=== design 1 ===
Design 1, clock nets:
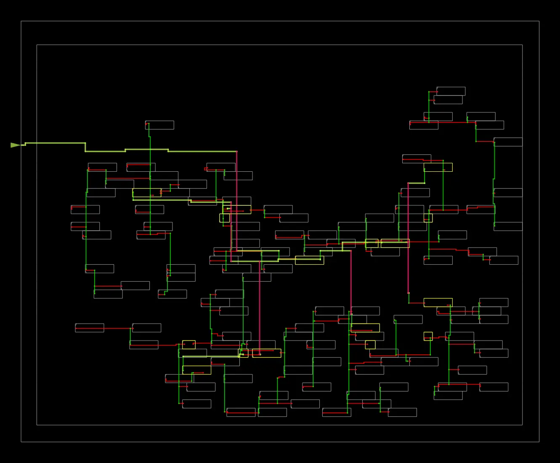

**config.mk**
```make
export PLATFORM = sky130hd
export DESIGN_NAME = cnn_core_sched
export DESIGN_NICKNAME = d
export VERILOG_FILES = /design/src/rtl/cnn_core_sched.sv
export SDC_FILE = /design/constraint.sdc
export NUM_CORES = 1
export LEC_CHECK = 0
export CAP_MARGIN = 20
export CORE_ASPECT_RATIO = 0.8
export CORE_MARGIN = 5
export CORE_UTILIZATION = 40
export DETAILED_ROUTE_END_ITERATION = 10
export SLEW_MARGIN = 25
export SYNTH_ARGS = -nofsm -noshare
export SYNTH_HDL_FRONTEND = slang
export SYNTH_SLANG_ARGS = --single-unit
```
**constraint.sdc**
```tcl
create_clock -name clk -period 3.7 [get_ports clk]
set_input_delay 0.74 -clock clk [delete_from_list [all_inputs] [get_ports clk]]
set_output_delay 0.74 -clock clk [all_outputs]
set_load 0.02 [all_outputs]
```
**src/rtl/cnn_core_sched.sv**
```systemverilog
// cnn_core_sched: sequences one output-feature-map pass through the conv core.
// Soft-resets the core, issues one window per output pixel in raster order under
// a credit limit, counts returns and pulses done_o when all have come back.
// Ports: clk/reset_n; start_i, abort_i, cfg_ox_i, cfg_oy_i, cfg_stride_i (control);
// stall_i, core_ot_valid_i (flow); core_soft_reset_o, core_in_valid_o,
// win_x_o, win_y_o (core side); busy_o, done_o, err_o (status).
module cnn_core_sched #(
  parameter int C_BW         = 8,
  parameter int MAX_INFLIGHT = 4,
  parameter int IF_BW        = 4
) (
  input  logic            clk,
  input  logic            reset_n,
  input  logic            start_i,
  input  logic            abort_i,
  input  logic [C_BW-1:0] cfg_ox_i,
  input  logic [C_BW-1:0] cfg_oy_i,
  input  logic [1:0]      cfg_stride_i,
  input  logic            stall_i,
  input  logic            core_ot_valid_i,
  output logic            core_soft_reset_o,
  output logic            core_in_valid_o,
  output logic [C_BW-1:0] win_x_o,
  output logic [C_BW-1:0] win_y_o,
  output logic            busy_o,
  output logic            done_o,
  output logic            err_o
);

  localparam int R_BW = 2 * C_BW;
  localparam logic [IF_BW-1:0] MAX_IF = IF_BW'(MAX_INFLIGHT);
  localparam logic [IF_BW-1:0] ONE_IF = IF_BW'(1);
  localparam logic [C_BW-1:0]  ONE_C  = C_BW'(1);
  localparam logic [R_BW-1:0]  ONE_R  = R_BW'(1);

  typedef enum logic [2:0] {
    IDLE,
    CLEAR,
    RUN,
    DRAIN,
    DONE
  } state_t;

  state_t state;

  logic [C_BW-1:0]  ox;
  logic [C_BW-1:0]  oy;
  logic [1:0]       stride;
  logic [R_BW-1:0]  total;
  logic [C_BW-1:0]  x;
  logic [C_BW-1:0]  y;
  logic [C_BW-1:0]  wx;
  logic [C_BW-1:0]  wy;
  logic [IF_BW-1:0] inflight;
  logic [R_BW-1:0]  ret_cnt;
  // Set while CLEAR is the soft-reset leg of an abort; it then returns to IDLE.
  logic             aborting;

  logic             bad_ret;
  logic             ret_ok;
  logic             issue_ok;
  logic             do_issue;
  logic             x_last;
  logic             y_last;
  logic             size_zero;
  logic [C_BW-1:0]  stride_w;
  logic [IF_BW-1:0] inf_nxt;

  always_comb begin
    bad_ret   = core_ot_valid_i && (inflight == '0);
    ret_ok    = core_ot_valid_i && (inflight != '0);
    // A return in the same cycle frees a credit for this issue.
    issue_ok  = !stall_i &&
                ((inflight < MAX_IF) || core_ot_valid_i);
    x_last    = (x == ox - ONE_C);
    y_last    = (y == oy - ONE_C);
    size_zero = (ox == '0) || (oy == '0);
    stride_w  = C_BW'(stride);
    // The first window is decided in CLEAR so it reaches the
    // core the cycle after the soft reset.
    do_issue  = 1'b0;
    if (!abort_i && issue_ok) begin
      if (state == RUN)
        do_issue = 1'b1;
      if (state == CLEAR && !aborting && !size_zero)
        do_issue = 1'b1;
    end
    inf_nxt = inflight;
    case ({do_issue, ret_ok})
      2'b10:   inf_nxt = inflight + ONE_IF;
      2'b01:   inf_nxt = inflight - ONE_IF;
      default: inf_nxt = inflight;
    endcase
  end

  always_ff @(posedge clk or negedge reset_n) begin
    if (!reset_n) begin
      state             <= IDLE;
      ox                <= '0;
      oy                <= '0;
      stride            <= '0;
      total             <= '0;
      x                 <= '0;
      y                 <= '0;
      wx                <= '0;
      wy                <= '0;
      inflight          <= '0;
      ret_cnt           <= '0;
      aborting          <= 1'b0;
      core_soft_reset_o <= 1'b0;
      core_in_valid_o   <= 1'b0;
      win_x_o           <= '0;
      win_y_o           <= '0;
      busy_o            <= 1'b0;
      done_o            <= 1'b0;
      err_o             <= 1'b0;
    end else begin
      core_soft_reset_o <= 1'b0;
      core_in_valid_o   <= 1'b0;
      done_o            <= 1'b0;
      inflight          <= inf_nxt;

      if (state != IDLE && core_ot_valid_i)
        ret_cnt <= ret_cnt + ONE_R;

      if (do_issue) begin
        core_in_valid_o <= 1'b1;
        win_x_o         <= wx;
        win_y_o         <= wy;
        if (x_last) begin
          x  <= '0;
          wx <= '0;
          y  <= y + ONE_C;
          wy <= wy + stride_w;
        end else begin
          x  <= x + ONE_C;
          wx <= wx + stride_w;
        end
      end

      unique case (state)
        IDLE: begin
          if (start_i) begin
            ox                <= cfg_ox_i;
            oy                <= cfg_oy_i;
            stride            <= (cfg_stride_i == 2'd0) ? 2'd1
                                                        : cfg_stride_i;
            total             <= R_BW'(cfg_ox_i) * R_BW'(cfg_oy_i);
            err_o             <= 1'b0;
            x                 <= '0;
            y                 <= '0;
            wx                <= '0;
            wy                <= '0;
            inflight          <= '0;
            ret_cnt           <= '0;
            aborting          <= 1'b0;
            core_soft_reset_o <= 1'b1;
            busy_o            <= 1'b1;
            state             <= CLEAR;
          end
        end
        CLEAR: begin
          if (abort_i) begin
            state <= CLEAR;
          end else if (aborting) begin
            aborting <= 1'b0;
            busy_o   <= 1'b0;
            state    <= IDLE;
          end else if (size_zero) begin
            done_o <= 1'b1;
            state  <= DONE;
          end else if (do_issue && x_last && y_last) begin
            state <= DRAIN;
          end else begin
            state <= RUN;
          end
        end
        RUN: begin
          if (do_issue && x_last && y_last)
            state <= DRAIN;
        end
        DRAIN: begin
          if (inflight == '0 && ret_cnt == total) begin
            done_o <= 1'b1;
            state  <= DONE;
          end
        end
        DONE: begin
          busy_o <= 1'b0;
          state  <= IDLE;
        end
        default: begin
          busy_o <= 1'b0;
          state  <= IDLE;
        end
      endcase

      // Abort wins over every other update: the core is reset,
      // so anything still in flight is simply forgotten.
      if (abort_i && (state == CLEAR || state == RUN ||
                      state == DRAIN)) begin
        state             <= CLEAR;
        aborting          <= 1'b1;
        core_soft_reset_o <= 1'b1;
        done_o            <= 1'b0;
        x                 <= '0;
        y                 <= '0;
        wx                <= '0;
        wy                <= '0;
        inflight          <= '0;
        ret_cnt           <= '0;
      end

      if (bad_ret)
        err_o <= 1'b1;
    end
  end

endmodule

```
=== design 2 ===
<file path="config.mk">
export PLATFORM = sky130hd
export DESIGN_NAME = dcache_responder
export DESIGN_NICKNAME = d
export VERILOG_FILES = /design/src/rtl/dcache_responder.sv
export SDC_FILE = /design/constraint.sdc
export NUM_CORES = 2
export LEC_CHECK = 0
export ABC_AREA = 1
export ABC_CLOCK_PERIOD_IN_PS = 9300
export CORE_ASPECT_RATIO = 1.25
export CORE_MARGIN = 2
export CORE_UTILIZATION = 55
export CTS_CLUSTER_SIZE = 30
export DETAILED_ROUTE_END_ITERATION = 12
export DONT_BUFFER_PORTS = 1
export GPL_ROUTABILITY_DRIVEN = 0
export PLACE_DENSITY = 0.7
export SYNTH_ARGS = -nofsm -noshare
export SYNTH_HDL_FRONTEND = slang
export SYNTH_SLANG_ARGS = --single-unit
</file>
<file path="constraint.sdc">
create_clock -name clk -period 9.3 [get_ports clk]
set_input_delay 0.93 -clock clk [delete_from_list [all_inputs] [get_ports clk]]
set_output_delay 0.93 -clock clk [all_outputs]
set_load 0.01 [all_outputs]
</file>
<file path="src/rtl/dcache_responder.sv">
// Direct-mapped, write-through, no-write-allocate data cache between the memory stage and data memory.
// Optional load hit/miss statistics counters are enabled with `define DCACHE_STATS_EN.
module dcache_responder #(
    parameter int INDEX_BITS = 4,
    parameter int LINE_WORDS = 4,
    parameter int ADDR_W     = 32
) (
    input  logic              clk,
    input  logic              rst,
    input  logic              cpu_req,
    input  logic              cpu_we,
    input  logic [ADDR_W-1:0] cpu_addr,
    input  logic [31:0]       cpu_wdata,
    input  logic [3:0]        cpu_be,
    output logic [31:0]       cpu_rdata,
    output logic              cpu_ready,
    output logic              mem_req,
    output logic              mem_we,
    output logic [ADDR_W-1:0] mem_addr,
    output logic [31:0]       mem_wdata,
    output logic [3:0]        mem_be,
    input  logic [31:0]       mem_rdata,
    input  logic              mem_ack,
    output logic [31:0]       hit_cnt,
    output logic [31:0]       miss_cnt
);

    localparam int OFF_BITS = $clog2(LINE_WORDS);
    localparam int LINES    = 1 << INDEX_BITS;
    localparam int TAG_W    = ADDR_W - 2 - OFF_BITS - INDEX_BITS;
    localparam logic [OFF_BITS-1:0] LAST_WORD = OFF_BITS'(LINE_WORDS - 1);

    typedef enum logic [1:0] {IDLE, REFILL, WRITE, RESP} state_t;

    state_t state, next_state;

    logic [LINES-1:0]    valid_q;
    logic [TAG_W-1:0]    tag_q  [LINES];
    logic [31:0]         data_q [LINES][LINE_WORDS];
    logic [OFF_BITS-1:0] refill_cnt;

    logic [OFF_BITS-1:0]   req_off;
    logic [INDEX_BITS-1:0] req_idx;
    logic [TAG_W-1:0]      req_tag;
    logic                  hit;
    logic                  ack;
    logic                  last_word;
    logic                  load_hit;
    logic                  load_miss;
    logic                  unused_byte_sel;

    assign req_off   = cpu_addr[2 +: OFF_BITS];
    assign req_idx   = cpu_addr[2+OFF_BITS +: INDEX_BITS];
    assign req_tag   = cpu_addr[ADDR_W-1 -: TAG_W];
    assign hit       = valid_q[req_idx] && (tag_q[req_idx] == req_tag);
    assign ack       = mem_ack && mem_req;
    assign last_word = (refill_cnt == LAST_WORD);
    assign load_hit  = (state == IDLE) && cpu_req && !cpu_we && hit;
    assign load_miss = (state == IDLE) && cpu_req && !cpu_we && !hit;

    assign unused_byte_sel = ^cpu_addr[1:0];

    always_ff @(posedge clk or posedge rst) begin
        if (rst) state <= IDLE;
        else     state <= next_state;
    end

    always_comb begin
        next_state = state;
        unique case (state)
            IDLE: begin
                if (cpu_req && cpu_we) next_state = WRITE;
                else if (load_miss)    next_state = REFILL;
            end
            REFILL: if (ack && last_word) next_state = RESP;
            WRITE:  if (ack)              next_state = IDLE;
            RESP:                         next_state = IDLE;
            default:                      next_state = IDLE;
        endcase
    end

    // Hits answer combinationally from IDLE; stores complete in the cycle memory acknowledges them.
    always_comb begin
        cpu_ready = 1'b0;
        cpu_rdata = 32'h0;
        unique case (state)
            IDLE: begin
                if (load_hit) begin
                    cpu_ready = 1'b1;
                    cpu_rdata = data_q[req_idx][req_off];
                end
            end
            RESP: begin
                if (cpu_req) begin
                    cpu_ready = 1'b1;
                    if (!cpu_we) cpu_rdata = data_q[req_idx][req_off];
                end
            end
            WRITE: begin
                if (cpu_req && ack) cpu_ready = 1'b1;
            end
            default: ;
        endcase
    end

    always_ff @(posedge clk or posedge rst) begin
        if (rst) begin
            valid_q    <= '0;
            refill_cnt <= '0;
            mem_req    <= 1'b0;
            mem_we     <= 1'b0;
            mem_addr   <= '0;
            mem_wdata  <= 32'h0;
            mem_be     <= 4'h0;
        end else begin
            unique case (state)
                IDLE: begin
                    if (cpu_req && cpu_we) begin
                        mem_req   <= 1'b1;
                        mem_we    <= 1'b1;
                        mem_addr  <= {cpu_addr[ADDR_W-1:2], 2'b00};
                        mem_wdata <= cpu_wdata;
                        mem_be    <= cpu_be;
                    end else if (load_miss) begin
                        mem_req          <= 1'b1;
                        mem_we           <= 1'b0;
                        mem_addr         <= {cpu_addr[ADDR_W-1:2+OFF_BITS], OFF_BITS'(0), 2'b00};
                        mem_wdata        <= 32'h0;
                        mem_be           <= 4'h0;
                        refill_cnt       <= '0;
                        valid_q[req_idx] <= 1'b0;
                    end
                end
                REFILL: begin
                    if (ack) begin
                        refill_cnt <= refill_cnt + OFF_BITS'(1);
                        if (last_word) begin
                            mem_req          <= 1'b0;
                            valid_q[req_idx] <= 1'b1;
                        end else begin
                            mem_addr <= {cpu_addr[ADDR_W-1:2+OFF_BITS], refill_cnt + OFF_BITS'(1), 2'b00};
                        end
                    end
                end
                WRITE: begin
                    if (ack) begin
                        mem_req <= 1'b0;
                        mem_we  <= 1'b0;
                    end
                end
                default: ;
            endcase
        end
    end

    // Tag and data arrays need no reset: the valid bits alone decide whether their contents count.
    always_ff @(posedge clk) begin
        if (state == REFILL && ack) begin
            data_q[req_idx][refill_cnt] <= mem_rdata;
            if (last_word) tag_q[req_idx] <= req_tag;
        end
        if (state == WRITE && ack && hit) begin
            for (int b = 0; b < 4; b++) begin
                if (cpu_be[b]) data_q[req_idx][req_off][8*b +: 8] <= cpu_wdata[8*b +: 8];
            end
        end
    end

`ifdef DCACHE_STATS_EN
    always_ff @(posedge clk or posedge rst) begin
        if (rst) begin
            hit_cnt  <= 32'h0;
            miss_cnt <= 32'h0;
        end else begin
            if (load_hit)  hit_cnt  <= hit_cnt + 32'd1;
            if (load_miss) miss_cnt <= miss_cnt + 32'd1;
        end
    end
`else
    assign hit_cnt  = 32'h0;
    assign miss_cnt = 32'h0;
`endif

endmodule

</file>
=== design 3 ===
[src/rtl/rf_txn_ctrl_if.sv]
// Host command / read-result / serializer signal bundle for rf_txn_ctrl.
// slave is the controller side, master is the host+serializer side.
interface rf_txn_ctrl_if;
  logic       cmd_valid;
  logic       cmd_ready;
  logic [1:0] cmd_mode;
  logic [9:0] cmd_addr;
  logic [7:0] cmd_data;
  logic       rd_valid;
  logic [7:0] rd_data;
  logic       busy;
  logic       err_timeout;
  logic       rf_c_en;
  logic [1:0] rf_mode;
  logic [9:0] rf_addr;
  logic [7:0] rf_data;
  logic       rf_ready;
  logic       rf_cs;
  logic       rf_dout;

  modport slave (
    input  cmd_valid, cmd_mode, cmd_addr, cmd_data, rf_ready, rf_cs, rf_dout,
    output cmd_ready, rd_valid, rd_data, busy, err_timeout,
           rf_c_en, rf_mode, rf_addr, rf_data
  );

  modport master (
    output cmd_valid, cmd_mode, cmd_addr, cmd_data, rf_ready, rf_cs, rf_dout,
    input  cmd_ready, rd_valid, rd_data, busy, err_timeout,
           rf_c_en, rf_mode, rf_addr, rf_data
  );
endinterface

[src/rtl/rf_txn_ctrl.sv]
// Radio SPI transaction controller: command FIFO, issue/track FSM keyed on chip-select,
// and serial read-back deserializer with a one-cycle result strobe.
module rf_txn_ctrl #(
  parameter int unsigned FIFO_DEPTH    = 4,
  parameter int unsigned START_TIMEOUT = 8
) (
  input  logic         clk,
  input  logic         rst,
  rf_txn_ctrl_if.slave bus
);

  localparam int unsigned AW = $clog2(FIFO_DEPTH);
  localparam int unsigned PW = AW + 1;
  localparam int unsigned EW = 20;
  localparam int unsigned CW = $clog2(START_TIMEOUT + 1);

  typedef enum logic [1:0] {IDLE, ISSUE, ACTIVE, DONE} state_t;

  state_t          state_q, state_d;
  logic [EW-1:0]   mem_q [FIFO_DEPTH];
  logic [PW-1:0]   wr_ptr_q, wr_ptr_d;
  logic [PW-1:0]   rd_ptr_q, rd_ptr_d;
  logic [CW-1:0]   tmo_q, tmo_d;
  logic [7:0]      shift_q, shift_d;
  logic            rf_c_en_q, rf_c_en_d;
  logic [1:0]      rf_mode_q, rf_mode_d;
  logic [9:0]      rf_addr_q, rf_addr_d;
  logic [7:0]      rf_data_q, rf_data_d;
  logic            rd_valid_q, rd_valid_d;
  logic [7:0]      rd_data_q, rd_data_d;
  logic            err_q, err_d;

  logic            fifo_empty, fifo_full, push, pop;
  logic [EW-1:0]   head;

  // Extra pointer MSB separates full from empty when the index bits match.
  assign fifo_empty = (wr_ptr_q == rd_ptr_q);
  assign fifo_full  = (wr_ptr_q[AW] != rd_ptr_q[AW]) &&
                      (wr_ptr_q[AW-1:0] == rd_ptr_q[AW-1:0]);
  assign push       = bus.cmd_valid & ~fifo_full;
  assign head       = mem_q[rd_ptr_q[AW-1:0]];

  // FIFO storage needs no reset; occupancy is defined by the pointers.
  always_ff @(posedge clk) begin
    if (push) mem_q[wr_ptr_q[AW-1:0]] <= {bus.cmd_mode, bus.cmd_addr, bus.cmd_data};
  end

  always_ff @(posedge clk or posedge rst) begin
    if (rst) begin
      state_q    <= IDLE;
      wr_ptr_q   <= '0;
      rd_ptr_q   <= '0;
      tmo_q      <= '0;
      shift_q    <= '0;
      rf_c_en_q  <= 1'b0;
      rf_mode_q  <= '0;
      rf_addr_q  <= '0;
      rf_data_q  <= '0;
      rd_valid_q <= 1'b0;
      rd_data_q  <= '0;
      err_q      <= 1'b0;
    end else begin
      state_q    <= state_d;
      wr_ptr_q   <= wr_ptr_d;
      rd_ptr_q   <= rd_ptr_d;
      tmo_q      <= tmo_d;
      shift_q    <= shift_d;
      rf_c_en_q  <= rf_c_en_d;
      rf_mode_q  <= rf_mode_d;
      rf_addr_q  <= rf_addr_d;
      rf_data_q  <= rf_data_d;
      rd_valid_q <= rd_valid_d;
      rd_data_q  <= rd_data_d;
      err_q      <= err_d;
    end
  end

  always_comb begin
    state_d    = state_q;
    tmo_d      = tmo_q;
    shift_d    = shift_q;
    rf_c_en_d  = rf_c_en_q;
    rf_mode_d  = rf_mode_q;
    rf_addr_d  = rf_addr_q;
    rf_data_d  = rf_data_q;
    rd_valid_d = 1'b0;
    rd_data_d  = rd_data_q;
    err_d      = err_q;
    pop        = 1'b0;

    unique case (state_q)
      IDLE: begin
        if (!fifo_empty && bus.rf_ready) begin
          pop                               = 1'b1;
          {rf_mode_d, rf_addr_d, rf_data_d} = head;
          rf_c_en_d                         = 1'b1;
          tmo_d                             = '0;
          state_d                           = ISSUE;
        end
      end
      ISSUE: begin
        if (!bus.rf_cs) begin
          rf_c_en_d = 1'b0;
          shift_d   = '0;
          state_d   = ACTIVE;
        end else begin
          tmo_d = tmo_q + CW'(1);
          if (tmo_d == CW'(START_TIMEOUT)) begin
            rf_c_en_d = 1'b0;
            err_d     = 1'b1;
            state_d   = IDLE;
          end
        end
      end
      ACTIVE: begin
        // Shifting every cs-low cycle leaves the last 8 bits, whatever the frame length.
        if (!bus.rf_cs) begin
          shift_d = {shift_q[6:0], bus.rf_dout};
        end else if (!rf_mode_q[0]) begin
          rd_valid_d = 1'b1;
          rd_data_d  = shift_q;
          state_d    = DONE;
        end else begin
          state_d = IDLE;
        end
      end
      DONE: begin
        state_d = IDLE;
      end
      default: begin
        state_d = IDLE;
      end
    endcase

    wr_ptr_d = push ? wr_ptr_q + PW'(1) : wr_ptr_q;
    rd_ptr_d = pop  ? rd_ptr_q + PW'(1) : rd_ptr_q;
  end

  assign bus.cmd_ready   = ~fifo_full;
  assign bus.busy        = (state_q != IDLE) | ~fifo_empty;
  assign bus.rd_valid    = rd_valid_q;
  assign bus.rd_data     = rd_data_q;
  assign bus.err_timeout = err_q;
  assign bus.rf_c_en     = rf_c_en_q;
  assign bus.rf_mode     = rf_mode_q;
  assign bus.rf_addr     = rf_addr_q;
  assign bus.rf_data     = rf_data_q;

endmodule
[src/flat_wrapper.sv]
// flat-port wrapper written by rule: the top's interface ports become plain ports
module rf_txn_ctrl_flat 
#(
  parameter int unsigned FIFO_DEPTH    = 4,
  parameter int unsigned START_TIMEOUT = 8
)
  (clk, rst, bus_cmd_valid, bus_cmd_mode, bus_cmd_addr, bus_cmd_data, bus_rf_ready, bus_rf_cs, bus_rf_dout, bus_cmd_ready, bus_rd_valid, bus_rd_data, bus_busy, bus_err_timeout, bus_rf_c_en, bus_rf_mode, bus_rf_addr, bus_rf_data);
  rf_txn_ctrl_if bus_i ();
  input  logic clk;
  input  logic rst;
  input wire logic [$bits(bus_i.cmd_valid)-1:0] bus_cmd_valid;
  input wire logic [$bits(bus_i.cmd_mode)-1:0] bus_cmd_mode;
  input wire logic [$bits(bus_i.cmd_addr)-1:0] bus_cmd_addr;
  input wire logic [$bits(bus_i.cmd_data)-1:0] bus_cmd_data;
  input wire logic [$bits(bus_i.rf_ready)-1:0] bus_rf_ready;
  input wire logic [$bits(bus_i.rf_cs)-1:0] bus_rf_cs;
  input wire logic [$bits(bus_i.rf_dout)-1:0] bus_rf_dout;
  output wire logic [$bits(bus_i.cmd_ready)-1:0] bus_cmd_ready;
  output wire logic [$bits(bus_i.rd_valid)-1:0] bus_rd_valid;
  output wire logic [$bits(bus_i.rd_data)-1:0] bus_rd_data;
  output wire logic [$bits(bus_i.busy)-1:0] bus_busy;
  output wire logic [$bits(bus_i.err_timeout)-1:0] bus_err_timeout;
  output wire logic [$bits(bus_i.rf_c_en)-1:0] bus_rf_c_en;
  output wire logic [$bits(bus_i.rf_mode)-1:0] bus_rf_mode;
  output wire logic [$bits(bus_i.rf_addr)-1:0] bus_rf_addr;
  output wire logic [$bits(bus_i.rf_data)-1:0] bus_rf_data;
  assign bus_i.cmd_valid = bus_cmd_valid;
  assign bus_i.cmd_mode = bus_cmd_mode;
  assign bus_i.cmd_addr = bus_cmd_addr;
  assign bus_i.cmd_data = bus_cmd_data;
  assign bus_i.rf_ready = bus_rf_ready;
  assign bus_i.rf_cs = bus_rf_cs;
  assign bus_i.rf_dout = bus_rf_dout;
  assign bus_cmd_ready = bus_i.cmd_ready;
  assign bus_rd_valid = bus_i.rd_valid;
  assign bus_rd_data = bus_i.rd_data;
  assign bus_busy = bus_i.busy;
  assign bus_err_timeout = bus_i.err_timeout;
  assign bus_rf_c_en = bus_i.rf_c_en;
  assign bus_rf_mode = bus_i.rf_mode;
  assign bus_rf_addr = bus_i.rf_addr;
  assign bus_rf_data = bus_i.rf_data;
  rf_txn_ctrl #(.FIFO_DEPTH(FIFO_DEPTH), .START_TIMEOUT(START_TIMEOUT)) u_core (.clk(clk), .rst(rst), .bus(bus_i));
endmodule
[config.mk]
export PLATFORM = sky130hd
export DESIGN_NAME = rf_txn_ctrl_flat
export DESIGN_NICKNAME = d
export VERILOG_FILES = /design/src/rtl/rf_txn_ctrl_if.sv /design/src/rtl/rf_txn_ctrl.sv /design/src/flat_wrapper.sv
export SDC_FILE = /design/constraint.sdc
export NUM_CORES = 1
export LEC_CHECK = 0
export CORE_MARGIN = 2
export CORE_UTILIZATION = 55
export CTS_CLUSTER_DIAMETER = 200
export DETAILED_ROUTE_END_ITERATION = 8
export PLACE_DENSITY = 0.86
export SYNTH_ARGS = -nofsm -noshare
export SYNTH_HDL_FRONTEND = slang
export SYNTH_SLANG_ARGS = --single-unit
[constraint.sdc]
create_clock -name clk -period 2.3 [get_ports clk]
set_input_delay 0.23 -clock clk [delete_from_list [all_inputs] [get_ports clk]]
set_output_delay 0.23 -clock clk [all_outputs]
set_load 0.02 [all_outputs]
=== design 4 ===
--- src/rtl/mul_pipe_unit.sv ---
// mul_pipe_unit: fully pipelined RV32M/RV64M multiplier with valid/ready
// handshake, per-op signedness, configurable depth and a pass-through tag.
// Optional feature: define MUL_PIPE_KILL_EN to add a 'kill' flush input.
module mul_pipe_unit #(
    parameter int XLEN   = 32,
    parameter int STAGES = 3,
    parameter int TAG_W  = 5
) (
    input  logic              CLK_0,
    input  logic              RST_0,
`ifdef MUL_PIPE_KILL_EN
    input  logic              kill,
`endif
    input  logic              in_valid,
    output logic              in_ready,
    input  logic [1:0]        in_op,
    input  logic [XLEN-1:0]   in_a,
    input  logic [XLEN-1:0]   in_b,
    input  logic [TAG_W-1:0]  in_tag,
    output logic              out_valid,
    input  logic              out_ready,
    output logic [XLEN-1:0]   out_result,
    output logic [TAG_W-1:0]  out_tag
);

    localparam int PW = 2 * XLEN;

    logic              adv;
    logic              accept;
    logic              flush;
    logic [STAGES:1]   vld;
    logic [1:0]        op_q  [1:STAGES];
    logic [TAG_W-1:0]  tag_q [1:STAGES];
    logic [PW-1:0]     prod_last;

    assign adv      = !out_valid || out_ready;
    assign in_ready = adv;
    assign accept   = in_valid && adv;

`ifdef MUL_PIPE_KILL_EN
    assign flush = kill;
`else
    assign flush = 1'b0;
`endif

    // rs1 is signed for everything except MULHU
    function automatic logic [XLEN:0] ext_a(input logic [1:0] op, input logic [XLEN-1:0] v);
        return {(op != 2'b11) & v[XLEN-1], v};
    endfunction

    // rs2 is signed only for MUL and MULH
    function automatic logic [XLEN:0] ext_b(input logic [1:0] op, input logic [XLEN-1:0] v);
        return {!op[1] & v[XLEN-1], v};
    endfunction

    // The top two bits of the (XLEN+1)x(XLEN+1) signed product are never
    // selected, so the multiply is done modulo 2^(2*XLEN) on sign-extended
    // operands; the low 2*XLEN bits are identical to the full product.
    function automatic logic [PW-1:0] mul_ext(input logic [XLEN:0] a, input logic [XLEN:0] b);
        logic [PW-1:0] aw;
        logic [PW-1:0] bw;
        aw = {{(XLEN - 1){a[XLEN]}}, a};
        bw = {{(XLEN - 1){b[XLEN]}}, b};
        return aw * bw;
    endfunction

    // Valid chain: cleared by reset or kill, otherwise shifts on advance
    always_ff @(posedge CLK_0) begin
        if (RST_0 || flush) begin
            vld <= '0;
        end else if (adv) begin
            vld[1] <= accept;
            for (int unsigned i = 2; i <= STAGES; i++) begin
                vld[i] <= vld[i-1];
            end
        end
    end

    // Op and tag travel alongside the data, frozen when the pipe stalls
    always_ff @(posedge CLK_0) begin
        if (RST_0) begin
            for (int unsigned i = 1; i <= STAGES; i++) begin
                op_q[i]  <= '0;
                tag_q[i] <= '0;
            end
        end else if (adv) begin
            op_q[1]  <= in_op;
            tag_q[1] <= in_tag;
            for (int unsigned i = 2; i <= STAGES; i++) begin
                op_q[i]  <= op_q[i-1];
                tag_q[i] <= tag_q[i-1];
            end
        end
    end

    if (STAGES < 1 || STAGES > 6) begin : g_bad_stages
        $error("mul_pipe_unit: STAGES must be in 1..6");
        assign prod_last = '0;
    end else if (STAGES == 1) begin : g_single
        logic [PW-1:0] prod_q;

        // Single stage: product registered directly from the inputs
        always_ff @(posedge CLK_0) begin
            if (RST_0) begin
                prod_q <= '0;
            end else if (adv) begin
                prod_q <= mul_ext(ext_a(in_op, in_a), ext_b(in_op, in_b));
            end
        end

        assign prod_last = prod_q;
    end else begin : g_multi
        logic [XLEN:0] a_q;
        logic [XLEN:0] b_q;
        logic [PW-1:0] prod_q [2:STAGES];

        // Operands registered in stage 1, multiply into stage 2, rest is retiming
        always_ff @(posedge CLK_0) begin
            if (RST_0) begin
                a_q <= '0;
                b_q <= '0;
                for (int unsigned i = 2; i <= STAGES; i++) begin
                    prod_q[i] <= '0;
                end
            end else if (adv) begin
                a_q       <= ext_a(in_op, in_a);
                b_q       <= ext_b(in_op, in_b);
                prod_q[2] <= mul_ext(a_q, b_q);
                for (int unsigned i = 3; i <= STAGES; i++) begin
                    prod_q[i] <= prod_q[i-1];
                end
            end
        end

        assign prod_last = prod_q[STAGES];
    end

    assign out_valid  = vld[STAGES];
    assign out_tag    = tag_q[STAGES];
    assign out_result = (op_q[STAGES] == 2'b00) ? prod_last[XLEN-1:0] : prod_last[PW-1:XLEN];

endmodule

--- config.mk ---
export PLATFORM = sky130hd
export DESIGN_NAME = mul_pipe_unit
export DESIGN_NICKNAME = d
export VERILOG_FILES = /design/src/rtl/mul_pipe_unit.sv
export SDC_FILE = /design/constraint.sdc
export NUM_CORES = 2
export LEC_CHECK = 0
export ABC_AREA = 1
export CAP_MARGIN = 20
export CELL_PAD_IN_SITES_DETAIL_PLACEMENT = 0
export CELL_PAD_IN_SITES_GLOBAL_PLACEMENT = 1
export CORE_MARGIN = 4
export CORE_UTILIZATION = 35
export DETAILED_ROUTE_END_ITERATION = 16
export PLACE_DENSITY = 0.65
export SLEW_MARGIN = 10
export SYNTH_ARGS = -nofsm -noshare
export SYNTH_HDL_FRONTEND = slang
export SYNTH_SLANG_ARGS = --single-unit
--- constraint.sdc ---
create_clock -name CLK_0 -period 9.7 [get_ports CLK_0]
set_input_delay 2.425 -clock CLK_0 [delete_from_list [all_inputs] [get_ports CLK_0]]
set_output_delay 2.425 -clock CLK_0 [all_outputs]
set_load 0.01 [all_outputs]
Design 1, clock wires, drivers and flops:
Drawn at 3 px/µm.
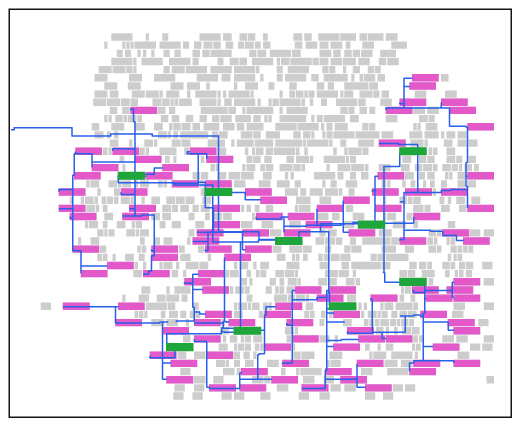
[green] clock drivers | count: 9
[magenta] flip-flops | count: 111
[blue] clock wires | length: 1,460 µm
routed clock nets	10

About 'clock nets' of design 1:
total number of clock tree sinks: 111
final worst clock skew: 0.01166 ns

==> run summary, design 1 <==
Main metrics from the flow reports.

The maximum clock frequency came out at 247.3 MHz. Looking at the clock tree report, the root buffer type is sky130_fd_sc_hd__clkbuf_16. The most common logic cells in the final layout are 111 x sky130_fd_sc_hd__dfrtp_1, 67 x sky130_fd_sc_hd__buf_4, 60 x sky130_fd_sc_hd__inv_1, 57 x sky130_fd_sc_hd__nor2_1, 53 x sky130_fd_sc_hd__xnor2_1. Combinational cells consume a total of 2.86 mW.

The total core area came out at 19,140 µm². The STA report counts the stages on the worst setup path as 15. For this run, the script counts the antenna cells in the layout as 0. The remaining global-route overflow came out at 0. The wire length on met3 is 461 µm. The count of nets left with antenna violations after detail routing is 0. For this run, the leading register cell type out of synthesis is sky130_fd_sc_hd__dfrtp_1. The power spent charging and discharging nets came out at 2.240 mW. The run finished, with violations left. The HPWL after detailed placement is 12,690 µm. The slowest stage of the critical path is the sky130_fd_sc_hd__fa_1 cell.

The count of state elements after synthesis came out at 111. Summed over the clock group, the power is 0.960 mW. The worst setup path is of the in -> reg kind.

The worst-case register-to-register setup slack is 0.24 ns. The summed area of non-filler cells in the final layout is 9634 µm². The internal power of the cells totals 3.363 mW. The vertical die dimension reported for this design is 135.5 µm.

The relative contribution of the clock network to total power is 17.1%. The floorplan net count is 896. The least setup slack across all paths after layout came out at -0.3429 ns. The clock period minus final worst setup slack is 4.043 ns. The placer congestion estimate came out at 0.8226. The utilization after layout came out at 50.33%. The number of cells on the worst reg-to-reg path is 12.

The setup violation total in the final timing report is 8. The register cell area after layout is 2778 µm². The final reports fail on setup timing. The endpoint required time on the critical path is 3.94 ns.
design 1: logic make-up (layout without fill, tap and decap cells):
group,count (synthesis),after routing,share of synthesized area (%)
adder cells (fa/ha/maj),89,89,17.86
AND-OR/OR-AND,107,107,9.505
buffers and inverters,90,198,4.879
flip-flops,111,111,35.28
AND/OR/NAND/NOR,270,270,18.39
multiplexers,40,40,5.626
XOR/XNOR,76,76,8.455
design 1: sequential cells by signal, summed over array words and instances, names as in the netlist, 2 cells and up:
name / count
x: 8
wx: 8
inflight: 4
total: 16
win_y_o: 8
ret_cnt: 16
oy: 8
ox: 8
wy: 8
stride: 2
win_x_o: 8
y: 8
state: 3
design 1: area by class of cell:
class                   instances  share of cell area (%)
repair buffers                115                   10.60
flip-flops and latches        111                   28.83
clock inverters                 7                  0.6623
well taps                     258                   3.351
multi-input cells             582                   51.61
clock buffers                   9                   2.338
inverters                      67                   2.610
design 1: metal layers:
metal | vias to the layer above | track usage, %
li1 | 2886 | -
met1 | 2797 | 23.64
met2 | 57 | 23.76
met3 | 14 | 2.742
met4 | 0 | 3.226
met5 | - | 0
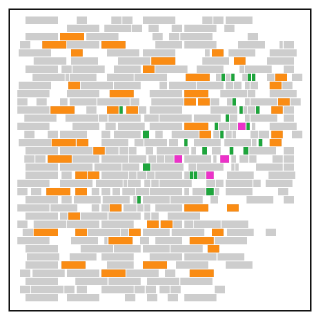
Design 3: logic cells by family
Drawn at 3 px/µm.
color	family	cells	most used
green	NAND gates	23	nand2_1
orange	multiplexers	50	mux2_2
magenta	AND-OR and OR-AND gates	4	a21o_1
multi-input logic portion of the cell area: 20.78%
most frequent logic cell in the layout: sky130_fd_sc_hd__edfxtp_1

==> run summary, design 3 <==
Main metrics from the flow reports.

The top cell family by delay on the critical path is buffers and inverters. Post-synth the commonest register cell is sky130_fd_sc_hd__edfxtp_1. The main power-consuming group is sequential cells. Counting both buffers and inverters, the worst setup path holds a total of 1.

The launch point of the critical path was reported as u_core.wr_ptr_q[0]. The worst hold path belongs to the class in -> async. The number of placed cells counting well taps is 453.

The transition time recorded at the tightest slew-check pin is 0.5913 ns. The flow ran to the end, and the final reports show no timing, DRC or antenna violations. The worst-case register-to-register setup slack came out at 0.49 ns. Among all cell classes, the greatest summed area belongs to flip-flops and latches. The least setup slack across all paths after layout came out at 0.07945 ns. The share of the Yosys chip area taken by registers is 72.61%. Yosys printed 0 warnings. The area share of the leading cell type in the synthesized netlist is 47.42%. The area added between synthesis and finish is 26.94%. The static power due to leakage is 2.439 nW.

The kind of end point of the critical path is a primary output. The pin count of the biggest net entering global routing is 28. The count of state elements after synthesis came out at 131. The cell sequence reported for the critical path is xnor2_2, nand4_1, clkdlybuf4s50_1. TritonCTS reports the number of clock sinks as 131.

The buffer_ports step reported a buffer count of 58. The startpoint of the lowest-slack register-to-register path is u_core.state_q[1]. The area fraction of clock buffers and clock inverters is 8.521%.

For the worst reg-to-reg path, the endpoint reported by OpenROAD is u_core.bus.rf_addr[2]. The fraction of final cell area spent on non-clock buffers in this run is 11.11%. The total cell area reported by yosys after synthesis is 5066 µm².

Static timing analysis puts the maximum clock frequency at 450.3 MHz. The die boundary width came out at 99.98 µm. The register cell area after layout is 3679 µm². The total count of max-transition violations in the final report came out at 0. The number of clock buffers inserted by TritonCTS came out at 17. The floorplan net count is 308.

The clock latency of the later-clocked register in the worst-skew pair is 0.51 ns. The utilization after layout is 70.95%. The count of filler cells inserted in the layout came out at 549. For this design the top-level I/O count stands at 59. After floorplanning, the core was sized to cover 9065 µm².
[design 3: cell families after synthesis]
| kind of cell | count (synthesis) | share of synthesized area [%] |
|---|---|---|
| fa+ha+maj | 6 | 1.482 |
| mux | 50 | 15.56 |
| simple gates | 38 | 3.779 |
| xor+xnor | 7 | 1.210 |
| compound gates | 30 | 3.878 |
| buf+inv | 14 | 1.482 |
| flops | 131 | 72.61 |
[design 3: per-layer routing]
metal | up-vias | GRT usage, % | share of wire [%]
li1 | 1244 | - | -
met1 | 1388 | 24.40 | 40
met2 | 83 | 35.19 | 53
met3 | 14 | 7.242 | 5.9
met4 | 0 | 7.376 | 1.2
met5 | - | 0 | 0
[design 3: flip-flops by register name, summed over array words and instances (netlist names)]
name / count
u_core.mem_q: 80
u_core.bus.rf_mode: 2
u_core.bus.rd_valid: 1
u_core.wr_ptr_q: 3
u_core.bus.err_timeout: 1
u_core.bus.rd_data: 8
u_core.tmo_q: 4
u_core.bus.rf_data: 8
u_core.shift_q: 8
u_core.rd_ptr_q: 3
u_core.bus.rf_c_en: 1
u_core.bus.rf_addr: 10
u_core.state_q: 2
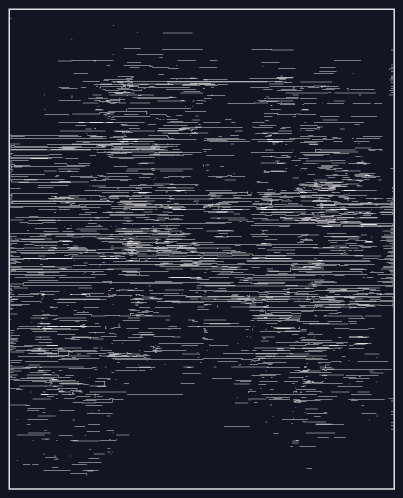
Design 2: the metal 3 layer
Drawn at 1 px/µm.
wire length on this layer	32.2 mm
share of all routed wire	12%
longest straight run	210 µm
DRT Wirelength: 274,200 µm
fraction of met3 tracks used by global routing: 7.386%
Vias: 61.52k

==> run summary, design 2 <==
Main metrics from the flow reports.

Among the non-sequential cells, AND-OR/OR-AND gates take the most area. The cell with the largest stage delay on the worst path is sky130_fd_sc_hd__a21oi_1. The flow ran to the end, and the final reports show no timing, DRC or antenna violations. The count of library flops with an enable pin is 2,432. The worst hold-check slack came out at 0.1474 ns. Clock buffers in the final layout number 289. The number of remaining DRC errors came out at 0. The deepest clock path buffer count is 3. The cell count after synthesis is 7,005.

The clock sink count is 2,520. The wire-length estimate of the detail-placed layout is 163,600 µm. Non-clock buffering takes up 1.099% of total cell area after layout.

The final timing report counts setup violations totalling 0. The count of cells resized by post-cts repair is 0. The fraction of synthesized area in multiplexers came out at 0%. The later pin in the worst-skew pair is clocked with a latency of 0.88 ns. The number of nets in the layout came out at 7,011. The number of placed cells counting well taps is 9,044.

The internal power summed over all cells came out at 18.49 mW. The floorplan report gives the top-level pin count as 272. The final tally of hold violations came out at 0.
## design 2: routing by layer
layer  global-route usage [%]  wire [µm]  vias to the layer above
met4                    12.16      11760                        8
met2                    46.73     131000                     3835
met3                    7.386      32250                      685
met1                    38.57      99160                    30629
met5                        0         44                        -
li1                         -          -                    26364
## design 2: critical path: cells and delay by family
family / cells / cell delay (ns)
simple gates: 13 / 2.58
buf+inv: 3 / 1.40
compound gates: 2 / 0.93
## design 2: cells by family after synthesis
kind of cell / count (synthesis)
AND-OR/OR-AND: 1978
adder cells (fa/ha/maj): 9
buffers and inverters: 639
flip-flops: 2520
other: 1
AND/OR/NAND/NOR: 1858
## design 2: path summary, 6_finish.rpt
kind	start	cells past startpoint	to	slack [ns]
setup / recovery	cpu_addr[5]	18	cpu_rdata[28]	2.38
hold / removal	cpu_addr[21]	0	tag_q[10][13]	0.15
setup reg to reg	tag_q[4][21]	15	data_q[4][44]	4.06
hold reg to reg	register	2	register	0.51
max in group asynchronous	rst	3	mem_wdata[14]	7.49
min in group asynchronous	rst	2	mem_addr[15]	0.61
Design 4, the metal 3 layer:
Drawn at 1 px/µm.
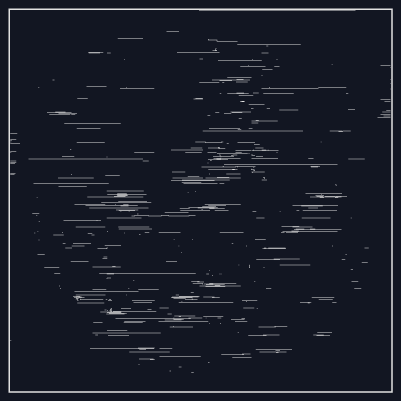
main direction	horizontal
longest straight run	156 µm
nets with wire on the layer	252
wire length on this layer	6,110 µm
share of all routed wire	4.1%

Design 4, clock wires, drivers and flops:
Drawn at 1 px/µm.
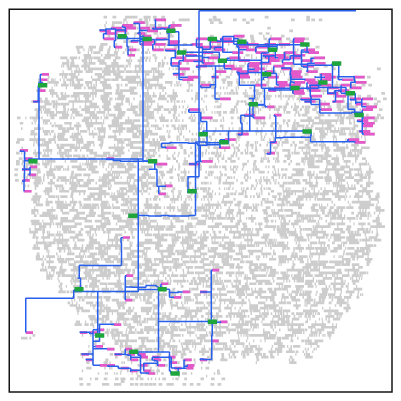
[blue] clock wires | length: 4,800 µm
[green] clock drivers | count: 30
[magenta] flip-flops | count: 218
routed clock nets	31
clock-net power: 1.19 mW
final worst clock skew: 0.04557 ns
clock network fraction of total power: 7.8%
clock network latency to the later pin of the worst-skew pair: 0.66 ns

==> run summary, design 4 <==
Main metrics from the flow reports.

The static power due to leakage is 30.80 nW. The critical path data arrival time came out at 8.80 ns. Ranking logic cells in the layout by count gives the top entries 1,878 x sky130_fd_sc_hd__inv_1, 1,562 x sky130_fd_sc_hd__nand2_1, 1,125 x sky130_fd_sc_hd__fa_1, 288 x sky130_fd_sc_hd__nor2_1, 212 x sky130_fd_sc_hd__ha_1. By area the synthesized netlist is led by sky130_fd_sc_hd__fa_1 46%, sky130_fd_sc_hd__inv_1 14%, sky130_fd_sc_hd__nand2_1 12%.

The critical path ends at g_multi.prod_q[1][46]. The cell count after synthesis came out at 6,011. The maximum clock frequency is 118.7 MHz. The timing report shows that the slowest cell on the worst path is sky130_fd_sc_hd__dfxtp_1. The global route stage reports its total congestion overflow as 0. The summed area of non-filler cells in the final layout is 52,970 µm².

The count of library flops with an enable pin is 149. The warning total across the stage logs is 29. The floorplan net count is 7,423. The met3 usage is 2.203%. The area share of xor/xnor cells in the synthesized design came out at 0.1258%.

The flow ran to the end, and the final reports show no timing, DRC or antenna violations. The count of filler cells inserted in the layout is 14.36k. The area added between synthesis and finish is 8.676%.

The number of hold-repair buffers added at the cts stage is 0.
design 4: area by class of cell:
| type | count | area, µm² | area share, % |
|---|---|---|---|
| clock buffer | 42 | 825.8 | 1.559 |
| sequential | 218 | 5861 | 11.06 |
| tap | 1794 | 2245 | 4.238 |
| timing repair buffer | 230 | 2085 | 3.935 |
| inverter | 1883 | 7071 | 13.35 |
| multi-input combinational | 3606 | 34680 | 65.48 |
| clock inverter | 14 | 197.7 | 0.3732 |
| antenna | 1 | 2.502 | 0.004724 |
design 4: how the worst min path moves through the flow:
stage / from / endpoint / slack, ns / depth (start not counted)
CTS: vld[1] / vld[2] / 0.47 / 2
finish: vld[1] / vld[2] / 0.47 / 2
floorplan: vld[1] / vld[2] / 0.44 / 2
detailed placement: vld[1] / vld[2] / 0.46 / 2
global placement: vld[1] / vld[2] / 0.45 / 2
global route: g_multi.a_q[7] / g_multi.a_q[7] / 0.50 / 2
design 4: metal layers:
metal / vias to the layer above / part of all wire, %
met4: 4 / 3.0
met5: - / 0.013
li1: 16619 / -
met1: 18363 / 43
met3: 175 / 4.1
met2: 731 / 50

=== design 5 ===
Design 5, the metal 3 layer:
Drawn at 8 px/µm.
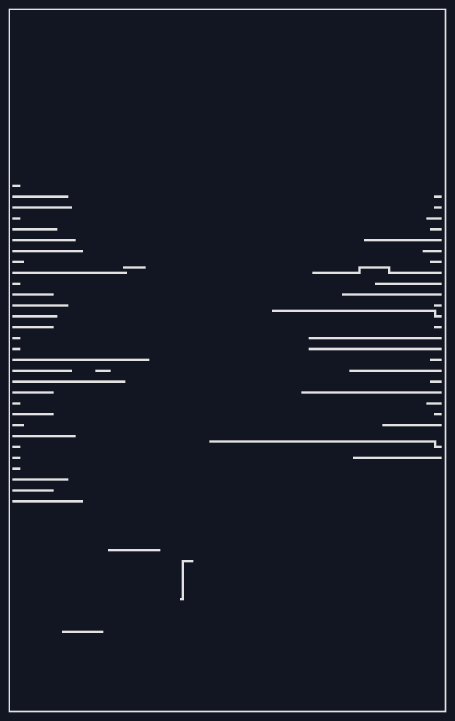

==> src/rtl/axis_rr_arbiter.sv <==
// Packet-level round-robin arbiter: N_SRC AXI4-Stream sources share one sink, grant locked per packet.
// Optional per-source packet counters on output pkt_cnt when AXIS_ARB_PKT_CNT_EN is defined.
module axis_rr_arbiter #(
    parameter  int unsigned N_SRC  = 2,
    parameter  int unsigned DATA_W = 32,
    localparam int unsigned ID_W   = (N_SRC > 1) ? $clog2(N_SRC) : 1
) (
    input  logic                      clk,
    input  logic                      rst,
    input  logic [N_SRC-1:0]          s_tvalid,
    output logic [N_SRC-1:0]          s_tready,
    input  logic [N_SRC*DATA_W-1:0]   s_tdata,
    input  logic [N_SRC-1:0]          s_tlast,
    output logic                      m_tvalid,
    input  logic                      m_tready,
    output logic [DATA_W-1:0]         m_tdata,
    output logic                      m_tlast,
    output logic [ID_W-1:0]           grant_id,
    output logic                      busy
`ifdef AXIS_ARB_PKT_CNT_EN
    ,
    output logic [N_SRC*16-1:0]       pkt_cnt
`endif
);

    localparam int unsigned CNT_W = 16;

    typedef enum logic {
        IDLE = 1'b0,
        LOCK = 1'b1
    } state_t;

    state_t          state_q, state_d;
    logic [ID_W-1:0] grant_q, grant_d;
    logic [ID_W-1:0] last_q,  last_d;
    logic            busy_q,  busy_d;
    logic [ID_W-1:0] winner_c;
    logic            found_c;
    logic            release_c;

    // Round-robin scan starting just after the most recently served source.
    always_comb begin
        int unsigned idx;
        winner_c = '0;
        found_c  = 1'b0;
        for (int unsigned k = 1; k <= N_SRC; k++) begin
            idx = (32'(last_q) + k) % N_SRC;
            if (!found_c && s_tvalid[ID_W'(idx)]) begin
                found_c  = 1'b1;
                winner_c = ID_W'(idx);
            end
        end
    end

    always_ff @(posedge clk) begin
        if (!rst) begin
            state_q <= IDLE;
            grant_q <= '0;
            last_q  <= ID_W'(N_SRC - 1);
            busy_q  <= 1'b0;
        end else begin
            state_q <= state_d;
            grant_q <= grant_d;
            last_q  <= last_d;
            busy_q  <= busy_d;
        end
    end

    // Next state plus combinational pass-through; everything is gated off while in reset.
    always_comb begin
        state_d   = state_q;
        grant_d   = grant_q;
        last_d    = last_q;
        busy_d    = busy_q;
        s_tready  = '0;
        m_tvalid  = 1'b0;
        m_tdata   = '0;
        m_tlast   = 1'b0;
        release_c = 1'b0;
        if (rst) begin
            case (state_q)
                IDLE: begin
                    if (found_c) begin
                        grant_d = winner_c;
                        busy_d  = 1'b1;
                        state_d = LOCK;
                    end
                end
                LOCK: begin
                    m_tvalid          = s_tvalid[grant_q];
                    m_tdata           = s_tdata[32'(grant_q)*DATA_W +: DATA_W];
                    m_tlast           = s_tlast[grant_q];
                    s_tready[grant_q] = m_tready;
                    release_c         = s_tvalid[grant_q] & m_tready & s_tlast[grant_q];
                    if (release_c) begin
                        last_d  = grant_q;
                        busy_d  = 1'b0;
                        state_d = IDLE;
                    end
                end
                default: state_d = IDLE;
            endcase
        end
    end

    assign grant_id = grant_q;
    assign busy     = busy_q;

`ifdef AXIS_ARB_PKT_CNT_EN
    logic [N_SRC*CNT_W-1:0] cnt_q;

    // Per-source completed-packet counters, wrapping at 16 bits.
    always_ff @(posedge clk) begin
        if (!rst) begin
            cnt_q <= '0;
        end else if (release_c) begin
            cnt_q[32'(grant_q)*CNT_W +: CNT_W] <= cnt_q[32'(grant_q)*CNT_W +: CNT_W] + 16'd1;
        end
    end

    assign pkt_cnt = cnt_q;
`endif

endmodule

==> config.mk <==
export PLATFORM = sky130hd
export DESIGN_NAME = axis_rr_arbiter
export DESIGN_NICKNAME = d
export VERILOG_FILES = /design/src/rtl/axis_rr_arbiter.sv
export SDC_FILE = /design/constraint.sdc
export NUM_CORES = 1
export LEC_CHECK = 0
export CAP_MARGIN = 20
export CORE_ASPECT_RATIO = 1.75
export CORE_MARGIN = 5
export CORE_UTILIZATION = 20
export CTS_BUF_LIST = sky130_fd_sc_hd__clkbuf_16
export DETAILED_ROUTE_END_ITERATION = 6
export GPL_TIMING_DRIVEN = 0
export PLACE_DENSITY = 0.82
export SETUP_SLACK_MARGIN = 0.2
export SYNTH_ARGS = -nofsm -noshare
export SYNTH_HDL_FRONTEND = slang
export SYNTH_SLANG_ARGS = --single-unit
export TNS_END_PERCENT = 1
==> constraint.sdc <==
create_clock -name clk -period 1.2 [get_ports clk]
set_input_delay 0.18 -clock clk [delete_from_list [all_inputs] [get_ports clk]]
set_output_delay 0.18 -clock clk [all_outputs]
set_load 0.05 [all_outputs]
=== design 6 ===
<file path="src/rtl/rf_sched_pkg.sv">
// Shared types and constants for the register-file writeback scheduler.
package rf_sched_pkg;

    localparam int RF_ADDR_W  = 5;
    localparam int RF_DATA_W  = 32;
    localparam int RF_ENTRIES = 32;

    typedef struct packed {
        logic                 valid;
        logic [RF_ADDR_W-1:0] addr;
        logic [RF_DATA_W-1:0] data;
    } wb_req_t;

    typedef enum logic [1:0] {
        GRANT_NONE = 2'd0,
        GRANT_ALU  = 2'd1,
        GRANT_LD   = 2'd2
    } grant_e;

    function automatic logic [3:0] sat_inc4(input logic [3:0] v);
        return (v == 4'hF) ? v : v + 4'd1;
    endfunction

endpackage

</file>
<file path="src/rtl/rf_scoreboard.sv">
// Pending-load scoreboard: per-register pending bits, outstanding count,
// sticky protocol error and read-hazard lookup for the issue stage.
module rf_scoreboard
    import rf_sched_pkg::*;
#(
    parameter int MAX_PENDING = 4
) (
    input  logic                 clk,
    input  logic                 rst,
    input  logic                 issue_valid,
    input  logic [RF_ADDR_W-1:0] issue_addr,
    output logic                 issue_ready,
    input  logic                 ld_fire,
    input  logic [RF_ADDR_W-1:0] ld_addr,
    input  logic                 alu_fire,
    input  logic [RF_ADDR_W-1:0] alu_addr,
    input  logic [RF_ADDR_W-1:0] rd_addr_0,
    input  logic [RF_ADDR_W-1:0] rd_addr_1,
    input  logic                 wr_enable,
    input  logic [RF_ADDR_W-1:0] wr_addr,
    output logic                 rd_hazard,
    output logic [5:0]           pending_count,
    output logic                 sb_error
);

    localparam logic [5:0] MAX_CNT = 6'(MAX_PENDING);

    logic [RF_ENTRIES-1:0] pending;
    logic [RF_ENTRIES-1:0] pending_next;
    logic                  issue_fire;
    logic                  ld_retire;
    logic                  bad_write;

    assign issue_ready = (pending_count != MAX_CNT) && !pending[issue_addr];
    assign issue_fire  = issue_valid && issue_ready;
    assign ld_retire   = ld_fire && pending[ld_addr];
    assign bad_write   = (alu_fire && pending[alu_addr]) || (ld_fire && !pending[ld_addr]);

    // Clear before set so a same-edge re-issue leaves the register pending.
    always_comb begin
        pending_next = pending;
        if (ld_fire)
            pending_next[ld_addr] = 1'b0;
        if (issue_fire)
            pending_next[issue_addr] = 1'b1;
    end

    always_ff @(posedge clk) begin
        if (rst) begin
            pending       <= '0;
            pending_count <= '0;
            sb_error      <= 1'b0;
        end else begin
            pending <= pending_next;
            case ({issue_fire, ld_retire})
                2'b10:   pending_count <= pending_count + 6'd1;
                2'b01:   pending_count <= pending_count - 6'd1;
                default: pending_count <= pending_count;
            endcase
            sb_error <= sb_error | bad_write;
        end
    end

    // A write sitting on the registered port is not yet readable from the file.
    assign rd_hazard = pending[rd_addr_0] || pending[rd_addr_1] ||
                       (wr_enable && ((wr_addr == rd_addr_0) || (wr_addr == rd_addr_1)));

endmodule

</file>
<file path="src/rtl/rf_wb_scheduler.sv">
// Writeback arbiter and registered write port for the 2R/1W register file.
// Optional macro RF_WB_STARVE_EN enables load anti-starvation pre-emption.
module rf_wb_scheduler
    import rf_sched_pkg::*;
#(
    parameter int MAX_PENDING  = 4,
    parameter int STARVE_LIMIT = 3
) (
    input  logic                 rf_clock,
    input  logic                 rf_reset,
    input  logic                 alu_wb_valid,
    output logic                 alu_wb_ready,
    input  logic [RF_ADDR_W-1:0] alu_wb_addr,
    input  logic [RF_DATA_W-1:0] alu_wb_data,
    input  logic                 ld_wb_valid,
    output logic                 ld_wb_ready,
    input  logic [RF_ADDR_W-1:0] ld_wb_addr,
    input  logic [RF_DATA_W-1:0] ld_wb_data,
    input  logic                 ld_issue_valid,
    input  logic [RF_ADDR_W-1:0] ld_issue_addr,
    output logic                 ld_issue_ready,
    input  logic [RF_ADDR_W-1:0] rd_addr_0,
    input  logic [RF_ADDR_W-1:0] rd_addr_1,
    output logic                 rd_hazard,
    output logic                 rf_wr_enable,
    output logic [RF_ADDR_W-1:0] rf_wr_addr,
    output logic [RF_DATA_W-1:0] rf_wr_data,
    output logic [5:0]           pending_count,
    output logic                 sb_error
);

    localparam logic [3:0] STARVE_LIM = 4'(STARVE_LIMIT);

    wb_req_t alu_req;
    wb_req_t ld_req;
    grant_e  grant;
    logic    ld_preempt;
    logic    alu_fire;
    logic    ld_fire;

    logic                 wr_en_p1;
    logic [RF_ADDR_W-1:0] wr_addr_p1;
    logic [RF_DATA_W-1:0] wr_data_p1;

    assign alu_req = '{valid: alu_wb_valid, addr: alu_wb_addr, data: alu_wb_data};
    assign ld_req  = '{valid: ld_wb_valid,  addr: ld_wb_addr,  data: ld_wb_data};

`ifdef RF_WB_STARVE_EN
    logic [3:0] starve_cnt;

    always_ff @(posedge rf_clock) begin
        if (rf_reset)
            starve_cnt <= 4'd0;
        else if (ld_wb_valid && !ld_wb_ready)
            starve_cnt <= sat_inc4(starve_cnt);
        else
            starve_cnt <= 4'd0;
    end

    assign ld_preempt = (starve_cnt >= STARVE_LIM);
`else
    logic unused_starve_cfg;
    assign unused_starve_cfg = ^STARVE_LIM;
    assign ld_preempt        = 1'b0;
`endif

    always_comb begin
        grant = GRANT_NONE;
        if (alu_req.valid && !(ld_req.valid && ld_preempt))
            grant = GRANT_ALU;
        else if (ld_req.valid)
            grant = GRANT_LD;
    end

    // The ALU side holds ready while idle so exactly one ready is ever high.
    assign ld_wb_ready  = (grant == GRANT_LD);
    assign alu_wb_ready = !ld_wb_ready;
    assign alu_fire     = alu_req.valid && alu_wb_ready;
    assign ld_fire      = ld_req.valid && ld_wb_ready;

    // ---- stage p1: registered write port ----
    always_ff @(posedge rf_clock) begin
        if (rf_reset) begin
            wr_en_p1   <= 1'b0;
            wr_addr_p1 <= '0;
            wr_data_p1 <= '0;
        end else begin
            wr_en_p1 <= alu_fire || ld_fire;
            if (ld_fire) begin
                wr_addr_p1 <= ld_req.addr;
                wr_data_p1 <= ld_req.data;
            end else if (alu_fire) begin
                wr_addr_p1 <= alu_req.addr;
                wr_data_p1 <= alu_req.data;
            end
        end
    end

    assign rf_wr_enable = wr_en_p1;
    assign rf_wr_addr   = wr_addr_p1;
    assign rf_wr_data   = wr_data_p1;

    rf_scoreboard #(
        .MAX_PENDING (MAX_PENDING)
    ) u_scoreboard (
        .clk           (rf_clock),
        .rst           (rf_reset),
        .issue_valid   (ld_issue_valid),
        .issue_addr    (ld_issue_addr),
        .issue_ready   (ld_issue_ready),
        .ld_fire       (ld_fire),
        .ld_addr       (ld_req.addr),
        .alu_fire      (alu_fire),
        .alu_addr      (alu_req.addr),
        .rd_addr_0     (rd_addr_0),
        .rd_addr_1     (rd_addr_1),
        .wr_enable     (wr_en_p1),
        .wr_addr       (wr_addr_p1),
        .rd_hazard     (rd_hazard),
        .pending_count (pending_count),
        .sb_error      (sb_error)
    );

endmodule

</file>
<file path="config.mk">
export PLATFORM = sky130hd
export DESIGN_NAME = rf_wb_scheduler
export DESIGN_NICKNAME = d
export VERILOG_FILES = /design/src/rtl/rf_sched_pkg.sv /design/src/rtl/rf_scoreboard.sv /design/src/rtl/rf_wb_scheduler.sv
export SDC_FILE = /design/constraint.sdc
export NUM_CORES = 1
export LEC_CHECK = 0
export CAP_MARGIN = 0
export CORE_UTILIZATION = 53
export CTS_CLUSTER_DIAMETER = 50
export DETAILED_ROUTE_END_ITERATION = 8
export GPL_TIMING_DRIVEN = 0
export PLACE_DENSITY_LB_ADDON = 0.12
export RECOVER_POWER = 25
export SLEW_MARGIN = 5
export SYNTH_ARGS = -nofsm -noshare
export SYNTH_HDL_FRONTEND = slang
export SYNTH_SLANG_ARGS = --single-unit
export TNS_END_PERCENT = 20
</file>
<file path="constraint.sdc">
create_clock -name rf_clock -period 6.15 [get_ports rf_clock]
set_input_delay 0.9225 -clock rf_clock [delete_from_list [all_inputs] [get_ports rf_clock]]
set_output_delay 0.9225 -clock rf_clock [all_outputs]
set_load 0.005 [all_outputs]
</file>
=== design 7 ===
**src/rtl/spike_rate_monitor.sv**
```systemverilog
// spike_rate_monitor
//   Post-processing for a LIF neuron spike train. Detects spike rising edges,
//   counts them over a fixed window of WINDOW enabled cycles to form a
//   firing-rate sample, and measures the inter-spike interval between the two
//   most recent edges.
//
// Ports
//   clk         system clock, rising edge
//   rst         asynchronous active-high reset
//   ena         enable; low freezes window/spike/ISI counters and masks edges
//   spike       spike level from the neuron (may be held high)
//   rate        spike count of the last completed window (saturates at 255)
//   rate_valid  rate holds an unconsumed sample
//   rate_ready  consumer accepts the sample when rate_valid & rate_ready
//   overrun     sticky: a completed window was dropped while a sample pended
//   isi         cycles between the two most recent edges (saturating)
//   isi_valid   at least two edges seen since reset
module spike_rate_monitor #(
  parameter int WINDOW = 1024,
  parameter int ISI_W  = 16
) (
  input  logic             clk,
  input  logic             rst,
  input  logic             ena,
  input  logic             spike,
  output logic [7:0]       rate,
  output logic             rate_valid,
  input  logic             rate_ready,
  output logic             overrun,
  output logic [ISI_W-1:0] isi,
  output logic             isi_valid
);

  localparam int CNT_W = (WINDOW > 2) ? $clog2(WINDOW) : 1;
  localparam logic [CNT_W-1:0] WIN_LAST = CNT_W'(WINDOW - 1);

  typedef enum logic {
    WAIT_FIRST,
    MEASURE
  } isi_state_t;

  function automatic logic [7:0] sat_inc8(input logic [7:0] v);
    return (v == 8'hFF) ? v : v + 8'd1;
  endfunction

  function automatic logic [ISI_W-1:0] sat_inc_isi(input logic [ISI_W-1:0] v);
    return (&v) ? v : v + {{(ISI_W-1){1'b0}}, 1'b1};
  endfunction

  logic             spike_d;
  logic [CNT_W-1:0] win_cnt;
  logic [7:0]       spike_cnt;
  logic             spike_edge;
  logic             win_end;
  logic [7:0]       final_cnt;

  isi_state_t       state_q, state_d;
  logic [ISI_W-1:0] isi_cnt_q, isi_cnt_d;
  logic [ISI_W-1:0] isi_d;
  logic             isi_valid_d;

  assign spike_edge = spike & ~spike_d & ena;
  assign win_end    = ena && (win_cnt == WIN_LAST);
  // An edge landing in the window-end cycle belongs to the ending window.
  assign final_cnt  = spike_edge ? sat_inc8(spike_cnt) : spike_cnt;

  // Edge detection: spike_d tracks spike regardless of ena, so a spike that
  // rose while disabled is not counted when ena returns.
  always_ff @(posedge clk or posedge rst) begin
    if (rst) spike_d <= 1'b0;
    else     spike_d <= spike;
  end

  // Window and spike counters
  always_ff @(posedge clk or posedge rst) begin
    if (rst) begin
      win_cnt   <= '0;
      spike_cnt <= 8'd0;
    end else if (ena) begin
      if (win_end) begin
        win_cnt   <= '0;
        spike_cnt <= 8'd0;
      end else begin
        win_cnt   <= win_cnt + CNT_W'(1);
        spike_cnt <= final_cnt;
      end
    end
  end

  // Sample publication and handshake. A window end may load a new sample in
  // the same cycle the previous one is consumed, keeping rate_valid high.
  always_ff @(posedge clk or posedge rst) begin
    if (rst) begin
      rate       <= 8'd0;
      rate_valid <= 1'b0;
      overrun    <= 1'b0;
    end else if (win_end) begin
      if (!rate_valid || rate_ready) begin
        rate       <= final_cnt;
        rate_valid <= 1'b1;
      end else begin
        overrun    <= 1'b1;
      end
    end else if (rate_valid && rate_ready) begin
      rate_valid <= 1'b0;
    end
  end

  // ISI FSM state register
  always_ff @(posedge clk or posedge rst) begin
    if (rst) begin
      state_q   <= WAIT_FIRST;
      isi_cnt_q <= '0;
      isi       <= '0;
      isi_valid <= 1'b0;
    end else begin
      state_q   <= state_d;
      isi_cnt_q <= isi_cnt_d;
      isi       <= isi_d;
      isi_valid <= isi_valid_d;
    end
  end

  // ISI FSM next state. The counter starts at 1 on an edge so that edges k
  // enabled cycles apart report exactly k.
  always_comb begin
    state_d     = state_q;
    isi_cnt_d   = isi_cnt_q;
    isi_d       = isi;
    isi_valid_d = isi_valid;
    case (state_q)
      WAIT_FIRST: begin
        if (spike_edge) begin
          isi_cnt_d = {{(ISI_W-1){1'b0}}, 1'b1};
          state_d   = MEASURE;
        end
      end
      MEASURE: begin
        if (spike_edge) begin
          isi_d       = isi_cnt_q;
          isi_valid_d = 1'b1;
          isi_cnt_d   = {{(ISI_W-1){1'b0}}, 1'b1};
        end else if (ena) begin
          isi_cnt_d   = sat_inc_isi(isi_cnt_q);
        end
      end
      default: state_d = WAIT_FIRST;
    endcase
  end

endmodule
```
**config.mk**
```make
export PLATFORM = sky130hd
export DESIGN_NAME = spike_rate_monitor
export DESIGN_NICKNAME = d
export VERILOG_FILES = /design/src/rtl/spike_rate_monitor.sv
export SDC_FILE = /design/constraint.sdc
export NUM_CORES = 1
export LEC_CHECK = 0
export ABC_AREA = 0
export ABC_CLOCK_PERIOD_IN_PS = 1700
export CAP_MARGIN = 20
export CORE_ASPECT_RATIO = 2
export CORE_UTILIZATION = 50
export DETAILED_ROUTE_END_ITERATION = 8
export GPL_TIMING_DRIVEN = 0
export PLACE_DENSITY = 0.75
export SKIP_LAST_GASP = 1
export SYNTH_ARGS = -nofsm -noshare
export SYNTH_HDL_FRONTEND = slang
export SYNTH_SLANG_ARGS = --single-unit
```
**constraint.sdc**
```tcl
create_clock -name clk -period 1.7 [get_ports clk]
set_input_delay 0.17 -clock clk [delete_from_list [all_inputs] [get_ports clk]]
set_output_delay 0.17 -clock clk [all_outputs]
set_load 0.1 [all_outputs]
```
=== design 8 ===
===== config.mk =====
export PLATFORM = sky130hd
export DESIGN_NAME = rpc_reg_init_seq_flat
export DESIGN_NICKNAME = d
export VERILOG_FILES = /design/src/rtl/rpc_reg_init_seq_pkg.sv /design/src/rtl/rpc_reg_init_seq_if.sv /design/src/rtl/rpc_reg_init_seq.sv /design/src/flat_wrapper.sv
export SDC_FILE = /design/constraint.sdc
export NUM_CORES = 1
export LEC_CHECK = 0
export CELL_PAD_IN_SITES_DETAIL_PLACEMENT = 0
export CELL_PAD_IN_SITES_GLOBAL_PLACEMENT = 2
export CORE_AREA = 2 2 755 757
export CTS_CLUSTER_SIZE = 30
export DETAILED_ROUTE_END_ITERATION = 16
export DIE_AREA = 0 0 757 759
export PLACE_DENSITY = 0.33
export SYNTH_ARGS = -nofsm -noshare
export SYNTH_HDL_FRONTEND = slang
export SYNTH_SLANG_ARGS = --single-unit

===== constraint.sdc =====
create_clock -name clk_i -period 10.2 [get_ports clk_i]
set_input_delay 2.55 -clock clk_i [delete_from_list [all_inputs] [get_ports clk_i]]
set_output_delay 2.55 -clock clk_i [all_outputs]
set_load 0.02 [all_outputs]

===== src/rtl/rpc_reg_init_seq_pkg.sv =====
// Shared types for the register-bus init sequencer: opcode encoding,
// table entry layout and FSM state encoding.
package rpc_reg_init_pkg;

  localparam int REG_ADDR_W = 48;
  localparam int REG_DATA_W = 32;

  typedef enum logic [1:0] {
    OP_WRITE = 2'd0,
    OP_POLL  = 2'd1,
    OP_WAIT  = 2'd2,
    OP_END   = 2'd3
  } op_e;

  // One table entry; op sits in the MSBs, mask in the LSBs.
  typedef struct packed {
    op_e                   op;
    logic [REG_ADDR_W-1:0] addr;
    logic [REG_DATA_W-1:0] data;
    logic [REG_DATA_W-1:0] mask;
  } entry_t;

  typedef enum logic [2:0] {
    ST_IDLE,
    ST_FETCH,
    ST_REQ,
    ST_POLL_GAP,
    ST_DELAY,
    ST_DONE,
    ST_ERROR
  } state_e;

  // Index width that never collapses to zero bits for a one-entry table.
  function automatic int clog2_min1(input int n);
    return (n > 1) ? $clog2(n) : 1;
  endfunction

endpackage


===== src/rtl/rpc_reg_init_seq_if.sv =====
// Register-bus request/response bundle between the init sequencer
// (master) and the RPC controller's register responder (slave).
interface rpc_reg_init_seq_if
  import rpc_reg_init_pkg::*;
#(
  parameter int AddrWidth = REG_ADDR_W,
  parameter int DataWidth = REG_DATA_W
);

  logic [AddrWidth-1:0]   reg_addr_o;
  logic                   reg_write_o;
  logic [DataWidth-1:0]   reg_wdata_o;
  logic [DataWidth/8-1:0] reg_wstrb_o;
  logic                   reg_valid_o;
  logic [DataWidth-1:0]   reg_rdata_i;
  logic                   reg_ready_i;
  logic                   reg_error_i;

  modport master (
    output reg_addr_o, reg_write_o, reg_wdata_o, reg_wstrb_o, reg_valid_o,
    input  reg_rdata_i, reg_ready_i, reg_error_i
  );

  modport slave (
    input  reg_addr_o, reg_write_o, reg_wdata_o, reg_wstrb_o, reg_valid_o,
    output reg_rdata_i, reg_ready_i, reg_error_i
  );

endinterface


===== src/rtl/rpc_reg_init_seq.sv =====
// Table-driven register-bus initiator: brings up the RPC controller's
// timing/config registers after reset by walking write/poll/wait entries.
//
// state      | meaning
// -----------+-------------------------------------------------------
// IDLE       | out of reset, waiting for start_i
// FETCH      | decode table entry at idx, no bus activity
// REQ        | reg_valid_o high, request held until reg_ready_i
// POLL_GAP   | idle PollGap cycles between poll reads
// DELAY      | WAIT entry, down-counting max(data,1) cycles
// DONE       | table finished cleanly, done_o sticky
// ERROR      | bus error or poll timeout, error_o/err_idx_o sticky
module rpc_reg_init_seq
  import rpc_reg_init_pkg::*;
#(
  parameter int  NumEntries   = 16,
  parameter int  RegAddrWidth = REG_ADDR_W,
  parameter int  RegDataWidth = REG_DATA_W,
  parameter int  PollGap      = 8,
  parameter int  PollTimeout  = 1024,
  localparam int IdxW         = clog2_min1(NumEntries)
) (
  input  logic                    clk_i,
  input  logic                    rst_ni,
  input  logic                    start_i,
  input  entry_t [NumEntries-1:0] table_i,
  output logic                    busy_o,
  output logic                    done_o,
  output logic                    error_o,
  output logic [IdxW-1:0]         err_idx_o,
  rpc_reg_init_seq_if.master      bus
);

  localparam int StrbW = RegDataWidth / 8;
  localparam int GapW  = $clog2(PollGap + 1);
  localparam int PollW = $clog2(PollTimeout + 1);

  localparam logic [GapW-1:0]  GapLoad  = GapW'(PollGap - 1);
  localparam logic [PollW-1:0] PollLast = PollW'(PollTimeout - 1);
  localparam logic [IdxW-1:0]  IdxLast  = IdxW'(NumEntries - 1);

  state_e                  state_q, state_d;
  logic [IdxW-1:0]         idx_q, idx_d;
  logic [PollW-1:0]        poll_cnt_q, poll_cnt_d;
  logic [GapW-1:0]         gap_cnt_q, gap_cnt_d;
  logic [RegDataWidth-1:0] dly_cnt_q, dly_cnt_d;
  logic                    done_q, done_d;
  logic                    error_q, error_d;
  logic [IdxW-1:0]         err_idx_q, err_idx_d;
  logic [RegAddrWidth-1:0] addr_q, addr_d;
  logic                    write_q, write_d;
  logic [RegDataWidth-1:0] wdata_q, wdata_d;
  logic [StrbW-1:0]        wstrb_q, wstrb_d;
  logic                    valid_q, valid_d;

  entry_t cur;
  logic   halted;
  logic   start_go;
  logic   xfer;
  logic   rd_match;
  logic   last;
  state_e adv_st;

  assign cur      = table_i[idx_q];
  assign halted   = (state_q == ST_IDLE) || (state_q == ST_DONE) || (state_q == ST_ERROR);
  assign start_go = halted && start_i;
  assign xfer     = valid_q && bus.reg_ready_i;
  assign rd_match = (bus.reg_rdata_i & cur.mask) == (cur.data & cur.mask);
  assign last     = (idx_q == IdxLast);
  // Running off the end of the table without an END entry finishes cleanly.
  assign adv_st   = last ? ST_DONE : ST_FETCH;

  // State register.
  always_ff @(posedge clk_i or negedge rst_ni) begin
    if (!rst_ni) state_q <= ST_IDLE;
    else         state_q <= state_d;
  end

  // Next-state decision.
  always_comb begin
    state_d = state_q;
    unique case (state_q)
      ST_IDLE, ST_DONE, ST_ERROR: begin
        if (start_i) state_d = ST_FETCH;
      end
      ST_FETCH: begin
        case (cur.op)
          OP_WRITE, OP_POLL: state_d = ST_REQ;
          OP_WAIT:           state_d = ST_DELAY;
          default:           state_d = ST_DONE;
        endcase
      end
      ST_REQ: begin
        if (xfer) begin
          if (bus.reg_error_i)           state_d = ST_ERROR;
          else if (write_q || rd_match)  state_d = adv_st;
          else if (poll_cnt_q == PollLast) state_d = ST_ERROR;
          else                           state_d = ST_POLL_GAP;
        end
      end
      ST_POLL_GAP: begin
        if (gap_cnt_q == '0) state_d = ST_REQ;
      end
      ST_DELAY: begin
        // Terminal count at 1 so WAIT n lasts n cycles and WAIT 0 lasts one.
        if (dly_cnt_q <= RegDataWidth'(1)) state_d = adv_st;
      end
      default: state_d = ST_IDLE;
    endcase
  end

  // Next values for counters, status flags and the registered bus request.
  always_comb begin
    idx_d      = idx_q;
    poll_cnt_d = poll_cnt_q;
    gap_cnt_d  = gap_cnt_q;
    dly_cnt_d  = dly_cnt_q;
    done_d     = done_q;
    error_d    = error_q;
    err_idx_d  = err_idx_q;
    addr_d     = addr_q;
    write_d    = write_q;
    wdata_d    = wdata_q;
    wstrb_d    = wstrb_q;
    valid_d    = (state_d == ST_REQ);

    if (start_go) begin
      idx_d      = '0;
      poll_cnt_d = '0;
      done_d     = 1'b0;
      error_d    = 1'b0;
      err_idx_d  = '0;
    end
    if (state_d == ST_DONE && state_q != ST_DONE) done_d = 1'b1;
    if (state_d == ST_ERROR && state_q != ST_ERROR) begin
      error_d   = 1'b1;
      err_idx_d = idx_q;
    end

    unique case (state_q)
      ST_FETCH: begin
        addr_d    = cur.addr;
        write_d   = (cur.op == OP_WRITE);
        wdata_d   = (cur.op == OP_WRITE) ? cur.data : '0;
        wstrb_d   = (cur.op == OP_WRITE) ? '1 : '0;
        dly_cnt_d = cur.data;
      end
      ST_REQ: begin
        if (xfer) begin
          if (state_d == ST_FETCH) idx_d = idx_q + 1'b1;
          if (state_d == ST_POLL_GAP) begin
            poll_cnt_d = poll_cnt_q + 1'b1;
            gap_cnt_d  = GapLoad;
          end else begin
            poll_cnt_d = '0;
          end
        end
      end
      ST_POLL_GAP: begin
        if (gap_cnt_q != '0) gap_cnt_d = gap_cnt_q - 1'b1;
      end
      ST_DELAY: begin
        if (state_d == ST_FETCH)      idx_d     = idx_q + 1'b1;
        else if (state_d == ST_DELAY) dly_cnt_d = dly_cnt_q - 1'b1;
      end
      default: ;
    endcase
  end

  // Datapath registers; valid drops asynchronously with reset.
  always_ff @(posedge clk_i or negedge rst_ni) begin
    if (!rst_ni) begin
      idx_q      <= '0;
      poll_cnt_q <= '0;
      gap_cnt_q  <= '0;
      dly_cnt_q  <= '0;
      done_q     <= 1'b0;
      error_q    <= 1'b0;
      err_idx_q  <= '0;
      addr_q     <= '0;
      write_q    <= 1'b0;
      wdata_q    <= '0;
      wstrb_q    <= '0;
      valid_q    <= 1'b0;
    end else begin
      idx_q      <= idx_d;
      poll_cnt_q <= poll_cnt_d;
      gap_cnt_q  <= gap_cnt_d;
      dly_cnt_q  <= dly_cnt_d;
      done_q     <= done_d;
      error_q    <= error_d;
      err_idx_q  <= err_idx_d;
      addr_q     <= addr_d;
      write_q    <= write_d;
      wdata_q    <= wdata_d;
      wstrb_q    <= wstrb_d;
      valid_q    <= valid_d;
    end
  end

  assign busy_o    = !halted;
  assign done_o    = done_q;
  assign error_o   = error_q;
  assign err_idx_o = err_idx_q;

  assign bus.reg_addr_o  = addr_q;
  assign bus.reg_write_o = write_q;
  assign bus.reg_wdata_o = wdata_q;
  assign bus.reg_wstrb_o = wstrb_q;
  assign bus.reg_valid_o = valid_q;

endmodule


===== src/flat_wrapper.sv =====
// flat-port wrapper written by rule: the top's interface ports become plain ports
module rpc_reg_init_seq_flat import rpc_reg_init_pkg::*;
#(
  parameter int  NumEntries   = 16,
  parameter int  RegAddrWidth = REG_ADDR_W,
  parameter int  RegDataWidth = REG_DATA_W,
  parameter int  PollGap      = 8,
  parameter int  PollTimeout  = 1024,
  localparam int IdxW         = clog2_min1(NumEntries)
)
  (clk_i, rst_ni, start_i, table_i, busy_o, done_o, error_o, err_idx_o, bus_reg_addr_o, bus_reg_write_o, bus_reg_wdata_o, bus_reg_wstrb_o, bus_reg_valid_o, bus_reg_rdata_i, bus_reg_ready_i, bus_reg_error_i);
  rpc_reg_init_seq_if bus_i ();
  input  logic clk_i;
  input  logic rst_ni;
  input  logic start_i;
  input  entry_t [NumEntries-1:0] table_i;
  output logic busy_o;
  output logic done_o;
  output logic error_o;
  output logic [IdxW-1:0] err_idx_o;
  output wire logic [$bits(bus_i.reg_addr_o)-1:0] bus_reg_addr_o;
  output wire logic [$bits(bus_i.reg_write_o)-1:0] bus_reg_write_o;
  output wire logic [$bits(bus_i.reg_wdata_o)-1:0] bus_reg_wdata_o;
  output wire logic [$bits(bus_i.reg_wstrb_o)-1:0] bus_reg_wstrb_o;
  output wire logic [$bits(bus_i.reg_valid_o)-1:0] bus_reg_valid_o;
  input wire logic [$bits(bus_i.reg_rdata_i)-1:0] bus_reg_rdata_i;
  input wire logic [$bits(bus_i.reg_ready_i)-1:0] bus_reg_ready_i;
  input wire logic [$bits(bus_i.reg_error_i)-1:0] bus_reg_error_i;
  assign bus_reg_addr_o = bus_i.reg_addr_o;
  assign bus_reg_write_o = bus_i.reg_write_o;
  assign bus_reg_wdata_o = bus_i.reg_wdata_o;
  assign bus_reg_wstrb_o = bus_i.reg_wstrb_o;
  assign bus_reg_valid_o = bus_i.reg_valid_o;
  assign bus_i.reg_rdata_i = bus_reg_rdata_i;
  assign bus_i.reg_ready_i = bus_reg_ready_i;
  assign bus_i.reg_error_i = bus_reg_error_i;
  rpc_reg_init_seq #(.NumEntries(NumEntries), .RegAddrWidth(RegAddrWidth), .RegDataWidth(RegDataWidth), .PollGap(PollGap), .PollTimeout(PollTimeout)) u_core (.clk_i(clk_i), .rst_ni(rst_ni), .start_i(start_i), .table_i(table_i), .busy_o(busy_o), .done_o(done_o), .error_o(error_o), .err_idx_o(err_idx_o), .bus(bus_i));
endmodule

Design 8, the metal 3 layer:
Drawn at 1 px/µm.
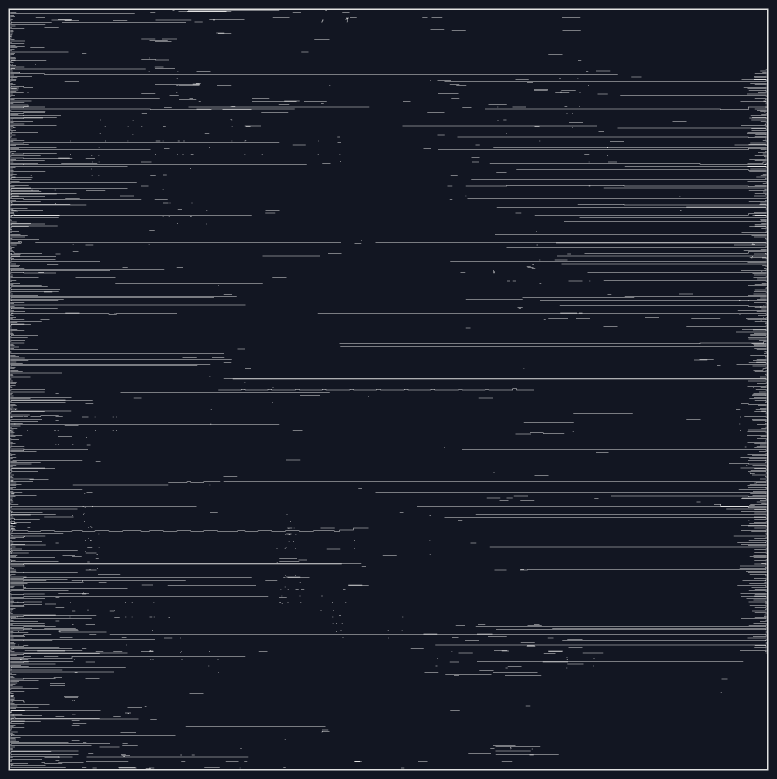
share of all routed wire	11%
nets with wire on the layer	1,252
wire length on this layer	42.2 mm
fraction of met3 tracks used by global routing: 5.986%
DRT Wirelength: 379,200 µm
Vias: 29.20k

Design 8, signal wires by layer:
Drawn at 1 px/µm.
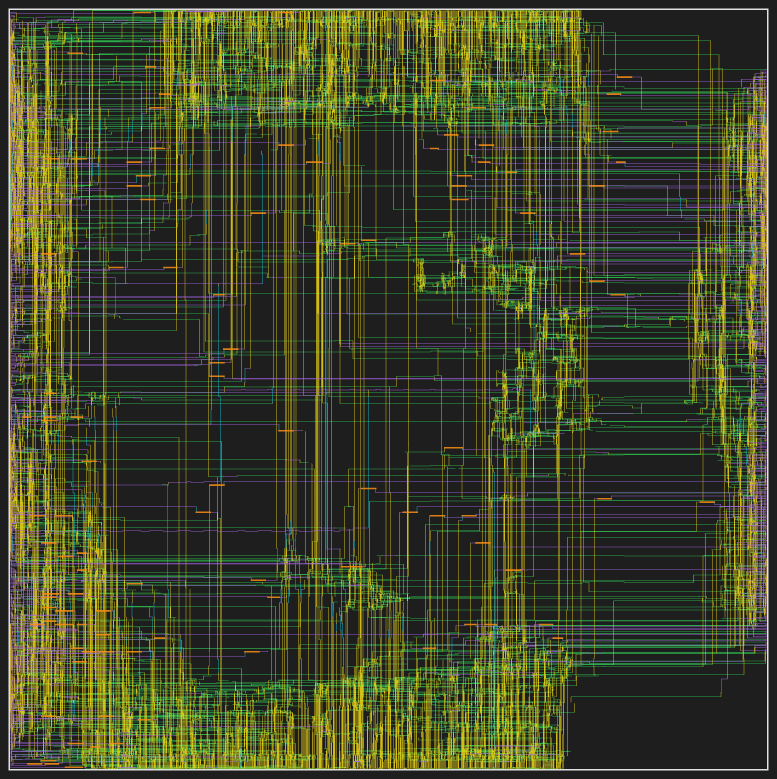
color	layer	wire length
yellow	metal 2	190 mm
purple	metal 3	42.2 mm
orange	metal 5	1,370 µm
green	metal 1	141 mm
cyan	metal 4	5,060 µm
per-cell routed wire length: 32.96 µm
global-route usage over all layers: 12.71%

==> run summary, design 8 <==
Main metrics from the flow reports.

The flow ran to the end, and the final reports show no timing, DRC or antenna violations. For this configuration, the core starts out at a cell density of 4.064%. The main power-consuming group is combinational cells.

Looking at the critical path, the single cell with the biggest stage delay is sky130_fd_sc_hd__mux2i_1. Per the repair_timing log after CTS, setup buffers inserted total 0. The combinational share of cell area came out at 35.08%. The average footprint of a synthesized cell came out at 11.30 µm². After detailed routing, the met3 layer carries 42,210 µm of wire. The total cell area reported by yosys after synthesis came out at 23,040 µm².

The final-layout clock buffer total is 23. The setup path with the least slack is of type in -> reg. The worst setup path is captured at a register. The flow reports that sequential cells draw 12.3% of the design power.

The non-clock buffer contribution to total cell area is 38.48%. The largest fanout of any net on the critical path is 64. The number of unique standard cell types used by synthesis is 72. The count of nets left with antenna violations after detail routing came out at 0.
==> design 8: registers in the layout (all words and copies together) (netlist names) <==
register                flops
u_core.idx_q                4
u_core.poll_cnt_q          11
u_core.dly_cnt_q           32
u_core.gap_cnt_q            4
u_core.bus.reg_wdata_o     32
u_core.error_o              1
u_core.done_o               1
u_core.bus.reg_wstrb_o      1
u_core.bus.reg_addr_o      48
u_core.state_q              3
u_core.err_idx_o            4
u_core.bus.reg_valid_o      1
==> design 8: per-stage QoR <==
step                hold WS, ns  total power [mW]
finish                   0.4735             8.608
global route             0.4968             9.270
CTS                      0.4782             9.165
detailed placement       0.4640             8.167
global placement         0.4630             8.177
floorplan                0.4538             4.145
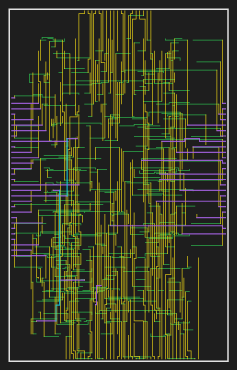
Design 5: signal wires by layer
Drawn at 4 px/µm.
color	layer	wire length
yellow	metal 2	3,220 µm
green	metal 1	1,410 µm
purple	metal 3	366 µm
cyan	metal 4	47.8 µm
DRT Wirelength: 5039 µm
per-cell routed wire length: 19.38 µm
global-route usage over all layers: 21.22%
Vias: 1,215

Notes on 'the metal 3 layer' of design 5 above:
longest straight run	28.1 µm
nets with wire on the layer	56

==> run summary, design 5 <==
Main metrics from the flow reports.

The flow ran to the end, but the final reports show violations. For this run, the detailed router reports a per-instance via density of 4.673. Setup repair after global routing could not meet its margin everywhere. The startpoint of the most critical setup path is grant_id.

The number of nets in the layout is 287. The design received a total of 45 well taps at floorplan. The buffer and inverter count on the worst path came out at 4. The die footprint came out at 4760 µm².

The part of the total power dissipated in sequential elements came out at 8.1%. The synthesized netlist has a Yosys-reported chip area of 688.2 µm². Per the final layout report, the fraction of cells sized above drive strength 1 comes to 57.67%. Counting tap cells, the placed design contains a total of 250 instances. The final timing report gives a worst setup slack of -0.4489 ns.

The final reports fail on setup timing. The setup violation total in the final timing report is 40. The most frequent cell on the critical path is sky130_fd_sc_hd__buf_8. The transition time of the tightest slew-check pin is 0.4851 ns. The multi-input combinational cells in the finished layout cover a total of 1196 µm².

The count of filler cells inserted in the layout came out at 174.
[design 5: Yosys cell counts]
library cell | number | share of area (%)
sky130_fd_sc_hd__mux2i_1 | 34 | 49
sky130_fd_sc_hd__nand2_1 | 3 | 1.6
sky130_fd_sc_hd__and4b_1 | 1 | 1.5
sky130_fd_sc_hd__o21ai_0 | 1 | 0.73
sky130_fd_sc_hd__clkbuf_1 | 3 | 1.6
sky130_fd_sc_hd__and3_1 | 1 | 0.91
sky130_fd_sc_hd__o211a_1 | 1 | 1.5
sky130_fd_sc_hd__o311a_1 | 1 | 1.5
sky130_fd_sc_hd__a21boi_0 | 1 | 1.1
sky130_fd_sc_hd__nor2_1 | 37 | 20
sky130_fd_sc_hd__dfxtp_1 | 4 | 12
sky130_fd_sc_hd__buf_2 | 3 | 2.2
sky130_fd_sc_hd__inv_1 | 3 | 1.6
sky130_fd_sc_hd__a31oi_1 | 1 | 0.91
sky130_fd_sc_hd__buf_6 | 1 | 1.6
sky130_fd_sc_hd__or3_1 | 1 | 0.91
sky130_fd_sc_hd__o211ai_1 | 1 | 1.1
[design 5: per-layer routing]
layer	track usage, %	vias to the layer above
met5	0	-
met2	43.73	59
met3	4.940	5
met1	18.55	580
li1	-	571
met4	5.896	0
Design 7, clock wires, drivers and flops:
Drawn at 6 px/µm.
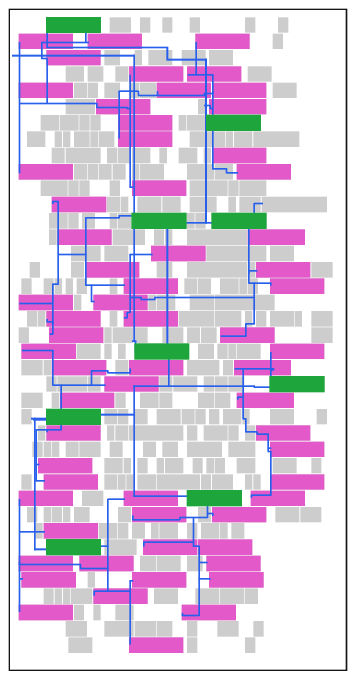
[magenta] flip-flops | count: 63
[blue] clock wires | length: 794 µm
[green] clock drivers | count: 9
routed clock nets	10
flops lie	all over the die

==> run summary, design 7 <==
Main metrics from the flow reports.

The flow ran to the end, and the final reports show no timing, DRC or antenna violations. In this run, the synthesized area fraction spent on adder and majority cells is recorded as 1.289%. The count of warnings emitted by yosys is 0. The clock sink count is 63. The flop share of the area came out at 41.50%. The area added between synthesis and finish came out at 30.84%.

Among logic cells in the layout, the one with the most instances is sky130_fd_sc_hd__dfrtp_1. The final timing report lists clock skew as 0.005931 ns. The least setup slack across all paths after layout is 0.03371 ns. Per the layout report, the design carries 52 non-clock buffers.

The number of well taps is 61. Global routing finished with a remaining overflow of 0. The average footprint of a synthesized cell is 10.99 µm². Looking at area per cell type in the netlist, the leader is sky130_fd_sc_hd__dfrtp_1. Global routing used 20.81% of the available met1 tracks. The startpoint of the most critical setup path is isi[8]. The cell count after synthesis is 265. Pin placement for this block handled 32 I/O pins. The initial antenna violation count came out at 0. The report shows a maximum critical-path fanout of 2. The utilization after layout came out at 67.33%. The floorplan row count is 39.

Setup repair after global routing could not meet its margin everywhere. The detail route stage leaves a number of antenna-violating nets equal to 0. The area share of xor/xnor cells in the synthesized design came out at 5.713%. The highest clock rate this design can be run at is 600.1 MHz. The floorplan net count is 273. The cell with the largest stage delay on the worst path is sky130_fd_sc_hd__clkdlybuf4s15_1. The part of the total power dissipated in sequential elements came out at 40.3%. The largest registers in the layout are isi x16, isi_cnt_q x16, win_cnt x10. The summed area of non-filler cells in the final layout came out at 3811 µm². The area fraction of clock buffers and clock inverters is 8.142%. The area of placed instances came out at 3323 µm². The transition time of the tightest slew-check pin is 0.9554 ns. The top cell type by instance count after synthesis is sky130_fd_sc_hd__dfrtp_1. The sequential cell count is 63. The final tally of hold violations came out at 0. The setup violation total in the final timing report is 0.
-- design 7: per-stage QoR --
| stage | setup TNS (ns) | hold slack (ns) |
|---|---|---|
| 4_1_cts | -0.06113 | 0.2574 |
| 3_5_place_dp | -15.44 | 0.4607 |
| 3_3_place_gp | -14.57 | 0.4520 |
| 6_report | 0 | 0.2417 |
| 5_1_grt | -0.2079 | 0.2981 |
| 2_1_floorplan | -0.5422 | 0.2014 |
-- design 7: path summary, 6_finish.rpt --
kind | to | slack (ns) | cells after the start
min in group clk | spike_d | 0.36 | 1
setup reg to reg | isi_cnt_q[10] | 0.06 | 6
setup / recovery | isi[8] | 0.03 | 1
hold / removal | isi[1] | 0.24 | 2
max in group asynchronous | overrun | 0.90 | 3
hold reg to reg | overrun | 0.47 | 2
-- design 7: power by group through the flow --
stage / logic, mW / registers [mW] / clock network [mW]
4_1_cts: 0.958 / 1.94 / 1.89
3_3_place_gp: 0.930 / 1.95 / 0
5_1_grt: 1.11 / 1.98 / 1.98
6_report: 1.02 / 1.95 / 1.87
3_5_place_dp: 0.958 / 1.96 / 0
2_1_floorplan: 0.405 / 2.26 / 0
Design 6, signal wires by layer:
Drawn at 3 px/µm.
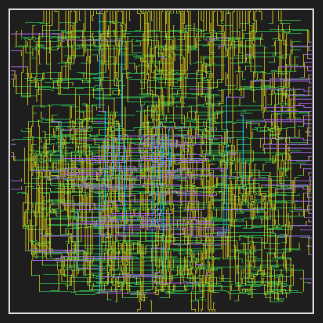
color	layer	wire length
purple	metal 3	1,740 µm
yellow	metal 2	7,730 µm
cyan	metal 4	518 µm
green	metal 1	6,520 µm
per-cell routed wire length: 19.33 µm
Vias: 5,227

Design 6, the metal 3 layer:
Drawn at 4 px/µm.
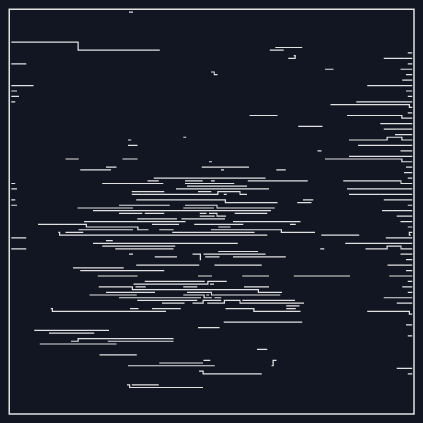
longest straight run	51.8 µm
nets with wire on the layer	140

==> run summary, design 6 <==
Main metrics from the flow reports.

The setup violation total in the final timing report came out at 0. According to the timing report, the critical path is launched from ld_wb_addr[1]. The total global routing track utilization came out at 32.69%. The worst register-to-register path ends at u_scoreboard.pending_count[4]. Per the gpl log, the routability congestion estimate is 0.9916. The synthesis run shows multiplexers occupying 27.02% of the cell area.

Among the stages of the critical path, the cell type that occurs most often is sky130_fd_sc_hd__a21oi_1. After clock tree synthesis, the flow added hold-fix buffers numbering 0. The number of stages on the worst hold path is 2.

Hold is met by 0.5446 ns. The run finished with clean final reports. The final wirelength is 16,510 µm. The share of synthesized cell area in and-or and or-and compound cells is 15.30%. The number of unique standard cell types used by synthesis came out at 57. The cell count after synthesis is 578. The register cell area after layout came out at 1541 µm².

The commonest register cell after synthesis is sky130_fd_sc_hd__dfxtp_1. The area of placed instances came out at 6660 µm². The met3 usage came out at 7.906%. The min-delay analysis places its worst path in the category reg -> reg.

Once synthesis finished, the tally of register bits stood at 77. Entering global routing, the biggest net connects 14 pins.
-- design 6: synthesized netlist by cell type, types with 7 or more instances --
| cell type | n | share of area (%) |
|---|---|---|
| sky130_fd_sc_hd__a21oi_1 | 43 | 4.2 |
| sky130_fd_sc_hd__clkbuf_1 | 33 | 2.4 |
| sky130_fd_sc_hd__dfxtp_1 | 77 | 30 |
| sky130_fd_sc_hd__mux2i_1 | 49 | 9.5 |
| sky130_fd_sc_hd__mux4_2 | 35 | 15 |
| sky130_fd_sc_hd__nand2_1 | 27 | 2.0 |
| sky130_fd_sc_hd__nand3_1 | 11 | 1.1 |
| sky130_fd_sc_hd__nand3b_1 | 19 | 2.8 |
| sky130_fd_sc_hd__nor2_1 | 89 | 6.5 |
| sky130_fd_sc_hd__nor2b_1 | 29 | 3.5 |
| sky130_fd_sc_hd__o21ai_0 | 42 | 4.1 |
| sky130_fd_sc_hd__o21ai_1 | 12 | 1.2 |
| sky130_fd_sc_hd__xnor2_1 | 7 | 1.2 |
| sky130_fd_sc_hd__xor2_1 | 8 | 1.4 |

=== design 9 ===
File: config.mk
export PLATFORM = sky130hd
export DESIGN_NAME = pll_lock_sequencer
export DESIGN_NICKNAME = d
export VERILOG_FILES = /design/src/rtl/pll_lock_sequencer.sv
export SDC_FILE = /design/constraint.sdc
export NUM_CORES = 1
export LEC_CHECK = 0
export ABC_AREA = 1
export CAP_MARGIN = 15
export CORE_UTILIZATION = 50
export DETAILED_ROUTE_END_ITERATION = 8
export PLACE_DENSITY = 0.77
export SETUP_SLACK_MARGIN = 0.1
export SYNTH_ARGS = -nofsm -noshare
export SYNTH_HDL_FRONTEND = slang
export SYNTH_SLANG_ARGS = --single-unit
export TNS_END_PERCENT = 20
File: constraint.sdc
create_clock -name clk -period 4.6 [get_ports clk]
set_input_delay 1.38 -clock clk [delete_from_list [all_inputs] [get_ports clk]]
set_output_delay 1.38 -clock clk [all_outputs]
set_load 0.05 [all_outputs]
File: src/rtl/pll_lock_sequencer.sv
// pll_lock_sequencer: drives the PSRAM-clock PLL reset, watches its lock output,
// and releases downstream logic once lock has been continuously stable.
// Runs from the free-running board oscillator, never from a PLL output.
// Optional build macro: PLL_LOCK_LOSS_COUNT_EN adds loss_cnt / lock_lost outputs.
module pll_lock_sequencer #(
  parameter int unsigned RST_CYCLES     = 16,
  parameter int unsigned TIMEOUT_CYCLES = 27000,
  parameter int unsigned STABLE_CYCLES  = 1024,
  parameter int unsigned CNT_W          = 16
) (
  input  logic       clk,
  input  logic       rst,
  input  logic       pll_lock,
  output logic       pll_reset,
  output logic       sys_rst,
  output logic       ready,
  output logic       timeout,
`ifdef PLL_LOCK_LOSS_COUNT_EN
  output logic [7:0] retry_cnt,
  output logic [7:0] loss_cnt,
  output logic       lock_lost
`else
  output logic [7:0] retry_cnt
`endif
);

  localparam int unsigned       SAT_W       = 8;
  localparam logic [CNT_W-1:0]  RST_LAST    = CNT_W'(RST_CYCLES - 32'd1);
  localparam logic [CNT_W-1:0]  TIMEOUT_LAST = CNT_W'(TIMEOUT_CYCLES - 32'd1);
  localparam logic [CNT_W-1:0]  STABLE_LAST = CNT_W'(STABLE_CYCLES - 32'd1);
  localparam logic [SAT_W-1:0]  SAT_MAX     = '1;

  typedef enum logic [1:0] {
    S_PLL_RST   = 2'd0,
    S_WAIT_LOCK = 2'd1,
    S_STABLE    = 2'd2,
    S_RUN       = 2'd3
  } state_t;

  state_t             state_q, state_d;
  logic [CNT_W-1:0]   cnt_q, cnt_d;
  logic               sync1_q, sync1_d;
  logic               sync2_q, sync2_d;
  logic               pll_reset_q, pll_reset_d;
  logic               sys_rst_q, sys_rst_d;
  logic               ready_q, ready_d;
  logic               timeout_q, timeout_d;
  logic [SAT_W-1:0]   retry_cnt_q, retry_cnt_d;
  logic               lock_s;
`ifdef PLL_LOCK_LOSS_COUNT_EN
  logic [SAT_W-1:0]   loss_cnt_q, loss_cnt_d;
  logic               lock_lost_q, lock_lost_d;
`endif

  assign lock_s = sync2_q;

  // Two-flop synchronizer for the asynchronous PLL lock
  always_comb begin
    sync1_d = pll_lock;
    sync2_d = sync1_q;
  end

  // Next-state, shared counter and registered Moore outputs
  always_comb begin
    state_d     = state_q;
    timeout_d   = 1'b0;
    retry_cnt_d = retry_cnt_q;
`ifdef PLL_LOCK_LOSS_COUNT_EN
    loss_cnt_d  = loss_cnt_q;
    lock_lost_d = lock_lost_q;
`endif
    unique case (state_q)
      S_PLL_RST: begin
        if (cnt_q == RST_LAST) state_d = S_WAIT_LOCK;
      end
      S_WAIT_LOCK: begin
        // Lock wins over the timeout when both land on the same cycle
        if (lock_s) begin
          state_d = S_STABLE;
        end else if (cnt_q == TIMEOUT_LAST) begin
          state_d   = S_PLL_RST;
          timeout_d = 1'b1;
          if (retry_cnt_q != SAT_MAX) retry_cnt_d = retry_cnt_q + SAT_W'(1);
        end
      end
      S_STABLE: begin
        // A lock glitch restarts the stability wait without resetting the PLL
        if (!lock_s) begin
          state_d = S_WAIT_LOCK;
        end else if (cnt_q == STABLE_LAST) begin
          state_d = S_RUN;
        end
      end
      S_RUN: begin
        if (!lock_s) begin
          state_d = S_PLL_RST;
`ifdef PLL_LOCK_LOSS_COUNT_EN
          if (loss_cnt_q != SAT_MAX) loss_cnt_d = loss_cnt_q + SAT_W'(1);
          lock_lost_d = 1'b1;
`endif
        end
      end
      default: state_d = S_PLL_RST;
    endcase

    cnt_d       = (state_d != state_q) ? '0 : cnt_q + CNT_W'(1);
    pll_reset_d = (state_d == S_PLL_RST);
    sys_rst_d   = (state_d != S_RUN);
    ready_d     = (state_d == S_RUN);
  end

  // State, counter, synchronizer and output registers
  always_ff @(posedge clk or posedge rst) begin
    if (rst) begin
      state_q     <= S_PLL_RST;
      cnt_q       <= '0;
      sync1_q     <= 1'b0;
      sync2_q     <= 1'b0;
      pll_reset_q <= 1'b1;
      sys_rst_q   <= 1'b1;
      ready_q     <= 1'b0;
      timeout_q   <= 1'b0;
      retry_cnt_q <= '0;
`ifdef PLL_LOCK_LOSS_COUNT_EN
      loss_cnt_q  <= '0;
      lock_lost_q <= 1'b0;
`endif
    end else begin
      state_q     <= state_d;
      cnt_q       <= cnt_d;
      sync1_q     <= sync1_d;
      sync2_q     <= sync2_d;
      pll_reset_q <= pll_reset_d;
      sys_rst_q   <= sys_rst_d;
      ready_q     <= ready_d;
      timeout_q   <= timeout_d;
      retry_cnt_q <= retry_cnt_d;
`ifdef PLL_LOCK_LOSS_COUNT_EN
      loss_cnt_q  <= loss_cnt_d;
      lock_lost_q <= lock_lost_d;
`endif
    end
  end

  assign pll_reset = pll_reset_q;
  assign sys_rst   = sys_rst_q;
  assign ready     = ready_q;
  assign timeout   = timeout_q;
  assign retry_cnt = retry_cnt_q;
`ifdef PLL_LOCK_LOSS_COUNT_EN
  assign loss_cnt  = loss_cnt_q;
  assign lock_lost = lock_lost_q;
`endif

endmodule

=== design 10 ===
===== src/rtl/strobe_sync.sv =====
// Synchronises and deglitches asynchronous bus strobes, emitting clean levels, edge pulses
// and a data-bus capture qualified by the rising edge of one selected strobe channel.
module strobe_sync #(
  parameter int WIDTH       = 4,
  parameter int DATA_W      = 8,
  parameter int SYNC_STAGES = 2,
  parameter int FILTER      = 2,
  parameter int CAP_CH      = 0,
  parameter bit RESET_VAL   = 1'b0
) (
  input  logic              clock,
  input  logic              reset,
  input  logic [WIDTH-1:0]  din,
  input  logic [DATA_W-1:0] dbus,
  output logic [WIDTH-1:0]  q,
  output logic [WIDTH-1:0]  rise,
  output logic [WIDTH-1:0]  fall,
  output logic [DATA_W-1:0] cap_data,
  output logic              cap_valid
);

  localparam int CNT_W = $clog2(FILTER + 1);
  localparam logic [CNT_W-1:0] CNT_LAST = CNT_W'(FILTER - 1);

  logic [SYNC_STAGES-1:0][WIDTH-1:0]  din_sync;
  logic [SYNC_STAGES-1:0][DATA_W-1:0] dbus_sync;
  logic [WIDTH-1:0][CNT_W-1:0]        cnt;
  logic [WIDTH-1:0][CNT_W-1:0]        cnt_nxt;
  logic [WIDTH-1:0]                   s;
  logic [WIDTH-1:0]                   q_nxt;
  logic [DATA_W-1:0]                  sd;
  logic                               cap_hit;

  assign s  = din_sync[SYNC_STAGES-1];
  assign sd = dbus_sync[SYNC_STAGES-1];

  // A channel only follows s once the mismatch has persisted FILTER cycles.
  always_comb begin
    q_nxt   = q;
    cnt_nxt = '0;
    for (int i = 0; i < WIDTH; i++) begin
      if (s[i] != q[i]) begin
        if (cnt[i] == CNT_LAST) begin
          q_nxt[i] = s[i];
        end else begin
          cnt_nxt[i] = cnt[i] + 1'b1;
        end
      end
    end
  end

  assign cap_hit = q_nxt[CAP_CH] & ~q[CAP_CH];

  always_ff @(posedge clock or posedge reset) begin
    if (reset) begin
      din_sync  <= {(SYNC_STAGES * WIDTH){RESET_VAL}};
      dbus_sync <= {(SYNC_STAGES * DATA_W){RESET_VAL}};
      cnt       <= '0;
      q         <= {WIDTH{RESET_VAL}};
      rise      <= '0;
      fall      <= '0;
      cap_data  <= '0;
      cap_valid <= 1'b0;
    end else begin
      din_sync  <= {din_sync[SYNC_STAGES-2:0], din};
      dbus_sync <= {dbus_sync[SYNC_STAGES-2:0], dbus};
      cnt       <= cnt_nxt;
      q         <= q_nxt;
      rise      <= q_nxt & ~q;
      fall      <= ~q_nxt & q;
      cap_valid <= cap_hit;
      if (cap_hit) begin
        cap_data <= sd;
      end
    end
  end

endmodule


===== config.mk =====
export PLATFORM = sky130hd
export DESIGN_NAME = strobe_sync
export DESIGN_NICKNAME = d
export VERILOG_FILES = /design/src/rtl/strobe_sync.sv
export SDC_FILE = /design/constraint.sdc
export NUM_CORES = 1
export LEC_CHECK = 0
export ABC_AREA = 1
export CAP_MARGIN = 20
export CORE_MARGIN = 3
export CORE_UTILIZATION = 50
export CTS_CLUSTER_SIZE = 16
export DETAILED_ROUTE_END_ITERATION = 10
export PLACE_DENSITY = 0.79
export SLEW_MARGIN = 5
export SYNTH_ARGS = -nofsm -noshare
export SYNTH_HDL_FRONTEND = slang
export SYNTH_SLANG_ARGS = --single-unit

===== constraint.sdc =====
create_clock -name clock -period 4.15 [get_ports clock]
set_input_delay 0.6225 -clock clock [delete_from_list [all_inputs] [get_ports clock]]
set_output_delay 0.6225 -clock clock [all_outputs]
set_load 0.005 [all_outputs]


==> screenshots <==
Logic cells by family.
Drawn at 4 px/µm.
picture 1
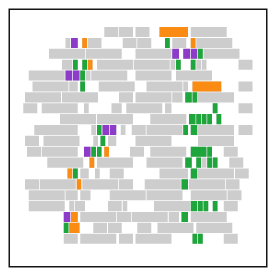
picture 2
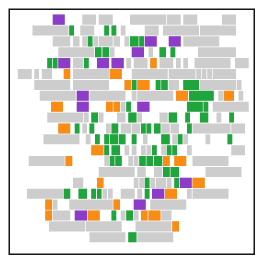
design 9: picture 2
design 10: picture 1
- most cells: picture 2

Design 10, the metal 3 layer:
Drawn at 8 px/µm.
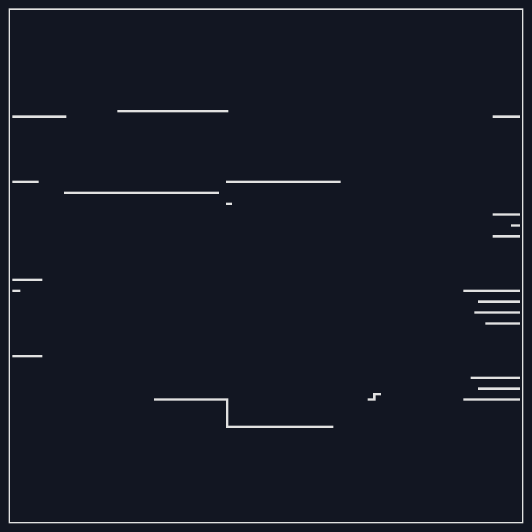
main direction	horizontal
longest straight run	19.1 µm
nets with wire on the layer	18
wire length on this layer	140 µm
Vias: 992
fraction of met3 tracks used by global routing: 3.691%

Design 10, signal wires by layer:
Drawn at 4 px/µm.
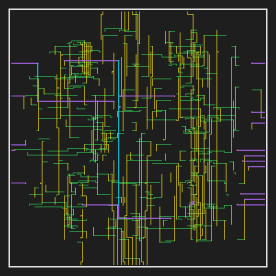
color	layer	wire length
cyan	metal 4	45.6 µm
yellow	metal 2	1,400 µm
green	metal 1	863 µm
purple	metal 3	140 µm
DRT Wirelength: 2451 µm
global-route usage over all layers: 13.19%

==> run summary, design 10 <==
Main metrics from the flow reports.

The flow ran to the end, and the final reports show no timing, DRC or antenna violations. On the critical path, the stage with the largest delay is an instance of sky130_fd_sc_hd__clkdlybuf4s50_1. OpenSTA lists the critical path startpoint as q[0]. 0 antenna diodes ended up in the layout. The commonest register cell is sky130_fd_sc_hd__dfrtp_1. The worst-case vdd ir drop is 0.3604 mV. The warning total across the stage logs came out at 26. The most frequently used library cell after synthesis is sky130_fd_sc_hd__dfrtp_1. The setup fix buffers added after clock tree synthesis is 0. The startpoint identified for the worst register-to-register timing path is q[0]. The worst setup path is captured at a primary output. The critical path data arrival time is 1.40 ns.

The utilization after layout came out at 69.36%. The number of DRC violations after detailed-routing iteration 0 is 31. Synthesis instantiated 15 different standard cells from the library. The count of buffers added on input and output ports is 34. Endpoints with negative setup slack in the final report add up to 0. Synthesis handed over a netlist of 131 instances. The clock latency of the later-clocked register in the worst-skew pair came out at 0.36 ns. The die boundary width is 64.00 µm. The depth of the most critical reg-to-reg path is 4. Listed in order, past its start point the critical path passes clkdlybuf4s50_1.

The area share of xor/xnor cells in the synthesized design came out at 0.5208%. The number of detailed-routing iterations run before antenna repair is 4. The area of placed instances came out at 2069 µm².

Looking at area per cell type in the netlist, the leader is sky130_fd_sc_hd__dfrtp_1. For this run, the post-layout net count is 186. The fraction of synthesized area in multiplexers came out at 0%. The transition time of the tightest slew-check pin came out at 0.4288 ns. The class of the tightest hold or removal check is reg -> reg.
## design 10: per-layer routing
metal  track usage (%)  vias to the layer above  wire length (µm)
met2             25.03                       23              1402
met4             8.086                        0                45
li1                  -                      487                 -
met1             12.06                      476               863
met5                 0                        -                 0
met3             3.691                        6               140
## design 10: kinds of logic (layout without fill, tap and decap cells)
group,count (synthesis),count (layout)
flops,52,52
compound gates,10,10
buf+inv,15,57
xor+xnor,1,1
simple gates,53,53
## design 10: flip-flops by register name, summed over array words and instances (netlist names)
register and flops:
cap_data 8, cnt 8, dbus_sync 8, sd 8
din_sync 4, fall 4, q 4, rise 4
s 4
## design 10: layout make-up
class / instances / area, µm²
Sequential cell: 52 / 1301
Inverter: 14 / 52.55
Clock buffer: 5 / 37.54
Tap cell: 44 / 55.05
Fill cell: 223 / 958.4
Clock inverter: 3 / 42.54
Timing Repair Buffer: 35 / 360.3
Multi-Input combinational cell: 64 / 320.3
## design 10: where the power goes
part	switching, mW	internal [mW]	total (mW)
registers	0.0643	0.606	0.670
logic	0.156	0.190	0.347
clock network	0.146	0.126	0.272
Design 9, clock wires, drivers and flops:
Drawn at 8 px/µm.
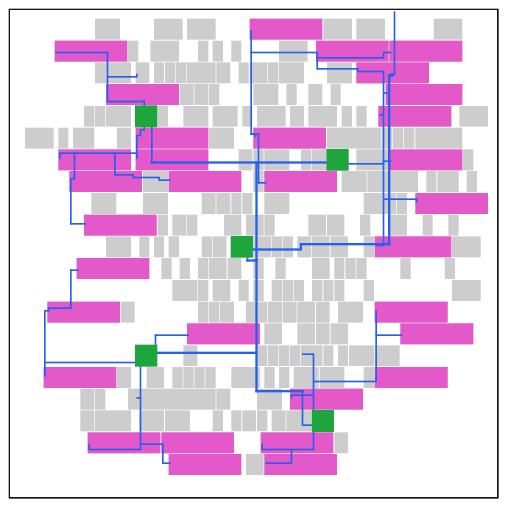
[magenta] flip-flops | count: 32
[blue] clock wires | length: 393 µm
[green] clock drivers | count: 5
routed clock nets	6

Design 9, signal wires by layer:
Drawn at 4 px/µm.
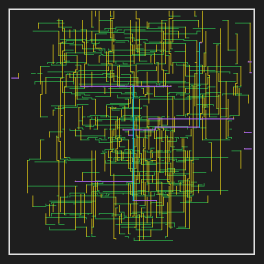
color	layer	wire length
purple	metal 3	90.8 µm
yellow	metal 2	1,500 µm
cyan	metal 4	49.6 µm
green	metal 1	1,520 µm

==> run summary, design 9 <==
Main metrics from the flow reports.

The flow ran to the end, and the final reports show no timing, DRC or antenna violations. The count of warnings emitted by yosys is 0. The largest fanout of any net on the critical path is 1.

The count of nets left with antenna violations after detail routing came out at 0. The synthesis report gives the async set-or-reset register share as 100.0%. The setup violation total in the final timing report is 0.

The number of unique standard cell types used by synthesis came out at 25. The I/O pin count came out at 15. The worst-case register-to-register setup slack is 2.77 ns.

The count of max-cap constraint violations is 0. Ranked by total area, the top cell class in this layout is flip-flops and latches. The startpoint-to-endpoint class of the critical path is reg -> out. The main area contributors are sky130_fd_sc_hd__dfrtp_1 43%, sky130_fd_sc_hd__nand2_1 7.8%, sky130_fd_sc_hd__inv_1 5.6%.

In this run the critical register-to-register path is captured at cnt_q[3]. The static power due to leakage came out at 0.8705 nW. The first global-routing pass estimated 5181 µm of wire. Counting every net in the synthesized netlist gives 204. In the floorplan report the effective utilization is 51.97%. The startpoint of the most critical setup path is pll_reset. The final-layout clock buffer total came out at 5. The CTS clock-pin slew for the worst setup and hold paths came out at 0.11 ns. The warning total across the stage logs came out at 26. The pin count of the biggest net entering global routing is 33. The count of filler cells inserted in the layout is 300. The detailed router finished its first iteration with 42 violations. Looking at the cell usage after synthesis, the top flip-flop cell is sky130_fd_sc_hd__dfrtp_1. The cell count after synthesis came out at 199. The simple-gate portion of the synthesized area came out at 27.20%. The clock passes through at most 2 buffers.
design 9: kinds of logic after synthesis:
family / Yosys count
AND/OR/NAND/NOR: 92
flip-flops: 32
AND-OR/OR-AND: 25
adder cells (fa/ha/maj): 2
buffers and inverters: 34
XOR/XNOR: 14
design 9: stage by stage:
step                      hold WS (ns)  power [mW]  cell area [µm²]  worst slack (ns)  cells
after floorplan                 0.3312      0.5492             1734             2.532    199
after global placement          0.3396      0.5786             1917             1.944    258
final                           0.3774      0.7915             1997             1.545    266
after CTS                       0.3822      0.8015             1997             1.520    266
after detailed placement        0.3563      0.5874             1917             1.918    258
after global routing            0.3830      0.8382             1997             1.499    266
design 9: flip-flops by register name, indices dropped and copies added (netlist names):
signal,cells
state_q,2
sys_rst,1
pll_reset,1
cnt_q,16
retry_cnt,8
sync1_q,1
timeout,1
lock_s,1
ready,1
design 9: layer usage:
layer	wire [µm]	up-vias	share of wire [%]
met1	1519	606	48
met4	49	0	1.6
met5	0	-	0
li1	-	675	-
met3	90	6	2.8
met2	1498	14	47

=== design 11 ===
Design 11, clock nets:
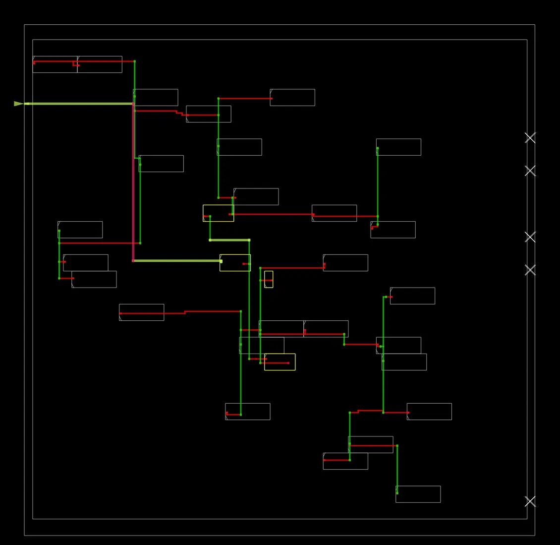

[config.mk]
export PLATFORM = sky130hd
export DESIGN_NAME = timer_apb_regs_flat
export DESIGN_NICKNAME = d
export VERILOG_FILES = /design/src/rtl/timer_apb_regs_if.sv /design/src/rtl/timer_apb_regs.sv /design/src/flat_wrapper.sv
export SDC_FILE = /design/constraint.sdc
export NUM_CORES = 1
export LEC_CHECK = 0
export ABC_AREA = 0
export CAP_MARGIN = 40
export CORE_UTILIZATION = 25
export DETAILED_ROUTE_END_ITERATION = 8
export PLACE_DENSITY = 0.43
export SYNTH_ARGS = -nofsm -noshare
export SYNTH_HDL_FRONTEND = slang
export SYNTH_SLANG_ARGS = --single-unit
[constraint.sdc]
create_clock -name pclk -period 2.3 [get_ports pclk]
set_input_delay 0.46 -clock pclk [delete_from_list [all_inputs] [get_ports pclk]]
set_output_delay 0.46 -clock pclk [all_outputs]
set_load 0.05 [all_outputs]
[src/rtl/timer_apb_regs_if.sv]
// APB3 bus bundle between the system fabric (master) and the timer register block (slave).
// The bus has no clock or reset of its own; those stay plain ports on the completer.
interface timer_apb_regs_if #(
    parameter int ADDR_W = 8,
    parameter int CNT_W  = 8
);
    logic              psel;
    logic              penable;
    logic              pwrite;
    logic [ADDR_W-1:0] paddr;
    logic [CNT_W-1:0]  pwdata;
    logic [CNT_W-1:0]  prdata;
    logic              pready;
    logic              pslverr;

    modport master (
        output psel, penable, pwrite, paddr, pwdata,
        input  prdata, pready, pslverr
    );

    modport slave (
        input  psel, penable, pwrite, paddr, pwdata,
        output prdata, pready, pslverr
    );
endinterface

[src/rtl/timer_apb_regs.sv]
// APB3 completer holding TDR/TCR/TSR/TCNT plus the prescaled 8-bit up/down counter with sticky wrap flags.
// Zero wait states: reads are combinational in the access phase, writes commit on that edge, pready tied high.
module timer_apb_regs #(
    parameter int ADDR_W = 8,
    parameter int CNT_W  = 8
) (
    input  logic            pclk,
    input  logic            presetn,
    timer_apb_regs_if.slave apb,
    output logic            tmr_ovf,
    output logic            tmr_udf
);
    localparam logic [1:0]       A_TDR    = 2'd0;
    localparam logic [1:0]       A_TCR    = 2'd1;
    localparam logic [1:0]       A_TSR    = 2'd2;
    localparam logic [1:0]       A_TCNT   = 2'd3;
    localparam logic [CNT_W-1:0] TCR_MASK = CNT_W'(8'hB3);

    logic [CNT_W-1:0] tdr_q, tdr_d;
    logic [CNT_W-1:0] tcr_q, tcr_d;
    logic [CNT_W-1:0] tcnt_q, tcnt_d;
    logic [1:0]       tsr_q, tsr_d;
    logic [3:0]       presc_q, presc_d;
    logic [3:0]       presc_max;
    logic [CNT_W-1:0] rd_mux;

    logic       access;
    logic       addr_ok;
    logic       wr_commit;
    logic [1:0] reg_sel;
    logic       tick;
    logic       set_ovf;
    logic       set_udf;

    logic tcr_load;
    logic tcr_down;
    logic tcr_en;

    assign access    = apb.psel & apb.penable;
    assign addr_ok   = (apb.paddr[ADDR_W-1:2] == '0);
    assign reg_sel   = apb.paddr[1:0];
    assign wr_commit = access & apb.pwrite & addr_ok;

    assign tcr_load  = tcr_q[7];
    assign tcr_down  = tcr_q[5];
    assign tcr_en    = tcr_q[4];

    always_comb begin
        case (tcr_q[1:0])
            2'd0:    presc_max = 4'd1;
            2'd1:    presc_max = 4'd3;
            2'd2:    presc_max = 4'd7;
            default: presc_max = 4'd15;
        endcase
    end

    // Compare with >= so shrinking CKS mid-count fires on the next cycle instead of wrapping the prescaler.
    always_comb begin
        presc_d = presc_q;
        tcnt_d  = tcnt_q;
        tick    = 1'b0;
        set_ovf = 1'b0;
        set_udf = 1'b0;
        if (tcr_load) begin
            presc_d = '0;
            tcnt_d  = tdr_q;
        end else if (tcr_en) begin
            if (presc_q >= presc_max) begin
                presc_d = '0;
                tick    = 1'b1;
            end else begin
                presc_d = presc_q + 4'd1;
            end
        end else begin
            presc_d = '0;
        end

        if (tick) begin
            if (tcr_down) begin
                set_udf = (tcnt_q == '0);
                tcnt_d  = tcnt_q - 1'b1;
            end else begin
                set_ovf = (tcnt_q == '1);
                tcnt_d  = tcnt_q + 1'b1;
            end
        end
    end

    always_comb begin
        tdr_d = tdr_q;
        tcr_d = tcr_q;
        tsr_d = tsr_q;
        if (wr_commit) begin
            case (reg_sel)
                A_TDR:   tdr_d = apb.pwdata;
                A_TCR:   tcr_d = apb.pwdata & TCR_MASK;
                A_TSR:   tsr_d = tsr_q & apb.pwdata[1:0];
                default: ;
            endcase
        end
        // Hardware set is applied after the software clear so a same-edge wrap keeps the flag.
        tsr_d = tsr_d | {set_udf, set_ovf};
    end

    always_ff @(posedge pclk) begin
        if (!presetn) begin
            tdr_q   <= '0;
            tcr_q   <= '0;
            tsr_q   <= '0;
            tcnt_q  <= '0;
            presc_q <= '0;
        end else begin
            tdr_q   <= tdr_d;
            tcr_q   <= tcr_d;
            tsr_q   <= tsr_d;
            tcnt_q  <= tcnt_d;
            presc_q <= presc_d;
        end
    end

    always_comb begin
        case (reg_sel)
            A_TDR:   rd_mux = tdr_q;
            A_TCR:   rd_mux = tcr_q;
            A_TSR:   rd_mux = {{(CNT_W-2){1'b0}}, tsr_q};
            default: rd_mux = tcnt_q;
        endcase
    end

    // Outputs are forced quiet while reset is held, before the first reset edge clears the state.
    assign apb.prdata  = (presetn && access && !apb.pwrite && addr_ok) ? rd_mux : '0;
    assign apb.pslverr = presetn & access & (!addr_ok | (apb.pwrite & (reg_sel == A_TCNT)));
    assign apb.pready  = 1'b1;
    assign tmr_ovf     = presetn & tsr_q[0];
    assign tmr_udf     = presetn & tsr_q[1];
endmodule

[src/flat_wrapper.sv]
// flat-port wrapper written by rule: the top's interface ports become plain ports
module timer_apb_regs_flat 
#(
    parameter int ADDR_W = 8,
    parameter int CNT_W  = 8
)
  (pclk, presetn, tmr_ovf, tmr_udf, apb_psel, apb_penable, apb_pwrite, apb_paddr, apb_pwdata, apb_prdata, apb_pready, apb_pslverr);
  timer_apb_regs_if #(.ADDR_W(ADDR_W), .CNT_W(CNT_W)) apb_i ();
  input  logic pclk;
  input  logic presetn;
  output logic tmr_ovf;
  output logic tmr_udf;
  input wire logic [$bits(apb_i.psel)-1:0] apb_psel;
  input wire logic [$bits(apb_i.penable)-1:0] apb_penable;
  input wire logic [$bits(apb_i.pwrite)-1:0] apb_pwrite;
  input wire logic [$bits(apb_i.paddr)-1:0] apb_paddr;
  input wire logic [$bits(apb_i.pwdata)-1:0] apb_pwdata;
  output wire logic [$bits(apb_i.prdata)-1:0] apb_prdata;
  output wire logic [$bits(apb_i.pready)-1:0] apb_pready;
  output wire logic [$bits(apb_i.pslverr)-1:0] apb_pslverr;
  assign apb_i.psel = apb_psel;
  assign apb_i.penable = apb_penable;
  assign apb_i.pwrite = apb_pwrite;
  assign apb_i.paddr = apb_paddr;
  assign apb_i.pwdata = apb_pwdata;
  assign apb_prdata = apb_i.prdata;
  assign apb_pready = apb_i.pready;
  assign apb_pslverr = apb_i.pslverr;
  timer_apb_regs #(.ADDR_W(ADDR_W), .CNT_W(CNT_W)) u_core (.pclk(pclk), .presetn(presetn), .apb(apb_i), .tmr_ovf(tmr_ovf), .tmr_udf(tmr_udf));
endmodule
=== design 12 ===
$ cat config.mk
export PLATFORM = sky130hd
export DESIGN_NAME = alu_decode_stage
export DESIGN_NICKNAME = d
export VERILOG_FILES = /design/src/rtl/alu_decode_stage.sv
export SDC_FILE = /design/constraint.sdc
export NUM_CORES = 1
export LEC_CHECK = 0
export ABC_AREA = 1
export CAP_MARGIN = 40
export CORE_UTILIZATION = 40
export CTS_CLUSTER_DIAMETER = 40
export DETAILED_ROUTE_END_ITERATION = 7
export GPL_TIMING_DRIVEN = 0
export MAX_ROUTING_LAYER = met4
export PLACE_DENSITY = 0.66
export SKIP_LAST_GASP = 1
export SYNTH_ARGS = -nofsm -noshare
export SYNTH_HDL_FRONTEND = slang
export SYNTH_SLANG_ARGS = --single-unit
$ cat constraint.sdc
create_clock -name clk -period 5.3 [get_ports clk]
set_clock_uncertainty 0.15 [all_clocks]
set_input_delay 0.53 -clock clk [delete_from_list [all_inputs] [get_ports clk]]
set_output_delay 0.53 -clock clk [all_outputs]
set_load 0.02 [all_outputs]
$ cat src/rtl/alu_decode_stage.sv
// alu_decode_stage: registered ALU-control decoder with a DEPTH-entry result FIFO,
// flush and a saturating illegal-op counter.
//   clk, rst_n          clock, asynchronous active-low reset
//   flush               synchronous clear of queued entries (counter kept)
//   in_valid/in_ready   input handshake; in_ready = !full
//   in_instr, in_aluop  instruction word and ALUop from main decode
//   out_valid/out_ready output handshake on the FIFO head
//   out_ctrl            4-bit ALU control of head
//   out_illegal         head is an illegal ALU op
//   out_instr           instruction of head
//   illegal_cnt         saturating count of accepted illegal ops
module alu_decode_stage #(
   parameter int W       = 32,
   parameter int DEPTH   = 2,
   parameter int EXT_OPS = 1,
   parameter int CNT_W   = 8
) (
   input  logic             clk,
   input  logic             rst_n,
   input  logic             flush,
   input  logic             in_valid,
   output logic             in_ready,
   input  logic [W-1:0]     in_instr,
   input  logic [1:0]       in_aluop,
   output logic             out_valid,
   input  logic             out_ready,
   output logic [3:0]       out_ctrl,
   output logic             out_illegal,
   output logic [W-1:0]     out_instr,
   output logic [CNT_W-1:0] illegal_cnt
);
   localparam int AW = $clog2(DEPTH);

   logic [AW-1:0] wr_ptr, rd_ptr;
   logic [AW:0]   count;
   logic [3:0]    ctrl_mem  [DEPTH];
   logic          ill_mem   [DEPTH];
   logic [W-1:0]  instr_mem [DEPTH];
   logic [3:0]    hold_ctrl;
   logic          hold_ill;
   logic [W-1:0]  hold_instr;
   logic [2:0]    f3;
   logic          f7_5, op5, ext_op, push, pop;
   logic [3:0]    dec_ctrl;
   logic          dec_ill;

   assign f3     = in_instr[W-18:W-20];
   assign f7_5   = in_instr[W-2];
   // opcode bit 5 separates R-type (sub possible) from I-type (addi never subtracts)
   assign op5    = in_instr[W-27];
   assign ext_op = (f3 == 3'b001) || (f3 == 3'b011) || (f3 == 3'b100) || (f3 == 3'b101);

   always_comb begin
      dec_ctrl = 4'b0000;
      dec_ill  = 1'b0;
      case (in_aluop)
         2'b01: dec_ctrl = 4'b0001;
         2'b11: dec_ill  = 1'b1;
         2'b10: begin
            case (f3)
               3'b000: dec_ctrl = (op5 && f7_5) ? 4'b0001 : 4'b0000;
               3'b001: dec_ctrl = 4'b0111;
               3'b010: dec_ctrl = 4'b0101;
               3'b011: dec_ctrl = 4'b0110;
               3'b100: dec_ctrl = 4'b0100;
               3'b101: dec_ctrl = f7_5 ? 4'b1001 : 4'b1000;
               3'b110: dec_ctrl = 4'b0011;
               default: dec_ctrl = 4'b0010;
            endcase
            if (EXT_OPS == 0 && ext_op) begin
               dec_ctrl = 4'b0000;
               dec_ill  = 1'b1;
            end
         end
         default: dec_ctrl = 4'b0000;
      endcase
   end

   assign in_ready  = count != (AW+1)'(DEPTH);
   assign out_valid = count != '0;
   assign push      = in_valid && in_ready;
   assign pop       = out_valid && out_ready;

   // when empty the outputs show the last head that was presented
   assign out_ctrl    = out_valid ? ctrl_mem[rd_ptr]  : hold_ctrl;
   assign out_illegal = out_valid ? ill_mem[rd_ptr]   : hold_ill;
   assign out_instr   = out_valid ? instr_mem[rd_ptr] : hold_instr;

   always_ff @(posedge clk or negedge rst_n) begin
      if (!rst_n) begin
         wr_ptr      <= '0;
         rd_ptr      <= '0;
         count       <= '0;
         hold_ctrl   <= '0;
         hold_ill    <= 1'b0;
         hold_instr  <= '0;
         illegal_cnt <= '0;
         for (int i = 0; i < DEPTH; i++) begin
            ctrl_mem[i]  <= '0;
            ill_mem[i]   <= 1'b0;
            instr_mem[i] <= '0;
         end
      end else begin
         if (out_valid) begin
            hold_ctrl  <= ctrl_mem[rd_ptr];
            hold_ill   <= ill_mem[rd_ptr];
            hold_instr <= instr_mem[rd_ptr];
         end
         if (flush) begin
            wr_ptr <= '0;
            rd_ptr <= '0;
            count  <= '0;
         end else begin
            if (push) begin
               ctrl_mem[wr_ptr]  <= dec_ctrl;
               ill_mem[wr_ptr]   <= dec_ill;
               instr_mem[wr_ptr] <= in_instr;
               wr_ptr            <= wr_ptr + 1'b1;
            end
            if (pop)
               rd_ptr <= rd_ptr + 1'b1;
            count <= count + (AW+1)'(push) - (AW+1)'(pop);
            if (push && dec_ill && illegal_cnt != '1)
               illegal_cnt <= illegal_cnt + 1'b1;
         end
      end
   end
endmodule

=== design 13 ===
===== src/rtl/alu_pipe.sv =====
// alu_pipe -- two-stage pipelined ALU with valid/ready on both sides.
//
// S1 registers the incoming op/operands; S2 computes the result from the S1
// registers and registers result + flags. Backpressure propagates from
// out_ready back to in_ready combinationally. Empty stages accept new data
// even while the consumer stalls, so two transactions can be held.
//
// Ports:
//   clock, reset      clock (posedge) and async active-high reset
//   in_valid/in_ready input handshake; op[3:0], a, b operands
//   out_valid/out_ready output handshake
//   out               result
//   out_zero          result == 0
//   out_carry         carry-out for ADD/SUB, else 0
//   out_overflow      signed overflow for ADD/SUB, else 0
//                     (exists only when ALU_PIPE_OVERFLOW_EN is defined)
//
// Build option: define ALU_PIPE_OVERFLOW_EN to add the out_overflow port.
module alu_pipe #(
  parameter int WIDTH = 32
) (
  input  logic             clock,
  input  logic             reset,
  input  logic             in_valid,
  output logic             in_ready,
  input  logic [3:0]       op,
  input  logic [WIDTH-1:0] a,
  input  logic [WIDTH-1:0] b,
  output logic             out_valid,
  input  logic             out_ready,
  output logic [WIDTH-1:0] out,
  output logic             out_zero,
  output logic             out_carry
`ifdef ALU_PIPE_OVERFLOW_EN
  ,
  output logic             out_overflow
`endif
);

  localparam int SHW = $clog2(WIDTH);

  typedef enum logic [3:0] {
    OP_AND  = 4'h0, OP_NAND = 4'h1, OP_OR   = 4'h2, OP_NOR  = 4'h3,
    OP_XOR  = 4'h4, OP_XNOR = 4'h5, OP_NOTA = 4'h6, OP_NOTB = 4'h7,
    OP_ADD  = 4'h8, OP_SUB  = 4'h9, OP_SLL  = 4'hA, OP_SRL  = 4'hB,
    OP_SRA  = 4'hC, OP_SLT  = 4'hD, OP_SLTU = 4'hE, OP_PASS = 4'hF
  } op_e;

  // Stage 1 registers
  logic             r_s1_valid;
  op_e              r_s1_op;
  logic [WIDTH-1:0] r_s1_a;
  logic [WIDTH-1:0] r_s1_b;

  // Stage 2 registers
  logic             r_out_valid;
  logic [WIDTH-1:0] r_out;
  logic             r_zero;
  logic             r_carry;

  logic             w_s1_en;
  logic             w_s2_en;
  logic [SHW-1:0]   w_sh;
  logic [WIDTH:0]   w_sum;
  logic [WIDTH:0]   w_diff;
  logic [WIDTH-1:0] w_res;
  logic             w_carry;

  // An empty or draining S2 lets S1 move; an empty or moving S1 can take input.
  assign w_s2_en  = !r_out_valid || out_ready;
  assign w_s1_en  = !r_s1_valid || w_s2_en;
  assign in_ready = w_s1_en;

  assign w_sh   = r_s1_b[SHW-1:0];
  assign w_sum  = {1'b0, r_s1_a} + {1'b0, r_s1_b};
  // a + ~b + 1: the carry-out is set exactly when a >= b unsigned.
  assign w_diff = {1'b0, r_s1_a} + {1'b0, ~r_s1_b} + {{WIDTH{1'b0}}, 1'b1};

  always_comb begin
    w_res   = '0;
    w_carry = 1'b0;
    case (r_s1_op)
      OP_AND:  w_res = r_s1_a & r_s1_b;
      OP_NAND: w_res = ~(r_s1_a & r_s1_b);
      OP_OR:   w_res = r_s1_a | r_s1_b;
      OP_NOR:  w_res = ~(r_s1_a | r_s1_b);
      OP_XOR:  w_res = r_s1_a ^ r_s1_b;
      OP_XNOR: w_res = ~(r_s1_a ^ r_s1_b);
      OP_NOTA: w_res = ~r_s1_a;
      OP_NOTB: w_res = ~r_s1_b;
      OP_ADD: begin
        w_res   = w_sum[WIDTH-1:0];
        w_carry = w_sum[WIDTH];
      end
      OP_SUB: begin
        w_res   = w_diff[WIDTH-1:0];
        w_carry = w_diff[WIDTH];
      end
      OP_SLL:  w_res = r_s1_a << w_sh;
      OP_SRL:  w_res = r_s1_a >> w_sh;
      OP_SRA:  w_res = $unsigned($signed(r_s1_a) >>> w_sh);
      OP_SLT:  w_res = {{(WIDTH-1){1'b0}}, ($signed(r_s1_a) < $signed(r_s1_b))};
      OP_SLTU: w_res = {{(WIDTH-1){1'b0}}, (r_s1_a < r_s1_b)};
      OP_PASS: w_res = r_s1_a;
      default: w_res = '0;
    endcase
  end

  always_ff @(posedge clock or posedge reset) begin
    if (reset) begin
      r_s1_valid <= 1'b0;
      r_s1_op    <= OP_AND;
      r_s1_a     <= '0;
      r_s1_b     <= '0;
    end else if (w_s1_en) begin
      r_s1_valid <= in_valid;
      r_s1_op    <= op_e'(op);
      r_s1_a     <= a;
      r_s1_b     <= b;
    end
  end

  // Result/flags load alongside out_valid even on bubbles; consumers only
  // look at them when out_valid is set. They hold while stalled.
  always_ff @(posedge clock or posedge reset) begin
    if (reset) begin
      r_out_valid <= 1'b0;
      r_out       <= '0;
      r_zero      <= 1'b0;
      r_carry     <= 1'b0;
    end else if (w_s2_en) begin
      r_out_valid <= r_s1_valid;
      r_out       <= w_res;
      r_zero      <= (w_res == '0);
      r_carry     <= w_carry;
    end
  end

  assign out_valid = r_out_valid;
  assign out       = r_out;
  assign out_zero  = r_zero;
  assign out_carry = r_carry;

`ifdef ALU_PIPE_OVERFLOW_EN
  logic w_ovf;
  logic r_ovf;

  // ADD overflows when like-signed operands give a differently-signed sum;
  // SUB when operand signs differ and the result sign departs from a.
  always_comb begin
    w_ovf = 1'b0;
    case (r_s1_op)
      OP_ADD: w_ovf = (r_s1_a[WIDTH-1] == r_s1_b[WIDTH-1]) &&
                      (w_res[WIDTH-1] != r_s1_a[WIDTH-1]);
      OP_SUB: w_ovf = (r_s1_a[WIDTH-1] != r_s1_b[WIDTH-1]) &&
                      (w_res[WIDTH-1] != r_s1_a[WIDTH-1]);
      default: w_ovf = 1'b0;
    endcase
  end

  always_ff @(posedge clock or posedge reset) begin
    if (reset)        r_ovf <= 1'b0;
    else if (w_s2_en) r_ovf <= w_ovf;
  end

  assign out_overflow = r_ovf;
`endif

endmodule


===== config.mk =====
export PLATFORM = sky130hd
export DESIGN_NAME = alu_pipe
export DESIGN_NICKNAME = d
export VERILOG_FILES = /design/src/rtl/alu_pipe.sv
export SDC_FILE = /design/constraint.sdc
export NUM_CORES = 1
export LEC_CHECK = 0
export ABC_AREA = 1
export CAP_MARGIN = 10
export CORE_MARGIN = 5
export CORE_UTILIZATION = 50
export CTS_CLUSTER_DIAMETER = 50
export DETAILED_ROUTE_END_ITERATION = 8
export HOLD_SLACK_MARGIN = 0.12
export PLACE_DENSITY_LB_ADDON = 0.2
export REMOVE_ABC_BUFFERS = 1
export SLEW_MARGIN = 20
export SYNTH_ARGS = -nofsm -noshare
export SYNTH_HDL_FRONTEND = slang
export SYNTH_SLANG_ARGS = --single-unit

===== constraint.sdc =====
create_clock -name clock -period 9.5 [get_ports clock]
set_input_delay 1.9 -clock clock [delete_from_list [all_inputs] [get_ports clock]]
set_output_delay 1.9 -clock clock [all_outputs]
set_load 0.02 [all_outputs]

=== design 14 ===
## config.mk

```make
export PLATFORM = sky130hd
export DESIGN_NAME = edge_pulse_gen
export DESIGN_NICKNAME = d
export VERILOG_FILES = /design/src/rtl/edge_pulse_gen.sv
export SDC_FILE = /design/constraint.sdc
export NUM_CORES = 1
export LEC_CHECK = 0
export ABC_AREA = 1
export CAP_MARGIN = 20
export CORE_MARGIN = 1.5
export CORE_UTILIZATION = 29
export CTS_CLUSTER_DIAMETER = 30
export DETAILED_ROUTE_END_ITERATION = 10
export PLACE_DENSITY_LB_ADDON = 0.3
export SLEW_MARGIN = 25
export SYNTH_ARGS = -nofsm -noshare
export SYNTH_HDL_FRONTEND = slang
export SYNTH_SLANG_ARGS = --single-unit
```

## constraint.sdc

```tcl
create_clock -name clk -period 4.8 [get_ports clk]
set_input_delay 0.96 -clock clk [delete_from_list [all_inputs] [get_ports clk]]
set_output_delay 0.96 -clock clk [all_outputs]
set_load 0.1 [all_outputs]
```

## src/rtl/edge_pulse_gen.sv

```systemverilog
// Rising-edge pulse transmitter: turns 1-cycle trig requests into fixed-width pulses
// with a guaranteed low gap, queueing extra requests. Optional abort port: EDGE_GEN_ABORT_EN.
module edge_pulse_gen #(
  parameter int HIGH_CYCLES = 4,
  parameter int LOW_CYCLES  = 4,
  parameter int PEND_W      = 4
) (
  input  logic              clk,
  input  logic              rst_n,
`ifdef EDGE_GEN_ABORT_EN
  input  logic              abort,
`endif
  input  logic              trig,
  output logic              sig_out,
  output logic              busy,
  output logic [PEND_W-1:0] pend_cnt,
  output logic              overflow
);

  localparam int MAX_CYC = (HIGH_CYCLES > LOW_CYCLES) ? HIGH_CYCLES : LOW_CYCLES;
  localparam int TW      = (MAX_CYC > 1) ? $clog2(MAX_CYC) : 1;

  localparam logic [TW-1:0]     HIGH_LOAD = TW'(HIGH_CYCLES - 1);
  localparam logic [TW-1:0]     LOW_LOAD  = TW'(LOW_CYCLES - 1);
  localparam logic [PEND_W-1:0] PEND_MAX  = '1;

  typedef enum logic [1:0] {IDLE, HIGH, LOW} state_t;

  state_t              state, state_nxt;
  logic [TW-1:0]       timer, timer_nxt;
  logic [PEND_W-1:0]   pend_nxt;
  logic                ovf_nxt;
  logic                have_req;
  logic                start;
  logic                inc;
  logic                dec;

  // NOTE: every signal gets a default first so no path through this block can infer a latch.
  always_comb begin
    state_nxt = state;
    timer_nxt = (timer != '0) ? timer - 1'b1 : timer;
    pend_nxt  = pend_cnt;
    ovf_nxt   = 1'b0;
    start     = 1'b0;
    have_req  = trig || (pend_cnt != '0);

    unique case (state)
      IDLE: if (have_req) start = 1'b1;
      HIGH: if (timer == '0) begin
        state_nxt = LOW;
        timer_nxt = LOW_LOAD;
      end
      LOW: if (timer == '0) begin
        if (have_req) start = 1'b1;
        else          state_nxt = IDLE;
      end
      default: state_nxt = IDLE;
    endcase

    if (start) begin
      state_nxt = HIGH;
      timer_nxt = HIGH_LOAD;
    end

    // A trig that launches a pulse with an empty queue is consumed directly.
    dec = start && (pend_cnt != '0);
    inc = trig && !(start && (pend_cnt == '0));

    if (inc && !dec) begin
      if (pend_cnt == PEND_MAX) ovf_nxt  = 1'b1;
      else                      pend_nxt = pend_cnt + 1'b1;
    end else if (dec && !inc) begin
      pend_nxt = pend_cnt - 1'b1;
    end

`ifdef EDGE_GEN_ABORT_EN
    // Abort outranks trig and queued work: flush the queue and force a full low gap.
    if (abort) begin
      pend_nxt = '0;
      ovf_nxt  = 1'b0;
      if (state == IDLE) begin
        state_nxt = IDLE;
        timer_nxt = timer;
      end else begin
        state_nxt = LOW;
        timer_nxt = LOW_LOAD;
      end
    end
`endif
  end

  // NOTE: sequential state uses non-blocking assignments so all registers update together.
  always_ff @(posedge clk or negedge rst_n) begin
    if (!rst_n) begin
      state    <= IDLE;
      timer    <= '0;
      pend_cnt <= '0;
      overflow <= 1'b0;
      sig_out  <= 1'b0;
      busy     <= 1'b0;
    end else begin
      state    <= state_nxt;
      timer    <= timer_nxt;
      pend_cnt <= pend_nxt;
      overflow <= ovf_nxt;
      sig_out  <= (state_nxt == HIGH);
      busy     <= (state_nxt != IDLE);
    end
  end

endmodule

```

=== design 15 ===
==> src/rtl/juego_pkg.sv <==
// Shared codes for the tic-tac-toe datapath: cell contents, game results
// and the board controller state encoding.
package juego_pkg;

    localparam logic [1:0] CELDA_VACIA = 2'b00;
    localparam logic [1:0] JUG1        = 2'b01;
    localparam logic [1:0] JUG2        = 2'b10;

    localparam int unsigned NUM_CELDAS = 9;

    typedef enum logic [1:0] {
        RES_NINGUNO = 2'b00,
        RES_J1      = 2'b01,
        RES_J2      = 2'b10,
        RES_EMPATE  = 2'b11
    } res_e;

    typedef enum logic [1:0] {
        IDLE  = 2'b00,
        PLAY  = 2'b01,
        CHECK = 2'b10,
        DONE  = 2'b11
    } estado_e;

    function automatic logic [1:0] rival(input logic [1:0] jugador);
        return (jugador == JUG1) ? JUG2 : JUG1;
    endfunction

endpackage

==> src/rtl/decod_celda.sv <==
// Cell index decoder: 4-bit row-major index to a one-hot write enable,
// with a flag for indices 9..15 (which enable nothing).
module decod_celda (
    input  logic [3:0] idx_i,
    output logic [8:0] we_o,
    output logic       out_of_range_o
);

    assign out_of_range_o = (idx_i > 4'd8);
    assign we_o           = out_of_range_o ? 9'b0 : (9'b1 << idx_i);

endmodule

==> src/rtl/tablero_jugadas.sv <==
// Board register and turn controller: validates moves, writes the board,
// samples the external winner checker and reports win / draw / game over.
module tablero_jugadas
    import juego_pkg::*;
#(
    parameter logic [1:0] FIRST_PLAYER = JUG1
) (
    input  logic        clk,
    input  logic        rst,
    input  logic        start,
    input  logic        move_valid,
    input  logic [3:0]  move_pos,
    output logic        move_ready,
    output logic        move_ack,
    output logic        move_err,
    output logic [17:0] board,
    output logic [1:0]  turn,
    output logic [3:0]  move_count,
    input  logic        win_in,
    input  logic [1:0]  win_player_in,
    output logic        game_over,
    output logic [1:0]  result
);

    estado_e     state_q, state_d;
    logic [17:0] board_q, board_d;
    logic [1:0]  turn_q, turn_d;
    logic [3:0]  count_q, count_d;
    res_e        result_q, result_d;
    logic        ack_q, ack_d;
    logic        err_q, err_d;

    logic [8:0]  we;
    logic [8:0]  ocupada;
    logic        fuera_rango;
    logic        legal;

    decod_celda u_decod (
        .idx_i          (move_pos),
        .we_o           (we),
        .out_of_range_o (fuera_rango)
    );

    always_comb begin
        for (int i = 0; i < NUM_CELDAS; i++) begin
            ocupada[i] = (board_q[2*i +: 2] != CELDA_VACIA);
        end
    end

    assign legal = !fuera_rango && ((we & ocupada) == 9'b0);

    always_comb begin
        // NOTE: every target gets its hold value first, so no path leaves a variable unassigned and no latch is inferred.
        state_d  = state_q;
        board_d  = board_q;
        turn_d   = turn_q;
        count_d  = count_q;
        result_d = result_q;
        ack_d    = 1'b0;
        err_d    = 1'b0;

        if (start) begin
            // A move on the same edge as start is dropped without ack or err.
            state_d  = PLAY;
            board_d  = '0;
            turn_d   = FIRST_PLAYER;
            count_d  = '0;
            result_d = RES_NINGUNO;
        end else begin
            unique case (state_q)
                PLAY: begin
                    if (move_valid) begin
                        if (legal) begin
                            for (int i = 0; i < NUM_CELDAS; i++) begin
                                if (we[i]) board_d[2*i +: 2] = turn_q;
                            end
                            count_d = count_q + 4'd1;
                            ack_d   = 1'b1;
                            state_d = CHECK;
                        end else begin
                            err_d = 1'b1;
                        end
                    end
                end
                CHECK: begin
                    err_d = move_valid;
                    // A verdict naming anyone but the player who just moved is a checker fault.
                    if (win_in && (win_player_in == turn_q)) begin
                        result_d = res_e'(win_player_in);
                        state_d  = DONE;
                    end else if (count_q == 4'd9) begin
                        result_d = RES_EMPATE;
                        state_d  = DONE;
                    end else begin
                        turn_d  = rival(turn_q);
                        state_d = PLAY;
                    end
                end
                default: begin
                    err_d = move_valid;
                end
            endcase
        end
    end

    // NOTE: sequential state uses non-blocking assignments so all registers update from the same pre-edge values.
    always_ff @(posedge clk) begin
        if (rst) begin
            state_q  <= IDLE;
            board_q  <= '0;
            turn_q   <= CELDA_VACIA;
            count_q  <= '0;
            result_q <= RES_NINGUNO;
            ack_q    <= 1'b0;
            err_q    <= 1'b0;
        end else begin
            state_q  <= state_d;
            board_q  <= board_d;
            turn_q   <= turn_d;
            count_q  <= count_d;
            result_q <= result_d;
            ack_q    <= ack_d;
            err_q    <= err_d;
        end
    end

    assign move_ready = (state_q == PLAY);
    assign game_over  = (state_q == DONE);
    assign turn       = (state_q == PLAY) ? turn_q : CELDA_VACIA;
    assign board      = board_q;
    assign move_count = count_q;
    assign result     = result_q;
    assign move_ack   = ack_q;
    assign move_err   = err_q;

endmodule
==> config.mk <==
export PLATFORM = sky130hd
export DESIGN_NAME = tablero_jugadas
export DESIGN_NICKNAME = d
export VERILOG_FILES = /design/src/rtl/juego_pkg.sv /design/src/rtl/decod_celda.sv /design/src/rtl/tablero_jugadas.sv
export SDC_FILE = /design/constraint.sdc
export NUM_CORES = 1
export LEC_CHECK = 0
export CAP_MARGIN = 10
export CORE_ASPECT_RATIO = 1.2
export CORE_MARGIN = 2
export CORE_UTILIZATION = 45
export CTS_BUF_LIST = sky130_fd_sc_hd__clkbuf_2 sky130_fd_sc_hd__clkbuf_4 sky130_fd_sc_hd__clkbuf_8
export DETAILED_ROUTE_END_ITERATION = 10
export PLACE_DENSITY = 0.8
export SLEW_MARGIN = 10
export SYNTH_ARGS = -nofsm -noshare
export SYNTH_HDL_FRONTEND = slang
export SYNTH_SLANG_ARGS = --single-unit
==> constraint.sdc <==
create_clock -name clk -period 3.3 [get_ports clk]
set_clock_uncertainty 0.2 [all_clocks]
set_input_delay 0.66 -clock clk [delete_from_list [all_inputs] [get_ports clk]]
set_output_delay 0.66 -clock clk [all_outputs]
set_load 0.05 [all_outputs]
Design 15, clock nets:
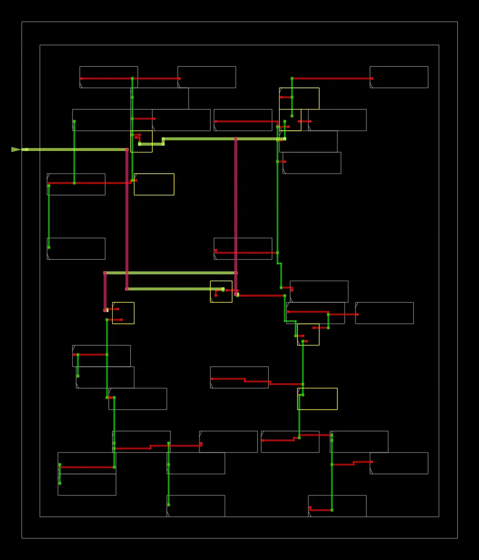
clock network latency to the later pin of the worst-skew pair: 0.33 ns
number of flip-flops and latches: 30
total of clock buffers placed in the layout: 8

==> run summary, design 15 <==
Main metrics from the flow reports.

The flow ran to the end, and the final reports show no timing, DRC or antenna violations. The warning total across the stage logs is 27. According to the cell report, the number of logic gates is 105. The area share of xor/xnor cells in the synthesized design is 1.235%. The CTS clock-pin slew for the worst setup and hold paths is 0.09 ns. The deepest clock path buffer count came out at 2. The setup violation total in the final timing report is 0.

The root cell of the clock tree is sky130_fd_sc_hd__clkbuf_4. The simple-gate portion of the synthesized area came out at 23.37%. The remaining global-route overflow is 0.

The class of the tightest hold or removal check is reg -> reg. The count of filler cells inserted in the layout is 275. The I/O pin count is 41. Setup repair after global routing left no endpoint under its margin.

TritonCTS built the clock tree. The kind of end point of the critical path is a primary output.
design 15: through the flow:
step | hold slack [ns] | area, µm² | cells
after floorplan | 0.3114 | 1419 | 142
after global placement | 0.2675 | 1857 | 215
after detailed placement | 0.2781 | 1857 | 215
after CTS | 0.2989 | 1936 | 223
after global routing | 0.3290 | 1936 | 223
final | 0.3000 | 1936 | 223
design 15: cell usage in the layout, fill, tap and decap left out, types with 4 or more instances in the layout:
master / n
sky130_fd_sc_hd__dfxtp_1: 30
sky130_fd_sc_hd__nor3_1: 6
sky130_fd_sc_hd__nand2_1: 9
sky130_fd_sc_hd__a32o_1: 8
sky130_fd_sc_hd__clkbuf_4: 5
sky130_fd_sc_hd__a22o_1: 8
sky130_fd_sc_hd__clkdlybuf4s50_1: 40
sky130_fd_sc_hd__nor2_1: 14
sky130_fd_sc_hd__nand2b_1: 4
sky130_fd_sc_hd__and2_1: 5
sky130_fd_sc_hd__mux2i_1: 4
sky130_fd_sc_hd__nor2b_1: 4
design 15: routing by layer:
| metal | track usage, % | up-vias |
|---|---|---|
| li1 | - | 634 |
| met1 | 22.09 | 620 |
| met2 | 37.50 | 43 |
| met3 | 6.299 | 7 |
| met4 | 6.402 | 0 |
| met5 | 0 | - |
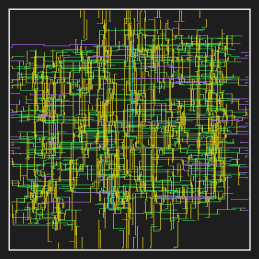
Design 12: signal wires by layer
Drawn at 2 px/µm.
color	layer	wire length
cyan	metal 4	154 µm
yellow	metal 2	6,480 µm
purple	metal 3	738 µm
green	metal 1	5,970 µm

Design 12, clock wires, drivers and flops:
Drawn at 4 px/µm.
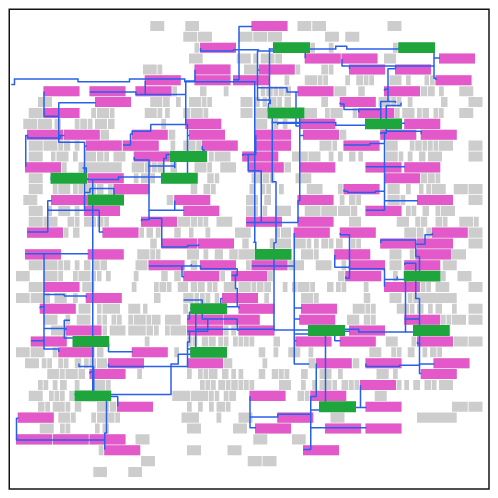
[magenta] flip-flops | count: 123
[blue] clock wires | length: 1,630 µm
[green] clock drivers | count: 17
flops lie	all over the die
routed clock nets	18
clock network latency to the later pin of the worst-skew pair: 0.42 ns

==> run summary, design 12 <==
Main metrics from the flow reports.

The flow ran to the end, and the final reports show no timing, DRC or antenna violations. The I/O pin count is 86. The most frequent cell on the critical path is sky130_fd_sc_hd__a21oi_1. The number of vias per cell came out at 4.931. The layout cell share with drive strength beyond 1 came out at 18.35%. The largest fanout of any net on the critical path came out at 10. Routability-driven placement finished with a final weighted congestion of 0.7818. The depth of the critical timing path with buffers and inverters included came out at 5. The worst setup timing slack at the placement stage is 2.470 ns. The CTS clock-pin slew for the worst setup and hold paths is 0.05 ns.

The top cell type in the final layout, fill and taps aside, is sky130_fd_sc_hd__nand2_1. The deepest clock path buffer count came out at 2.

The worst min-delay path endpoint is ctrl_mem[1]. The wire length of the first global-routing pass is 22,180 µm. The count of cells resized by post-cts repair came out at 0. The share of the clock period used by the worst path is 61.06%. The layer flagged by global routing as most heavily used is met2. In this run, the number of DRC markers left after iteration 0 of detailed routing was 311. The count of state elements after synthesis came out at 123. The met1 routed wirelength after detailed routing came out at 5967 µm. The root cell of the clock tree is sky130_fd_sc_hd__clkbuf_16.

Setup total negative slack on the finished layout was measured at 0 ns. The final wirelength came out at 13,340 µm.
==> design 12: what timing repair did <==
action	4_1_cts	5_1_grt
endpoints found under the hold margin	33	0
buffers inserted	0	0
hold buffers	1	0
==> design 12: final cells by class <==
cell class / count / area (µm²)
tap: 176 / 220.2
sequential: 123 / 3078
inverter: 54 / 207.7
clock inverter: 9 / 97.59
clock buffer: 23 / 447.9
timing repair buffer: 87 / 889.6
multi-input combinational: 377 / 2004
fill: 1226 / 6162
buffer: 30 / 240.2
==> design 12: cell families (layout without fill, tap and decap cells) <==
group,after synthesis,after routing,share of synthesized area [%]
simple gates,212,212,15.16
compound gates,150,150,18.30
flops,123,123,55.66
buf+inv,84,203,8.099
xor+xnor,9,9,1.425
fa+ha+maj,6,6,1.357
==> design 12: Yosys cell counts (all sizes together) <==
library cell  count  share of area [%]
nand4             2               0.23
a21boi            1               0.20
o21ai            72                 11
buf              24                3.9
nand3             8               0.72
xor2              6               0.95
xnor2             3               0.48
nor2             47                3.5
a21oi            77                7.0
nand2           152                 10
nor4              1               0.11
clkbuf            6               0.41
nor3              2               0.18
inv              54                3.8
ha                6                1.4
dfrtp           123                 56
Design 13, clock nets:
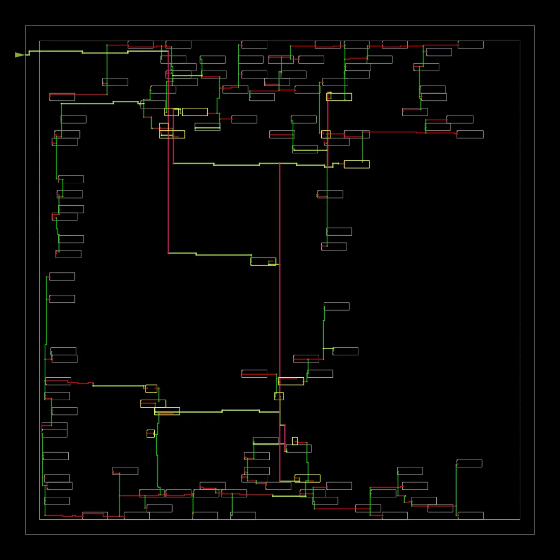
total number of clock tree sinks: 104
number of clock buffers inserted by TritonCTS: 9
total of clock buffers placed in the layout: 10

==> run summary, design 13 <==
Main metrics from the flow reports.

The fraction of synthesized area in multiplexers is 0%. The run finished with clean final reports. The total core area is 30,430 µm².

Per the final report, the share of cell area in clock cells is 1.711%. The floorplan row count is 64. The count of library flops with an enable pin came out at 0. The number of well taps came out at 396. STA classifies the critical path endpoint as a primary output.

In the layout the tool counted multi-input logic cells amounting to 2,321. The area added between synthesis and finish came out at 10.11%. The final tally of hold violations is 0.

The count of inserted antenna diode cells came out at 0. The routed design shows a wire length per standard cell of 23.19 µm. The commonest register cell after synthesis is sky130_fd_sc_hd__dfrtp_1. The yosys stat cell total is 2,887.

The die is 185.1 µm wide. The I/O pin count came out at 108.
## design 13: worst paths after layout
path / start / endpoint / slack (ns)
worst max-delay path: out_ready / in_ready / 3.39
worst min-delay path: out[6] / out[6] / 0.49
worst max register to register: r_s1_b[1] / out_zero / 5.15
worst min register to register: out[6] / out[6] / 0.49
max in group asynchronous: reset / r_s1_b[2] / 6.25
min in group asynchronous: reset / r_s1_b[4] / 1.97
## design 13: cells in the final DEF (no fill, tap or decap), drive strengths merged, types with 31 or more instances in the layout
cell,Yosys,final
nand2,1038,1038
nand3,462,462
inv,324,329
nor2,297,297
o21ai,209,209
clkdlybuf4s50,0,107
dfrtp,104,104
ha,97,97
a21oi,86,86
buf,61,31
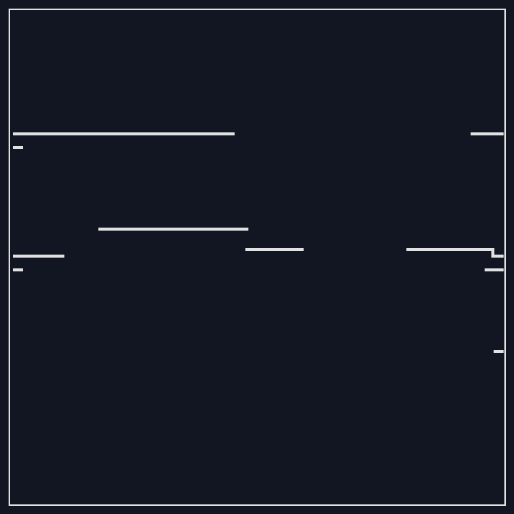
Design 14: the metal 3 layer
Drawn at 10 px/µm.
main direction	horizontal
share of all routed wire	5.8%
longest straight run	21.8 µm
nets with wire on the layer	9
wire length on this layer	63.7 µm

==> run summary, design 14 <==
Main metrics from the flow reports.

The run finished with clean final reports. The combined area of all synthesized cells is 625.6 µm². The summed area of non-filler cells in the final layout came out at 775.7 µm². The CTS clock-pin slew for the worst setup and hold paths is 0.07 ns.

The buffer and inverter count on the worst path came out at 1. The die footprint came out at 2445 µm².

The area added between synthesis and finish came out at 24.00%. The count of warnings emitted by yosys came out at 0. Summed over all layers, the global routing overflow is 0. The initial core utilization came out at 31.25%. The maximum clock frequency came out at 348.3 MHz.

The synthesis run identifies the leading combinational cell family as simple AND/OR/NAND/NOR gates. Sorting the synthesized cells by area gives the leading types as sky130_fd_sc_hd__dfrtp_1 44%, sky130_fd_sc_hd__nand2_1 10%, sky130_fd_sc_hd__ha_1 10%. Dividing the detail-routed via count by the number of cells gives 4.360. The H-tree depth is 1. The wire length of the first global-routing pass came out at 1966 µm. Of the total synthesized cell area, the portion taken by AND-OR and OR-AND cells is 9.800%. The critical path's largest stage delay came out at 1.18 ns.

For this run, the register share of the synthesized area comes to 44.00%. At the end of routability-driven placement, the weighted congestion stood at 0.7444.

The HPWL after detailed placement came out at 873.8 µm. The TritonCTS clock tree is yes.
-- design 14: layout make-up --
| type | instances | area, µm² | area share, % |
|---|---|---|---|
| multi-input combinational | 49 | 309.0 | 39.84 |
| sequential | 11 | 275.3 | 35.48 |
| timing repair buffer | 9 | 90.09 | 11.61 |
| inverter | 11 | 41.29 | 5.323 |
| tap | 27 | 33.78 | 4.355 |
| clock buffer | 4 | 26.28 | 3.387 |
-- design 14: flip-flops by register name, indices dropped and copies added, names as in the netlist --
register	count
busy	1
overflow	1
sig_out	1
pend_cnt	4
state	2
timer	2
-- design 14: final timing paths --
path	from	endpoint	slack [ns]	cells after the start
setup / recovery	pend_cnt[0]	pend_cnt[0]	1.93	1
hold / removal	pend_cnt[3]	pend_cnt[3]	0.55	2
setup reg to reg	timer[0]	pend_cnt[3]	2.77	14
hold reg to reg	pend_cnt[3]	pend_cnt[3]	0.55	2
max in group asynchronous	rst_n	state[1]	3.43	1
min in group asynchronous	rst_n	timer[0]	1.03	1
-- design 14: per-layer routing --
metal / GRT usage, % / up-vias
met5: 0 / -
met1: 13.17 / 223
met4: 2.778 / 0
met2: 15.99 / 12
met3: 5.828 / 0
li1: - / 249
Design 11, signal wires by layer:
Drawn at 3 px/µm.
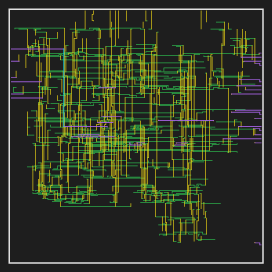
color	layer	wire length
yellow	metal 2	2,370 µm
green	metal 1	2,400 µm
cyan	metal 4	25.8 µm
purple	metal 3	229 µm
per-cell routed wire length: 14.92 µm
DRT Wirelength: 5029 µm
Vias: 1,701
global-route usage over all layers: 15.30%

Notes on 'clock nets' of design 11 above:
total number of clock tree sinks: 27
final worst clock skew: 0.005524 ns
total of clock buffers placed in the layout: 4

==> run summary, design 11 <==
Main metrics from the flow reports.

TritonCTS built the clock tree. The checks that failed: DRC, setup timing. Counting stages on the worst path, the most repeated cell is sky130_fd_sc_hd__buf_6.

The startpoint class of the critical path is an input port. The run finished, with violations left. The transition time of the tightest slew-check pin came out at 0.5086 ns. The die footprint came out at 7069 µm². The setup violation total in the final timing report came out at 8. On the critical path the data arrives at 1.90 ns. Summing the areas of all and, or, nand and nor instances in the mapped netlist gives 27.27% of the synthesized area. The number of nets in the layout came out at 293. Of the total standard cell area in the layout, the multi-input combinational portion is 47.49%. The critical path is of the in -> out type. The fraction of synthesis flops using an asynchronous set or reset pin is 0%. The least setup slack across all paths after layout is -0.05559 ns. The count of buffers not belonging to the clock network in the layout is 53. The number of remaining DRC errors is 10.
==> design 11: metal layers <==
| metal | vias to the layer above | part of all wire [%] | track usage (%) |
|---|---|---|---|
| met4 | 0 | 0.50 | 3.448 |
| met3 | 2 | 4.6 | 2.176 |
| met1 | 799 | 48 | 21.01 |
| li1 | 855 | - | - |
| met2 | 45 | 47 | 25.26 |
| met5 | - | 0 | 0 |
==> design 11: registers in the layout, indices dropped and copies added (netlist names) <==
register,flops
u_core.tsr_q,2
u_core.tcr_q,5
u_core.tdr_q,8
u_core.presc_q,4
u_core.tcnt_q,8
==> design 11: path summary, 6_finish.rpt <==
kind                                         from           endpoint  slack (ns)  cells after the start
worst min-delay path            u_core.presc_q[0]  u_core.presc_q[0]        0.49                      1
worst min register to register  u_core.presc_q[0]  u_core.presc_q[0]        0.49                      1
worst max-delay path                 apb_paddr[6]      apb_prdata[6]       -0.06                      7
worst max register to register    u_core.tcr_q[1]   u_core.tcnt_q[5]        0.38                      7

=== design 16 ===
Design 16, clock nets:
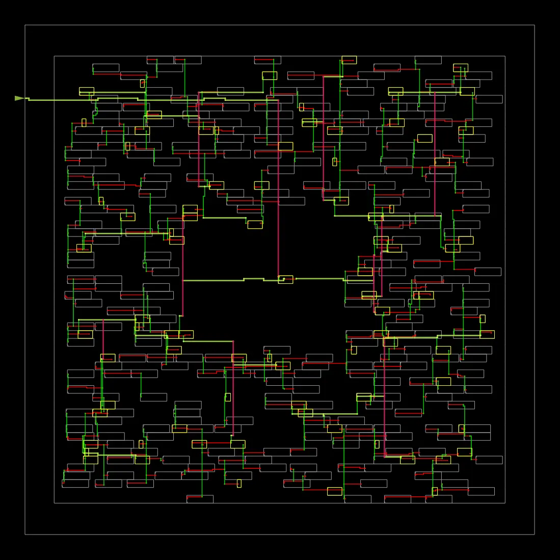

## config.mk

```make
export PLATFORM = sky130hd
export DESIGN_NAME = result_unload
export DESIGN_NICKNAME = d
export VERILOG_FILES = /design/src/rtl/result_unload_pkg.sv /design/src/rtl/result_unload_piso_buffer.sv /design/src/rtl/result_unload.sv
export SDC_FILE = /design/constraint.sdc
export NUM_CORES = 1
export LEC_CHECK = 0
export CAP_MARGIN = 0
export CORE_MARGIN = 10
export CORE_UTILIZATION = 50
export CTS_BUF_LIST = sky130_fd_sc_hd__clkbuf_8
export DETAILED_ROUTE_END_ITERATION = 16
export PLACE_DENSITY = 0.88
export SLEW_MARGIN = 25
export SYNTH_ARGS = -nofsm -noshare
export SYNTH_HDL_FRONTEND = slang
export SYNTH_SLANG_ARGS = --single-unit
```

## constraint.sdc

```tcl
create_clock -name clk -period 3.1 [get_ports clk]
set_input_delay 0.62 -clock clk [delete_from_list [all_inputs] [get_ports clk]]
set_output_delay 0.62 -clock clk [all_outputs]
set_load 0.02 [all_outputs]
```

## src/rtl/result_unload_pkg.sv

```systemverilog
// rtl/result_unload_pkg.sv - shared constants and state type for the load/unload datapath
package result_unload_pkg;

    localparam int UNLOAD_WORD_W    = 32;
    localparam int UNLOAD_NUM_WORDS = 8;
    localparam int UNLOAD_FRAME_W   = UNLOAD_WORD_W * UNLOAD_NUM_WORDS;

    typedef enum logic {
        IDLE = 1'b0,
        SEND = 1'b1
    } unload_state_t;

endpackage

```

## src/rtl/result_unload_piso_buffer.sv

```systemverilog
// rtl/result_unload_piso_buffer.sv - parallel-in/serial-out frame register with word index
module piso_buffer
    import result_unload_pkg::*;
#(
    parameter int WORD_W    = UNLOAD_WORD_W,
    parameter int NUM_WORDS = UNLOAD_NUM_WORDS
) (
    input  logic                        clk,
    input  logic                        rst_n,
    input  logic                        load_en,
    input  logic [WORD_W*NUM_WORDS-1:0] frame_i,
    input  logic                        advance,
    output logic [WORD_W-1:0]           word_o,
    output logic                        last_o
);

    localparam int IDX_W = (NUM_WORDS > 1) ? $clog2(NUM_WORDS) : 1;
    localparam logic [IDX_W-1:0] LAST_IDX = IDX_W'(NUM_WORDS - 1);

    logic [WORD_W*NUM_WORDS-1:0] frame_q, frame_d;
    logic [IDX_W-1:0]            idx_q, idx_d;

    // A load on the final transfer wins over the advance so the new frame starts at word 0.
    always_comb begin
        frame_d = frame_q;
        idx_d   = idx_q;
        if (load_en) begin
            frame_d = frame_i;
            idx_d   = '0;
        end else if (advance) begin
            idx_d = (idx_q == LAST_IDX) ? '0 : idx_q + IDX_W'(1);
        end
    end

    always_ff @(posedge clk or negedge rst_n) begin
        if (!rst_n) begin
            frame_q <= '0;
            idx_q   <= '0;
        end else begin
            frame_q <= frame_d;
            idx_q   <= idx_d;
        end
    end

    assign word_o = frame_q[idx_q*WORD_W +: WORD_W];
    assign last_o = (idx_q == LAST_IDX);

endmodule

```

## src/rtl/result_unload.sv

```systemverilog
// rtl/result_unload.sv - captures a wide result frame and streams it out word by word
module result_unload
    import result_unload_pkg::*;
#(
    parameter int WORD_W      = UNLOAD_WORD_W,
    parameter int NUM_WORDS   = UNLOAD_NUM_WORDS,
    parameter int FRAME_CNT_W = 16
) (
    input  logic                        clk,
    input  logic                        rst_n,
    input  logic [WORD_W*NUM_WORDS-1:0] result_i,
    input  logic                        result_valid_i,
    output logic                        result_ready_o,
    output logic [WORD_W-1:0]           data_o,
    output logic                        data_valid_o,
    input  logic                        data_ready_i,
    output logic                        last_o,
    output logic                        busy_o,
    output logic [FRAME_CNT_W-1:0]      frame_cnt_o
);

    unload_state_t          state_q, state_d;
    logic [FRAME_CNT_W-1:0] frame_cnt_q, frame_cnt_d;

    logic buf_last;
    logic load_en;
    logic xfer;
    logic last_xfer;
    logic sending;

    assign sending   = (state_q == SEND);
    assign xfer      = sending && data_ready_i;
    assign last_xfer = xfer && buf_last;

    // Ready is combinational from data_ready_i so a new frame can follow with no bubble.
    assign result_ready_o = !sending || last_xfer;
    assign load_en        = result_valid_i && result_ready_o;

    piso_buffer #(
        .WORD_W    (WORD_W),
        .NUM_WORDS (NUM_WORDS)
    ) u_piso_buffer (
        .clk     (clk),
        .rst_n   (rst_n),
        .load_en (load_en),
        .frame_i (result_i),
        .advance (xfer),
        .word_o  (data_o),
        .last_o  (buf_last)
    );

    always_comb begin
        state_d     = state_q;
        frame_cnt_d = frame_cnt_q;
        case (state_q)
            IDLE: begin
                if (result_valid_i) begin
                    state_d = SEND;
                end
            end
            SEND: begin
                if (last_xfer) begin
                    frame_cnt_d = frame_cnt_q + FRAME_CNT_W'(1);
                    if (!result_valid_i) begin
                        state_d = IDLE;
                    end
                end
            end
            default: state_d = IDLE;
        endcase
    end

    always_ff @(posedge clk or negedge rst_n) begin
        if (!rst_n) begin
            state_q     <= IDLE;
            frame_cnt_q <= '0;
        end else begin
            state_q     <= state_d;
            frame_cnt_q <= frame_cnt_d;
        end
    end

    assign data_valid_o = sending;
    assign last_o       = sending && buf_last;
    assign busy_o       = sending;
    assign frame_cnt_o  = frame_cnt_q;

endmodule
```

=== design 17 ===
--- src/rtl/pwm_pkg.sv ---
// Shared types for the PWM dead-band generator.
// Per-channel FSM state encoding and brake synchronizer depth.
package pwm_pkg;

    typedef enum logic [2:0] {
        OFF  = 3'd0,
        LOW  = 3'd1,
        DT_R = 3'd2,
        HIGH = 3'd3,
        DT_F = 3'd4
    } db_state_t;

    localparam int BRK_SYNC_W = 2;

endpackage

--- src/rtl/pwm_db_ch.sv ---
// One dead-band channel: complementary H/L drive with dead time.
// Outputs are registered from the next state, so H and L never overlap.
module pwm_db_ch
    import pwm_pkg::*;
#(
    parameter int DT_W = 8
) (
    input  logic            clk,
    input  logic            rst_n,
    input  logic            en,
    input  logic [DT_W-1:0] dead,
    input  logic            pwm_q,
    input  logic            pwm_d,
    output logic            pwm_h,
    output logic            pwm_l
);

    db_state_t       state;
    db_state_t       state_nxt;
    logic [DT_W-1:0] cnt;
    logic [DT_W-1:0] cnt_nxt;
    logic            h_nxt;
    logic            l_nxt;
    logic            rise;
    logic            fall;
    logic            dead_zero;
    logic            cnt_last;

    assign rise      = pwm_q & ~pwm_d;
    assign fall      = ~pwm_q & pwm_d;
    assign dead_zero = (dead == '0);
    assign cnt_last  = (cnt <= DT_W'(1));

    always_ff @(posedge clk) begin
        if (!rst_n) begin
            state <= OFF;
            cnt   <= '0;
            pwm_h <= 1'b0;
            pwm_l <= 1'b0;
        end else begin
            state <= state_nxt;
            cnt   <= cnt_nxt;
            pwm_h <= h_nxt;
            pwm_l <= l_nxt;
        end
    end

    always_comb begin
        state_nxt = state;
        cnt_nxt   = cnt;
        if (!en) begin
            state_nxt = OFF;
            cnt_nxt   = '0;
        end else begin
            unique case (state)
                OFF: begin
                    if (!pwm_q) begin
                        state_nxt = LOW;
                    end else begin
                        state_nxt = dead_zero ? HIGH : DT_R;
                        cnt_nxt   = dead;
                    end
                end
                LOW: begin
                    if (rise) begin
                        state_nxt = dead_zero ? HIGH : DT_R;
                        cnt_nxt   = dead;
                    end
                end
                DT_R: begin
                    if (fall) begin
                        state_nxt = LOW;
                        cnt_nxt   = '0;
                    end else if (cnt_last) begin
                        state_nxt = HIGH;
                        cnt_nxt   = '0;
                    end else begin
                        cnt_nxt = cnt - DT_W'(1);
                    end
                end
                HIGH: begin
                    if (fall) begin
                        state_nxt = dead_zero ? LOW : DT_F;
                        cnt_nxt   = dead;
                    end
                end
                DT_F: begin
                    if (rise) begin
                        state_nxt = HIGH;
                        cnt_nxt   = '0;
                    end else if (cnt_last) begin
                        state_nxt = LOW;
                        cnt_nxt   = '0;
                    end else begin
                        cnt_nxt = cnt - DT_W'(1);
                    end
                end
                default: begin
                    state_nxt = OFF;
                    cnt_nxt   = '0;
                end
            endcase
        end
    end

    always_comb begin
        h_nxt = 1'b0;
        l_nxt = 1'b0;
        unique case (1'b1)
            (state_nxt == HIGH): h_nxt = 1'b1;
            (state_nxt == LOW):  l_nxt = 1'b1;
            default: ;
        endcase
    end

endmodule

--- src/rtl/pwm_deadband.sv ---
// Multi-channel PWM dead-band inserter.
// Optional fault brake enabled by defining PWM_DB_BRAKE_EN.
module pwm_deadband
    import pwm_pkg::*;
#(
    parameter int CH_NUM = 8,
    parameter int DT_W   = 8
) (
    input  logic              I_clk,
    input  logic              I_rst_n,
    input  logic              I_en,
    input  logic [DT_W-1:0]   I_dead,
    input  logic [CH_NUM-1:0] I_pwm,
`ifdef PWM_DB_BRAKE_EN
    input  logic              I_brake,
    input  logic              I_brake_clr,
    output logic              O_brake_flag,
`endif
    output logic [CH_NUM-1:0] O_pwm_h,
    output logic [CH_NUM-1:0] O_pwm_l
);

    logic [CH_NUM-1:0] pwm_q;
    logic [CH_NUM-1:0] pwm_d;
    logic              run;

    always_ff @(posedge I_clk) begin
        if (!I_rst_n) begin
            pwm_q <= '0;
            pwm_d <= '0;
        end else begin
            pwm_q <= I_pwm;
            pwm_d <= pwm_q;
        end
    end

`ifdef PWM_DB_BRAKE_EN
    logic [BRK_SYNC_W-1:0] brk_sync;
    logic                  brk_s;

    assign brk_s = brk_sync[BRK_SYNC_W-1];

    // Flag is sticky: set wins over clear while the fault persists
    always_ff @(posedge I_clk) begin
        if (!I_rst_n) begin
            brk_sync     <= '0;
            O_brake_flag <= 1'b0;
        end else begin
            brk_sync <= {brk_sync[BRK_SYNC_W-2:0], I_brake};
            if (brk_s) begin
                O_brake_flag <= 1'b1;
            end else if (I_brake_clr) begin
                O_brake_flag <= 1'b0;
            end
        end
    end

    assign run = I_en & ~brk_s & ~O_brake_flag;
`else
    assign run = I_en;
`endif

    for (genvar g = 0; g < CH_NUM; g++) begin : g_ch
        pwm_db_ch #(
            .DT_W (DT_W)
        ) u_ch (
            .clk   (I_clk),
            .rst_n (I_rst_n),
            .en    (run),
            .dead  (I_dead),
            .pwm_q (pwm_q[g]),
            .pwm_d (pwm_d[g]),
            .pwm_h (O_pwm_h[g]),
            .pwm_l (O_pwm_l[g])
        );
    end

endmodule

--- config.mk ---
export PLATFORM = sky130hd
export DESIGN_NAME = pwm_deadband
export DESIGN_NICKNAME = d
export VERILOG_FILES = /design/src/rtl/pwm_pkg.sv /design/src/rtl/pwm_db_ch.sv /design/src/rtl/pwm_deadband.sv
export SDC_FILE = /design/constraint.sdc
export NUM_CORES = 1
export LEC_CHECK = 0
export ABC_AREA = 1
export CAP_MARGIN = 40
export CORE_ASPECT_RATIO = 2
export CORE_MARGIN = 2
export CORE_UTILIZATION = 37
export CTS_CLUSTER_SIZE = 28
export DETAILED_ROUTE_END_ITERATION = 10
export SETUP_SLACK_MARGIN = 0.3
export SYNTH_ARGS = -nofsm -noshare
export SYNTH_HDL_FRONTEND = slang
export SYNTH_HIERARCHICAL = 1
export SYNTH_SLANG_ARGS = --single-unit
--- constraint.sdc ---
create_clock -name I_clk -period 1.8 [get_ports I_clk]
set_input_delay 0.45 -clock I_clk [delete_from_list [all_inputs] [get_ports I_clk]]
set_output_delay 0.45 -clock I_clk [all_outputs]
set_load 0.01 [all_outputs]
=== design 18 ===
<file path="src/rtl/tstate_int_sequencer_pkg.sv">
// Shared encodings for the T-state / interrupt sequencer: mode, vector and source codes.
package tstate_int_sequencer_pkg;

  typedef enum logic [1:0] {
    MODE_FETCH  = 2'd0,
    MODE_EXEC   = 2'd1,
    MODE_INTSEQ = 2'd2
  } seqMode_t;

  typedef enum logic [1:0] {
    VEC_RST = 2'd0,
    VEC_NMI = 2'd1,
    VEC_IRQ = 2'd2
  } vecSel_t;

  typedef enum logic [1:0] {
    SRC_RST = 2'd0,
    SRC_NMI = 2'd1,
    SRC_IRQ = 2'd2,
    SRC_BRK = 2'd3
  } intSrc_t;

  // T-state indices: T1 is the opcode fetch, T2 the first cycle of every sequence
  localparam int unsigned T_FETCH = 1;
  localparam int unsigned T_ENTRY = 2;

  function automatic vecSel_t vecOf(input intSrc_t s);
    case (s)
      SRC_RST: return VEC_RST;
      SRC_NMI: return VEC_NMI;
      default: return VEC_IRQ;
    endcase
  endfunction

  // Only hardware interrupts acknowledge; reset and BRK do not
  function automatic logic ackSrc(input intSrc_t s);
    return (s == SRC_NMI) || (s == SRC_IRQ);
  endfunction

endpackage

</file>
<file path="src/rtl/tstate_int_sequencer_int_arbiter.sv">
// NMI edge latch, IRQ masking and lowest-index priority encode, and the NMI hijack decision.
module tstate_int_sequencer_int_arbiter
  import tstate_int_sequencer_pkg::*;
#(
  parameter int unsigned MAX_T      = 7,
  parameter int unsigned N_IRQ      = 1,
  parameter int unsigned INT_CYCLES = 7,
  parameter int unsigned VEC_T      = 5,
  localparam int unsigned T_W       = $clog2(MAX_T + 1),
  localparam int unsigned IRQ_W     = (N_IRQ > 1) ? $clog2(N_IRQ) : 1
) (
  input  logic             phi1,
  input  logic             rst,
  input  logic             rdy,
  input  logic             nmi,
  input  logic [N_IRQ-1:0] irq,
  input  logic             i_flag,
  input  seqMode_t         mode,
  input  intSrc_t          src,
  input  logic [T_W-1:0]   tCnt,
  output logic             nmiPend,
  output logic             irqReq_c,
  output logic [IRQ_W-1:0] irqIdx_c,
  output logic             hijack_c
);

  localparam logic [T_W-1:0] T_INT_END = T_W'(INT_CYCLES);
  localparam logic [T_W-1:0] T_VEC     = T_W'(VEC_T);

  logic nmiD;
  logic nmiRise;
  logic nmiClear;

  assign nmiRise  = nmi & ~nmiD;
  assign nmiClear = rdy && (mode == MODE_INTSEQ) && (src == SRC_NMI) && (tCnt == T_INT_END);

  // Edge detect runs regardless of rdy; a new edge beats the end-of-sequence clear
  always_ff @(posedge phi1 or negedge rst) begin
    if (!rst) begin
      nmiD    <= 1'b0;
      nmiPend <= 1'b0;
    end else begin
      nmiD <= nmi;
      if (nmiRise)
        nmiPend <= 1'b1;
      else if (nmiClear)
        nmiPend <= 1'b0;
    end
  end

  assign irqReq_c = (|irq) & ~i_flag;

  always_comb begin
    irqIdx_c = '0;
    for (int i = int'(N_IRQ) - 1; i >= 0; i--)
      if (irq[i]) irqIdx_c = IRQ_W'(i);
  end

  // An edge arriving this cycle counts, so the vector can switch on the very next T-state
  assign hijack_c = rdy && (mode == MODE_INTSEQ) &&
                    ((src == SRC_IRQ) || (src == SRC_BRK)) &&
                    (tCnt <= T_VEC) && (nmiPend | nmiRise);

endmodule

</file>
<file path="src/rtl/tstate_int_sequencer.sv">
// Per-cycle T-state generator with SYNC strobes and reset/NMI/IRQ/BRK entry sequencing.
module tstate_int_sequencer
  import tstate_int_sequencer_pkg::*;
#(
  parameter int unsigned MAX_T      = 7,
  parameter int unsigned N_IRQ      = 1,
  parameter int unsigned INT_CYCLES = 7,
  parameter int unsigned VEC_T      = 5,
  localparam int unsigned T_W       = $clog2(MAX_T + 1),
  localparam int unsigned IRQ_W     = (N_IRQ > 1) ? $clog2(N_IRQ) : 1
) (
  input  logic             phi1,
  input  logic             rst,
  input  logic             rdy,
  input  logic             nmi,
  input  logic [N_IRQ-1:0] irq,
  input  logic             i_flag,
  input  logic             brk_op,
  input  logic [T_W-1:0]   instr_len,
  input  logic             early_end,
  output logic [MAX_T-1:0] t_state,
  output logic             sync,
  output logic             t1now,
  output logic [1:0]       seq_mode,
  output logic [1:0]       vector_sel,
  output logic [IRQ_W-1:0] irq_id,
  output logic             brk_flag,
  output logic             int_ack
);

  localparam logic [T_W-1:0] T_ONE     = T_W'(T_FETCH);
  localparam logic [T_W-1:0] T_TWO     = T_W'(T_ENTRY);
  localparam logic [T_W-1:0] T_MAX     = T_W'(MAX_T);
  localparam logic [T_W-1:0] T_INT_END = T_W'(INT_CYCLES);

  seqMode_t       mode, nxtMode;
  intSrc_t        src, nxtSrc;
  logic [T_W-1:0] tCnt, nxtT;
  logic [T_W-1:0] lenQ, nxtLen;
  logic           nxtBrk;
  logic [IRQ_W-1:0] nxtIrqId;

  logic             nmiPend;
  logic             irqReq_c;
  logic [IRQ_W-1:0] irqIdx_c;
  logic             hijack_c;

  tstate_int_sequencer_int_arbiter #(
    .MAX_T      (MAX_T),
    .N_IRQ      (N_IRQ),
    .INT_CYCLES (INT_CYCLES),
    .VEC_T      (VEC_T)
  ) u_arb (
    .phi1     (phi1),
    .rst      (rst),
    .rdy      (rdy),
    .nmi      (nmi),
    .irq      (irq),
    .i_flag   (i_flag),
    .mode     (mode),
    .src      (src),
    .tCnt     (tCnt),
    .nmiPend  (nmiPend),
    .irqReq_c (irqReq_c),
    .irqIdx_c (irqIdx_c),
    .hijack_c (hijack_c)
  );

  function automatic logic [T_W-1:0] clampLen(input logic [T_W-1:0] len);
    int unsigned l;
    l = 32'(len);
    if (l < T_ENTRY)
      l = T_ENTRY;
    else if (l > MAX_T)
      l = MAX_T;
    return T_W'(l);
  endfunction

  function automatic logic [MAX_T-1:0] tOneHot(input logic [T_W-1:0] t);
    return MAX_T'(1) << (t - T_ONE);
  endfunction

  // Next sequencing state; everything holds while rdy is low
  always_comb begin : nextState
    nxtMode  = mode;
    nxtSrc   = src;
    nxtT     = tCnt;
    nxtLen   = lenQ;
    nxtBrk   = brk_flag;
    nxtIrqId = irq_id;
    if (rdy) begin
      case (mode)
        MODE_FETCH: begin
          nxtT = T_TWO;
          if (nmiPend) begin
            nxtMode = MODE_INTSEQ;
            nxtSrc  = SRC_NMI;
            nxtBrk  = 1'b0;
          end else if (irqReq_c) begin
            nxtMode  = MODE_INTSEQ;
            nxtSrc   = SRC_IRQ;
            nxtBrk   = 1'b0;
            nxtIrqId = irqIdx_c;
          end else if (brk_op) begin
            nxtMode = MODE_INTSEQ;
            nxtSrc  = SRC_BRK;
            nxtBrk  = 1'b1;
          end else begin
            nxtMode = MODE_EXEC;
            nxtLen  = clampLen(instr_len);
          end
        end
        MODE_EXEC: begin
          if (early_end || (tCnt == lenQ) || (tCnt >= T_MAX)) begin
            nxtMode = MODE_FETCH;
            nxtT    = T_ONE;
          end else begin
            nxtT = tCnt + T_ONE;
          end
        end
        default: begin
          if (tCnt >= T_INT_END) begin
            nxtMode = MODE_FETCH;
            nxtT    = T_ONE;
          end else begin
            nxtT = tCnt + T_ONE;
            if (hijack_c) nxtSrc = SRC_NMI;
          end
        end
      endcase
    end
  end

  // State and registered outputs, the latter derived from the next state
  always_ff @(posedge phi1 or negedge rst) begin
    if (!rst) begin
      mode       <= MODE_INTSEQ;
      src        <= SRC_RST;
      tCnt       <= T_TWO;
      lenQ       <= T_TWO;
      t_state    <= tOneHot(T_TWO);
      sync       <= 1'b0;
      t1now      <= 1'b0;
      seq_mode   <= MODE_INTSEQ;
      vector_sel <= VEC_RST;
      irq_id     <= '0;
      brk_flag   <= 1'b0;
      int_ack    <= 1'b0;
    end else begin
      mode       <= nxtMode;
      src        <= nxtSrc;
      tCnt       <= nxtT;
      lenQ       <= nxtLen;
      t_state    <= tOneHot(nxtT);
      sync       <= (nxtMode == MODE_FETCH);
      t1now      <= (nxtMode == MODE_FETCH);
      seq_mode   <= nxtMode;
      vector_sel <= vecOf(nxtSrc);
      irq_id     <= nxtIrqId;
      brk_flag   <= nxtBrk;
      int_ack    <= (nxtMode == MODE_INTSEQ) && (nxtT == T_INT_END) && ackSrc(nxtSrc);
    end
  end

endmodule
</file>
<file path="config.mk">
export PLATFORM = sky130hd
export DESIGN_NAME = tstate_int_sequencer
export DESIGN_NICKNAME = d
export VERILOG_FILES = /design/src/rtl/tstate_int_sequencer_pkg.sv /design/src/rtl/tstate_int_sequencer_int_arbiter.sv /design/src/rtl/tstate_int_sequencer.sv
export SDC_FILE = /design/constraint.sdc
export NUM_CORES = 1
export LEC_CHECK = 0
export ABC_AREA = 1
export CAP_MARGIN = 20
export CORE_MARGIN = 5
export CORE_UTILIZATION = 50
export CTS_CLUSTER_DIAMETER = 100
export DETAILED_ROUTE_END_ITERATION = 16
export GPL_ROUTABILITY_DRIVEN = 1
export PLACE_DENSITY = 0.83
export SETUP_SLACK_MARGIN = 0.1
export SLEW_MARGIN = 20
export SYNTH_ARGS = -nofsm -noshare
export SYNTH_HDL_FRONTEND = slang
export SYNTH_HIERARCHICAL = 1
export SYNTH_SLANG_ARGS = --single-unit
</file>
<file path="constraint.sdc">
create_clock -name phi1 -period 2.45 [get_ports phi1]
set_input_delay 0.49 -clock phi1 [delete_from_list [all_inputs] [get_ports phi1]]
set_output_delay 0.49 -clock phi1 [all_outputs]
set_load 0.005 [all_outputs]
</file>
Design 17, clock nets:
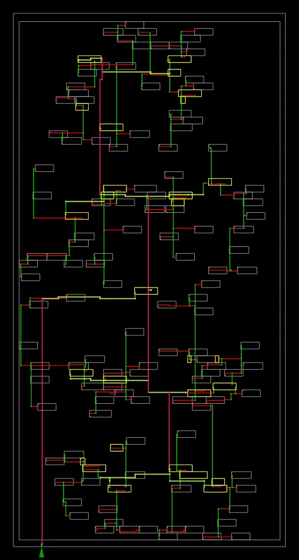
clock-net power: 3.24 mW
final worst clock skew: 0.006696 ns
total of clock buffers placed in the layout: 25

==> run summary, design 17 <==
Main metrics from the flow reports.

The count of nets left with antenna violations after detail routing is 0. The number of clock buffers inserted by TritonCTS is 17. The violation tally recorded at the end of detailed-routing iteration 0 is 282. Leaving out fill and tap cells, the most frequent cell in the layout is sky130_fd_sc_hd__nand2_1. The combinational share of cell area came out at 52.08%. The sequential cell count is 120. The routed design uses 541 µm of met3 wire.

The cell with the largest stage delay on the worst path is sky130_fd_sc_hd__dfxtp_4. The portion of synthesized area spent on multiplexers is 0%. The run finished with clean final reports. The CTS clock-pin slew for the worst setup and hold paths is 0.05 ns.

The area share of xor/xnor cells in the synthesized design is 2.607%. The power report lists cell-internal power as 5.618 mW. The fraction of synthesis flops using an asynchronous set or reset pin came out at 0%. The part of the total power dissipated in sequential elements came out at 35.7%. The die span in y is 212.7 µm. The number of unique standard cell types used by synthesis came out at 21.

The die boundary width is 108.4 µm. The count of inserted antenna diode cells came out at 0. The fraction of power spent switching nets is 30.98%. The area added between synthesis and finish is 31.51%. The layer with the highest usage after global routing is met2. The tree is rooted in a sky130_fd_sc_hd__clkbuf_16. In the final layout, flip-flops and latches take up 23.16% of the cell area.

Summed over all layers, the global routing overflow is 0. The pin count of the biggest net entering global routing is 33. The final wirelength came out at 23,530 µm. The least setup slack across all paths after layout came out at 0.3097 ns. The count of buffers not belonging to the clock network in the layout is 107.

The met2 global-route usage is 40.25%. The number of remaining DRC errors came out at 0. TritonCTS built the clock tree.

The largest fanout of any net on the critical path is 8. The number of detailed-routing iterations run before antenna repair is 4. The post-synth register bit count is 120. Among all cell classes, the greatest summed area belongs to multi-input combinational cells. According to the tapcell log, the count of inserted taps is 273. The met1 track demand over resource in global routing is 19.97%.
design 17: final timing paths:
kind                            start                  end  slack, ns
hold / removal                I_rst_n             pwm_q[2]       0.45
setup / recovery  g_ch[5].u_ch/cnt[0]  g_ch[5].u_ch/cnt[5]       0.31
hold reg to reg              pwm_q[2]             pwm_d[2]       0.46
setup reg to reg  g_ch[5].u_ch/cnt[0]  g_ch[5].u_ch/cnt[5]       0.31
design 17: metrics by stage:
step                      cell area [µm²]  instances  power (mW)
after CTS                            9992       1718       8.054
after global placement               9178       1681       4.682
after global routing                10600       1736       8.599
final                               10600       1736       8.140
after floorplan                      8061       1330       4.140
after detailed placement             9178       1681       4.696
design 17: sequential cells by signal, indices dropped and copies added, names as in the netlist:
register,cells
g_ch.u_ch/cnt,64
g_ch.u_ch/pwm_h,8
g_ch.u_ch/pwm_l,8
g_ch.u_ch/state,24
pwm_d,8
pwm_q,8
design 17: power groups by stage:
stage                     logic, mW  registers (mW)  clock network, mW
after floorplan                1.22            2.92                  0
after global placement         1.73            2.95                  0
after detailed placement       1.75            2.95                  0
after CTS                      1.82            2.90               3.34
after global routing           2.23            2.92               3.44
final                          1.99            2.91               3.24
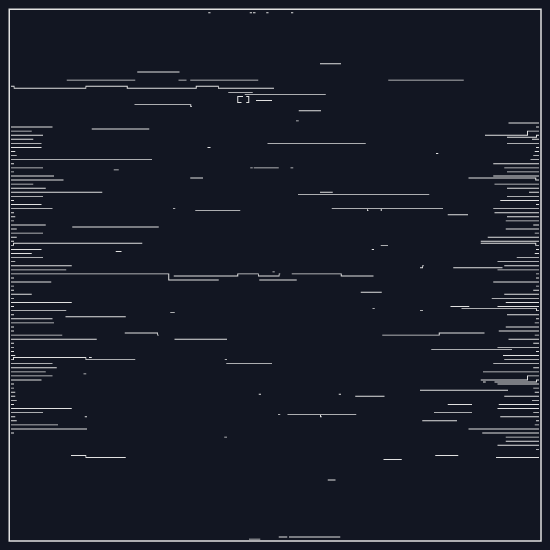
Design 16: the metal 3 layer
Drawn at 3 px/µm.
main direction	horizontal
nets with wire on the layer	190
longest straight run	52.4 µm
share of all routed wire	7.3%
wire length on this layer	2,390 µm

Design 16, clock wires, drivers and flops:
Drawn at 3 px/µm.
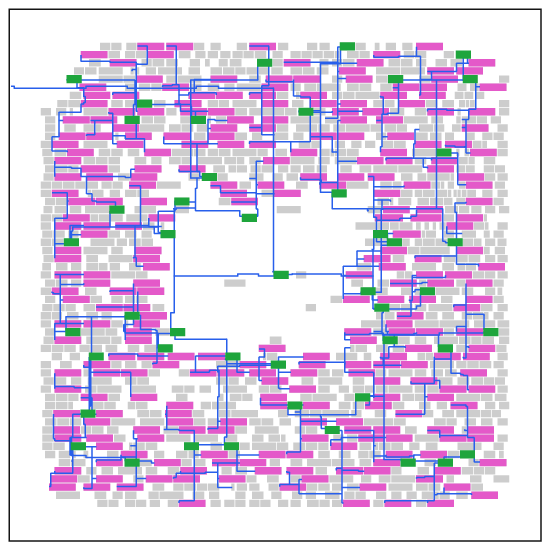
[magenta] flip-flops | count: 276
[blue] clock wires | length: 3,520 µm
[green] clock drivers | count: 46
routed clock nets	47
flops lie	all over the die
clock network fraction of total power: 20.8%
final worst clock skew: 0.01538 ns

About 'clock nets' of design 16:
number of clock buffers inserted by TritonCTS: 46
total of clock buffers placed in the layout: 64

==> run summary, design 16 <==
Main metrics from the flow reports.

Warnings raised by the tools during the run amount to 28. The run finished with clean final reports. The critical path data arrival time is 2.43 ns. The count of max-cap constraint violations came out at 0. On the worst path, the slowest cell contributes a delay of 0.49 ns.

The summed area of non-filler cells in the final layout came out at 17,010 µm². The clock tree synthesis step divided the H-tree into 2 levels. Setup repair after global routing could not meet its margin everywhere. For the worst reg-to-reg path, the endpoint reported by OpenROAD is u_piso_buffer.frame_q[211]. The relative slew slack is 61.88%.

The placer congestion estimate came out at 0.8329. The area share of the leading cell type in the synthesized netlist came out at 56.25%. The synthesized netlist contains 27 unique library cells.

The count of cells resized by post-cts repair came out at 87. Setup slack closes at 0.04679 ns. The routed layout reports a DRC error count of 0. The worst-case vdd ir drop came out at 0.6781 mV. The area added between synthesis and finish came out at 38.49%.

The die is 176.7 µm tall.
==> design 16: registers in the layout, indices dropped and copies added, names as in the netlist <==
signal	count
u_piso_buffer.frame_q	256
frame_cnt_o	16
u_piso_buffer.idx_q	3
busy_o	1
==> design 16: worst max-delay path: cells and delay by family, from the launching register on <==
family	cells	cell delay [ns]
buf+inv	3	0.62
flops	1	0.49
mux	2	0.78
==> design 16: routing by layer <==
metal	part of all wire [%]	global-route usage, %	vias up	routed length [µm]
met3	7.3	6.251	57	2391
met5	0.040	0	-	13
li1	-	-	3423	-
met1	41	25.80	4023	13480
met2	49	33.43	269	15940
met4	2.6	6.795	2	835
==> design 16: cell type report <==
class                      instances  area [µm²]
fill                            1576        7243
sequential                       276        6913
multi-input combinational        405        5087
timing repair buffer             348        3623
clock buffer                      64       880.8
tap                              324       405.4
clock inverter                    21       86.33
antenna                            2       5.005
inverter                           1       3.754
==> design 16: power by group <==
group / switching [mW] / internal [mW] / leakage [nW]
sequential: 0.947 / 5.28 / 3.38
combinational: 2.52 / 3.57 / 3.47
clock: 1.41 / 1.83 / 0.564
total: 4.88 / 10.7 / 7.41
Design 18, clock nets:
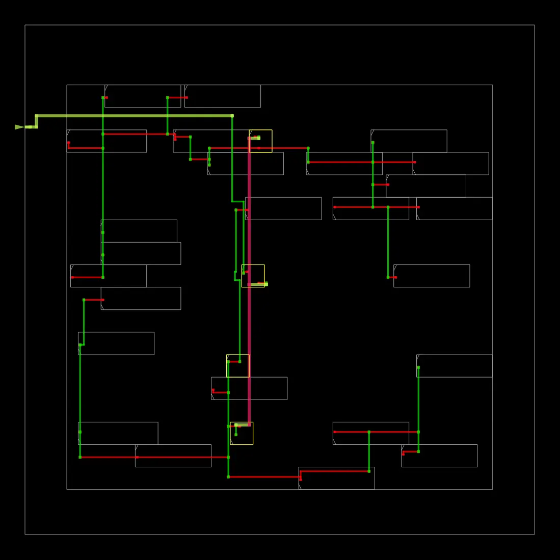
final worst clock skew: 0.002944 ns
number of flip-flops and latches: 25

==> run summary, design 18 <==
Main metrics from the flow reports.

Yosys reports that the most numerous cell types are 38 x sky130_fd_sc_hd__nand2_1, 24 x sky130_fd_sc_hd__inv_1, 21 x sky130_fd_sc_hd__dfrtp_1, 19 x sky130_fd_sc_hd__nor2_1, 8 x sky130_fd_sc_hd__nand3_1. The root buffer cell chosen for the clock tree is sky130_fd_sc_hd__clkbuf_4. The static power due to leakage came out at 0.8667 nW. The clock network power reported by the tool is 0.195 mW. The I/O pin count came out at 27. The area share of xor/xnor cells in the synthesized design is 0.6567%. Of all power groups, the one with the highest power is combinational cells. The depth of the most critical reg-to-reg path is 14. The flow ran to the end, and the final reports show no timing, DRC or antenna violations. The cell with the largest stage delay on the worst path is sky130_fd_sc_hd__dfrtp_2. The count of library flops with an enable pin is 0. The library cells used most frequently in the layout, excluding fill and tap cells, are 37 x sky130_fd_sc_hd__nand2_1, 26 x sky130_fd_sc_hd__clkdlybuf4s50_1, 23 x sky130_fd_sc_hd__inv_1, 20 x sky130_fd_sc_hd__dfrtp_1, 19 x sky130_fd_sc_hd__nor2_1. The kind of end point of the critical path is a register. Setup repair after global routing left no endpoint under its margin. The die footprint is 3801 µm². Endpoints failing hold in the final report were tallied at 0. The via count of the first global-routing pass is 1,092. The top cell type in the final layout, fill and taps aside, is sky130_fd_sc_hd__nand2_1. The fraction of synthesis flops using an asynchronous set or reset pin came out at 100.0%. Per STA, the endpoint of the critical path is int_ack. The net count of the finished layout is 217. Yosys stat counts 161 cells in the synthesized netlist. The share of the clock period used by the worst path is 91.28%. The area added between synthesis and finish is 30.11%. The relative contribution of the clock network to total power came out at 10.3%. The die boundary width is 61.65 µm.

The share of total power in combinational logic came out at 53.7%.
==> design 18: sequential cells by signal, summed over array words and instances (netlist names) <==
signal,count
u_arb/nmiPend,1
int_ack,1
brk_flag,1
vector_sel,2
u_arb/nmiD,1
t_state,7
lenQ,3
tCnt,3
src,2
irq_id,1
mode,2
t1now,1
==> design 18: layout make-up <==
| class | count | area (µm²) |
|---|---|---|
| multi-input cells | 105 | 578.1 |
| clock inverters | 1 | 7.507 |
| well taps | 30 | 37.54 |
| clock buffers | 3 | 22.52 |
| inverters | 28 | 107.6 |
| flip-flops and latches | 25 | 631.9 |
| repair buffers | 38 | 350.3 |
| fillers | 209 | 787.0 |
==> design 18: through the flow <==
step	area (µm²)	util [%]	total power [mW]	hold WS [ns]	setup slack, ns
final	1735	68.80	1.902	0.4920	0.2136
after global routing	1735	68.80	2.069	0.5076	0.07591
after CTS	1688	66.91	1.845	0.4952	0.1203
after detailed placement	1658	65.72	1.644	0.4759	0.01648
after global placement	1658	65.72	1.605	0.4662	0.05217
after floorplan	1334	-	1.290	0.1944	0.3343

=== design 19 ===
--- config.mk ---
export PLATFORM = sky130hd
export DESIGN_NAME = octree_mem_arbiter
export DESIGN_NICKNAME = d
export VERILOG_FILES = /design/src/rtl/octree_mem_arbiter.sv
export SDC_FILE = /design/constraint.sdc
export NUM_CORES = 1
export LEC_CHECK = 0
export CORE_AREA = 2 2 312 314
export CTS_CLUSTER_DIAMETER = 150
export DETAILED_ROUTE_END_ITERATION = 7
export DIE_AREA = 0 0 314 316
export PLACE_DENSITY_LB_ADDON = 0.1
export SYNTH_ARGS = -nofsm -noshare
export SYNTH_HDL_FRONTEND = slang
export SYNTH_SLANG_ARGS = --single-unit
--- constraint.sdc ---
create_clock -name clk -period 3.3 [get_ports clk]
set_clock_uncertainty 0.1 [all_clocks]
set_input_delay 0.66 -clock clk [delete_from_list [all_inputs] [get_ports clk]]
set_output_delay 0.66 -clock clk [all_outputs]
set_load 0.005 [all_outputs]
--- src/rtl/octree_mem_arbiter.sv ---
// -----------------------------------------------------------------------------
// octree_mem_arbiter
//
// Shares the single main-memory SRAM port between the Octree sub-blocks
// (port 0 = searcher, port 1 = updater, remaining ports for future engines).
// A requester wins the SRAM in IDLE, and its beat goes to the SRAM in the same
// cycle. A burst (first beat with req_last=0) locks the port until req_last or
// MAX_BURST beats. Read data returns on rsp_valid/rsp_data RD_LATENCY cycles
// after the accepting edge, tagged to the issuing port.
//
// Handshake: a beat transfers on the rising edge where req_valid[p] and
// req_ready[p] are both high. req_ready does not depend on this cycle's
// req_last/req_we, and a port must hold its beat stable until it transfers.
//
// Configuration macro: OCTREE_ARB_FIXED_PRIO_EN
//   defined   -> fixed priority in IDLE, lowest port index wins
//   undefined -> round-robin starting at rr_ptr (default)
//
// Ports:
//   clk, rst          clock (rising edge), asynchronous active-high reset
//   req_valid/ready   per-port request handshake
//   req_we/req_last   per-port write flag and last-beat flag
//   req_addr/wdata    packed per-port address and write data
//   rsp_valid         one-hot read-data valid
//   rsp_data          read data, shared by all ports
//   mem_sram_*        SRAM macro port (CEN/GWEN active low)
//   dbg_state         FSM state (0 = IDLE, 1 = LOCKED)
// -----------------------------------------------------------------------------
module octree_mem_arbiter #(
  parameter int NUM_PORTS      = 4,
  parameter int ADDR_BUS_WIDTH = 64,
  parameter int DATA_BUS_WIDTH = 64,
  parameter int RD_LATENCY     = 1,
  parameter int MAX_BURST      = 9,
  parameter int PORT_W         = (NUM_PORTS > 1) ? $clog2(NUM_PORTS) : 1
) (
  input  logic                                clk,
  input  logic                                rst,
  input  logic [NUM_PORTS-1:0]                req_valid,
  output logic [NUM_PORTS-1:0]                req_ready,
  input  logic [NUM_PORTS-1:0]                req_we,
  input  logic [NUM_PORTS-1:0]                req_last,
  input  logic [NUM_PORTS*ADDR_BUS_WIDTH-1:0] req_addr,
  input  logic [NUM_PORTS*DATA_BUS_WIDTH-1:0] req_wdata,
  output logic [NUM_PORTS-1:0]                rsp_valid,
  output logic [DATA_BUS_WIDTH-1:0]           rsp_data,
  output logic                                mem_sram_CEN,
  output logic                                mem_sram_GWEN,
  output logic [ADDR_BUS_WIDTH-1:0]           mem_sram_A,
  output logic [DATA_BUS_WIDTH-1:0]           mem_sram_D,
  input  logic [DATA_BUS_WIDTH-1:0]           mem_sram_Q,
  output logic                                dbg_state
);

  localparam int CNT_W = $clog2(MAX_BURST + 1);
  localparam logic [PORT_W-1:0] LAST_PORT = PORT_W'(NUM_PORTS - 1);

  typedef enum logic {ST_IDLE = 1'b0, ST_LOCKED = 1'b1} state_t;

  state_t            state_q, state_d;
  logic [PORT_W-1:0] owner_q, owner_d;
  logic [CNT_W-1:0]  beat_cnt_q, beat_cnt_d;
  logic [PORT_W-1:0] winner, sel;
  logic              winner_found, sel_en, accept, sel_we, sel_last, release_lock;

  // Read-return pipeline: one {valid, port} entry per cycle of SRAM latency.
  logic              pipe_v [RD_LATENCY];
  logic [PORT_W-1:0] pipe_p [RD_LATENCY];

`ifdef OCTREE_ARB_FIXED_PRIO_EN
  // Scan from the top down so the lowest asserted index is written last.
  always_comb begin
    winner       = '0;
    winner_found = 1'b0;
    for (int i = NUM_PORTS - 1; i >= 0; i--) begin
      if (req_valid[i]) begin
        winner       = PORT_W'(i);
        winner_found = 1'b1;
      end
    end
  end
`else
  logic [PORT_W-1:0] rr_ptr_q, rr_ptr_d;

  always_comb begin
    winner       = '0;
    winner_found = 1'b0;
    for (int i = 0; i < NUM_PORTS; i++) begin
      if (!winner_found && req_valid[(int'(rr_ptr_q) + i) % NUM_PORTS]) begin
        winner       = PORT_W'((int'(rr_ptr_q) + i) % NUM_PORTS);
        winner_found = 1'b1;
      end
    end
  end

  // On release, the port after the one just served gets first pick.
  always_comb begin
    rr_ptr_d = rr_ptr_q;
    if (release_lock) rr_ptr_d = (sel == LAST_PORT) ? '0 : sel + 1'b1;
  end

  always_ff @(posedge clk or posedge rst) begin
    if (rst) rr_ptr_q <= '0;
    else     rr_ptr_q <= rr_ptr_d;
  end
`endif

  // While LOCKED the owner keeps the grant even when its valid is low, so
  // nobody else can slip in during an owner stall.
  always_comb begin
    if (state_q == ST_LOCKED) begin
      sel    = owner_q;
      sel_en = 1'b1;
    end else begin
      sel    = winner;
      sel_en = winner_found;
    end
  end

  assign accept    = sel_en & req_valid[sel] & ~rst;
  assign sel_we    = req_we[sel];
  assign sel_last  = req_last[sel];
  assign req_ready = (sel_en && !rst) ? (NUM_PORTS'(1) << sel) : '0;

  assign mem_sram_CEN  = ~accept;
  assign mem_sram_GWEN = ~(accept & sel_we);
  assign mem_sram_A    = accept ? req_addr[sel*ADDR_BUS_WIDTH +: ADDR_BUS_WIDTH] : '0;
  assign mem_sram_D    = (accept && sel_we) ? req_wdata[sel*DATA_BUS_WIDTH +: DATA_BUS_WIDTH] : '0;

  always_comb begin
    state_d      = state_q;
    owner_d      = owner_q;
    beat_cnt_d   = beat_cnt_q;
    release_lock = 1'b0;
    if (accept) begin
      if (state_q == ST_IDLE) begin
        if (sel_last || MAX_BURST == 1) begin
          release_lock = 1'b1;
        end else begin
          state_d    = ST_LOCKED;
          owner_d    = sel;
          beat_cnt_d = CNT_W'(1);
        end
      end else begin
        // This beat brings the count to MAX_BURST: force the release.
        if (sel_last || beat_cnt_q == CNT_W'(MAX_BURST - 1)) begin
          state_d      = ST_IDLE;
          beat_cnt_d   = '0;
          release_lock = 1'b1;
        end else begin
          beat_cnt_d = beat_cnt_q + 1'b1;
        end
      end
    end
  end

  always_ff @(posedge clk or posedge rst) begin
    if (rst) begin
      state_q    <= ST_IDLE;
      owner_q    <= '0;
      beat_cnt_q <= '0;
    end else begin
      state_q    <= state_d;
      owner_q    <= owner_d;
      beat_cnt_q <= beat_cnt_d;
    end
  end

  always_ff @(posedge clk or posedge rst) begin
    if (rst) begin
      for (int i = 0; i < RD_LATENCY; i++) begin
        pipe_v[i] <= 1'b0;
        pipe_p[i] <= '0;
      end
    end else begin
      pipe_v[0] <= accept & ~sel_we;
      pipe_p[0] <= sel;
      for (int i = 1; i < RD_LATENCY; i++) begin
        pipe_v[i] <= pipe_v[i-1];
        pipe_p[i] <= pipe_p[i-1];
      end
    end
  end

  assign rsp_valid = (pipe_v[RD_LATENCY-1] && !rst) ? (NUM_PORTS'(1) << pipe_p[RD_LATENCY-1]) : '0;
  assign rsp_data  = (pipe_v[RD_LATENCY-1] && !rst) ? mem_sram_Q : '0;
  assign dbg_state = state_q;

endmodule

=== design 20 ===
<file path="src/rtl/vga_timing_pkg.sv">
// rtl/vga_timing_pkg.sv - 640x480@60 timing constants, coordinate type and decode helper
package vga_timing_pkg;

  // Default 640x480@60 Hz raster geometry
  localparam int VGA_H_VISIBLE = 640;
  localparam int VGA_H_FP      = 16;
  localparam int VGA_H_SYNC    = 96;
  localparam int VGA_H_BP      = 48;
  localparam int VGA_V_VISIBLE = 480;
  localparam int VGA_V_FP      = 10;
  localparam int VGA_V_SYNC    = 2;
  localparam int VGA_V_BP      = 33;

  // Mapper ROM + register latency that sync must match
  localparam int VGA_PIPE_DLY  = 2;

  // Derived totals and sync window bounds (start inclusive, end exclusive)
  localparam int VGA_H_TOTAL      = VGA_H_VISIBLE + VGA_H_FP + VGA_H_SYNC + VGA_H_BP;
  localparam int VGA_V_TOTAL      = VGA_V_VISIBLE + VGA_V_FP + VGA_V_SYNC + VGA_V_BP;
  localparam int VGA_H_SYNC_START = VGA_H_VISIBLE + VGA_H_FP;
  localparam int VGA_H_SYNC_END   = VGA_H_SYNC_START + VGA_H_SYNC;
  localparam int VGA_V_SYNC_START = VGA_V_VISIBLE + VGA_V_FP;
  localparam int VGA_V_SYNC_END   = VGA_V_SYNC_START + VGA_V_SYNC;

  typedef logic [9:0] coord_t;

  // 11-bit compare so a window ending exactly at 1024 still decodes correctly
  function automatic logic in_window(input coord_t v, input logic [10:0] lo,
                                     input logic [10:0] hi);
    logic [10:0] ext;
    ext = {1'b0, v};
    return (ext >= lo) && (ext < hi);
  endfunction

endpackage

</file>
<file path="src/rtl/sync_delay_line.sv">
// rtl/sync_delay_line.sv - free-running shift register aligning sync with the mapper pipeline
module sync_delay_line #(
  parameter int               DEPTH     = 2,
  parameter int               WIDTH     = 2,
  parameter logic [WIDTH-1:0] RESET_VAL = '1
) (
  input  logic             clk_i,
  input  logic             rst_n_i,
  input  logic [WIDTH-1:0] d_i,
  output logic [WIDTH-1:0] q_o
);

  if (DEPTH == 0) begin : g_bypass
    // Zero depth: no stages, the input is the output
    logic unused_clk_rst;
    assign unused_clk_rst = clk_i ^ rst_n_i;
    assign q_o = d_i;
  end else begin : g_stages
    logic [WIDTH-1:0] stage_q [DEPTH];

    // Shift every clock; reset flushes every stage to the idle value
    always_ff @(posedge clk_i) begin
      if (!rst_n_i) begin
        for (int i = 0; i < DEPTH; i++) begin
          stage_q[i] <= RESET_VAL;
        end
      end else begin
        stage_q[0] <= d_i;
        for (int i = 1; i < DEPTH; i++) begin
          stage_q[i] <= stage_q[i-1];
        end
      end
    end

    assign q_o = stage_q[DEPTH-1];
  end

endmodule

</file>
<file path="src/rtl/vga_timing_gen.sv">
// rtl/vga_timing_gen.sv - raster counters, visible/sync decode, strobes and frame counter
module vga_timing_gen
  import vga_timing_pkg::*;
#(
  parameter int H_VISIBLE = VGA_H_VISIBLE,
  parameter int H_FP      = VGA_H_FP,
  parameter int H_SYNC    = VGA_H_SYNC,
  parameter int H_BP      = VGA_H_BP,
  parameter int V_VISIBLE = VGA_V_VISIBLE,
  parameter int V_FP      = VGA_V_FP,
  parameter int V_SYNC    = VGA_V_SYNC,
  parameter int V_BP      = VGA_V_BP,
  parameter int PIPE_DLY  = VGA_PIPE_DLY
) (
  input  logic        vga_clk,
  input  logic        reset_n,
  input  logic        ce,
  output logic [9:0]  DrawX,
  output logic [9:0]  DrawY,
  output logic        blank,
  output logic        hs,
  output logic        vs,
  output logic        line_start,
  output logic        frame_start,
  output logic [15:0] frame_cnt
);

  localparam int H_TOT    = H_VISIBLE + H_FP + H_SYNC + H_BP;
  localparam int V_TOT    = V_VISIBLE + V_FP + V_SYNC + V_BP;
  localparam int HS_START = H_VISIBLE + H_FP;
  localparam int HS_END   = HS_START + H_SYNC;
  localparam int VS_START = V_VISIBLE + V_FP;
  localparam int VS_END   = VS_START + V_SYNC;

  // Counters are 10 bits wide, so a larger raster cannot be represented
  if (H_TOT > 1024 || V_TOT > 1024) begin : g_bad_total
    $error("vga_timing_gen: H_TOTAL and V_TOTAL must both be <= 1024");
  end

  localparam coord_t      H_LAST     = coord_t'(H_TOT - 1);
  localparam coord_t      V_LAST     = coord_t'(V_TOT - 1);
  localparam logic [10:0] H_VIS_C    = 11'(H_VISIBLE);
  localparam logic [10:0] V_VIS_C    = 11'(V_VISIBLE);
  localparam logic [10:0] HS_START_C = 11'(HS_START);
  localparam logic [10:0] HS_END_C   = 11'(HS_END);
  localparam logic [10:0] VS_START_C = 11'(VS_START);
  localparam logic [10:0] VS_END_C   = 11'(VS_END);

  coord_t      x_q, x_d;
  coord_t      y_q, y_d;
  logic        x_wrap, y_wrap;
  logic        blank_q, blank_d;
  logic        hs_q, hs_d;
  logic        vs_q, vs_d;
  logic        line_start_q;
  logic        frame_start_q;
  logic [15:0] frame_cnt_q;
  logic [1:0]  sync_dly;

  // Next raster position and the decodes of that position, so the registered
  // decodes land on the same edge as the counters they describe
  always_comb begin
    x_wrap  = (x_q == H_LAST);
    y_wrap  = (y_q == V_LAST);
    x_d     = x_wrap ? '0 : x_q + 10'd1;
    y_d     = y_q;
    if (x_wrap) begin
      y_d = y_wrap ? '0 : y_q + 10'd1;
    end
    blank_d = ({1'b0, x_d} < H_VIS_C) && ({1'b0, y_d} < V_VIS_C);
    hs_d    = !in_window(x_d, HS_START_C, HS_END_C);
    vs_d    = !in_window(y_d, VS_START_C, VS_END_C);
  end

  // Counter, decode, strobe and frame-count registers; ce gates stepping,
  // strobes are recomputed every clock so they stay one clock wide
  always_ff @(posedge vga_clk) begin
    if (!reset_n) begin
      x_q           <= '0;
      y_q           <= '0;
      blank_q       <= 1'b0;
      hs_q          <= 1'b1;
      vs_q          <= 1'b1;
      line_start_q  <= 1'b0;
      frame_start_q <= 1'b0;
      frame_cnt_q   <= '0;
    end else begin
      line_start_q  <= ce && x_wrap;
      frame_start_q <= ce && x_wrap && y_wrap;
      if (ce) begin
        x_q     <= x_d;
        y_q     <= y_d;
        blank_q <= blank_d;
        hs_q    <= hs_d;
        vs_q    <= vs_d;
        if (x_wrap && y_wrap) begin
          frame_cnt_q <= frame_cnt_q + 16'd1;
        end
      end
    end
  end

  // Sync delayed to match mapper RGB latency; runs every clock, not ce-gated
  sync_delay_line #(
    .DEPTH     (PIPE_DLY),
    .WIDTH     (2),
    .RESET_VAL (2'b11)
  ) u_sync_dly (
    .clk_i   (vga_clk),
    .rst_n_i (reset_n),
    .d_i     ({hs_q, vs_q}),
    .q_o     (sync_dly)
  );

  assign DrawX       = x_q;
  assign DrawY       = y_q;
  assign blank       = blank_q;
  assign hs          = sync_dly[1];
  assign vs          = sync_dly[0];
  assign line_start  = line_start_q;
  assign frame_start = frame_start_q;
  assign frame_cnt   = frame_cnt_q;

endmodule

</file>
<file path="config.mk">
export PLATFORM = sky130hd
export DESIGN_NAME = vga_timing_gen
export DESIGN_NICKNAME = d
export VERILOG_FILES = /design/src/rtl/vga_timing_pkg.sv /design/src/rtl/sync_delay_line.sv /design/src/rtl/vga_timing_gen.sv
export SDC_FILE = /design/constraint.sdc
export NUM_CORES = 1
export LEC_CHECK = 0
export CAP_MARGIN = 20
export CORE_UTILIZATION = 25
export DETAILED_ROUTE_END_ITERATION = 7
export SLEW_MARGIN = 20
export SYNTH_ARGS = -nofsm -noshare
export SYNTH_HDL_FRONTEND = slang
export SYNTH_SLANG_ARGS = --single-unit
</file>
<file path="constraint.sdc">
create_clock -name vga_clk -period 1.9 [get_ports vga_clk]
set_input_delay 0.285 -clock vga_clk [delete_from_list [all_inputs] [get_ports vga_clk]]
set_output_delay 0.285 -clock vga_clk [all_outputs]
set_load 0.1 [all_outputs]
</file>
=== design 21 ===
$ cat src/rtl/decoder_scan_pkg.sv
// Shared mode and state encodings for the scanning one-hot decoder.
package decoder_scan_pkg;

   localparam logic MODE_DIRECT = 1'b0;
   localparam logic MODE_SCAN   = 1'b1;

   typedef enum logic [1:0] {
      ST_IDLE   = 2'd0,
      ST_DIRECT = 2'd1,
      ST_SCAN   = 2'd2
   } state_t;

endpackage

$ cat src/rtl/decoder_scan_if.sv
// Control/result bundle between a driver and decoder_scan.
//   enable, mode, sel, load : driver -> decoder
//   out, idx, wrap          : decoder -> driver (registered)
interface decoder_scan_if #(
   parameter int unsigned SEL_W = 2
);
   localparam int unsigned N_LINES = 1 << SEL_W;

   logic               enable;
   logic               mode;
   logic [SEL_W-1:0]   sel;
   logic               load;
   logic [N_LINES-1:0] out;
   logic [SEL_W-1:0]   idx;
   logic               wrap;

   modport master (output enable, mode, sel, load, input out, idx, wrap);
   modport slave  (input enable, mode, sel, load, output out, idx, wrap);

endinterface

$ cat src/rtl/decoder_scan_onehot_decoder.sv
// Combinational SEL_W -> 2**SEL_W one-hot decoder with enable.
//   sel    : line number
//   en     : 0 forces all lines low
//   onehot : 1 << sel when enabled, else zero
module onehot_decoder #(
   parameter int unsigned SEL_W = 2
) (
   input  logic [SEL_W-1:0]        sel,
   input  logic                    en,
   output logic [(1<<SEL_W)-1:0]   onehot
);
   localparam int unsigned N_LINES = 1 << SEL_W;

   always_comb begin
      onehot = '0;
      if (en) onehot = N_LINES'(1) << sel;
   end

endmodule

$ cat src/rtl/decoder_scan.sv
// Registered one-hot decoder with direct-decode and self-scanning modes.
//   clk, rst : clock, asynchronous active-high reset
//   bus      : enable/mode/sel/load in; out/idx/wrap registered out
// In scan mode each line is held for DWELL cycles; load re-points the scan.
module decoder_scan
   import decoder_scan_pkg::*;
#(
   parameter int unsigned SEL_W = 2,
   parameter int unsigned DWELL = 4
) (
   input  logic           clk,
   input  logic           rst,
   decoder_scan_if.slave  bus
);
   localparam int unsigned    N_LINES  = 1 << SEL_W;
   localparam int unsigned    CNT_W    = $clog2(DWELL + 1);
   localparam logic [CNT_W-1:0] CNT_LAST = CNT_W'(DWELL - 1);
   localparam logic [SEL_W-1:0] PTR_LAST = SEL_W'(N_LINES - 1);

   state_t             st, st_nxt;
   logic [SEL_W-1:0]   ptr, ptr_nxt;
   logic [SEL_W-1:0]   idx_nxt;
   logic [CNT_W-1:0]   cnt, cnt_nxt;
   logic               wrap_nxt;
   logic               dec_en;
   logic [N_LINES-1:0] onehot;

   // Next state and next datapath values; actions follow the state being entered.
   always_comb begin
      st_nxt   = ST_IDLE;
      ptr_nxt  = ptr;
      cnt_nxt  = cnt;
      idx_nxt  = bus.idx;
      wrap_nxt = 1'b0;
      if (bus.enable) st_nxt = (bus.mode == MODE_SCAN) ? ST_SCAN : ST_DIRECT;

      case (st_nxt)
         ST_DIRECT: begin
            ptr_nxt = bus.sel;
            cnt_nxt = '0;
            idx_nxt = bus.sel;
         end
         ST_SCAN: begin
            if (bus.load) begin
               // load wins over advance, and never reports a wrap
               ptr_nxt = bus.sel;
               cnt_nxt = '0;
            end else if (st != ST_SCAN) begin
               // resume on the current line with a fresh dwell
               cnt_nxt = '0;
            end else if (cnt == CNT_LAST) begin
               ptr_nxt  = ptr + SEL_W'(1);
               cnt_nxt  = '0;
               wrap_nxt = (ptr == PTR_LAST);
            end else begin
               cnt_nxt = cnt + CNT_W'(1);
            end
            idx_nxt = ptr_nxt;
         end
         default: ;
      endcase
   end

   assign dec_en = (st_nxt != ST_IDLE);

   onehot_decoder #(.SEL_W(SEL_W)) u_dec (
      .sel    (ptr_nxt),
      .en     (dec_en),
      .onehot (onehot)
   );

   // State, scan pointer, dwell counter and output registers.
   always_ff @(posedge clk or posedge rst) begin
      if (rst) begin
         st       <= ST_IDLE;
         ptr      <= '0;
         cnt      <= '0;
         bus.out  <= '0;
         bus.idx  <= '0;
         bus.wrap <= 1'b0;
      end else begin
         st       <= st_nxt;
         ptr      <= ptr_nxt;
         cnt      <= cnt_nxt;
         bus.out  <= onehot;
         bus.idx  <= idx_nxt;
         bus.wrap <= wrap_nxt;
      end
   end

endmodule

$ cat src/flat_wrapper.sv
// flat-port wrapper written by rule: the top's interface ports become plain ports
module decoder_scan_flat import decoder_scan_pkg::*;
#(
   parameter int unsigned SEL_W = 2,
   parameter int unsigned DWELL = 4
)
  (clk, rst, bus_enable, bus_mode, bus_sel, bus_load, bus_out, bus_idx, bus_wrap);
  decoder_scan_if #(.SEL_W(SEL_W)) bus_i ();
  input  logic clk;
  input  logic rst;
  input wire logic [$bits(bus_i.enable)-1:0] bus_enable;
  input wire logic [$bits(bus_i.mode)-1:0] bus_mode;
  input wire logic [$bits(bus_i.sel)-1:0] bus_sel;
  input wire logic [$bits(bus_i.load)-1:0] bus_load;
  output wire logic [$bits(bus_i.out)-1:0] bus_out;
  output wire logic [$bits(bus_i.idx)-1:0] bus_idx;
  output wire logic [$bits(bus_i.wrap)-1:0] bus_wrap;
  assign bus_i.enable = bus_enable;
  assign bus_i.mode = bus_mode;
  assign bus_i.sel = bus_sel;
  assign bus_i.load = bus_load;
  assign bus_out = bus_i.out;
  assign bus_idx = bus_i.idx;
  assign bus_wrap = bus_i.wrap;
  decoder_scan #(.SEL_W(SEL_W), .DWELL(DWELL)) u_core (.clk(clk), .rst(rst), .bus(bus_i));
endmodule
$ cat config.mk
export PLATFORM = sky130hd
export DESIGN_NAME = decoder_scan_flat
export DESIGN_NICKNAME = d
export VERILOG_FILES = /design/src/rtl/decoder_scan_pkg.sv /design/src/rtl/decoder_scan_if.sv /design/src/rtl/decoder_scan_onehot_decoder.sv /design/src/rtl/decoder_scan.sv /design/src/flat_wrapper.sv
export SDC_FILE = /design/constraint.sdc
export NUM_CORES = 1
export LEC_CHECK = 0
export CORE_MARGIN = 2
export CORE_UTILIZATION = 48
export DETAILED_ROUTE_END_ITERATION = 16
export HOLD_SLACK_MARGIN = 0.05
export PLACE_DENSITY_LB_ADDON = 0.2
export SETUP_SLACK_MARGIN = 0.4
export SLEW_MARGIN = 20
export SYNTH_ARGS = -nofsm -noshare
export SYNTH_HDL_FRONTEND = slang
export SYNTH_HIERARCHICAL = 1
export SYNTH_SLANG_ARGS = --single-unit
$ cat constraint.sdc
create_clock -name clk -period 1.75 [get_ports clk]
set_input_delay 0.35 -clock clk [delete_from_list [all_inputs] [get_ports clk]]
set_output_delay 0.35 -clock clk [all_outputs]
set_load 0.005 [all_outputs]
=== design 22 ===
### config.mk
export PLATFORM = sky130hd
export DESIGN_NAME = winner_encoder
export DESIGN_NICKNAME = d
export VERILOG_FILES = /design/src/rtl/winner_encoder_pkg.sv /design/src/rtl/winner_prio_enc.sv /design/src/rtl/winner_encoder.sv
export SDC_FILE = /design/constraint.sdc
export NUM_CORES = 1
export LEC_CHECK = 0
export CAP_MARGIN = 40
export CORE_MARGIN = 8
export CORE_UTILIZATION = 48
export DETAILED_ROUTE_END_ITERATION = 10
export PLACE_DENSITY = 0.84
export SETUP_SLACK_MARGIN = 0.1
export SYNTH_ARGS = -nofsm -noshare
export SYNTH_HDL_FRONTEND = slang
export SYNTH_HIERARCHICAL = 1
export SYNTH_SLANG_ARGS = --single-unit
export TNS_END_PERCENT = 10
### constraint.sdc
create_clock -name i_clk -period 2.3 [get_ports i_clk]
set_input_delay 0.345 -clock i_clk [delete_from_list [all_inputs] [get_ports i_clk]]
set_output_delay 0.345 -clock i_clk [all_outputs]
set_load 0.01 [all_outputs]
### src/rtl/winner_encoder_pkg.sv
// Shared types and constants for the winner encoder controller.
package winner_encoder_pkg;

  localparam int unsigned NUM_NEURONS  = 4;
  localparam int unsigned NEURON_IDX_W = 2;

  // All-ones marker; wide enough to be sliced down to any index width in use.
  localparam logic [63:0] NO_WINNER = '1;

  typedef enum logic [1:0] {
    StIdle,
    StRun,
    StResult
  } state_e;

endpackage

### src/rtl/winner_prio_enc.sv
// Lowest-index-first priority encoder over the neuron active flags.
module winner_prio_enc
  import winner_encoder_pkg::*;
(
  input  logic [NUM_NEURONS-1:0]  i_active,
  output logic [NEURON_IDX_W-1:0] o_index,
  output logic                    o_multi,
  output logic                    o_none
);

  always_comb begin
    o_index = '0;
    // Walk downwards so the lowest set bit is the last one written.
    for (int i = NUM_NEURONS - 1; i >= 0; i--) begin
      if (i_active[i]) o_index = NEURON_IDX_W'(i);
    end
    o_none  = (i_active == '0);
    o_multi = ((i_active & (i_active - 1'b1)) != '0);
  end

endmodule

### src/rtl/winner_encoder.sv
// Run/timeout controller that waits for the datapath to settle on one neuron and
// reports its index with a valid/ready handshake.
module winner_encoder
  import winner_encoder_pkg::*;
#(
  parameter int unsigned MAX_ITER = 1024,
  parameter int unsigned INDEX_W  = 16
) (
  input  logic                   i_clk,
  input  logic                   i_rst,
  input  logic                   i_start,
  input  logic                   i_done,
  input  logic [NUM_NEURONS-1:0] i_active,
  input  logic                   i_result_ready,
  output logic                   o_result_valid,
  output logic [INDEX_W-1:0]     o_max_index,
  output logic [15:0]            o_iter_count,
  output logic                   o_timeout,
  output logic                   o_no_winner,
  output logic                   o_busy
);

  localparam logic [INDEX_W-1:0] NoWinIdx = NO_WINNER[INDEX_W-1:0];

  state_e                r_state;
  logic                  r_result_valid;
  logic [INDEX_W-1:0]    r_max_index;
  logic [15:0]           r_iter;
  logic                  r_timeout;
  logic                  r_no_winner;
  logic                  r_busy;

  logic [NEURON_IDX_W-1:0] w_idx;
  logic                    w_multi;
  logic                    w_none;
  logic [15:0]             w_iter_inc;
  logic                    w_limit;

  winner_prio_enc u_prio_enc (
    .i_active (i_active),
    .o_index  (w_idx),
    .o_multi  (w_multi),
    .o_none   (w_none)
  );

  assign w_iter_inc = (r_iter == 16'hFFFF) ? r_iter : r_iter + 16'd1;
  assign w_limit    = (32'(w_iter_inc) >= MAX_ITER);

  always_ff @(posedge i_clk) begin
    if (i_rst) begin
      r_state        <= StIdle;
      r_result_valid <= 1'b0;
      r_max_index    <= '0;
      r_iter         <= '0;
      r_timeout      <= 1'b0;
      r_no_winner    <= 1'b0;
      r_busy         <= 1'b0;
    end else begin
      unique case (r_state)
        StIdle: begin
          if (i_start) begin
            r_state     <= StRun;
            r_busy      <= 1'b1;
            r_iter      <= '0;
            r_timeout   <= 1'b0;
            r_no_winner <= 1'b0;
          end
        end
        StRun: begin
          if (i_start) begin
            r_iter <= '0;
          end else begin
            r_iter <= w_iter_inc;
            // The first RUN cycle still sees stale datapath state, so done waits a cycle.
            if (i_done && (r_iter != 16'd0)) begin
              r_state        <= StResult;
              r_busy         <= 1'b0;
              r_result_valid <= 1'b1;
              r_max_index    <= w_none ? NoWinIdx : INDEX_W'(w_idx);
              r_no_winner    <= w_none | w_multi;
            end else if (w_limit) begin
              r_state        <= StResult;
              r_busy         <= 1'b0;
              r_result_valid <= 1'b1;
              r_max_index    <= NoWinIdx;
              r_timeout      <= 1'b1;
              r_no_winner    <= 1'b1;
            end
          end
        end
        StResult: begin
          if (i_result_ready) begin
            r_state        <= StIdle;
            r_result_valid <= 1'b0;
          end
        end
        default: r_state <= StIdle;
      endcase
    end
  end

  assign o_result_valid = r_result_valid;
  assign o_max_index    = r_max_index;
  assign o_iter_count   = r_iter;
  assign o_timeout      = r_timeout;
  assign o_no_winner    = r_no_winner;
  assign o_busy         = r_busy;

endmodule
Design 22, logic cells by family:
Drawn at 4 px/µm.
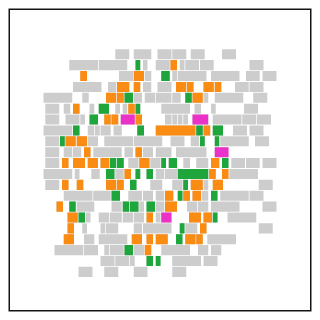
color	family	cells
magenta	AND-OR and OR-AND gates	4
green	NAND gates	39
orange	inverting AOI/OAI gates	56

==> run summary, design 22 <==
Main metrics from the flow reports.

The H-tree depth came out at 1. Logic depth along the worst register-to-register path is recorded as 5. Buffers inserted to repair hold after CTS numbered 0. The wire length of the first global-routing pass came out at 7734 µm. Once layout is done, the placed cells without fillers occupy 2155 µm².

The critical path data arrival time came out at 2.39 ns. The number of unique standard cell types used by synthesis came out at 46. The average instance in the mapped netlist occupies 7.916 µm². The setup fix buffers added after clock tree synthesis came out at 0. Global route summary, busiest routing layer listed as met2. The total power after layout came out at 0.8249 mW.

Per the cell usage report, the commonest logic cell in the layout is sky130_fd_sc_hd__clkdlybuf4s50_1. The pin count of the biggest net entering global routing came out at 22. The total cell area reported by yosys after synthesis is 1670 µm². The highest metal layer carrying signal wires in the routed design is met4. The number of detailed-routing iterations run before antenna repair came out at 5.

The static power due to leakage came out at 0.7034 nW. The power spent charging and discharging nets came out at 0.2469 mW. The startpoint class of the critical path is a register. The worst-case vdd ir drop is 0.4486 mV. The flow measured a signed area growth from synthesis to layout of 28.99%. The total core area is 3337 µm².

sky130_fd_sc_hd__dfxtp_1 is the most common cell in the netlist. In this run the remaining antenna-violating nets after routing total 0. The met1 routed wirelength after detailed routing came out at 2148 µm. The run finished with clean final reports. For flop-to-flop paths, the worst setup slack is 0.21 ns.

The met1 track demand over resource in global routing is 22.80%. The placer congestion estimate is 0.9259.
## design 22: worst paths after layout
kind	from	end
max	o_iter_count[4]	o_busy
min	o_max_index[1]	o_max_index[1]
max reg2reg	o_iter_count[4]	o_busy
min reg2reg	o_max_index[1]	o_max_index[1]
## design 22: final cells by class
type                    instances  area, µm²  share of cell area, %
clock buffers                   3      22.52                  1.045
clock inverters                 1      5.005                 0.2323
inverters                       7      26.28                  1.220
multi-input cells             155      999.7                  46.40
flip-flops and latches         25      500.5                  23.23
well taps                      46      57.56                  2.671
repair buffers                 56      543.0                  25.20
## design 22: cells by family (layout without fill, tap and decap cells)
group                    count (synthesis)  count (layout)  synth area share (%)
AND-OR/OR-AND                           60              60                 24.42
XOR/XNOR                                 1               1                0.5244
flip-flops                              25              25                 29.96
buffers and inverters                   31              67                 10.19
AND/OR/NAND/NOR                         90              90                 32.21
multiplexers                             2               2                 1.199
adder cells (fa/ha/maj)                  2               2                 1.498
## design 22: worst max-delay path: cells and delay by family (launching register included)
family,cells,cell delay [ns]
muxes,1,0.43
DFF,1,0.54
and+or+nand+nor,3,0.90
AOI/OAI and AO/OA,1,0.18
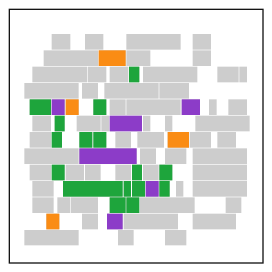
Design 21: logic cells by family
Drawn at 6 px/µm.
color	family	cells
purple	inverting AOI/OAI gates	6
green	NAND gates	16
orange	NOR gates	4
final instance count without filler cells: 97
multi-input logic portion of the cell area: 35.48%
most frequent logic cell in the layout: sky130_fd_sc_hd__dfrtp_1

Design 21, clock nets:
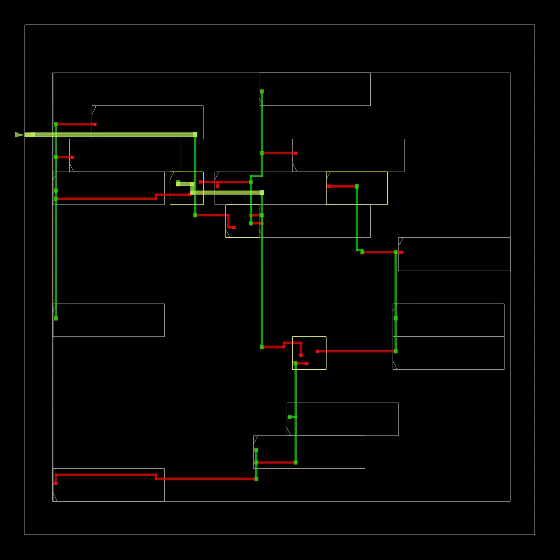
clock-net power: 0.226 mW
total of clock buffers placed in the layout: 4
final worst clock skew: 0.003010 ns
number of clock buffers inserted by TritonCTS: 3
number of flip-flops and latches: 14

==> run summary, design 21 <==
Main metrics from the flow reports.

The run finished with clean final reports. The count of library flops with an enable pin is 0. Per the synth stats, the flop cell with the highest instance count is sky130_fd_sc_hd__dfrtp_1. The power density relative to cell area is 736.4 nW/µm². The worst-case vdd ir drop is 0.6807 mV. Total power for the finished layout comes to 0.7141 mW.

The wire length of the first global-routing pass came out at 2021 µm. The initial core utilization came out at 52.06%. The met1 track demand over resource in global routing came out at 20.45%. The I/O pin count came out at 14. The TritonCTS clock tree is yes. The HPWL after detailed placement is 856.2 µm. The floorplan row count came out at 13. Setup repair after global routing could not meet its margin everywhere. For this block, the initial DRC count from the detailed router was 11. Per the final layout report, the fraction of cells sized above drive strength 1 comes to 26.83%. The detailed-route via count is 537.

Counting flops per register, the top entry is u_core/bus.out. The critical path is of the in -> reg type. After clock tree synthesis, the clock-pin slew on the worst setup and hold paths is 0.08 ns.

Max-cap violations in this run came to 0. The total global routing track utilization is 15.56%. The initial antenna violation count came to 0. At the end of the flow the core is filled with cells to 72.70%. The layer flagged by global routing as most heavily used is met2. The met3 usage is 5.172%. The count of cells resized by post-cts repair came out at 9. The wire length per cell after detailed routing is 12.96 µm. The via count of the first global-routing pass came out at 459.

The maximum clock frequency is 686.5 MHz. The transition time of the tightest slew-check pin came out at 0.5179 ns. The count of inserted antenna diode cells came out at 0.

The layout report lists the combined flip-flop and latch area as 350.3 µm².
-- design 21: worst paths after layout --
check	start	endpoint	slack (ns)	cells after the start
hold / removal	rst	u_core/bus.idx[1]	0.40	2
hold reg to reg	u_core/bus.idx[1]	u_core/bus.idx[1]	0.58	2
setup / recovery	bus_mode	u_core/bus.out[2]	0.29	5
setup reg to reg	u_core/cnt[0]	u_core/bus.out[1]	0.31	5
max in group asynchronous	rst	u_core/st[1]	1.00	2
min in group clk	u_core/bus.idx[1]	u_core/bus.idx[1]	0.58	2
-- design 21: layout make-up --
cell class                      instances  area share [%]
Clock buffer                            4           3.742
Inverter                                6           2.323
Multi-Input combinational cell         37           35.48
Sequential cell                        14           36.13
Tap cell                               15           1.935
Timing Repair Buffer                   21           20.39
-- design 21: critical path, cell delays in order --
cell and delay (ns):
sky130_fd_sc_hd__clkdlybuf4s50_1 0.51, sky130_fd_sc_hd__and2b_2 0.23, sky130_fd_sc_hd__nand4_1 0.19, sky130_fd_sc_hd__o2111ai_4 0.14, sky130_fd_sc_hd__and3b_1 0.21
-- design 21: power by group --
part	total, mW	switching (mW)	internal, mW
combinational	0.129	0.0599	0.0695
clock	0.226	0.0992	0.126
sequential	0.359	0.0136	0.345
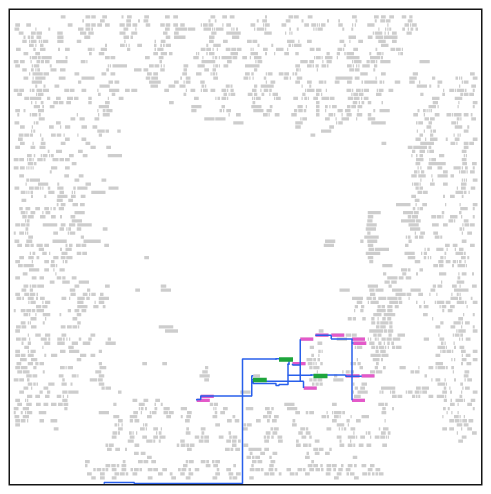
Design 19: clock wires, drivers and flops
Drawn at 1.5 px/µm.
[blue] clock wires | length: 483 µm
[green] clock drivers | count: 3
[magenta] flip-flops | count: 12
routed clock nets	4

==> run summary, design 19 <==
Main metrics from the flow reports.

The number of DRC violations after detailed-routing iteration 0 is 395. The timing report gives the worst reg2reg path a setup slack of 0.24 ns. After detailed routing, the average wire length per cell comes to 21.57 µm.

The die boundary width is 314 µm. The depth of the critical timing path with buffers and inverters included came out at 13. The total core area came out at 95,990 µm². The sequential cell area fraction in the yosys report came out at 4.906%.

Measured in cells, the most critical reg-to-reg path has a length of 14. The checks that failed: setup timing. The run finished, with violations left. The endpoint required time on the critical path is 2.54 ns.

The setup violation total in the final timing report is 129. The number of stages on the worst hold path is 1. The wire length of the first global-routing pass is 91,870 µm. The least setup slack across all paths after layout came out at -0.3268 ns.
[design 19: Yosys cell counts, drive strengths merged, types with 4 or more instances]
cell type,count
a211oi,64
nor2,5
and2,70
inv,9
clkbuf,51
mux2i,68
buf,51
nand2b,6
nand3,4
a311oi,64
and3,132
nand2,396
a21oi,10
dfrtp,12
ha,6
[design 19: cell type report]
| type | instances | area share [%] |
|---|---|---|
| Timing Repair Buffer | 1077 | 57.06 |
| Multi-Input combinational cell | 852 | 32.36 |
| Tap cell | 1276 | 8.226 |
| Sequential cell | 12 | 1.554 |
| Clock buffer | 4 | 0.4577 |
| Inverter | 10 | 0.2579 |
| Timing Repair inverter | 1 | 0.04513 |
| Antenna cell | 3 | 0.03868 |
[design 19: report_power, final]
part           total [mW]  switching, mW  internal (mW)  leakage (nW)
clock               0.263         0.0789          0.184        0.0442
combinational        16.1           7.55           8.55          7.92
sequential          0.284         0.0673          0.217         0.147
total                16.6           7.69           8.95          8.11
[design 19: metal layers]
metal	up-vias	GRT usage [%]	share of wire (%)
met5	-	0	0.039
met1	5215	14.59	39
met2	458	24.08	52
met3	49	3.706	7.6
li1	5384	-	-
met4	4	2.153	1.6
Design 20, clock wires, drivers and flops:
Drawn at 4 px/µm.
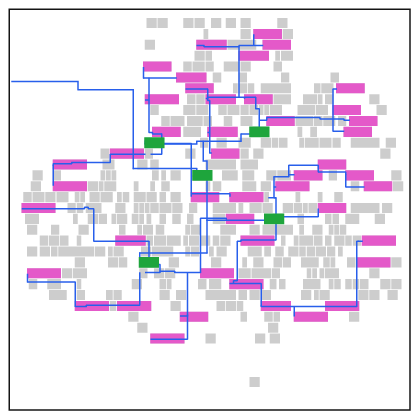
[blue] clock wires | length: 681 µm
[green] clock drivers | count: 5
[magenta] flip-flops | count: 45
routed clock nets	6
final worst clock skew: 0.01372 ns
clock-net power: 0.619 mW
clock network fraction of total power: 36.1%

==> run summary, design 20 <==
Main metrics from the flow reports.

The checks that failed: setup timing. The timing report attributes the biggest portion of critical-path delay to simple AND/OR/NAND/NOR gates. In this run the critical path is formed by or4b_4, nor4_4, buf_4, nand4_4, nor3_2, xor2_1, and2_1.

The run reported a max-capacitance violation count of 0. The worst hold-check slack is 0.4158 ns. The power in combinational cells is 0.155 mW. The setup violation total in the final timing report came out at 16. The layout cell share with drive strength beyond 1 came out at 37.88%.

The static power due to leakage is 1.406 nW. The total count of max-transition violations in the final report came out at 0. The least setup slack across all paths after layout is -0.07668 ns. For the worst reg-to-reg path, the startpoint reported by OpenROAD is DrawY[8]. The report gives the cell count of the worst hold path as 1. Ranked by instance count, the synthesized netlist is headed by 45 x sky130_fd_sc_hd__dfxtp_1, 26 x sky130_fd_sc_hd__nand2_1, 20 x sky130_fd_sc_hd__and2_1, 19 x sky130_fd_sc_hd__nor2_1, 15 x sky130_fd_sc_hd__nand3_1. The worst setup timing slack at the placement stage is -0.1090 ns. The wire length of the first global-routing pass is 10,360 µm. The sequential cell area fraction in the yosys report is 37.66%.

The register cell area after layout is 977.2 µm². STA lists the endpoint of the worst register-to-register path as frame_cnt[13]. The number of unique standard cell types used by synthesis came out at 42. Setup repair after global routing could not meet its margin everywhere. Looking at the VDD voltage map, the peak drop is 0.2436 mV. The top logic cell by instance count in the layout is sky130_fd_sc_hd__buf_4. The clock period minus final worst setup slack is 1.977 ns. The run finished, with violations left.

STA classifies the critical path endpoint as a register. The worst-case register-to-register setup slack is -0.08 ns. The registers of the reported paths see a clock transition of 0.09 ns. After routing, the total negative slack on setup checks comes to -0.7687 ns.

The power report shows net switching accounting for 27.58% of the total. In this run the standard cell core region covers 9240 µm². TritonCTS built the clock tree.
-- design 20: layer usage --
layer / track usage (%) / vias up / wire length, µm / part of all wire [%]
met5: 0 / - / 0 / 0
met1: 17.07 / 1051 / 2872 / 47
met4: 2.489 / 0 / 48 / 0.79
li1: - / 1140 / - / -
met3: 3.552 / 6 / 315 / 5.2
met2: 21.11 / 53 / 2854 / 47
-- design 20: layout make-up --
cell class | instances | share of cell area, %
clock buffers | 6 | 2.127
clock inverters | 2 | 0.3667
inverters | 7 | 0.7701
multi-input cells | 215 | 43.42
flip-flops and latches | 45 | 28.64
well taps | 129 | 4.730
repair buffers | 84 | 19.95
-- design 20: state kept, by name, indices dropped and copies added, names as in the netlist --
| name | flops |
|---|---|
| vs_q | 1 |
| line_start | 1 |
| hs_q | 1 |
| frame_start | 1 |
| frame_cnt | 16 |
| DrawX | 10 |
| u_sync_dly.g_stages.stage_q | 4 |
| blank | 1 |
| DrawY | 10 |
-- design 20: cells by family after synthesis --
family,after synthesis
AND/OR/NAND/NOR,146
flip-flops,45
AND-OR/OR-AND,41
buffers and inverters,22
XOR/XNOR,19
adder cells (fa/ha/maj),5
multiplexers,4

=== design 23 ===
Design 23, signal wires by layer:
Drawn at 3 px/µm.
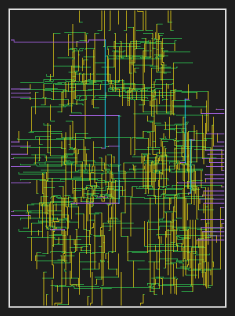

[src/rtl/hazard_scoreboard.sv]
// Hazard-detection and forwarding controller for the WISC pipeline.
// Tracks in-flight register writes EX..WB and derives forwarding selects, load-use stall and redirect flushes.
module hazard_scoreboard #(
  parameter int REG_W      = 4,
  parameter int DEPTH      = 3,
  parameter int LOAD_STAGE = 2,
  parameter int CNT_W      = 16,
  localparam int SEL_W     = $clog2(DEPTH + 1)
) (
  input  logic             clk,
  input  logic             rst,
  input  logic             id_valid,
  input  logic [REG_W-1:0] id_rs,
  input  logic [REG_W-1:0] id_rt,
  input  logic             id_rs_used,
  input  logic             id_rt_used,
  input  logic [REG_W-1:0] id_rd,
  input  logic             id_wr,
  input  logic             id_is_load,
  input  logic             ex_redirect,
  output logic             stall,
  output logic             flush_ifid,
  output logic             flush_idex,
  output logic [SEL_W-1:0] fwd_a_sel,
  output logic [SEL_W-1:0] fwd_b_sel,
  output logic [CNT_W-1:0] stall_cnt,
  output logic [CNT_W-1:0] flush_cnt
);

  logic [DEPTH:1]   v_q, v_d;
  logic [DEPTH:1]   ld_q;
  logic [REG_W-1:0] rd_q [1:DEPTH];
  logic [CNT_W-1:0] stall_cnt_q, stall_cnt_d;
  logic [CNT_W-1:0] flush_cnt_q, flush_cnt_d;
  logic             haz_a, haz_b;
  logic             issue;

  // Scans oldest to youngest so the youngest matching stage overwrites the result.
  function automatic void lookup(input logic [REG_W-1:0] src, input logic en,
                                 output logic [SEL_W-1:0] sel, output logic haz);
    sel = '0;
    haz = 1'b0;
    for (int k = DEPTH; k >= 1; k--) begin
      if (en && v_q[k] && (rd_q[k] == src)) begin
        sel = SEL_W'(k);
        haz = ld_q[k] && (k < LOAD_STAGE);
      end
    end
  endfunction

  always_comb begin
    // NOTE: every output of this block gets a default first so no path leaves it unassigned, which would infer a latch.
    fwd_a_sel = '0;
    fwd_b_sel = '0;
    haz_a     = 1'b0;
    haz_b     = 1'b0;
    lookup(id_rs, id_valid && id_rs_used && (id_rs != '0), fwd_a_sel, haz_a);
    lookup(id_rt, id_valid && id_rt_used && (id_rt != '0), fwd_b_sel, haz_b);
  end

  // Redirect wins over load-use: the ID instruction is squashed, so there is nothing to hold.
  assign stall      = (haz_a || haz_b) && !ex_redirect;
  assign flush_ifid = ex_redirect;
  assign flush_idex = ex_redirect;
  assign issue      = id_valid && id_wr && (id_rd != '0) && !stall && !ex_redirect;

  always_comb begin
    v_d    = '0;
    v_d[1] = issue;
    for (int k = 2; k <= DEPTH; k++) begin
      v_d[k] = v_q[k-1];
    end
    stall_cnt_d = stall_cnt_q;
    flush_cnt_d = flush_cnt_q;
    if (stall && (stall_cnt_q != '1)) stall_cnt_d = stall_cnt_q + CNT_W'(1);
    if (ex_redirect && (flush_cnt_q != '1)) flush_cnt_d = flush_cnt_q + CNT_W'(1);
  end

  always_ff @(posedge clk or negedge rst) begin
    if (!rst) begin
      v_q         <= '0;
      stall_cnt_q <= '0;
      flush_cnt_q <= '0;
    end else begin
      // NOTE: sequential state uses non-blocking assignments so every flop samples pre-edge values.
      v_q         <= v_d;
      stall_cnt_q <= stall_cnt_d;
      flush_cnt_q <= flush_cnt_d;
    end
  end

  // NOTE: rd/ld payload has no reset; it is never consulted while its valid bit is clear.
  always_ff @(posedge clk) begin
    rd_q[1] <= id_rd;
    ld_q[1] <= id_is_load;
    for (int k = 2; k <= DEPTH; k++) begin
      rd_q[k] <= rd_q[k-1];
      ld_q[k] <= ld_q[k-1];
    end
  end

  assign stall_cnt = stall_cnt_q;
  assign flush_cnt = flush_cnt_q;

endmodule

[config.mk]
export PLATFORM = sky130hd
export DESIGN_NAME = hazard_scoreboard
export DESIGN_NICKNAME = d
export VERILOG_FILES = /design/src/rtl/hazard_scoreboard.sv
export SDC_FILE = /design/constraint.sdc
export NUM_CORES = 1
export LEC_CHECK = 0
export CAP_MARGIN = 25
export CORE_ASPECT_RATIO = 1.4
export CORE_MARGIN = 2
export CORE_UTILIZATION = 35
export CTS_CLUSTER_DIAMETER = 60
export DETAILED_ROUTE_END_ITERATION = 8
export MAX_ROUTING_LAYER = met4
export SLEW_MARGIN = 0
export SYNTH_ARGS = -nofsm -noshare
export SYNTH_HDL_FRONTEND = slang
export SYNTH_SLANG_ARGS = --single-unit
export TNS_END_PERCENT = 100
[constraint.sdc]
create_clock -name clk -period 1.8 [get_ports clk]
set_input_delay 0.18 -clock clk [delete_from_list [all_inputs] [get_ports clk]]
set_output_delay 0.18 -clock clk [all_outputs]
set_load 0.005 [all_outputs]
=== design 24 ===
**config.mk**
```make
export PLATFORM = sky130hd
export DESIGN_NAME = io_input_conditioner
export DESIGN_NICKNAME = d
export VERILOG_FILES = /design/src/rtl/io_input_conditioner.sv
export SDC_FILE = /design/constraint.sdc
export NUM_CORES = 1
export LEC_CHECK = 0
export ABC_AREA = 0
export CAP_MARGIN = 20
export CORE_MARGIN = 1.5
export CORE_UTILIZATION = 45
export CTS_BUF_LIST = sky130_fd_sc_hd__clkbuf_2 sky130_fd_sc_hd__clkbuf_4 sky130_fd_sc_hd__clkbuf_8
export CTS_CLUSTER_SIZE = 12
export DETAILED_ROUTE_END_ITERATION = 7
export SKIP_LAST_GASP = 1
export SYNTH_ARGS = -nofsm -noshare
export SYNTH_HDL_FRONTEND = slang
export SYNTH_SLANG_ARGS = --single-unit
```
**constraint.sdc**
```tcl
create_clock -name clock -period 4.1 [get_ports clock]
set_input_delay 0.615 -clock clock [delete_from_list [all_inputs] [get_ports clock]]
set_output_delay 0.615 -clock clock [all_outputs]
set_load 0.05 [all_outputs]
```
**src/rtl/io_input_conditioner.sv**
```systemverilog
// Synchronizes and debounces the board switches and push buttons for the data memory IO read port.
// Each button also gets one-cycle press/release pulses, taken from its debounced level.
module io_input_conditioner #(
    parameter int SW_WIDTH        = 10,
    parameter int BTN_WIDTH       = 4,
    parameter int SYNC_STAGES     = 2,
    parameter int DEBOUNCE_CYCLES = 250000,
    parameter bit BTN_ACTIVE_LOW  = 1'b1
) (
    input  logic                          clock,
    input  logic                          reset,
    input  logic [SW_WIDTH-1:0]           raw_switches,
    input  logic [BTN_WIDTH-1:0]          raw_buttons,
    output logic [SW_WIDTH+BTN_WIDTH-1:0] io_input_bus,
    output logic [BTN_WIDTH-1:0]          button_press,
    output logic [BTN_WIDTH-1:0]          button_release
);

    localparam int CH    = SW_WIDTH + BTN_WIDTH;
    localparam int CNT_W = $clog2(DEBOUNCE_CYCLES + 1);

    localparam logic STABLE   = 1'b0;
    localparam logic CHANGING = 1'b1;

    logic [BTN_WIDTH-1:0] btn_level;
    logic [CH-1:0]        raw_level;
    logic [CH-1:0]        deb_vec;

    // Buttons are inverted ahead of the synchronizer, so everything downstream sees 1 = pressed.
    assign btn_level    = BTN_ACTIVE_LOW ? ~raw_buttons : raw_buttons;
    assign raw_level    = {btn_level, raw_switches};
    assign io_input_bus = deb_vec;

    for (genvar i = 0; i < CH; i++) begin : g_chan
        logic [SYNC_STAGES-1:0] sync_q;
        logic [SYNC_STAGES-1:0] sync_d;
        logic                   deb_q;
        logic                   deb_d;
        logic                   state;
        logic [CNT_W-1:0]       cnt_q;
        logic [CNT_W-1:0]       cnt_d;
        logic [CNT_W-1:0]       cnt_inc;

        // The count restarts from zero whenever sync agrees with deb again, so glitches leave nothing behind.
        always_comb begin
            sync_d  = {sync_q[SYNC_STAGES-2:0], raw_level[i]};
            state   = (sync_q[SYNC_STAGES-1] != deb_q) ? CHANGING : STABLE;
            cnt_inc = cnt_q + CNT_W'(1);
            cnt_d   = '0;
            deb_d   = deb_q;
            if (state == CHANGING) begin
                if (cnt_inc == CNT_W'(DEBOUNCE_CYCLES)) begin
                    deb_d = ~deb_q;
                end else begin
                    cnt_d = cnt_inc;
                end
            end
        end

        always_ff @(posedge clock or negedge reset) begin
            if (!reset) begin
                sync_q <= '0;
                deb_q  <= 1'b0;
                cnt_q  <= '0;
            end else begin
                sync_q <= sync_d;
                deb_q  <= deb_d;
                cnt_q  <= cnt_d;
            end
        end

        assign deb_vec[i] = deb_q;

        if (i >= SW_WIDTH) begin : g_pulse
            logic press_q;
            logic press_d;
            logic release_q;
            logic release_d;

            // Pulses are registered on the same edge that updates deb, so they line up with the bus bit.
            always_comb begin
                press_d   = deb_d & ~deb_q;
                release_d = ~deb_d & deb_q;
            end

            always_ff @(posedge clock or negedge reset) begin
                if (!reset) begin
                    press_q   <= 1'b0;
                    release_q <= 1'b0;
                end else begin
                    press_q   <= press_d;
                    release_q <= release_d;
                end
            end

            assign button_press[i-SW_WIDTH]   = press_q;
            assign button_release[i-SW_WIDTH] = release_q;
        end
    end

endmodule

```
=== design 25 ===
===== src/rtl/stream_aligner.sv =====
// Pairs two independently delayed element streams: one circular FIFO per lane, both popped together.
// Latency 1 cycle write-to-head (no bypass); a full lane drops writes unless popped that cycle, setting sticky overflow.

module stream_aligner_lane #(
    parameter int element_width = 64,
    parameter int depth         = 8,
    parameter int cnt_width     = 4
) (
    input  logic                     clk,
    input  logic                     reset,
    input  logic [element_width-1:0] data,
    input  logic                     valid,
    input  logic                     pop,
    output logic [element_width-1:0] head,
    output logic [cnt_width-1:0]     count,
    output logic                     full,
    output logic                     drop
);
    localparam int ptr_width = cnt_width - 1;

    logic [element_width-1:0] mem [depth];
    logic [ptr_width-1:0]     wr_ptr;
    logic [ptr_width-1:0]     rd_ptr;
    logic                     wr_en;

    assign full  = (count == cnt_width'(depth));
    // A pop in the same cycle frees the slot the write needs.
    assign wr_en = valid && (!full || pop);
    assign drop  = valid && !wr_en;
    assign head  = mem[rd_ptr];

    always_ff @(posedge clk) begin
        if (reset) begin
            wr_ptr <= '0;
            rd_ptr <= '0;
            count  <= '0;
        end else begin
            if (wr_en) begin
                wr_ptr <= wr_ptr + ptr_width'(1);
            end
            if (pop) begin
                rd_ptr <= rd_ptr + ptr_width'(1);
            end
            count <= count + cnt_width'(wr_en) - cnt_width'(pop);
        end
    end

    // Storage is never cleared; a zero count hides stale entries.
    always_ff @(posedge clk) begin
        if (!reset && wr_en) begin
            mem[wr_ptr] <= data;
        end
    end
endmodule

module stream_aligner #(
    parameter int element_width = 64,
    parameter int depth         = 8,
    parameter int cnt_width     = 4
) (
    input  logic                     clk,
    input  logic                     reset,
    input  logic [element_width-1:0] a_in,
    input  logic                     a_valid,
    input  logic [element_width-1:0] b_in,
    input  logic                     b_valid,
    input  logic                     out_ready,
    output logic [element_width-1:0] a_out,
    output logic [element_width-1:0] b_out,
    output logic                     out_valid,
    output logic [cnt_width-1:0]     a_count,
    output logic [cnt_width-1:0]     b_count,
    output logic                     a_full,
    output logic                     b_full,
    output logic                     overflow
);
    logic [element_width-1:0] a_head;
    logic [element_width-1:0] b_head;
    logic                     a_drop;
    logic                     b_drop;
    logic                     pop;

    assign out_valid = (a_count != '0) && (b_count != '0);
    assign pop       = out_valid && out_ready;
    assign a_out     = out_valid ? a_head : '0;
    assign b_out     = out_valid ? b_head : '0;

    stream_aligner_lane #(
        .element_width(element_width),
        .depth(depth),
        .cnt_width(cnt_width)
    ) u_lane_a (
        .clk(clk),
        .reset(reset),
        .data(a_in),
        .valid(a_valid),
        .pop(pop),
        .head(a_head),
        .count(a_count),
        .full(a_full),
        .drop(a_drop)
    );

    stream_aligner_lane #(
        .element_width(element_width),
        .depth(depth),
        .cnt_width(cnt_width)
    ) u_lane_b (
        .clk(clk),
        .reset(reset),
        .data(b_in),
        .valid(b_valid),
        .pop(pop),
        .head(b_head),
        .count(b_count),
        .full(b_full),
        .drop(b_drop)
    );

    always_ff @(posedge clk) begin
        if (reset) begin
            overflow <= 1'b0;
        end else if (a_drop || b_drop) begin
            overflow <= 1'b1;
        end
    end
endmodule


===== config.mk =====
export PLATFORM = sky130hd
export DESIGN_NAME = stream_aligner
export DESIGN_NICKNAME = d
export VERILOG_FILES = /design/src/rtl/stream_aligner.sv
export SDC_FILE = /design/constraint.sdc
export NUM_CORES = 1
export LEC_CHECK = 0
export CORE_MARGIN = 3
export CORE_UTILIZATION = 42
export DETAILED_ROUTE_END_ITERATION = 7
export SLEW_MARGIN = 25
export SYNTH_ARGS = -nofsm -noshare
export SYNTH_HDL_FRONTEND = slang
export SYNTH_SLANG_ARGS = --single-unit

===== constraint.sdc =====
create_clock -name clk -period 14 [get_ports clk]
set_input_delay 2.1 -clock clk [delete_from_list [all_inputs] [get_ports clk]]
set_output_delay 2.1 -clock clk [all_outputs]
set_load 0.02 [all_outputs]


==> gallery <==
Clock wires, drivers and flops.
shot_01.png
Drawn at 2 px/µm.
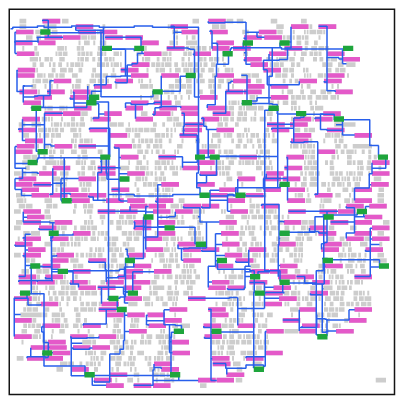
shot_02.png
Drawn at 1.5 px/µm.
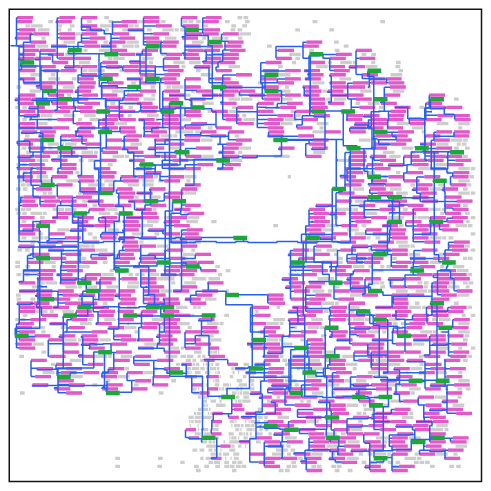
shot_03.png
Drawn at 4 px/µm.
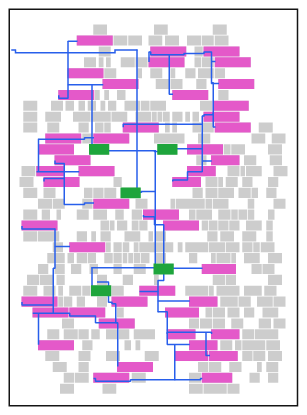
| from | picture |
|---|---|
| design 24 | shot_01.png |
| design 25 | shot_02.png |
| design 23 | shot_03.png |
Of these, smallest die: shot_03.png
Of these, largest die: shot_02.png

Design 24, signal wires by layer:
Drawn at 1.5 px/µm.
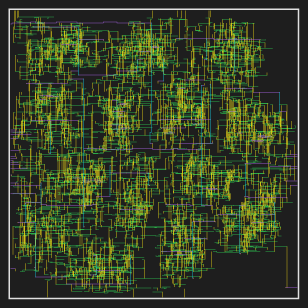
color	layer	wire length
cyan	metal 4	676 µm
purple	metal 3	1,280 µm
green	metal 1	15,100 µm
yellow	metal 2	14,000 µm

==> run summary, design 24 <==
Main metrics from the flow reports.

The depth of the most critical reg-to-reg path is 6. The script reports the combined buffer and inverter count of the critical path as 0. The area recorded from the Yosys report for this design is 16,060 µm².

The clock sink count is 302. The worst setup timing slack at the placement stage is 1.002 ns. The number of vias per cell came out at 5.424.

By area, the class that comes first in the final layout consists of multi-input combinational cells. By startpoint and endpoint, the worst setup path is classified as reg -> reg. The run finished with clean final reports. The commonest cells after synthesis are 302 x sky130_fd_sc_hd__dfrtp_1, 273 x sky130_fd_sc_hd__nor2_1, 129 x sky130_fd_sc_hd__xnor2_1, 101 x sky130_fd_sc_hd__xor2_1, 97 x sky130_fd_sc_hd__nand2_1. Summing all non-filler instances in the final layout gives an area of 17,930 µm².

The die span in y is 191.9 µm. The number of I/O port buffers is 37. Global routing used 27.91% of the available met2 tracks. The startpoint of the most critical setup path is g_chan[3].cnt_q[6].

Of the total synthesized cell area, the portion taken by XOR and XNOR cells is 12.55%. The wire length on met3 is 1275 µm. The floorplan net count is 1,715.
==> design 24: kinds of logic (layout without fill, tap and decap cells) <==
| family | after synthesis | count (layout) |
|---|---|---|
| simple gates | 831 | 831 |
| xor+xnor | 230 | 230 |
| flops | 302 | 302 |
| fa+ha+maj | 14 | 14 |
| mux | 24 | 24 |
| buf+inv | 131 | 204 |
| compound gates | 153 | 153 |
==> design 24: where the power goes <==
group          internal (mW)  switching [mW]
clock network           1.79            1.26
logic                 0.0738           0.149
registers               3.03          0.0465
==> design 24: how the worst min path moves through the flow <==
stage / from / to / slack (ns) / cells past startpoint
2_1_floorplan: reset / g_chan[0].cnt_q[0] / 0.32 / 0
3_5_place_dp: g_chan[4].sync_q[0] / g_chan[4].sync_q[1] / 0.33 / 0
6_report: reset / g_chan[8].cnt_q[10] / 0.03 / 1
5_1_grt: reset / g_chan[8].cnt_q[7] / 0.1 / 1
4_1_cts: reset / g_chan[8].cnt_q[7] / 0.05 / 1
3_3_place_gp: g_chan[13].sync_q[0] / g_chan[13].sync_q[1] / 0.33 / 0
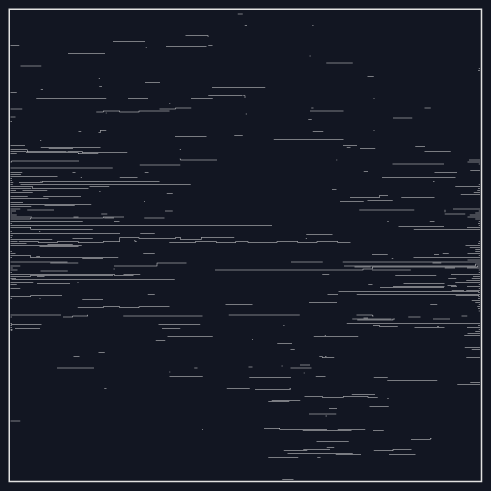
Design 25: the metal 3 layer
Drawn at 1.5 px/µm.
main direction	horizontal
longest straight run	174 µm
share of all routed wire	6.8%

==> run summary, design 25 <==
Main metrics from the flow reports.

Final hold analysis gives a worst-case slack of 0.4660 ns. The number of antenna diodes in the final layout is 10. In this run, synthesis inferred 1,024 flip-flops with an integrated enable.

The slowest stage of the critical path belongs to the cell sky130_fd_sc_hd__dfxtp_4. The cell count after synthesis is 1,665. The synthesis run shows the most used standard cells to be 1,024 x sky130_fd_sc_hd__edfxtp_1, 256 x sky130_fd_sc_hd__mux4_2, 128 x sky130_fd_sc_hd__a22o_1, 40 x sky130_fd_sc_hd__clkbuf_1, 30 x sky130_fd_sc_hd__buf_2. The sequential cell count is 1,051. The die footprint is 98,480 µm². All stages included, the depth of the critical timing path comes to 4.

The top cell family by delay on the critical path is buffers and inverters. The utilization after layout is 50.35%. The floorplan row count came out at 112. The layout has 310 buffers outside the clock class. The post-synth register bit count is 1,051. The static power due to leakage came out at 14.54 nW. Setup repair after global routing left no endpoint under its margin.

The combinational gate area came out at 7993 µm². The relative slew slack is 27.51%. The wire length of the first global-routing pass came out at 128,000 µm. The number of placed cells counting well taps came out at 3,141. The flow ran to the end, and the final reports show no timing, DRC or antenna violations. The combined area of all synthesized cells is 39,790 µm². The worst clock skew came out at 0.01906 ns. The transition time of the tightest slew-check pin came out at 1.087 ns. In this run the number of H-tree levels came out at 3. The wire length per cell after detailed routing came out at 25.76 µm.
## design 25: registers in the layout, indices dropped and copies added, names as in the netlist, named ones only
register	count
u_lane_b.mem	512
u_lane_b.rd_ptr	3
u_lane_a.wr_ptr	3
u_lane_a.mem	512
u_lane_a.rd_ptr	3
u_lane_b.wr_ptr	3
overflow	1
u_lane_a.count	4
u_lane_b.count	4
## design 25: where the power goes
part           internal (mW)  switching [mW]
registers               3.60           0.107
clock network           1.45            1.12
logic                   1.07            1.14
total                   6.11            2.37
## design 25: tightest hold or removal path, cell delays in order (launching register included)
cell and delay (ns):
sky130_fd_sc_hd__dfxtp_1 0.31, sky130_fd_sc_hd__nand2_1 0.05, sky130_fd_sc_hd__o31ai_1 0.05
## design 25: routing by layer
| metal | up-vias | global-route usage (%) | part of all wire, % |
|---|---|---|---|
| li1 | 7878 | - | - |
| met1 | 9767 | 22.36 | 40 |
| met2 | 473 | 29.88 | 51 |
| met3 | 152 | 4.456 | 6.8 |
| met4 | 18 | 4.984 | 2.4 |
| met5 | - | 0 | 0.13 |
## design 25: logic make-up after synthesis
logic type / after synthesis
compound gates: 152
xor+xnor: 4
buf+inv: 102
fa+ha+maj: 16
flops: 1051
mux: 266
simple gates: 74
Design 23, logic cells by family:
Drawn at 3 px/µm.
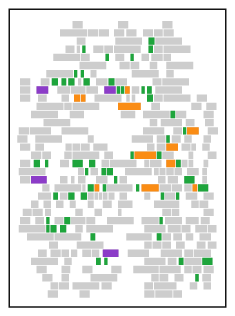
color	family	cells
green	NAND gates	54
purple	multiplexers	4
orange	inverting AOI/OAI gates	11

Notes on 'signal wires by layer' of design 23 above:
color	layer	wire length
green	metal 1	2,430 µm
cyan	metal 4	104 µm
yellow	metal 2	2,960 µm
purple	metal 3	281 µm
per-cell routed wire length: 14.72 µm
Vias: 1,937
DRT Wirelength: 5769 µm

==> run summary, design 23 <==
Main metrics from the flow reports.

The run finished, with violations left. The checks that failed: setup timing. The wire length of the first global-routing pass came out at 9315 µm. The kind of end point of the critical path is a register. CTS built an H-tree with a depth of 2. The remaining global-route overflow came out at 0.

The critical path endpoint has a required time of 1.98 ns. The area share of the leading cell type in the synthesized netlist came out at 39.02%. The number of hold-repair buffers added at the cts stage came out at 0.

The count of inserted antenna diode cells came out at 0. The count of library flops with an enable pin is 0. The layout cell share with drive strength beyond 1 came out at 29.69%. Setup repair after global routing could not meet its margin everywhere. 59 I/O pins were placed. The largest fanout of any net on the critical path came out at 6. The static power due to leakage came out at 1.520 nW. Data on the critical path arrives at its endpoint at 2.30 ns. The main power-consuming group is sequential cells. The area added between synthesis and finish is 55.02%. When the netlist entered floorplanning its net count stood at 231.

Clock tree synthesis inserted a total of 5 buffers. The placer congestion estimate came out at 0.9123. Entering global routing, the biggest net connects 36 pins. The utilization after layout came out at 56.02%. The number of DRC violations after detailed-routing iteration 0 is 77. The least setup slack across all paths after layout is -0.3150 ns. The relative slew slack is 68.88%. The startpoint class of the critical path is a register. In the post-synthesis netlist, the cell with the most instances is sky130_fd_sc_hd__xnor2_1. The share of synthesized cell area in and-or and or-and compound cells is 3.790%. The number of unique standard cell types used by synthesis is 33.

The timing report notes that buffer and inverter cells on the critical path total 2. The cell count after synthesis came out at 209. The routed layout reports a DRC error count of 0. The setup violation total in the final timing report came out at 18.
## design 23: layout make-up
type / count / area, µm² / area share (%)
multi-input combinational: 154 / 1201 / 34.52
clock inverter: 1 / 7.507 / 0.2157
sequential: 48 / 1149 / 33.01
inverter: 3 / 11.26 / 0.3236
tap: 72 / 90.09 / 2.589
clock buffer: 7 / 86.33 / 2.481
timing repair buffer: 107 / 934.6 / 26.86
## design 23: per-stage QoR
| stage | hold slack [ns] | TNS (ns) | setup WS, ns | total power [mW] | cell area [µm²] |
|---|---|---|---|---|---|
| finish | 0.2950 | -3.607 | -0.3150 | 2.499 | 3480 |
| global route | 0.3159 | -5.286 | -0.3811 | 2.647 | 3480 |
| CTS | 0.3134 | -3.661 | -0.3110 | 2.521 | 3421 |
| detailed placement | 0.3743 | -10.89 | -0.6631 | 1.853 | 3228 |
| global placement | 0.3805 | -11.25 | -0.7099 | 1.853 | 3228 |
| floorplan | -0.1156 | -0.2841 | -0.06177 | 1.496 | 2258 |
## design 23: layer usage
layer	global-route usage, %	vias to the layer above	routed length, µm
met5	-	-	0
met4	5.806	0	104
met3	3.579	9	281
met2	29.27	51	2956
met1	20.22	932	2427
li1	-	945	-


==> notes/layouts.md <==
Pictures saved along the way, in no particular order.

The metal 3 layer.
Plate I
Drawn at 3 px/µm.
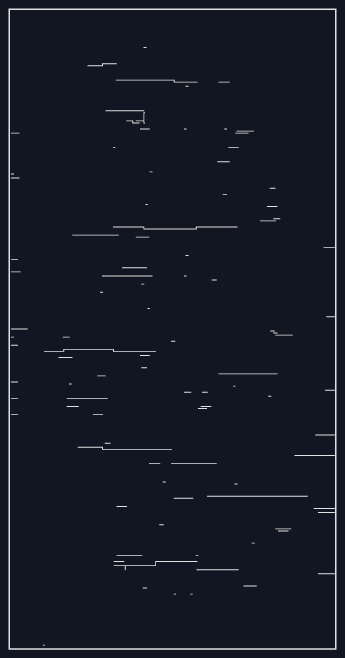
Plate II
Drawn at 4 px/µm.
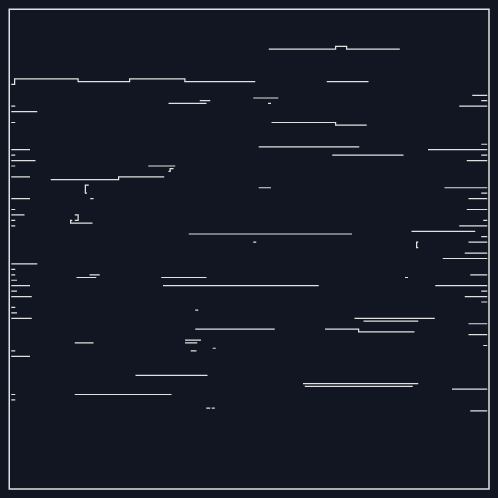
Plate III
Drawn at 2 px/µm.
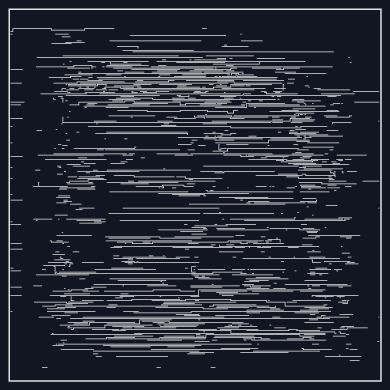
Plate IV
Drawn at 12 px/µm.
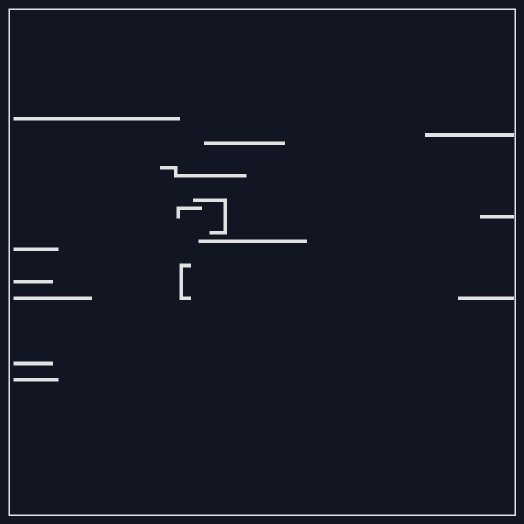
Plate V
Drawn at 8 px/µm.
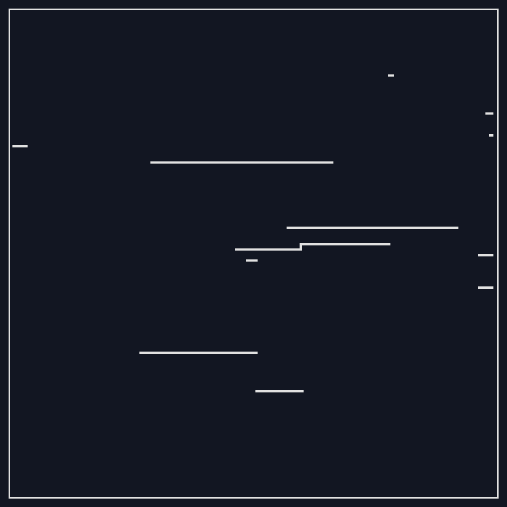
Plate VI
Drawn at 8 px/µm.
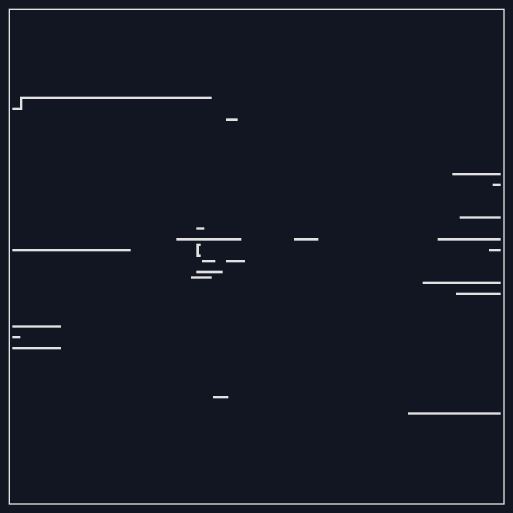
Plate IV is design 21.
Plate V is design 9.
Plate VI is design 18.
Plate I is design 17.
Plate II is design 12.
Plate III is design 13.
- smallest die: Plate IV
- largest die: Plate III

Key to Plate IV:
main direction	horizontal
share of all routed wire	6.6%


==> notes/layouts.md <==
Pictures saved along the way, in no particular order.

Signal wires by layer.
panel A
Drawn at 6 px/µm.
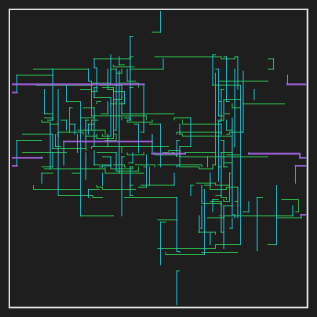
panel B
Drawn at 4 px/µm.
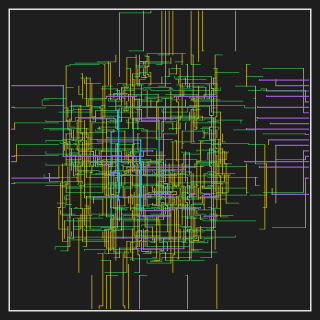
panel C
Drawn at 1.5 px/µm.
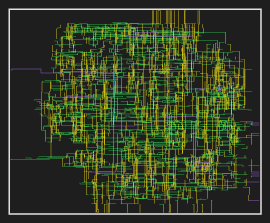
panel D
Drawn at 1.5 px/µm.
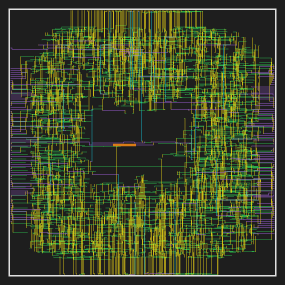
panel E
Drawn at 1 px/µm.
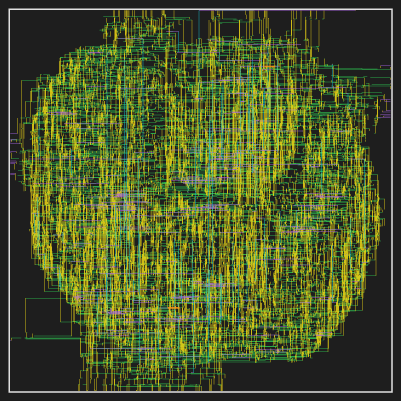
panel F
Drawn at 3 px/µm.
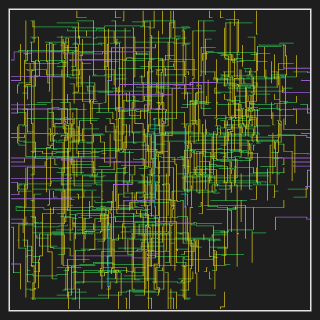
panel B -> design 22
panel D -> design 16
panel E -> design 4
panel A -> design 14
panel C -> design 1
panel F -> design 3

No activity file was given, so power comes from the tool's default toggle rates.
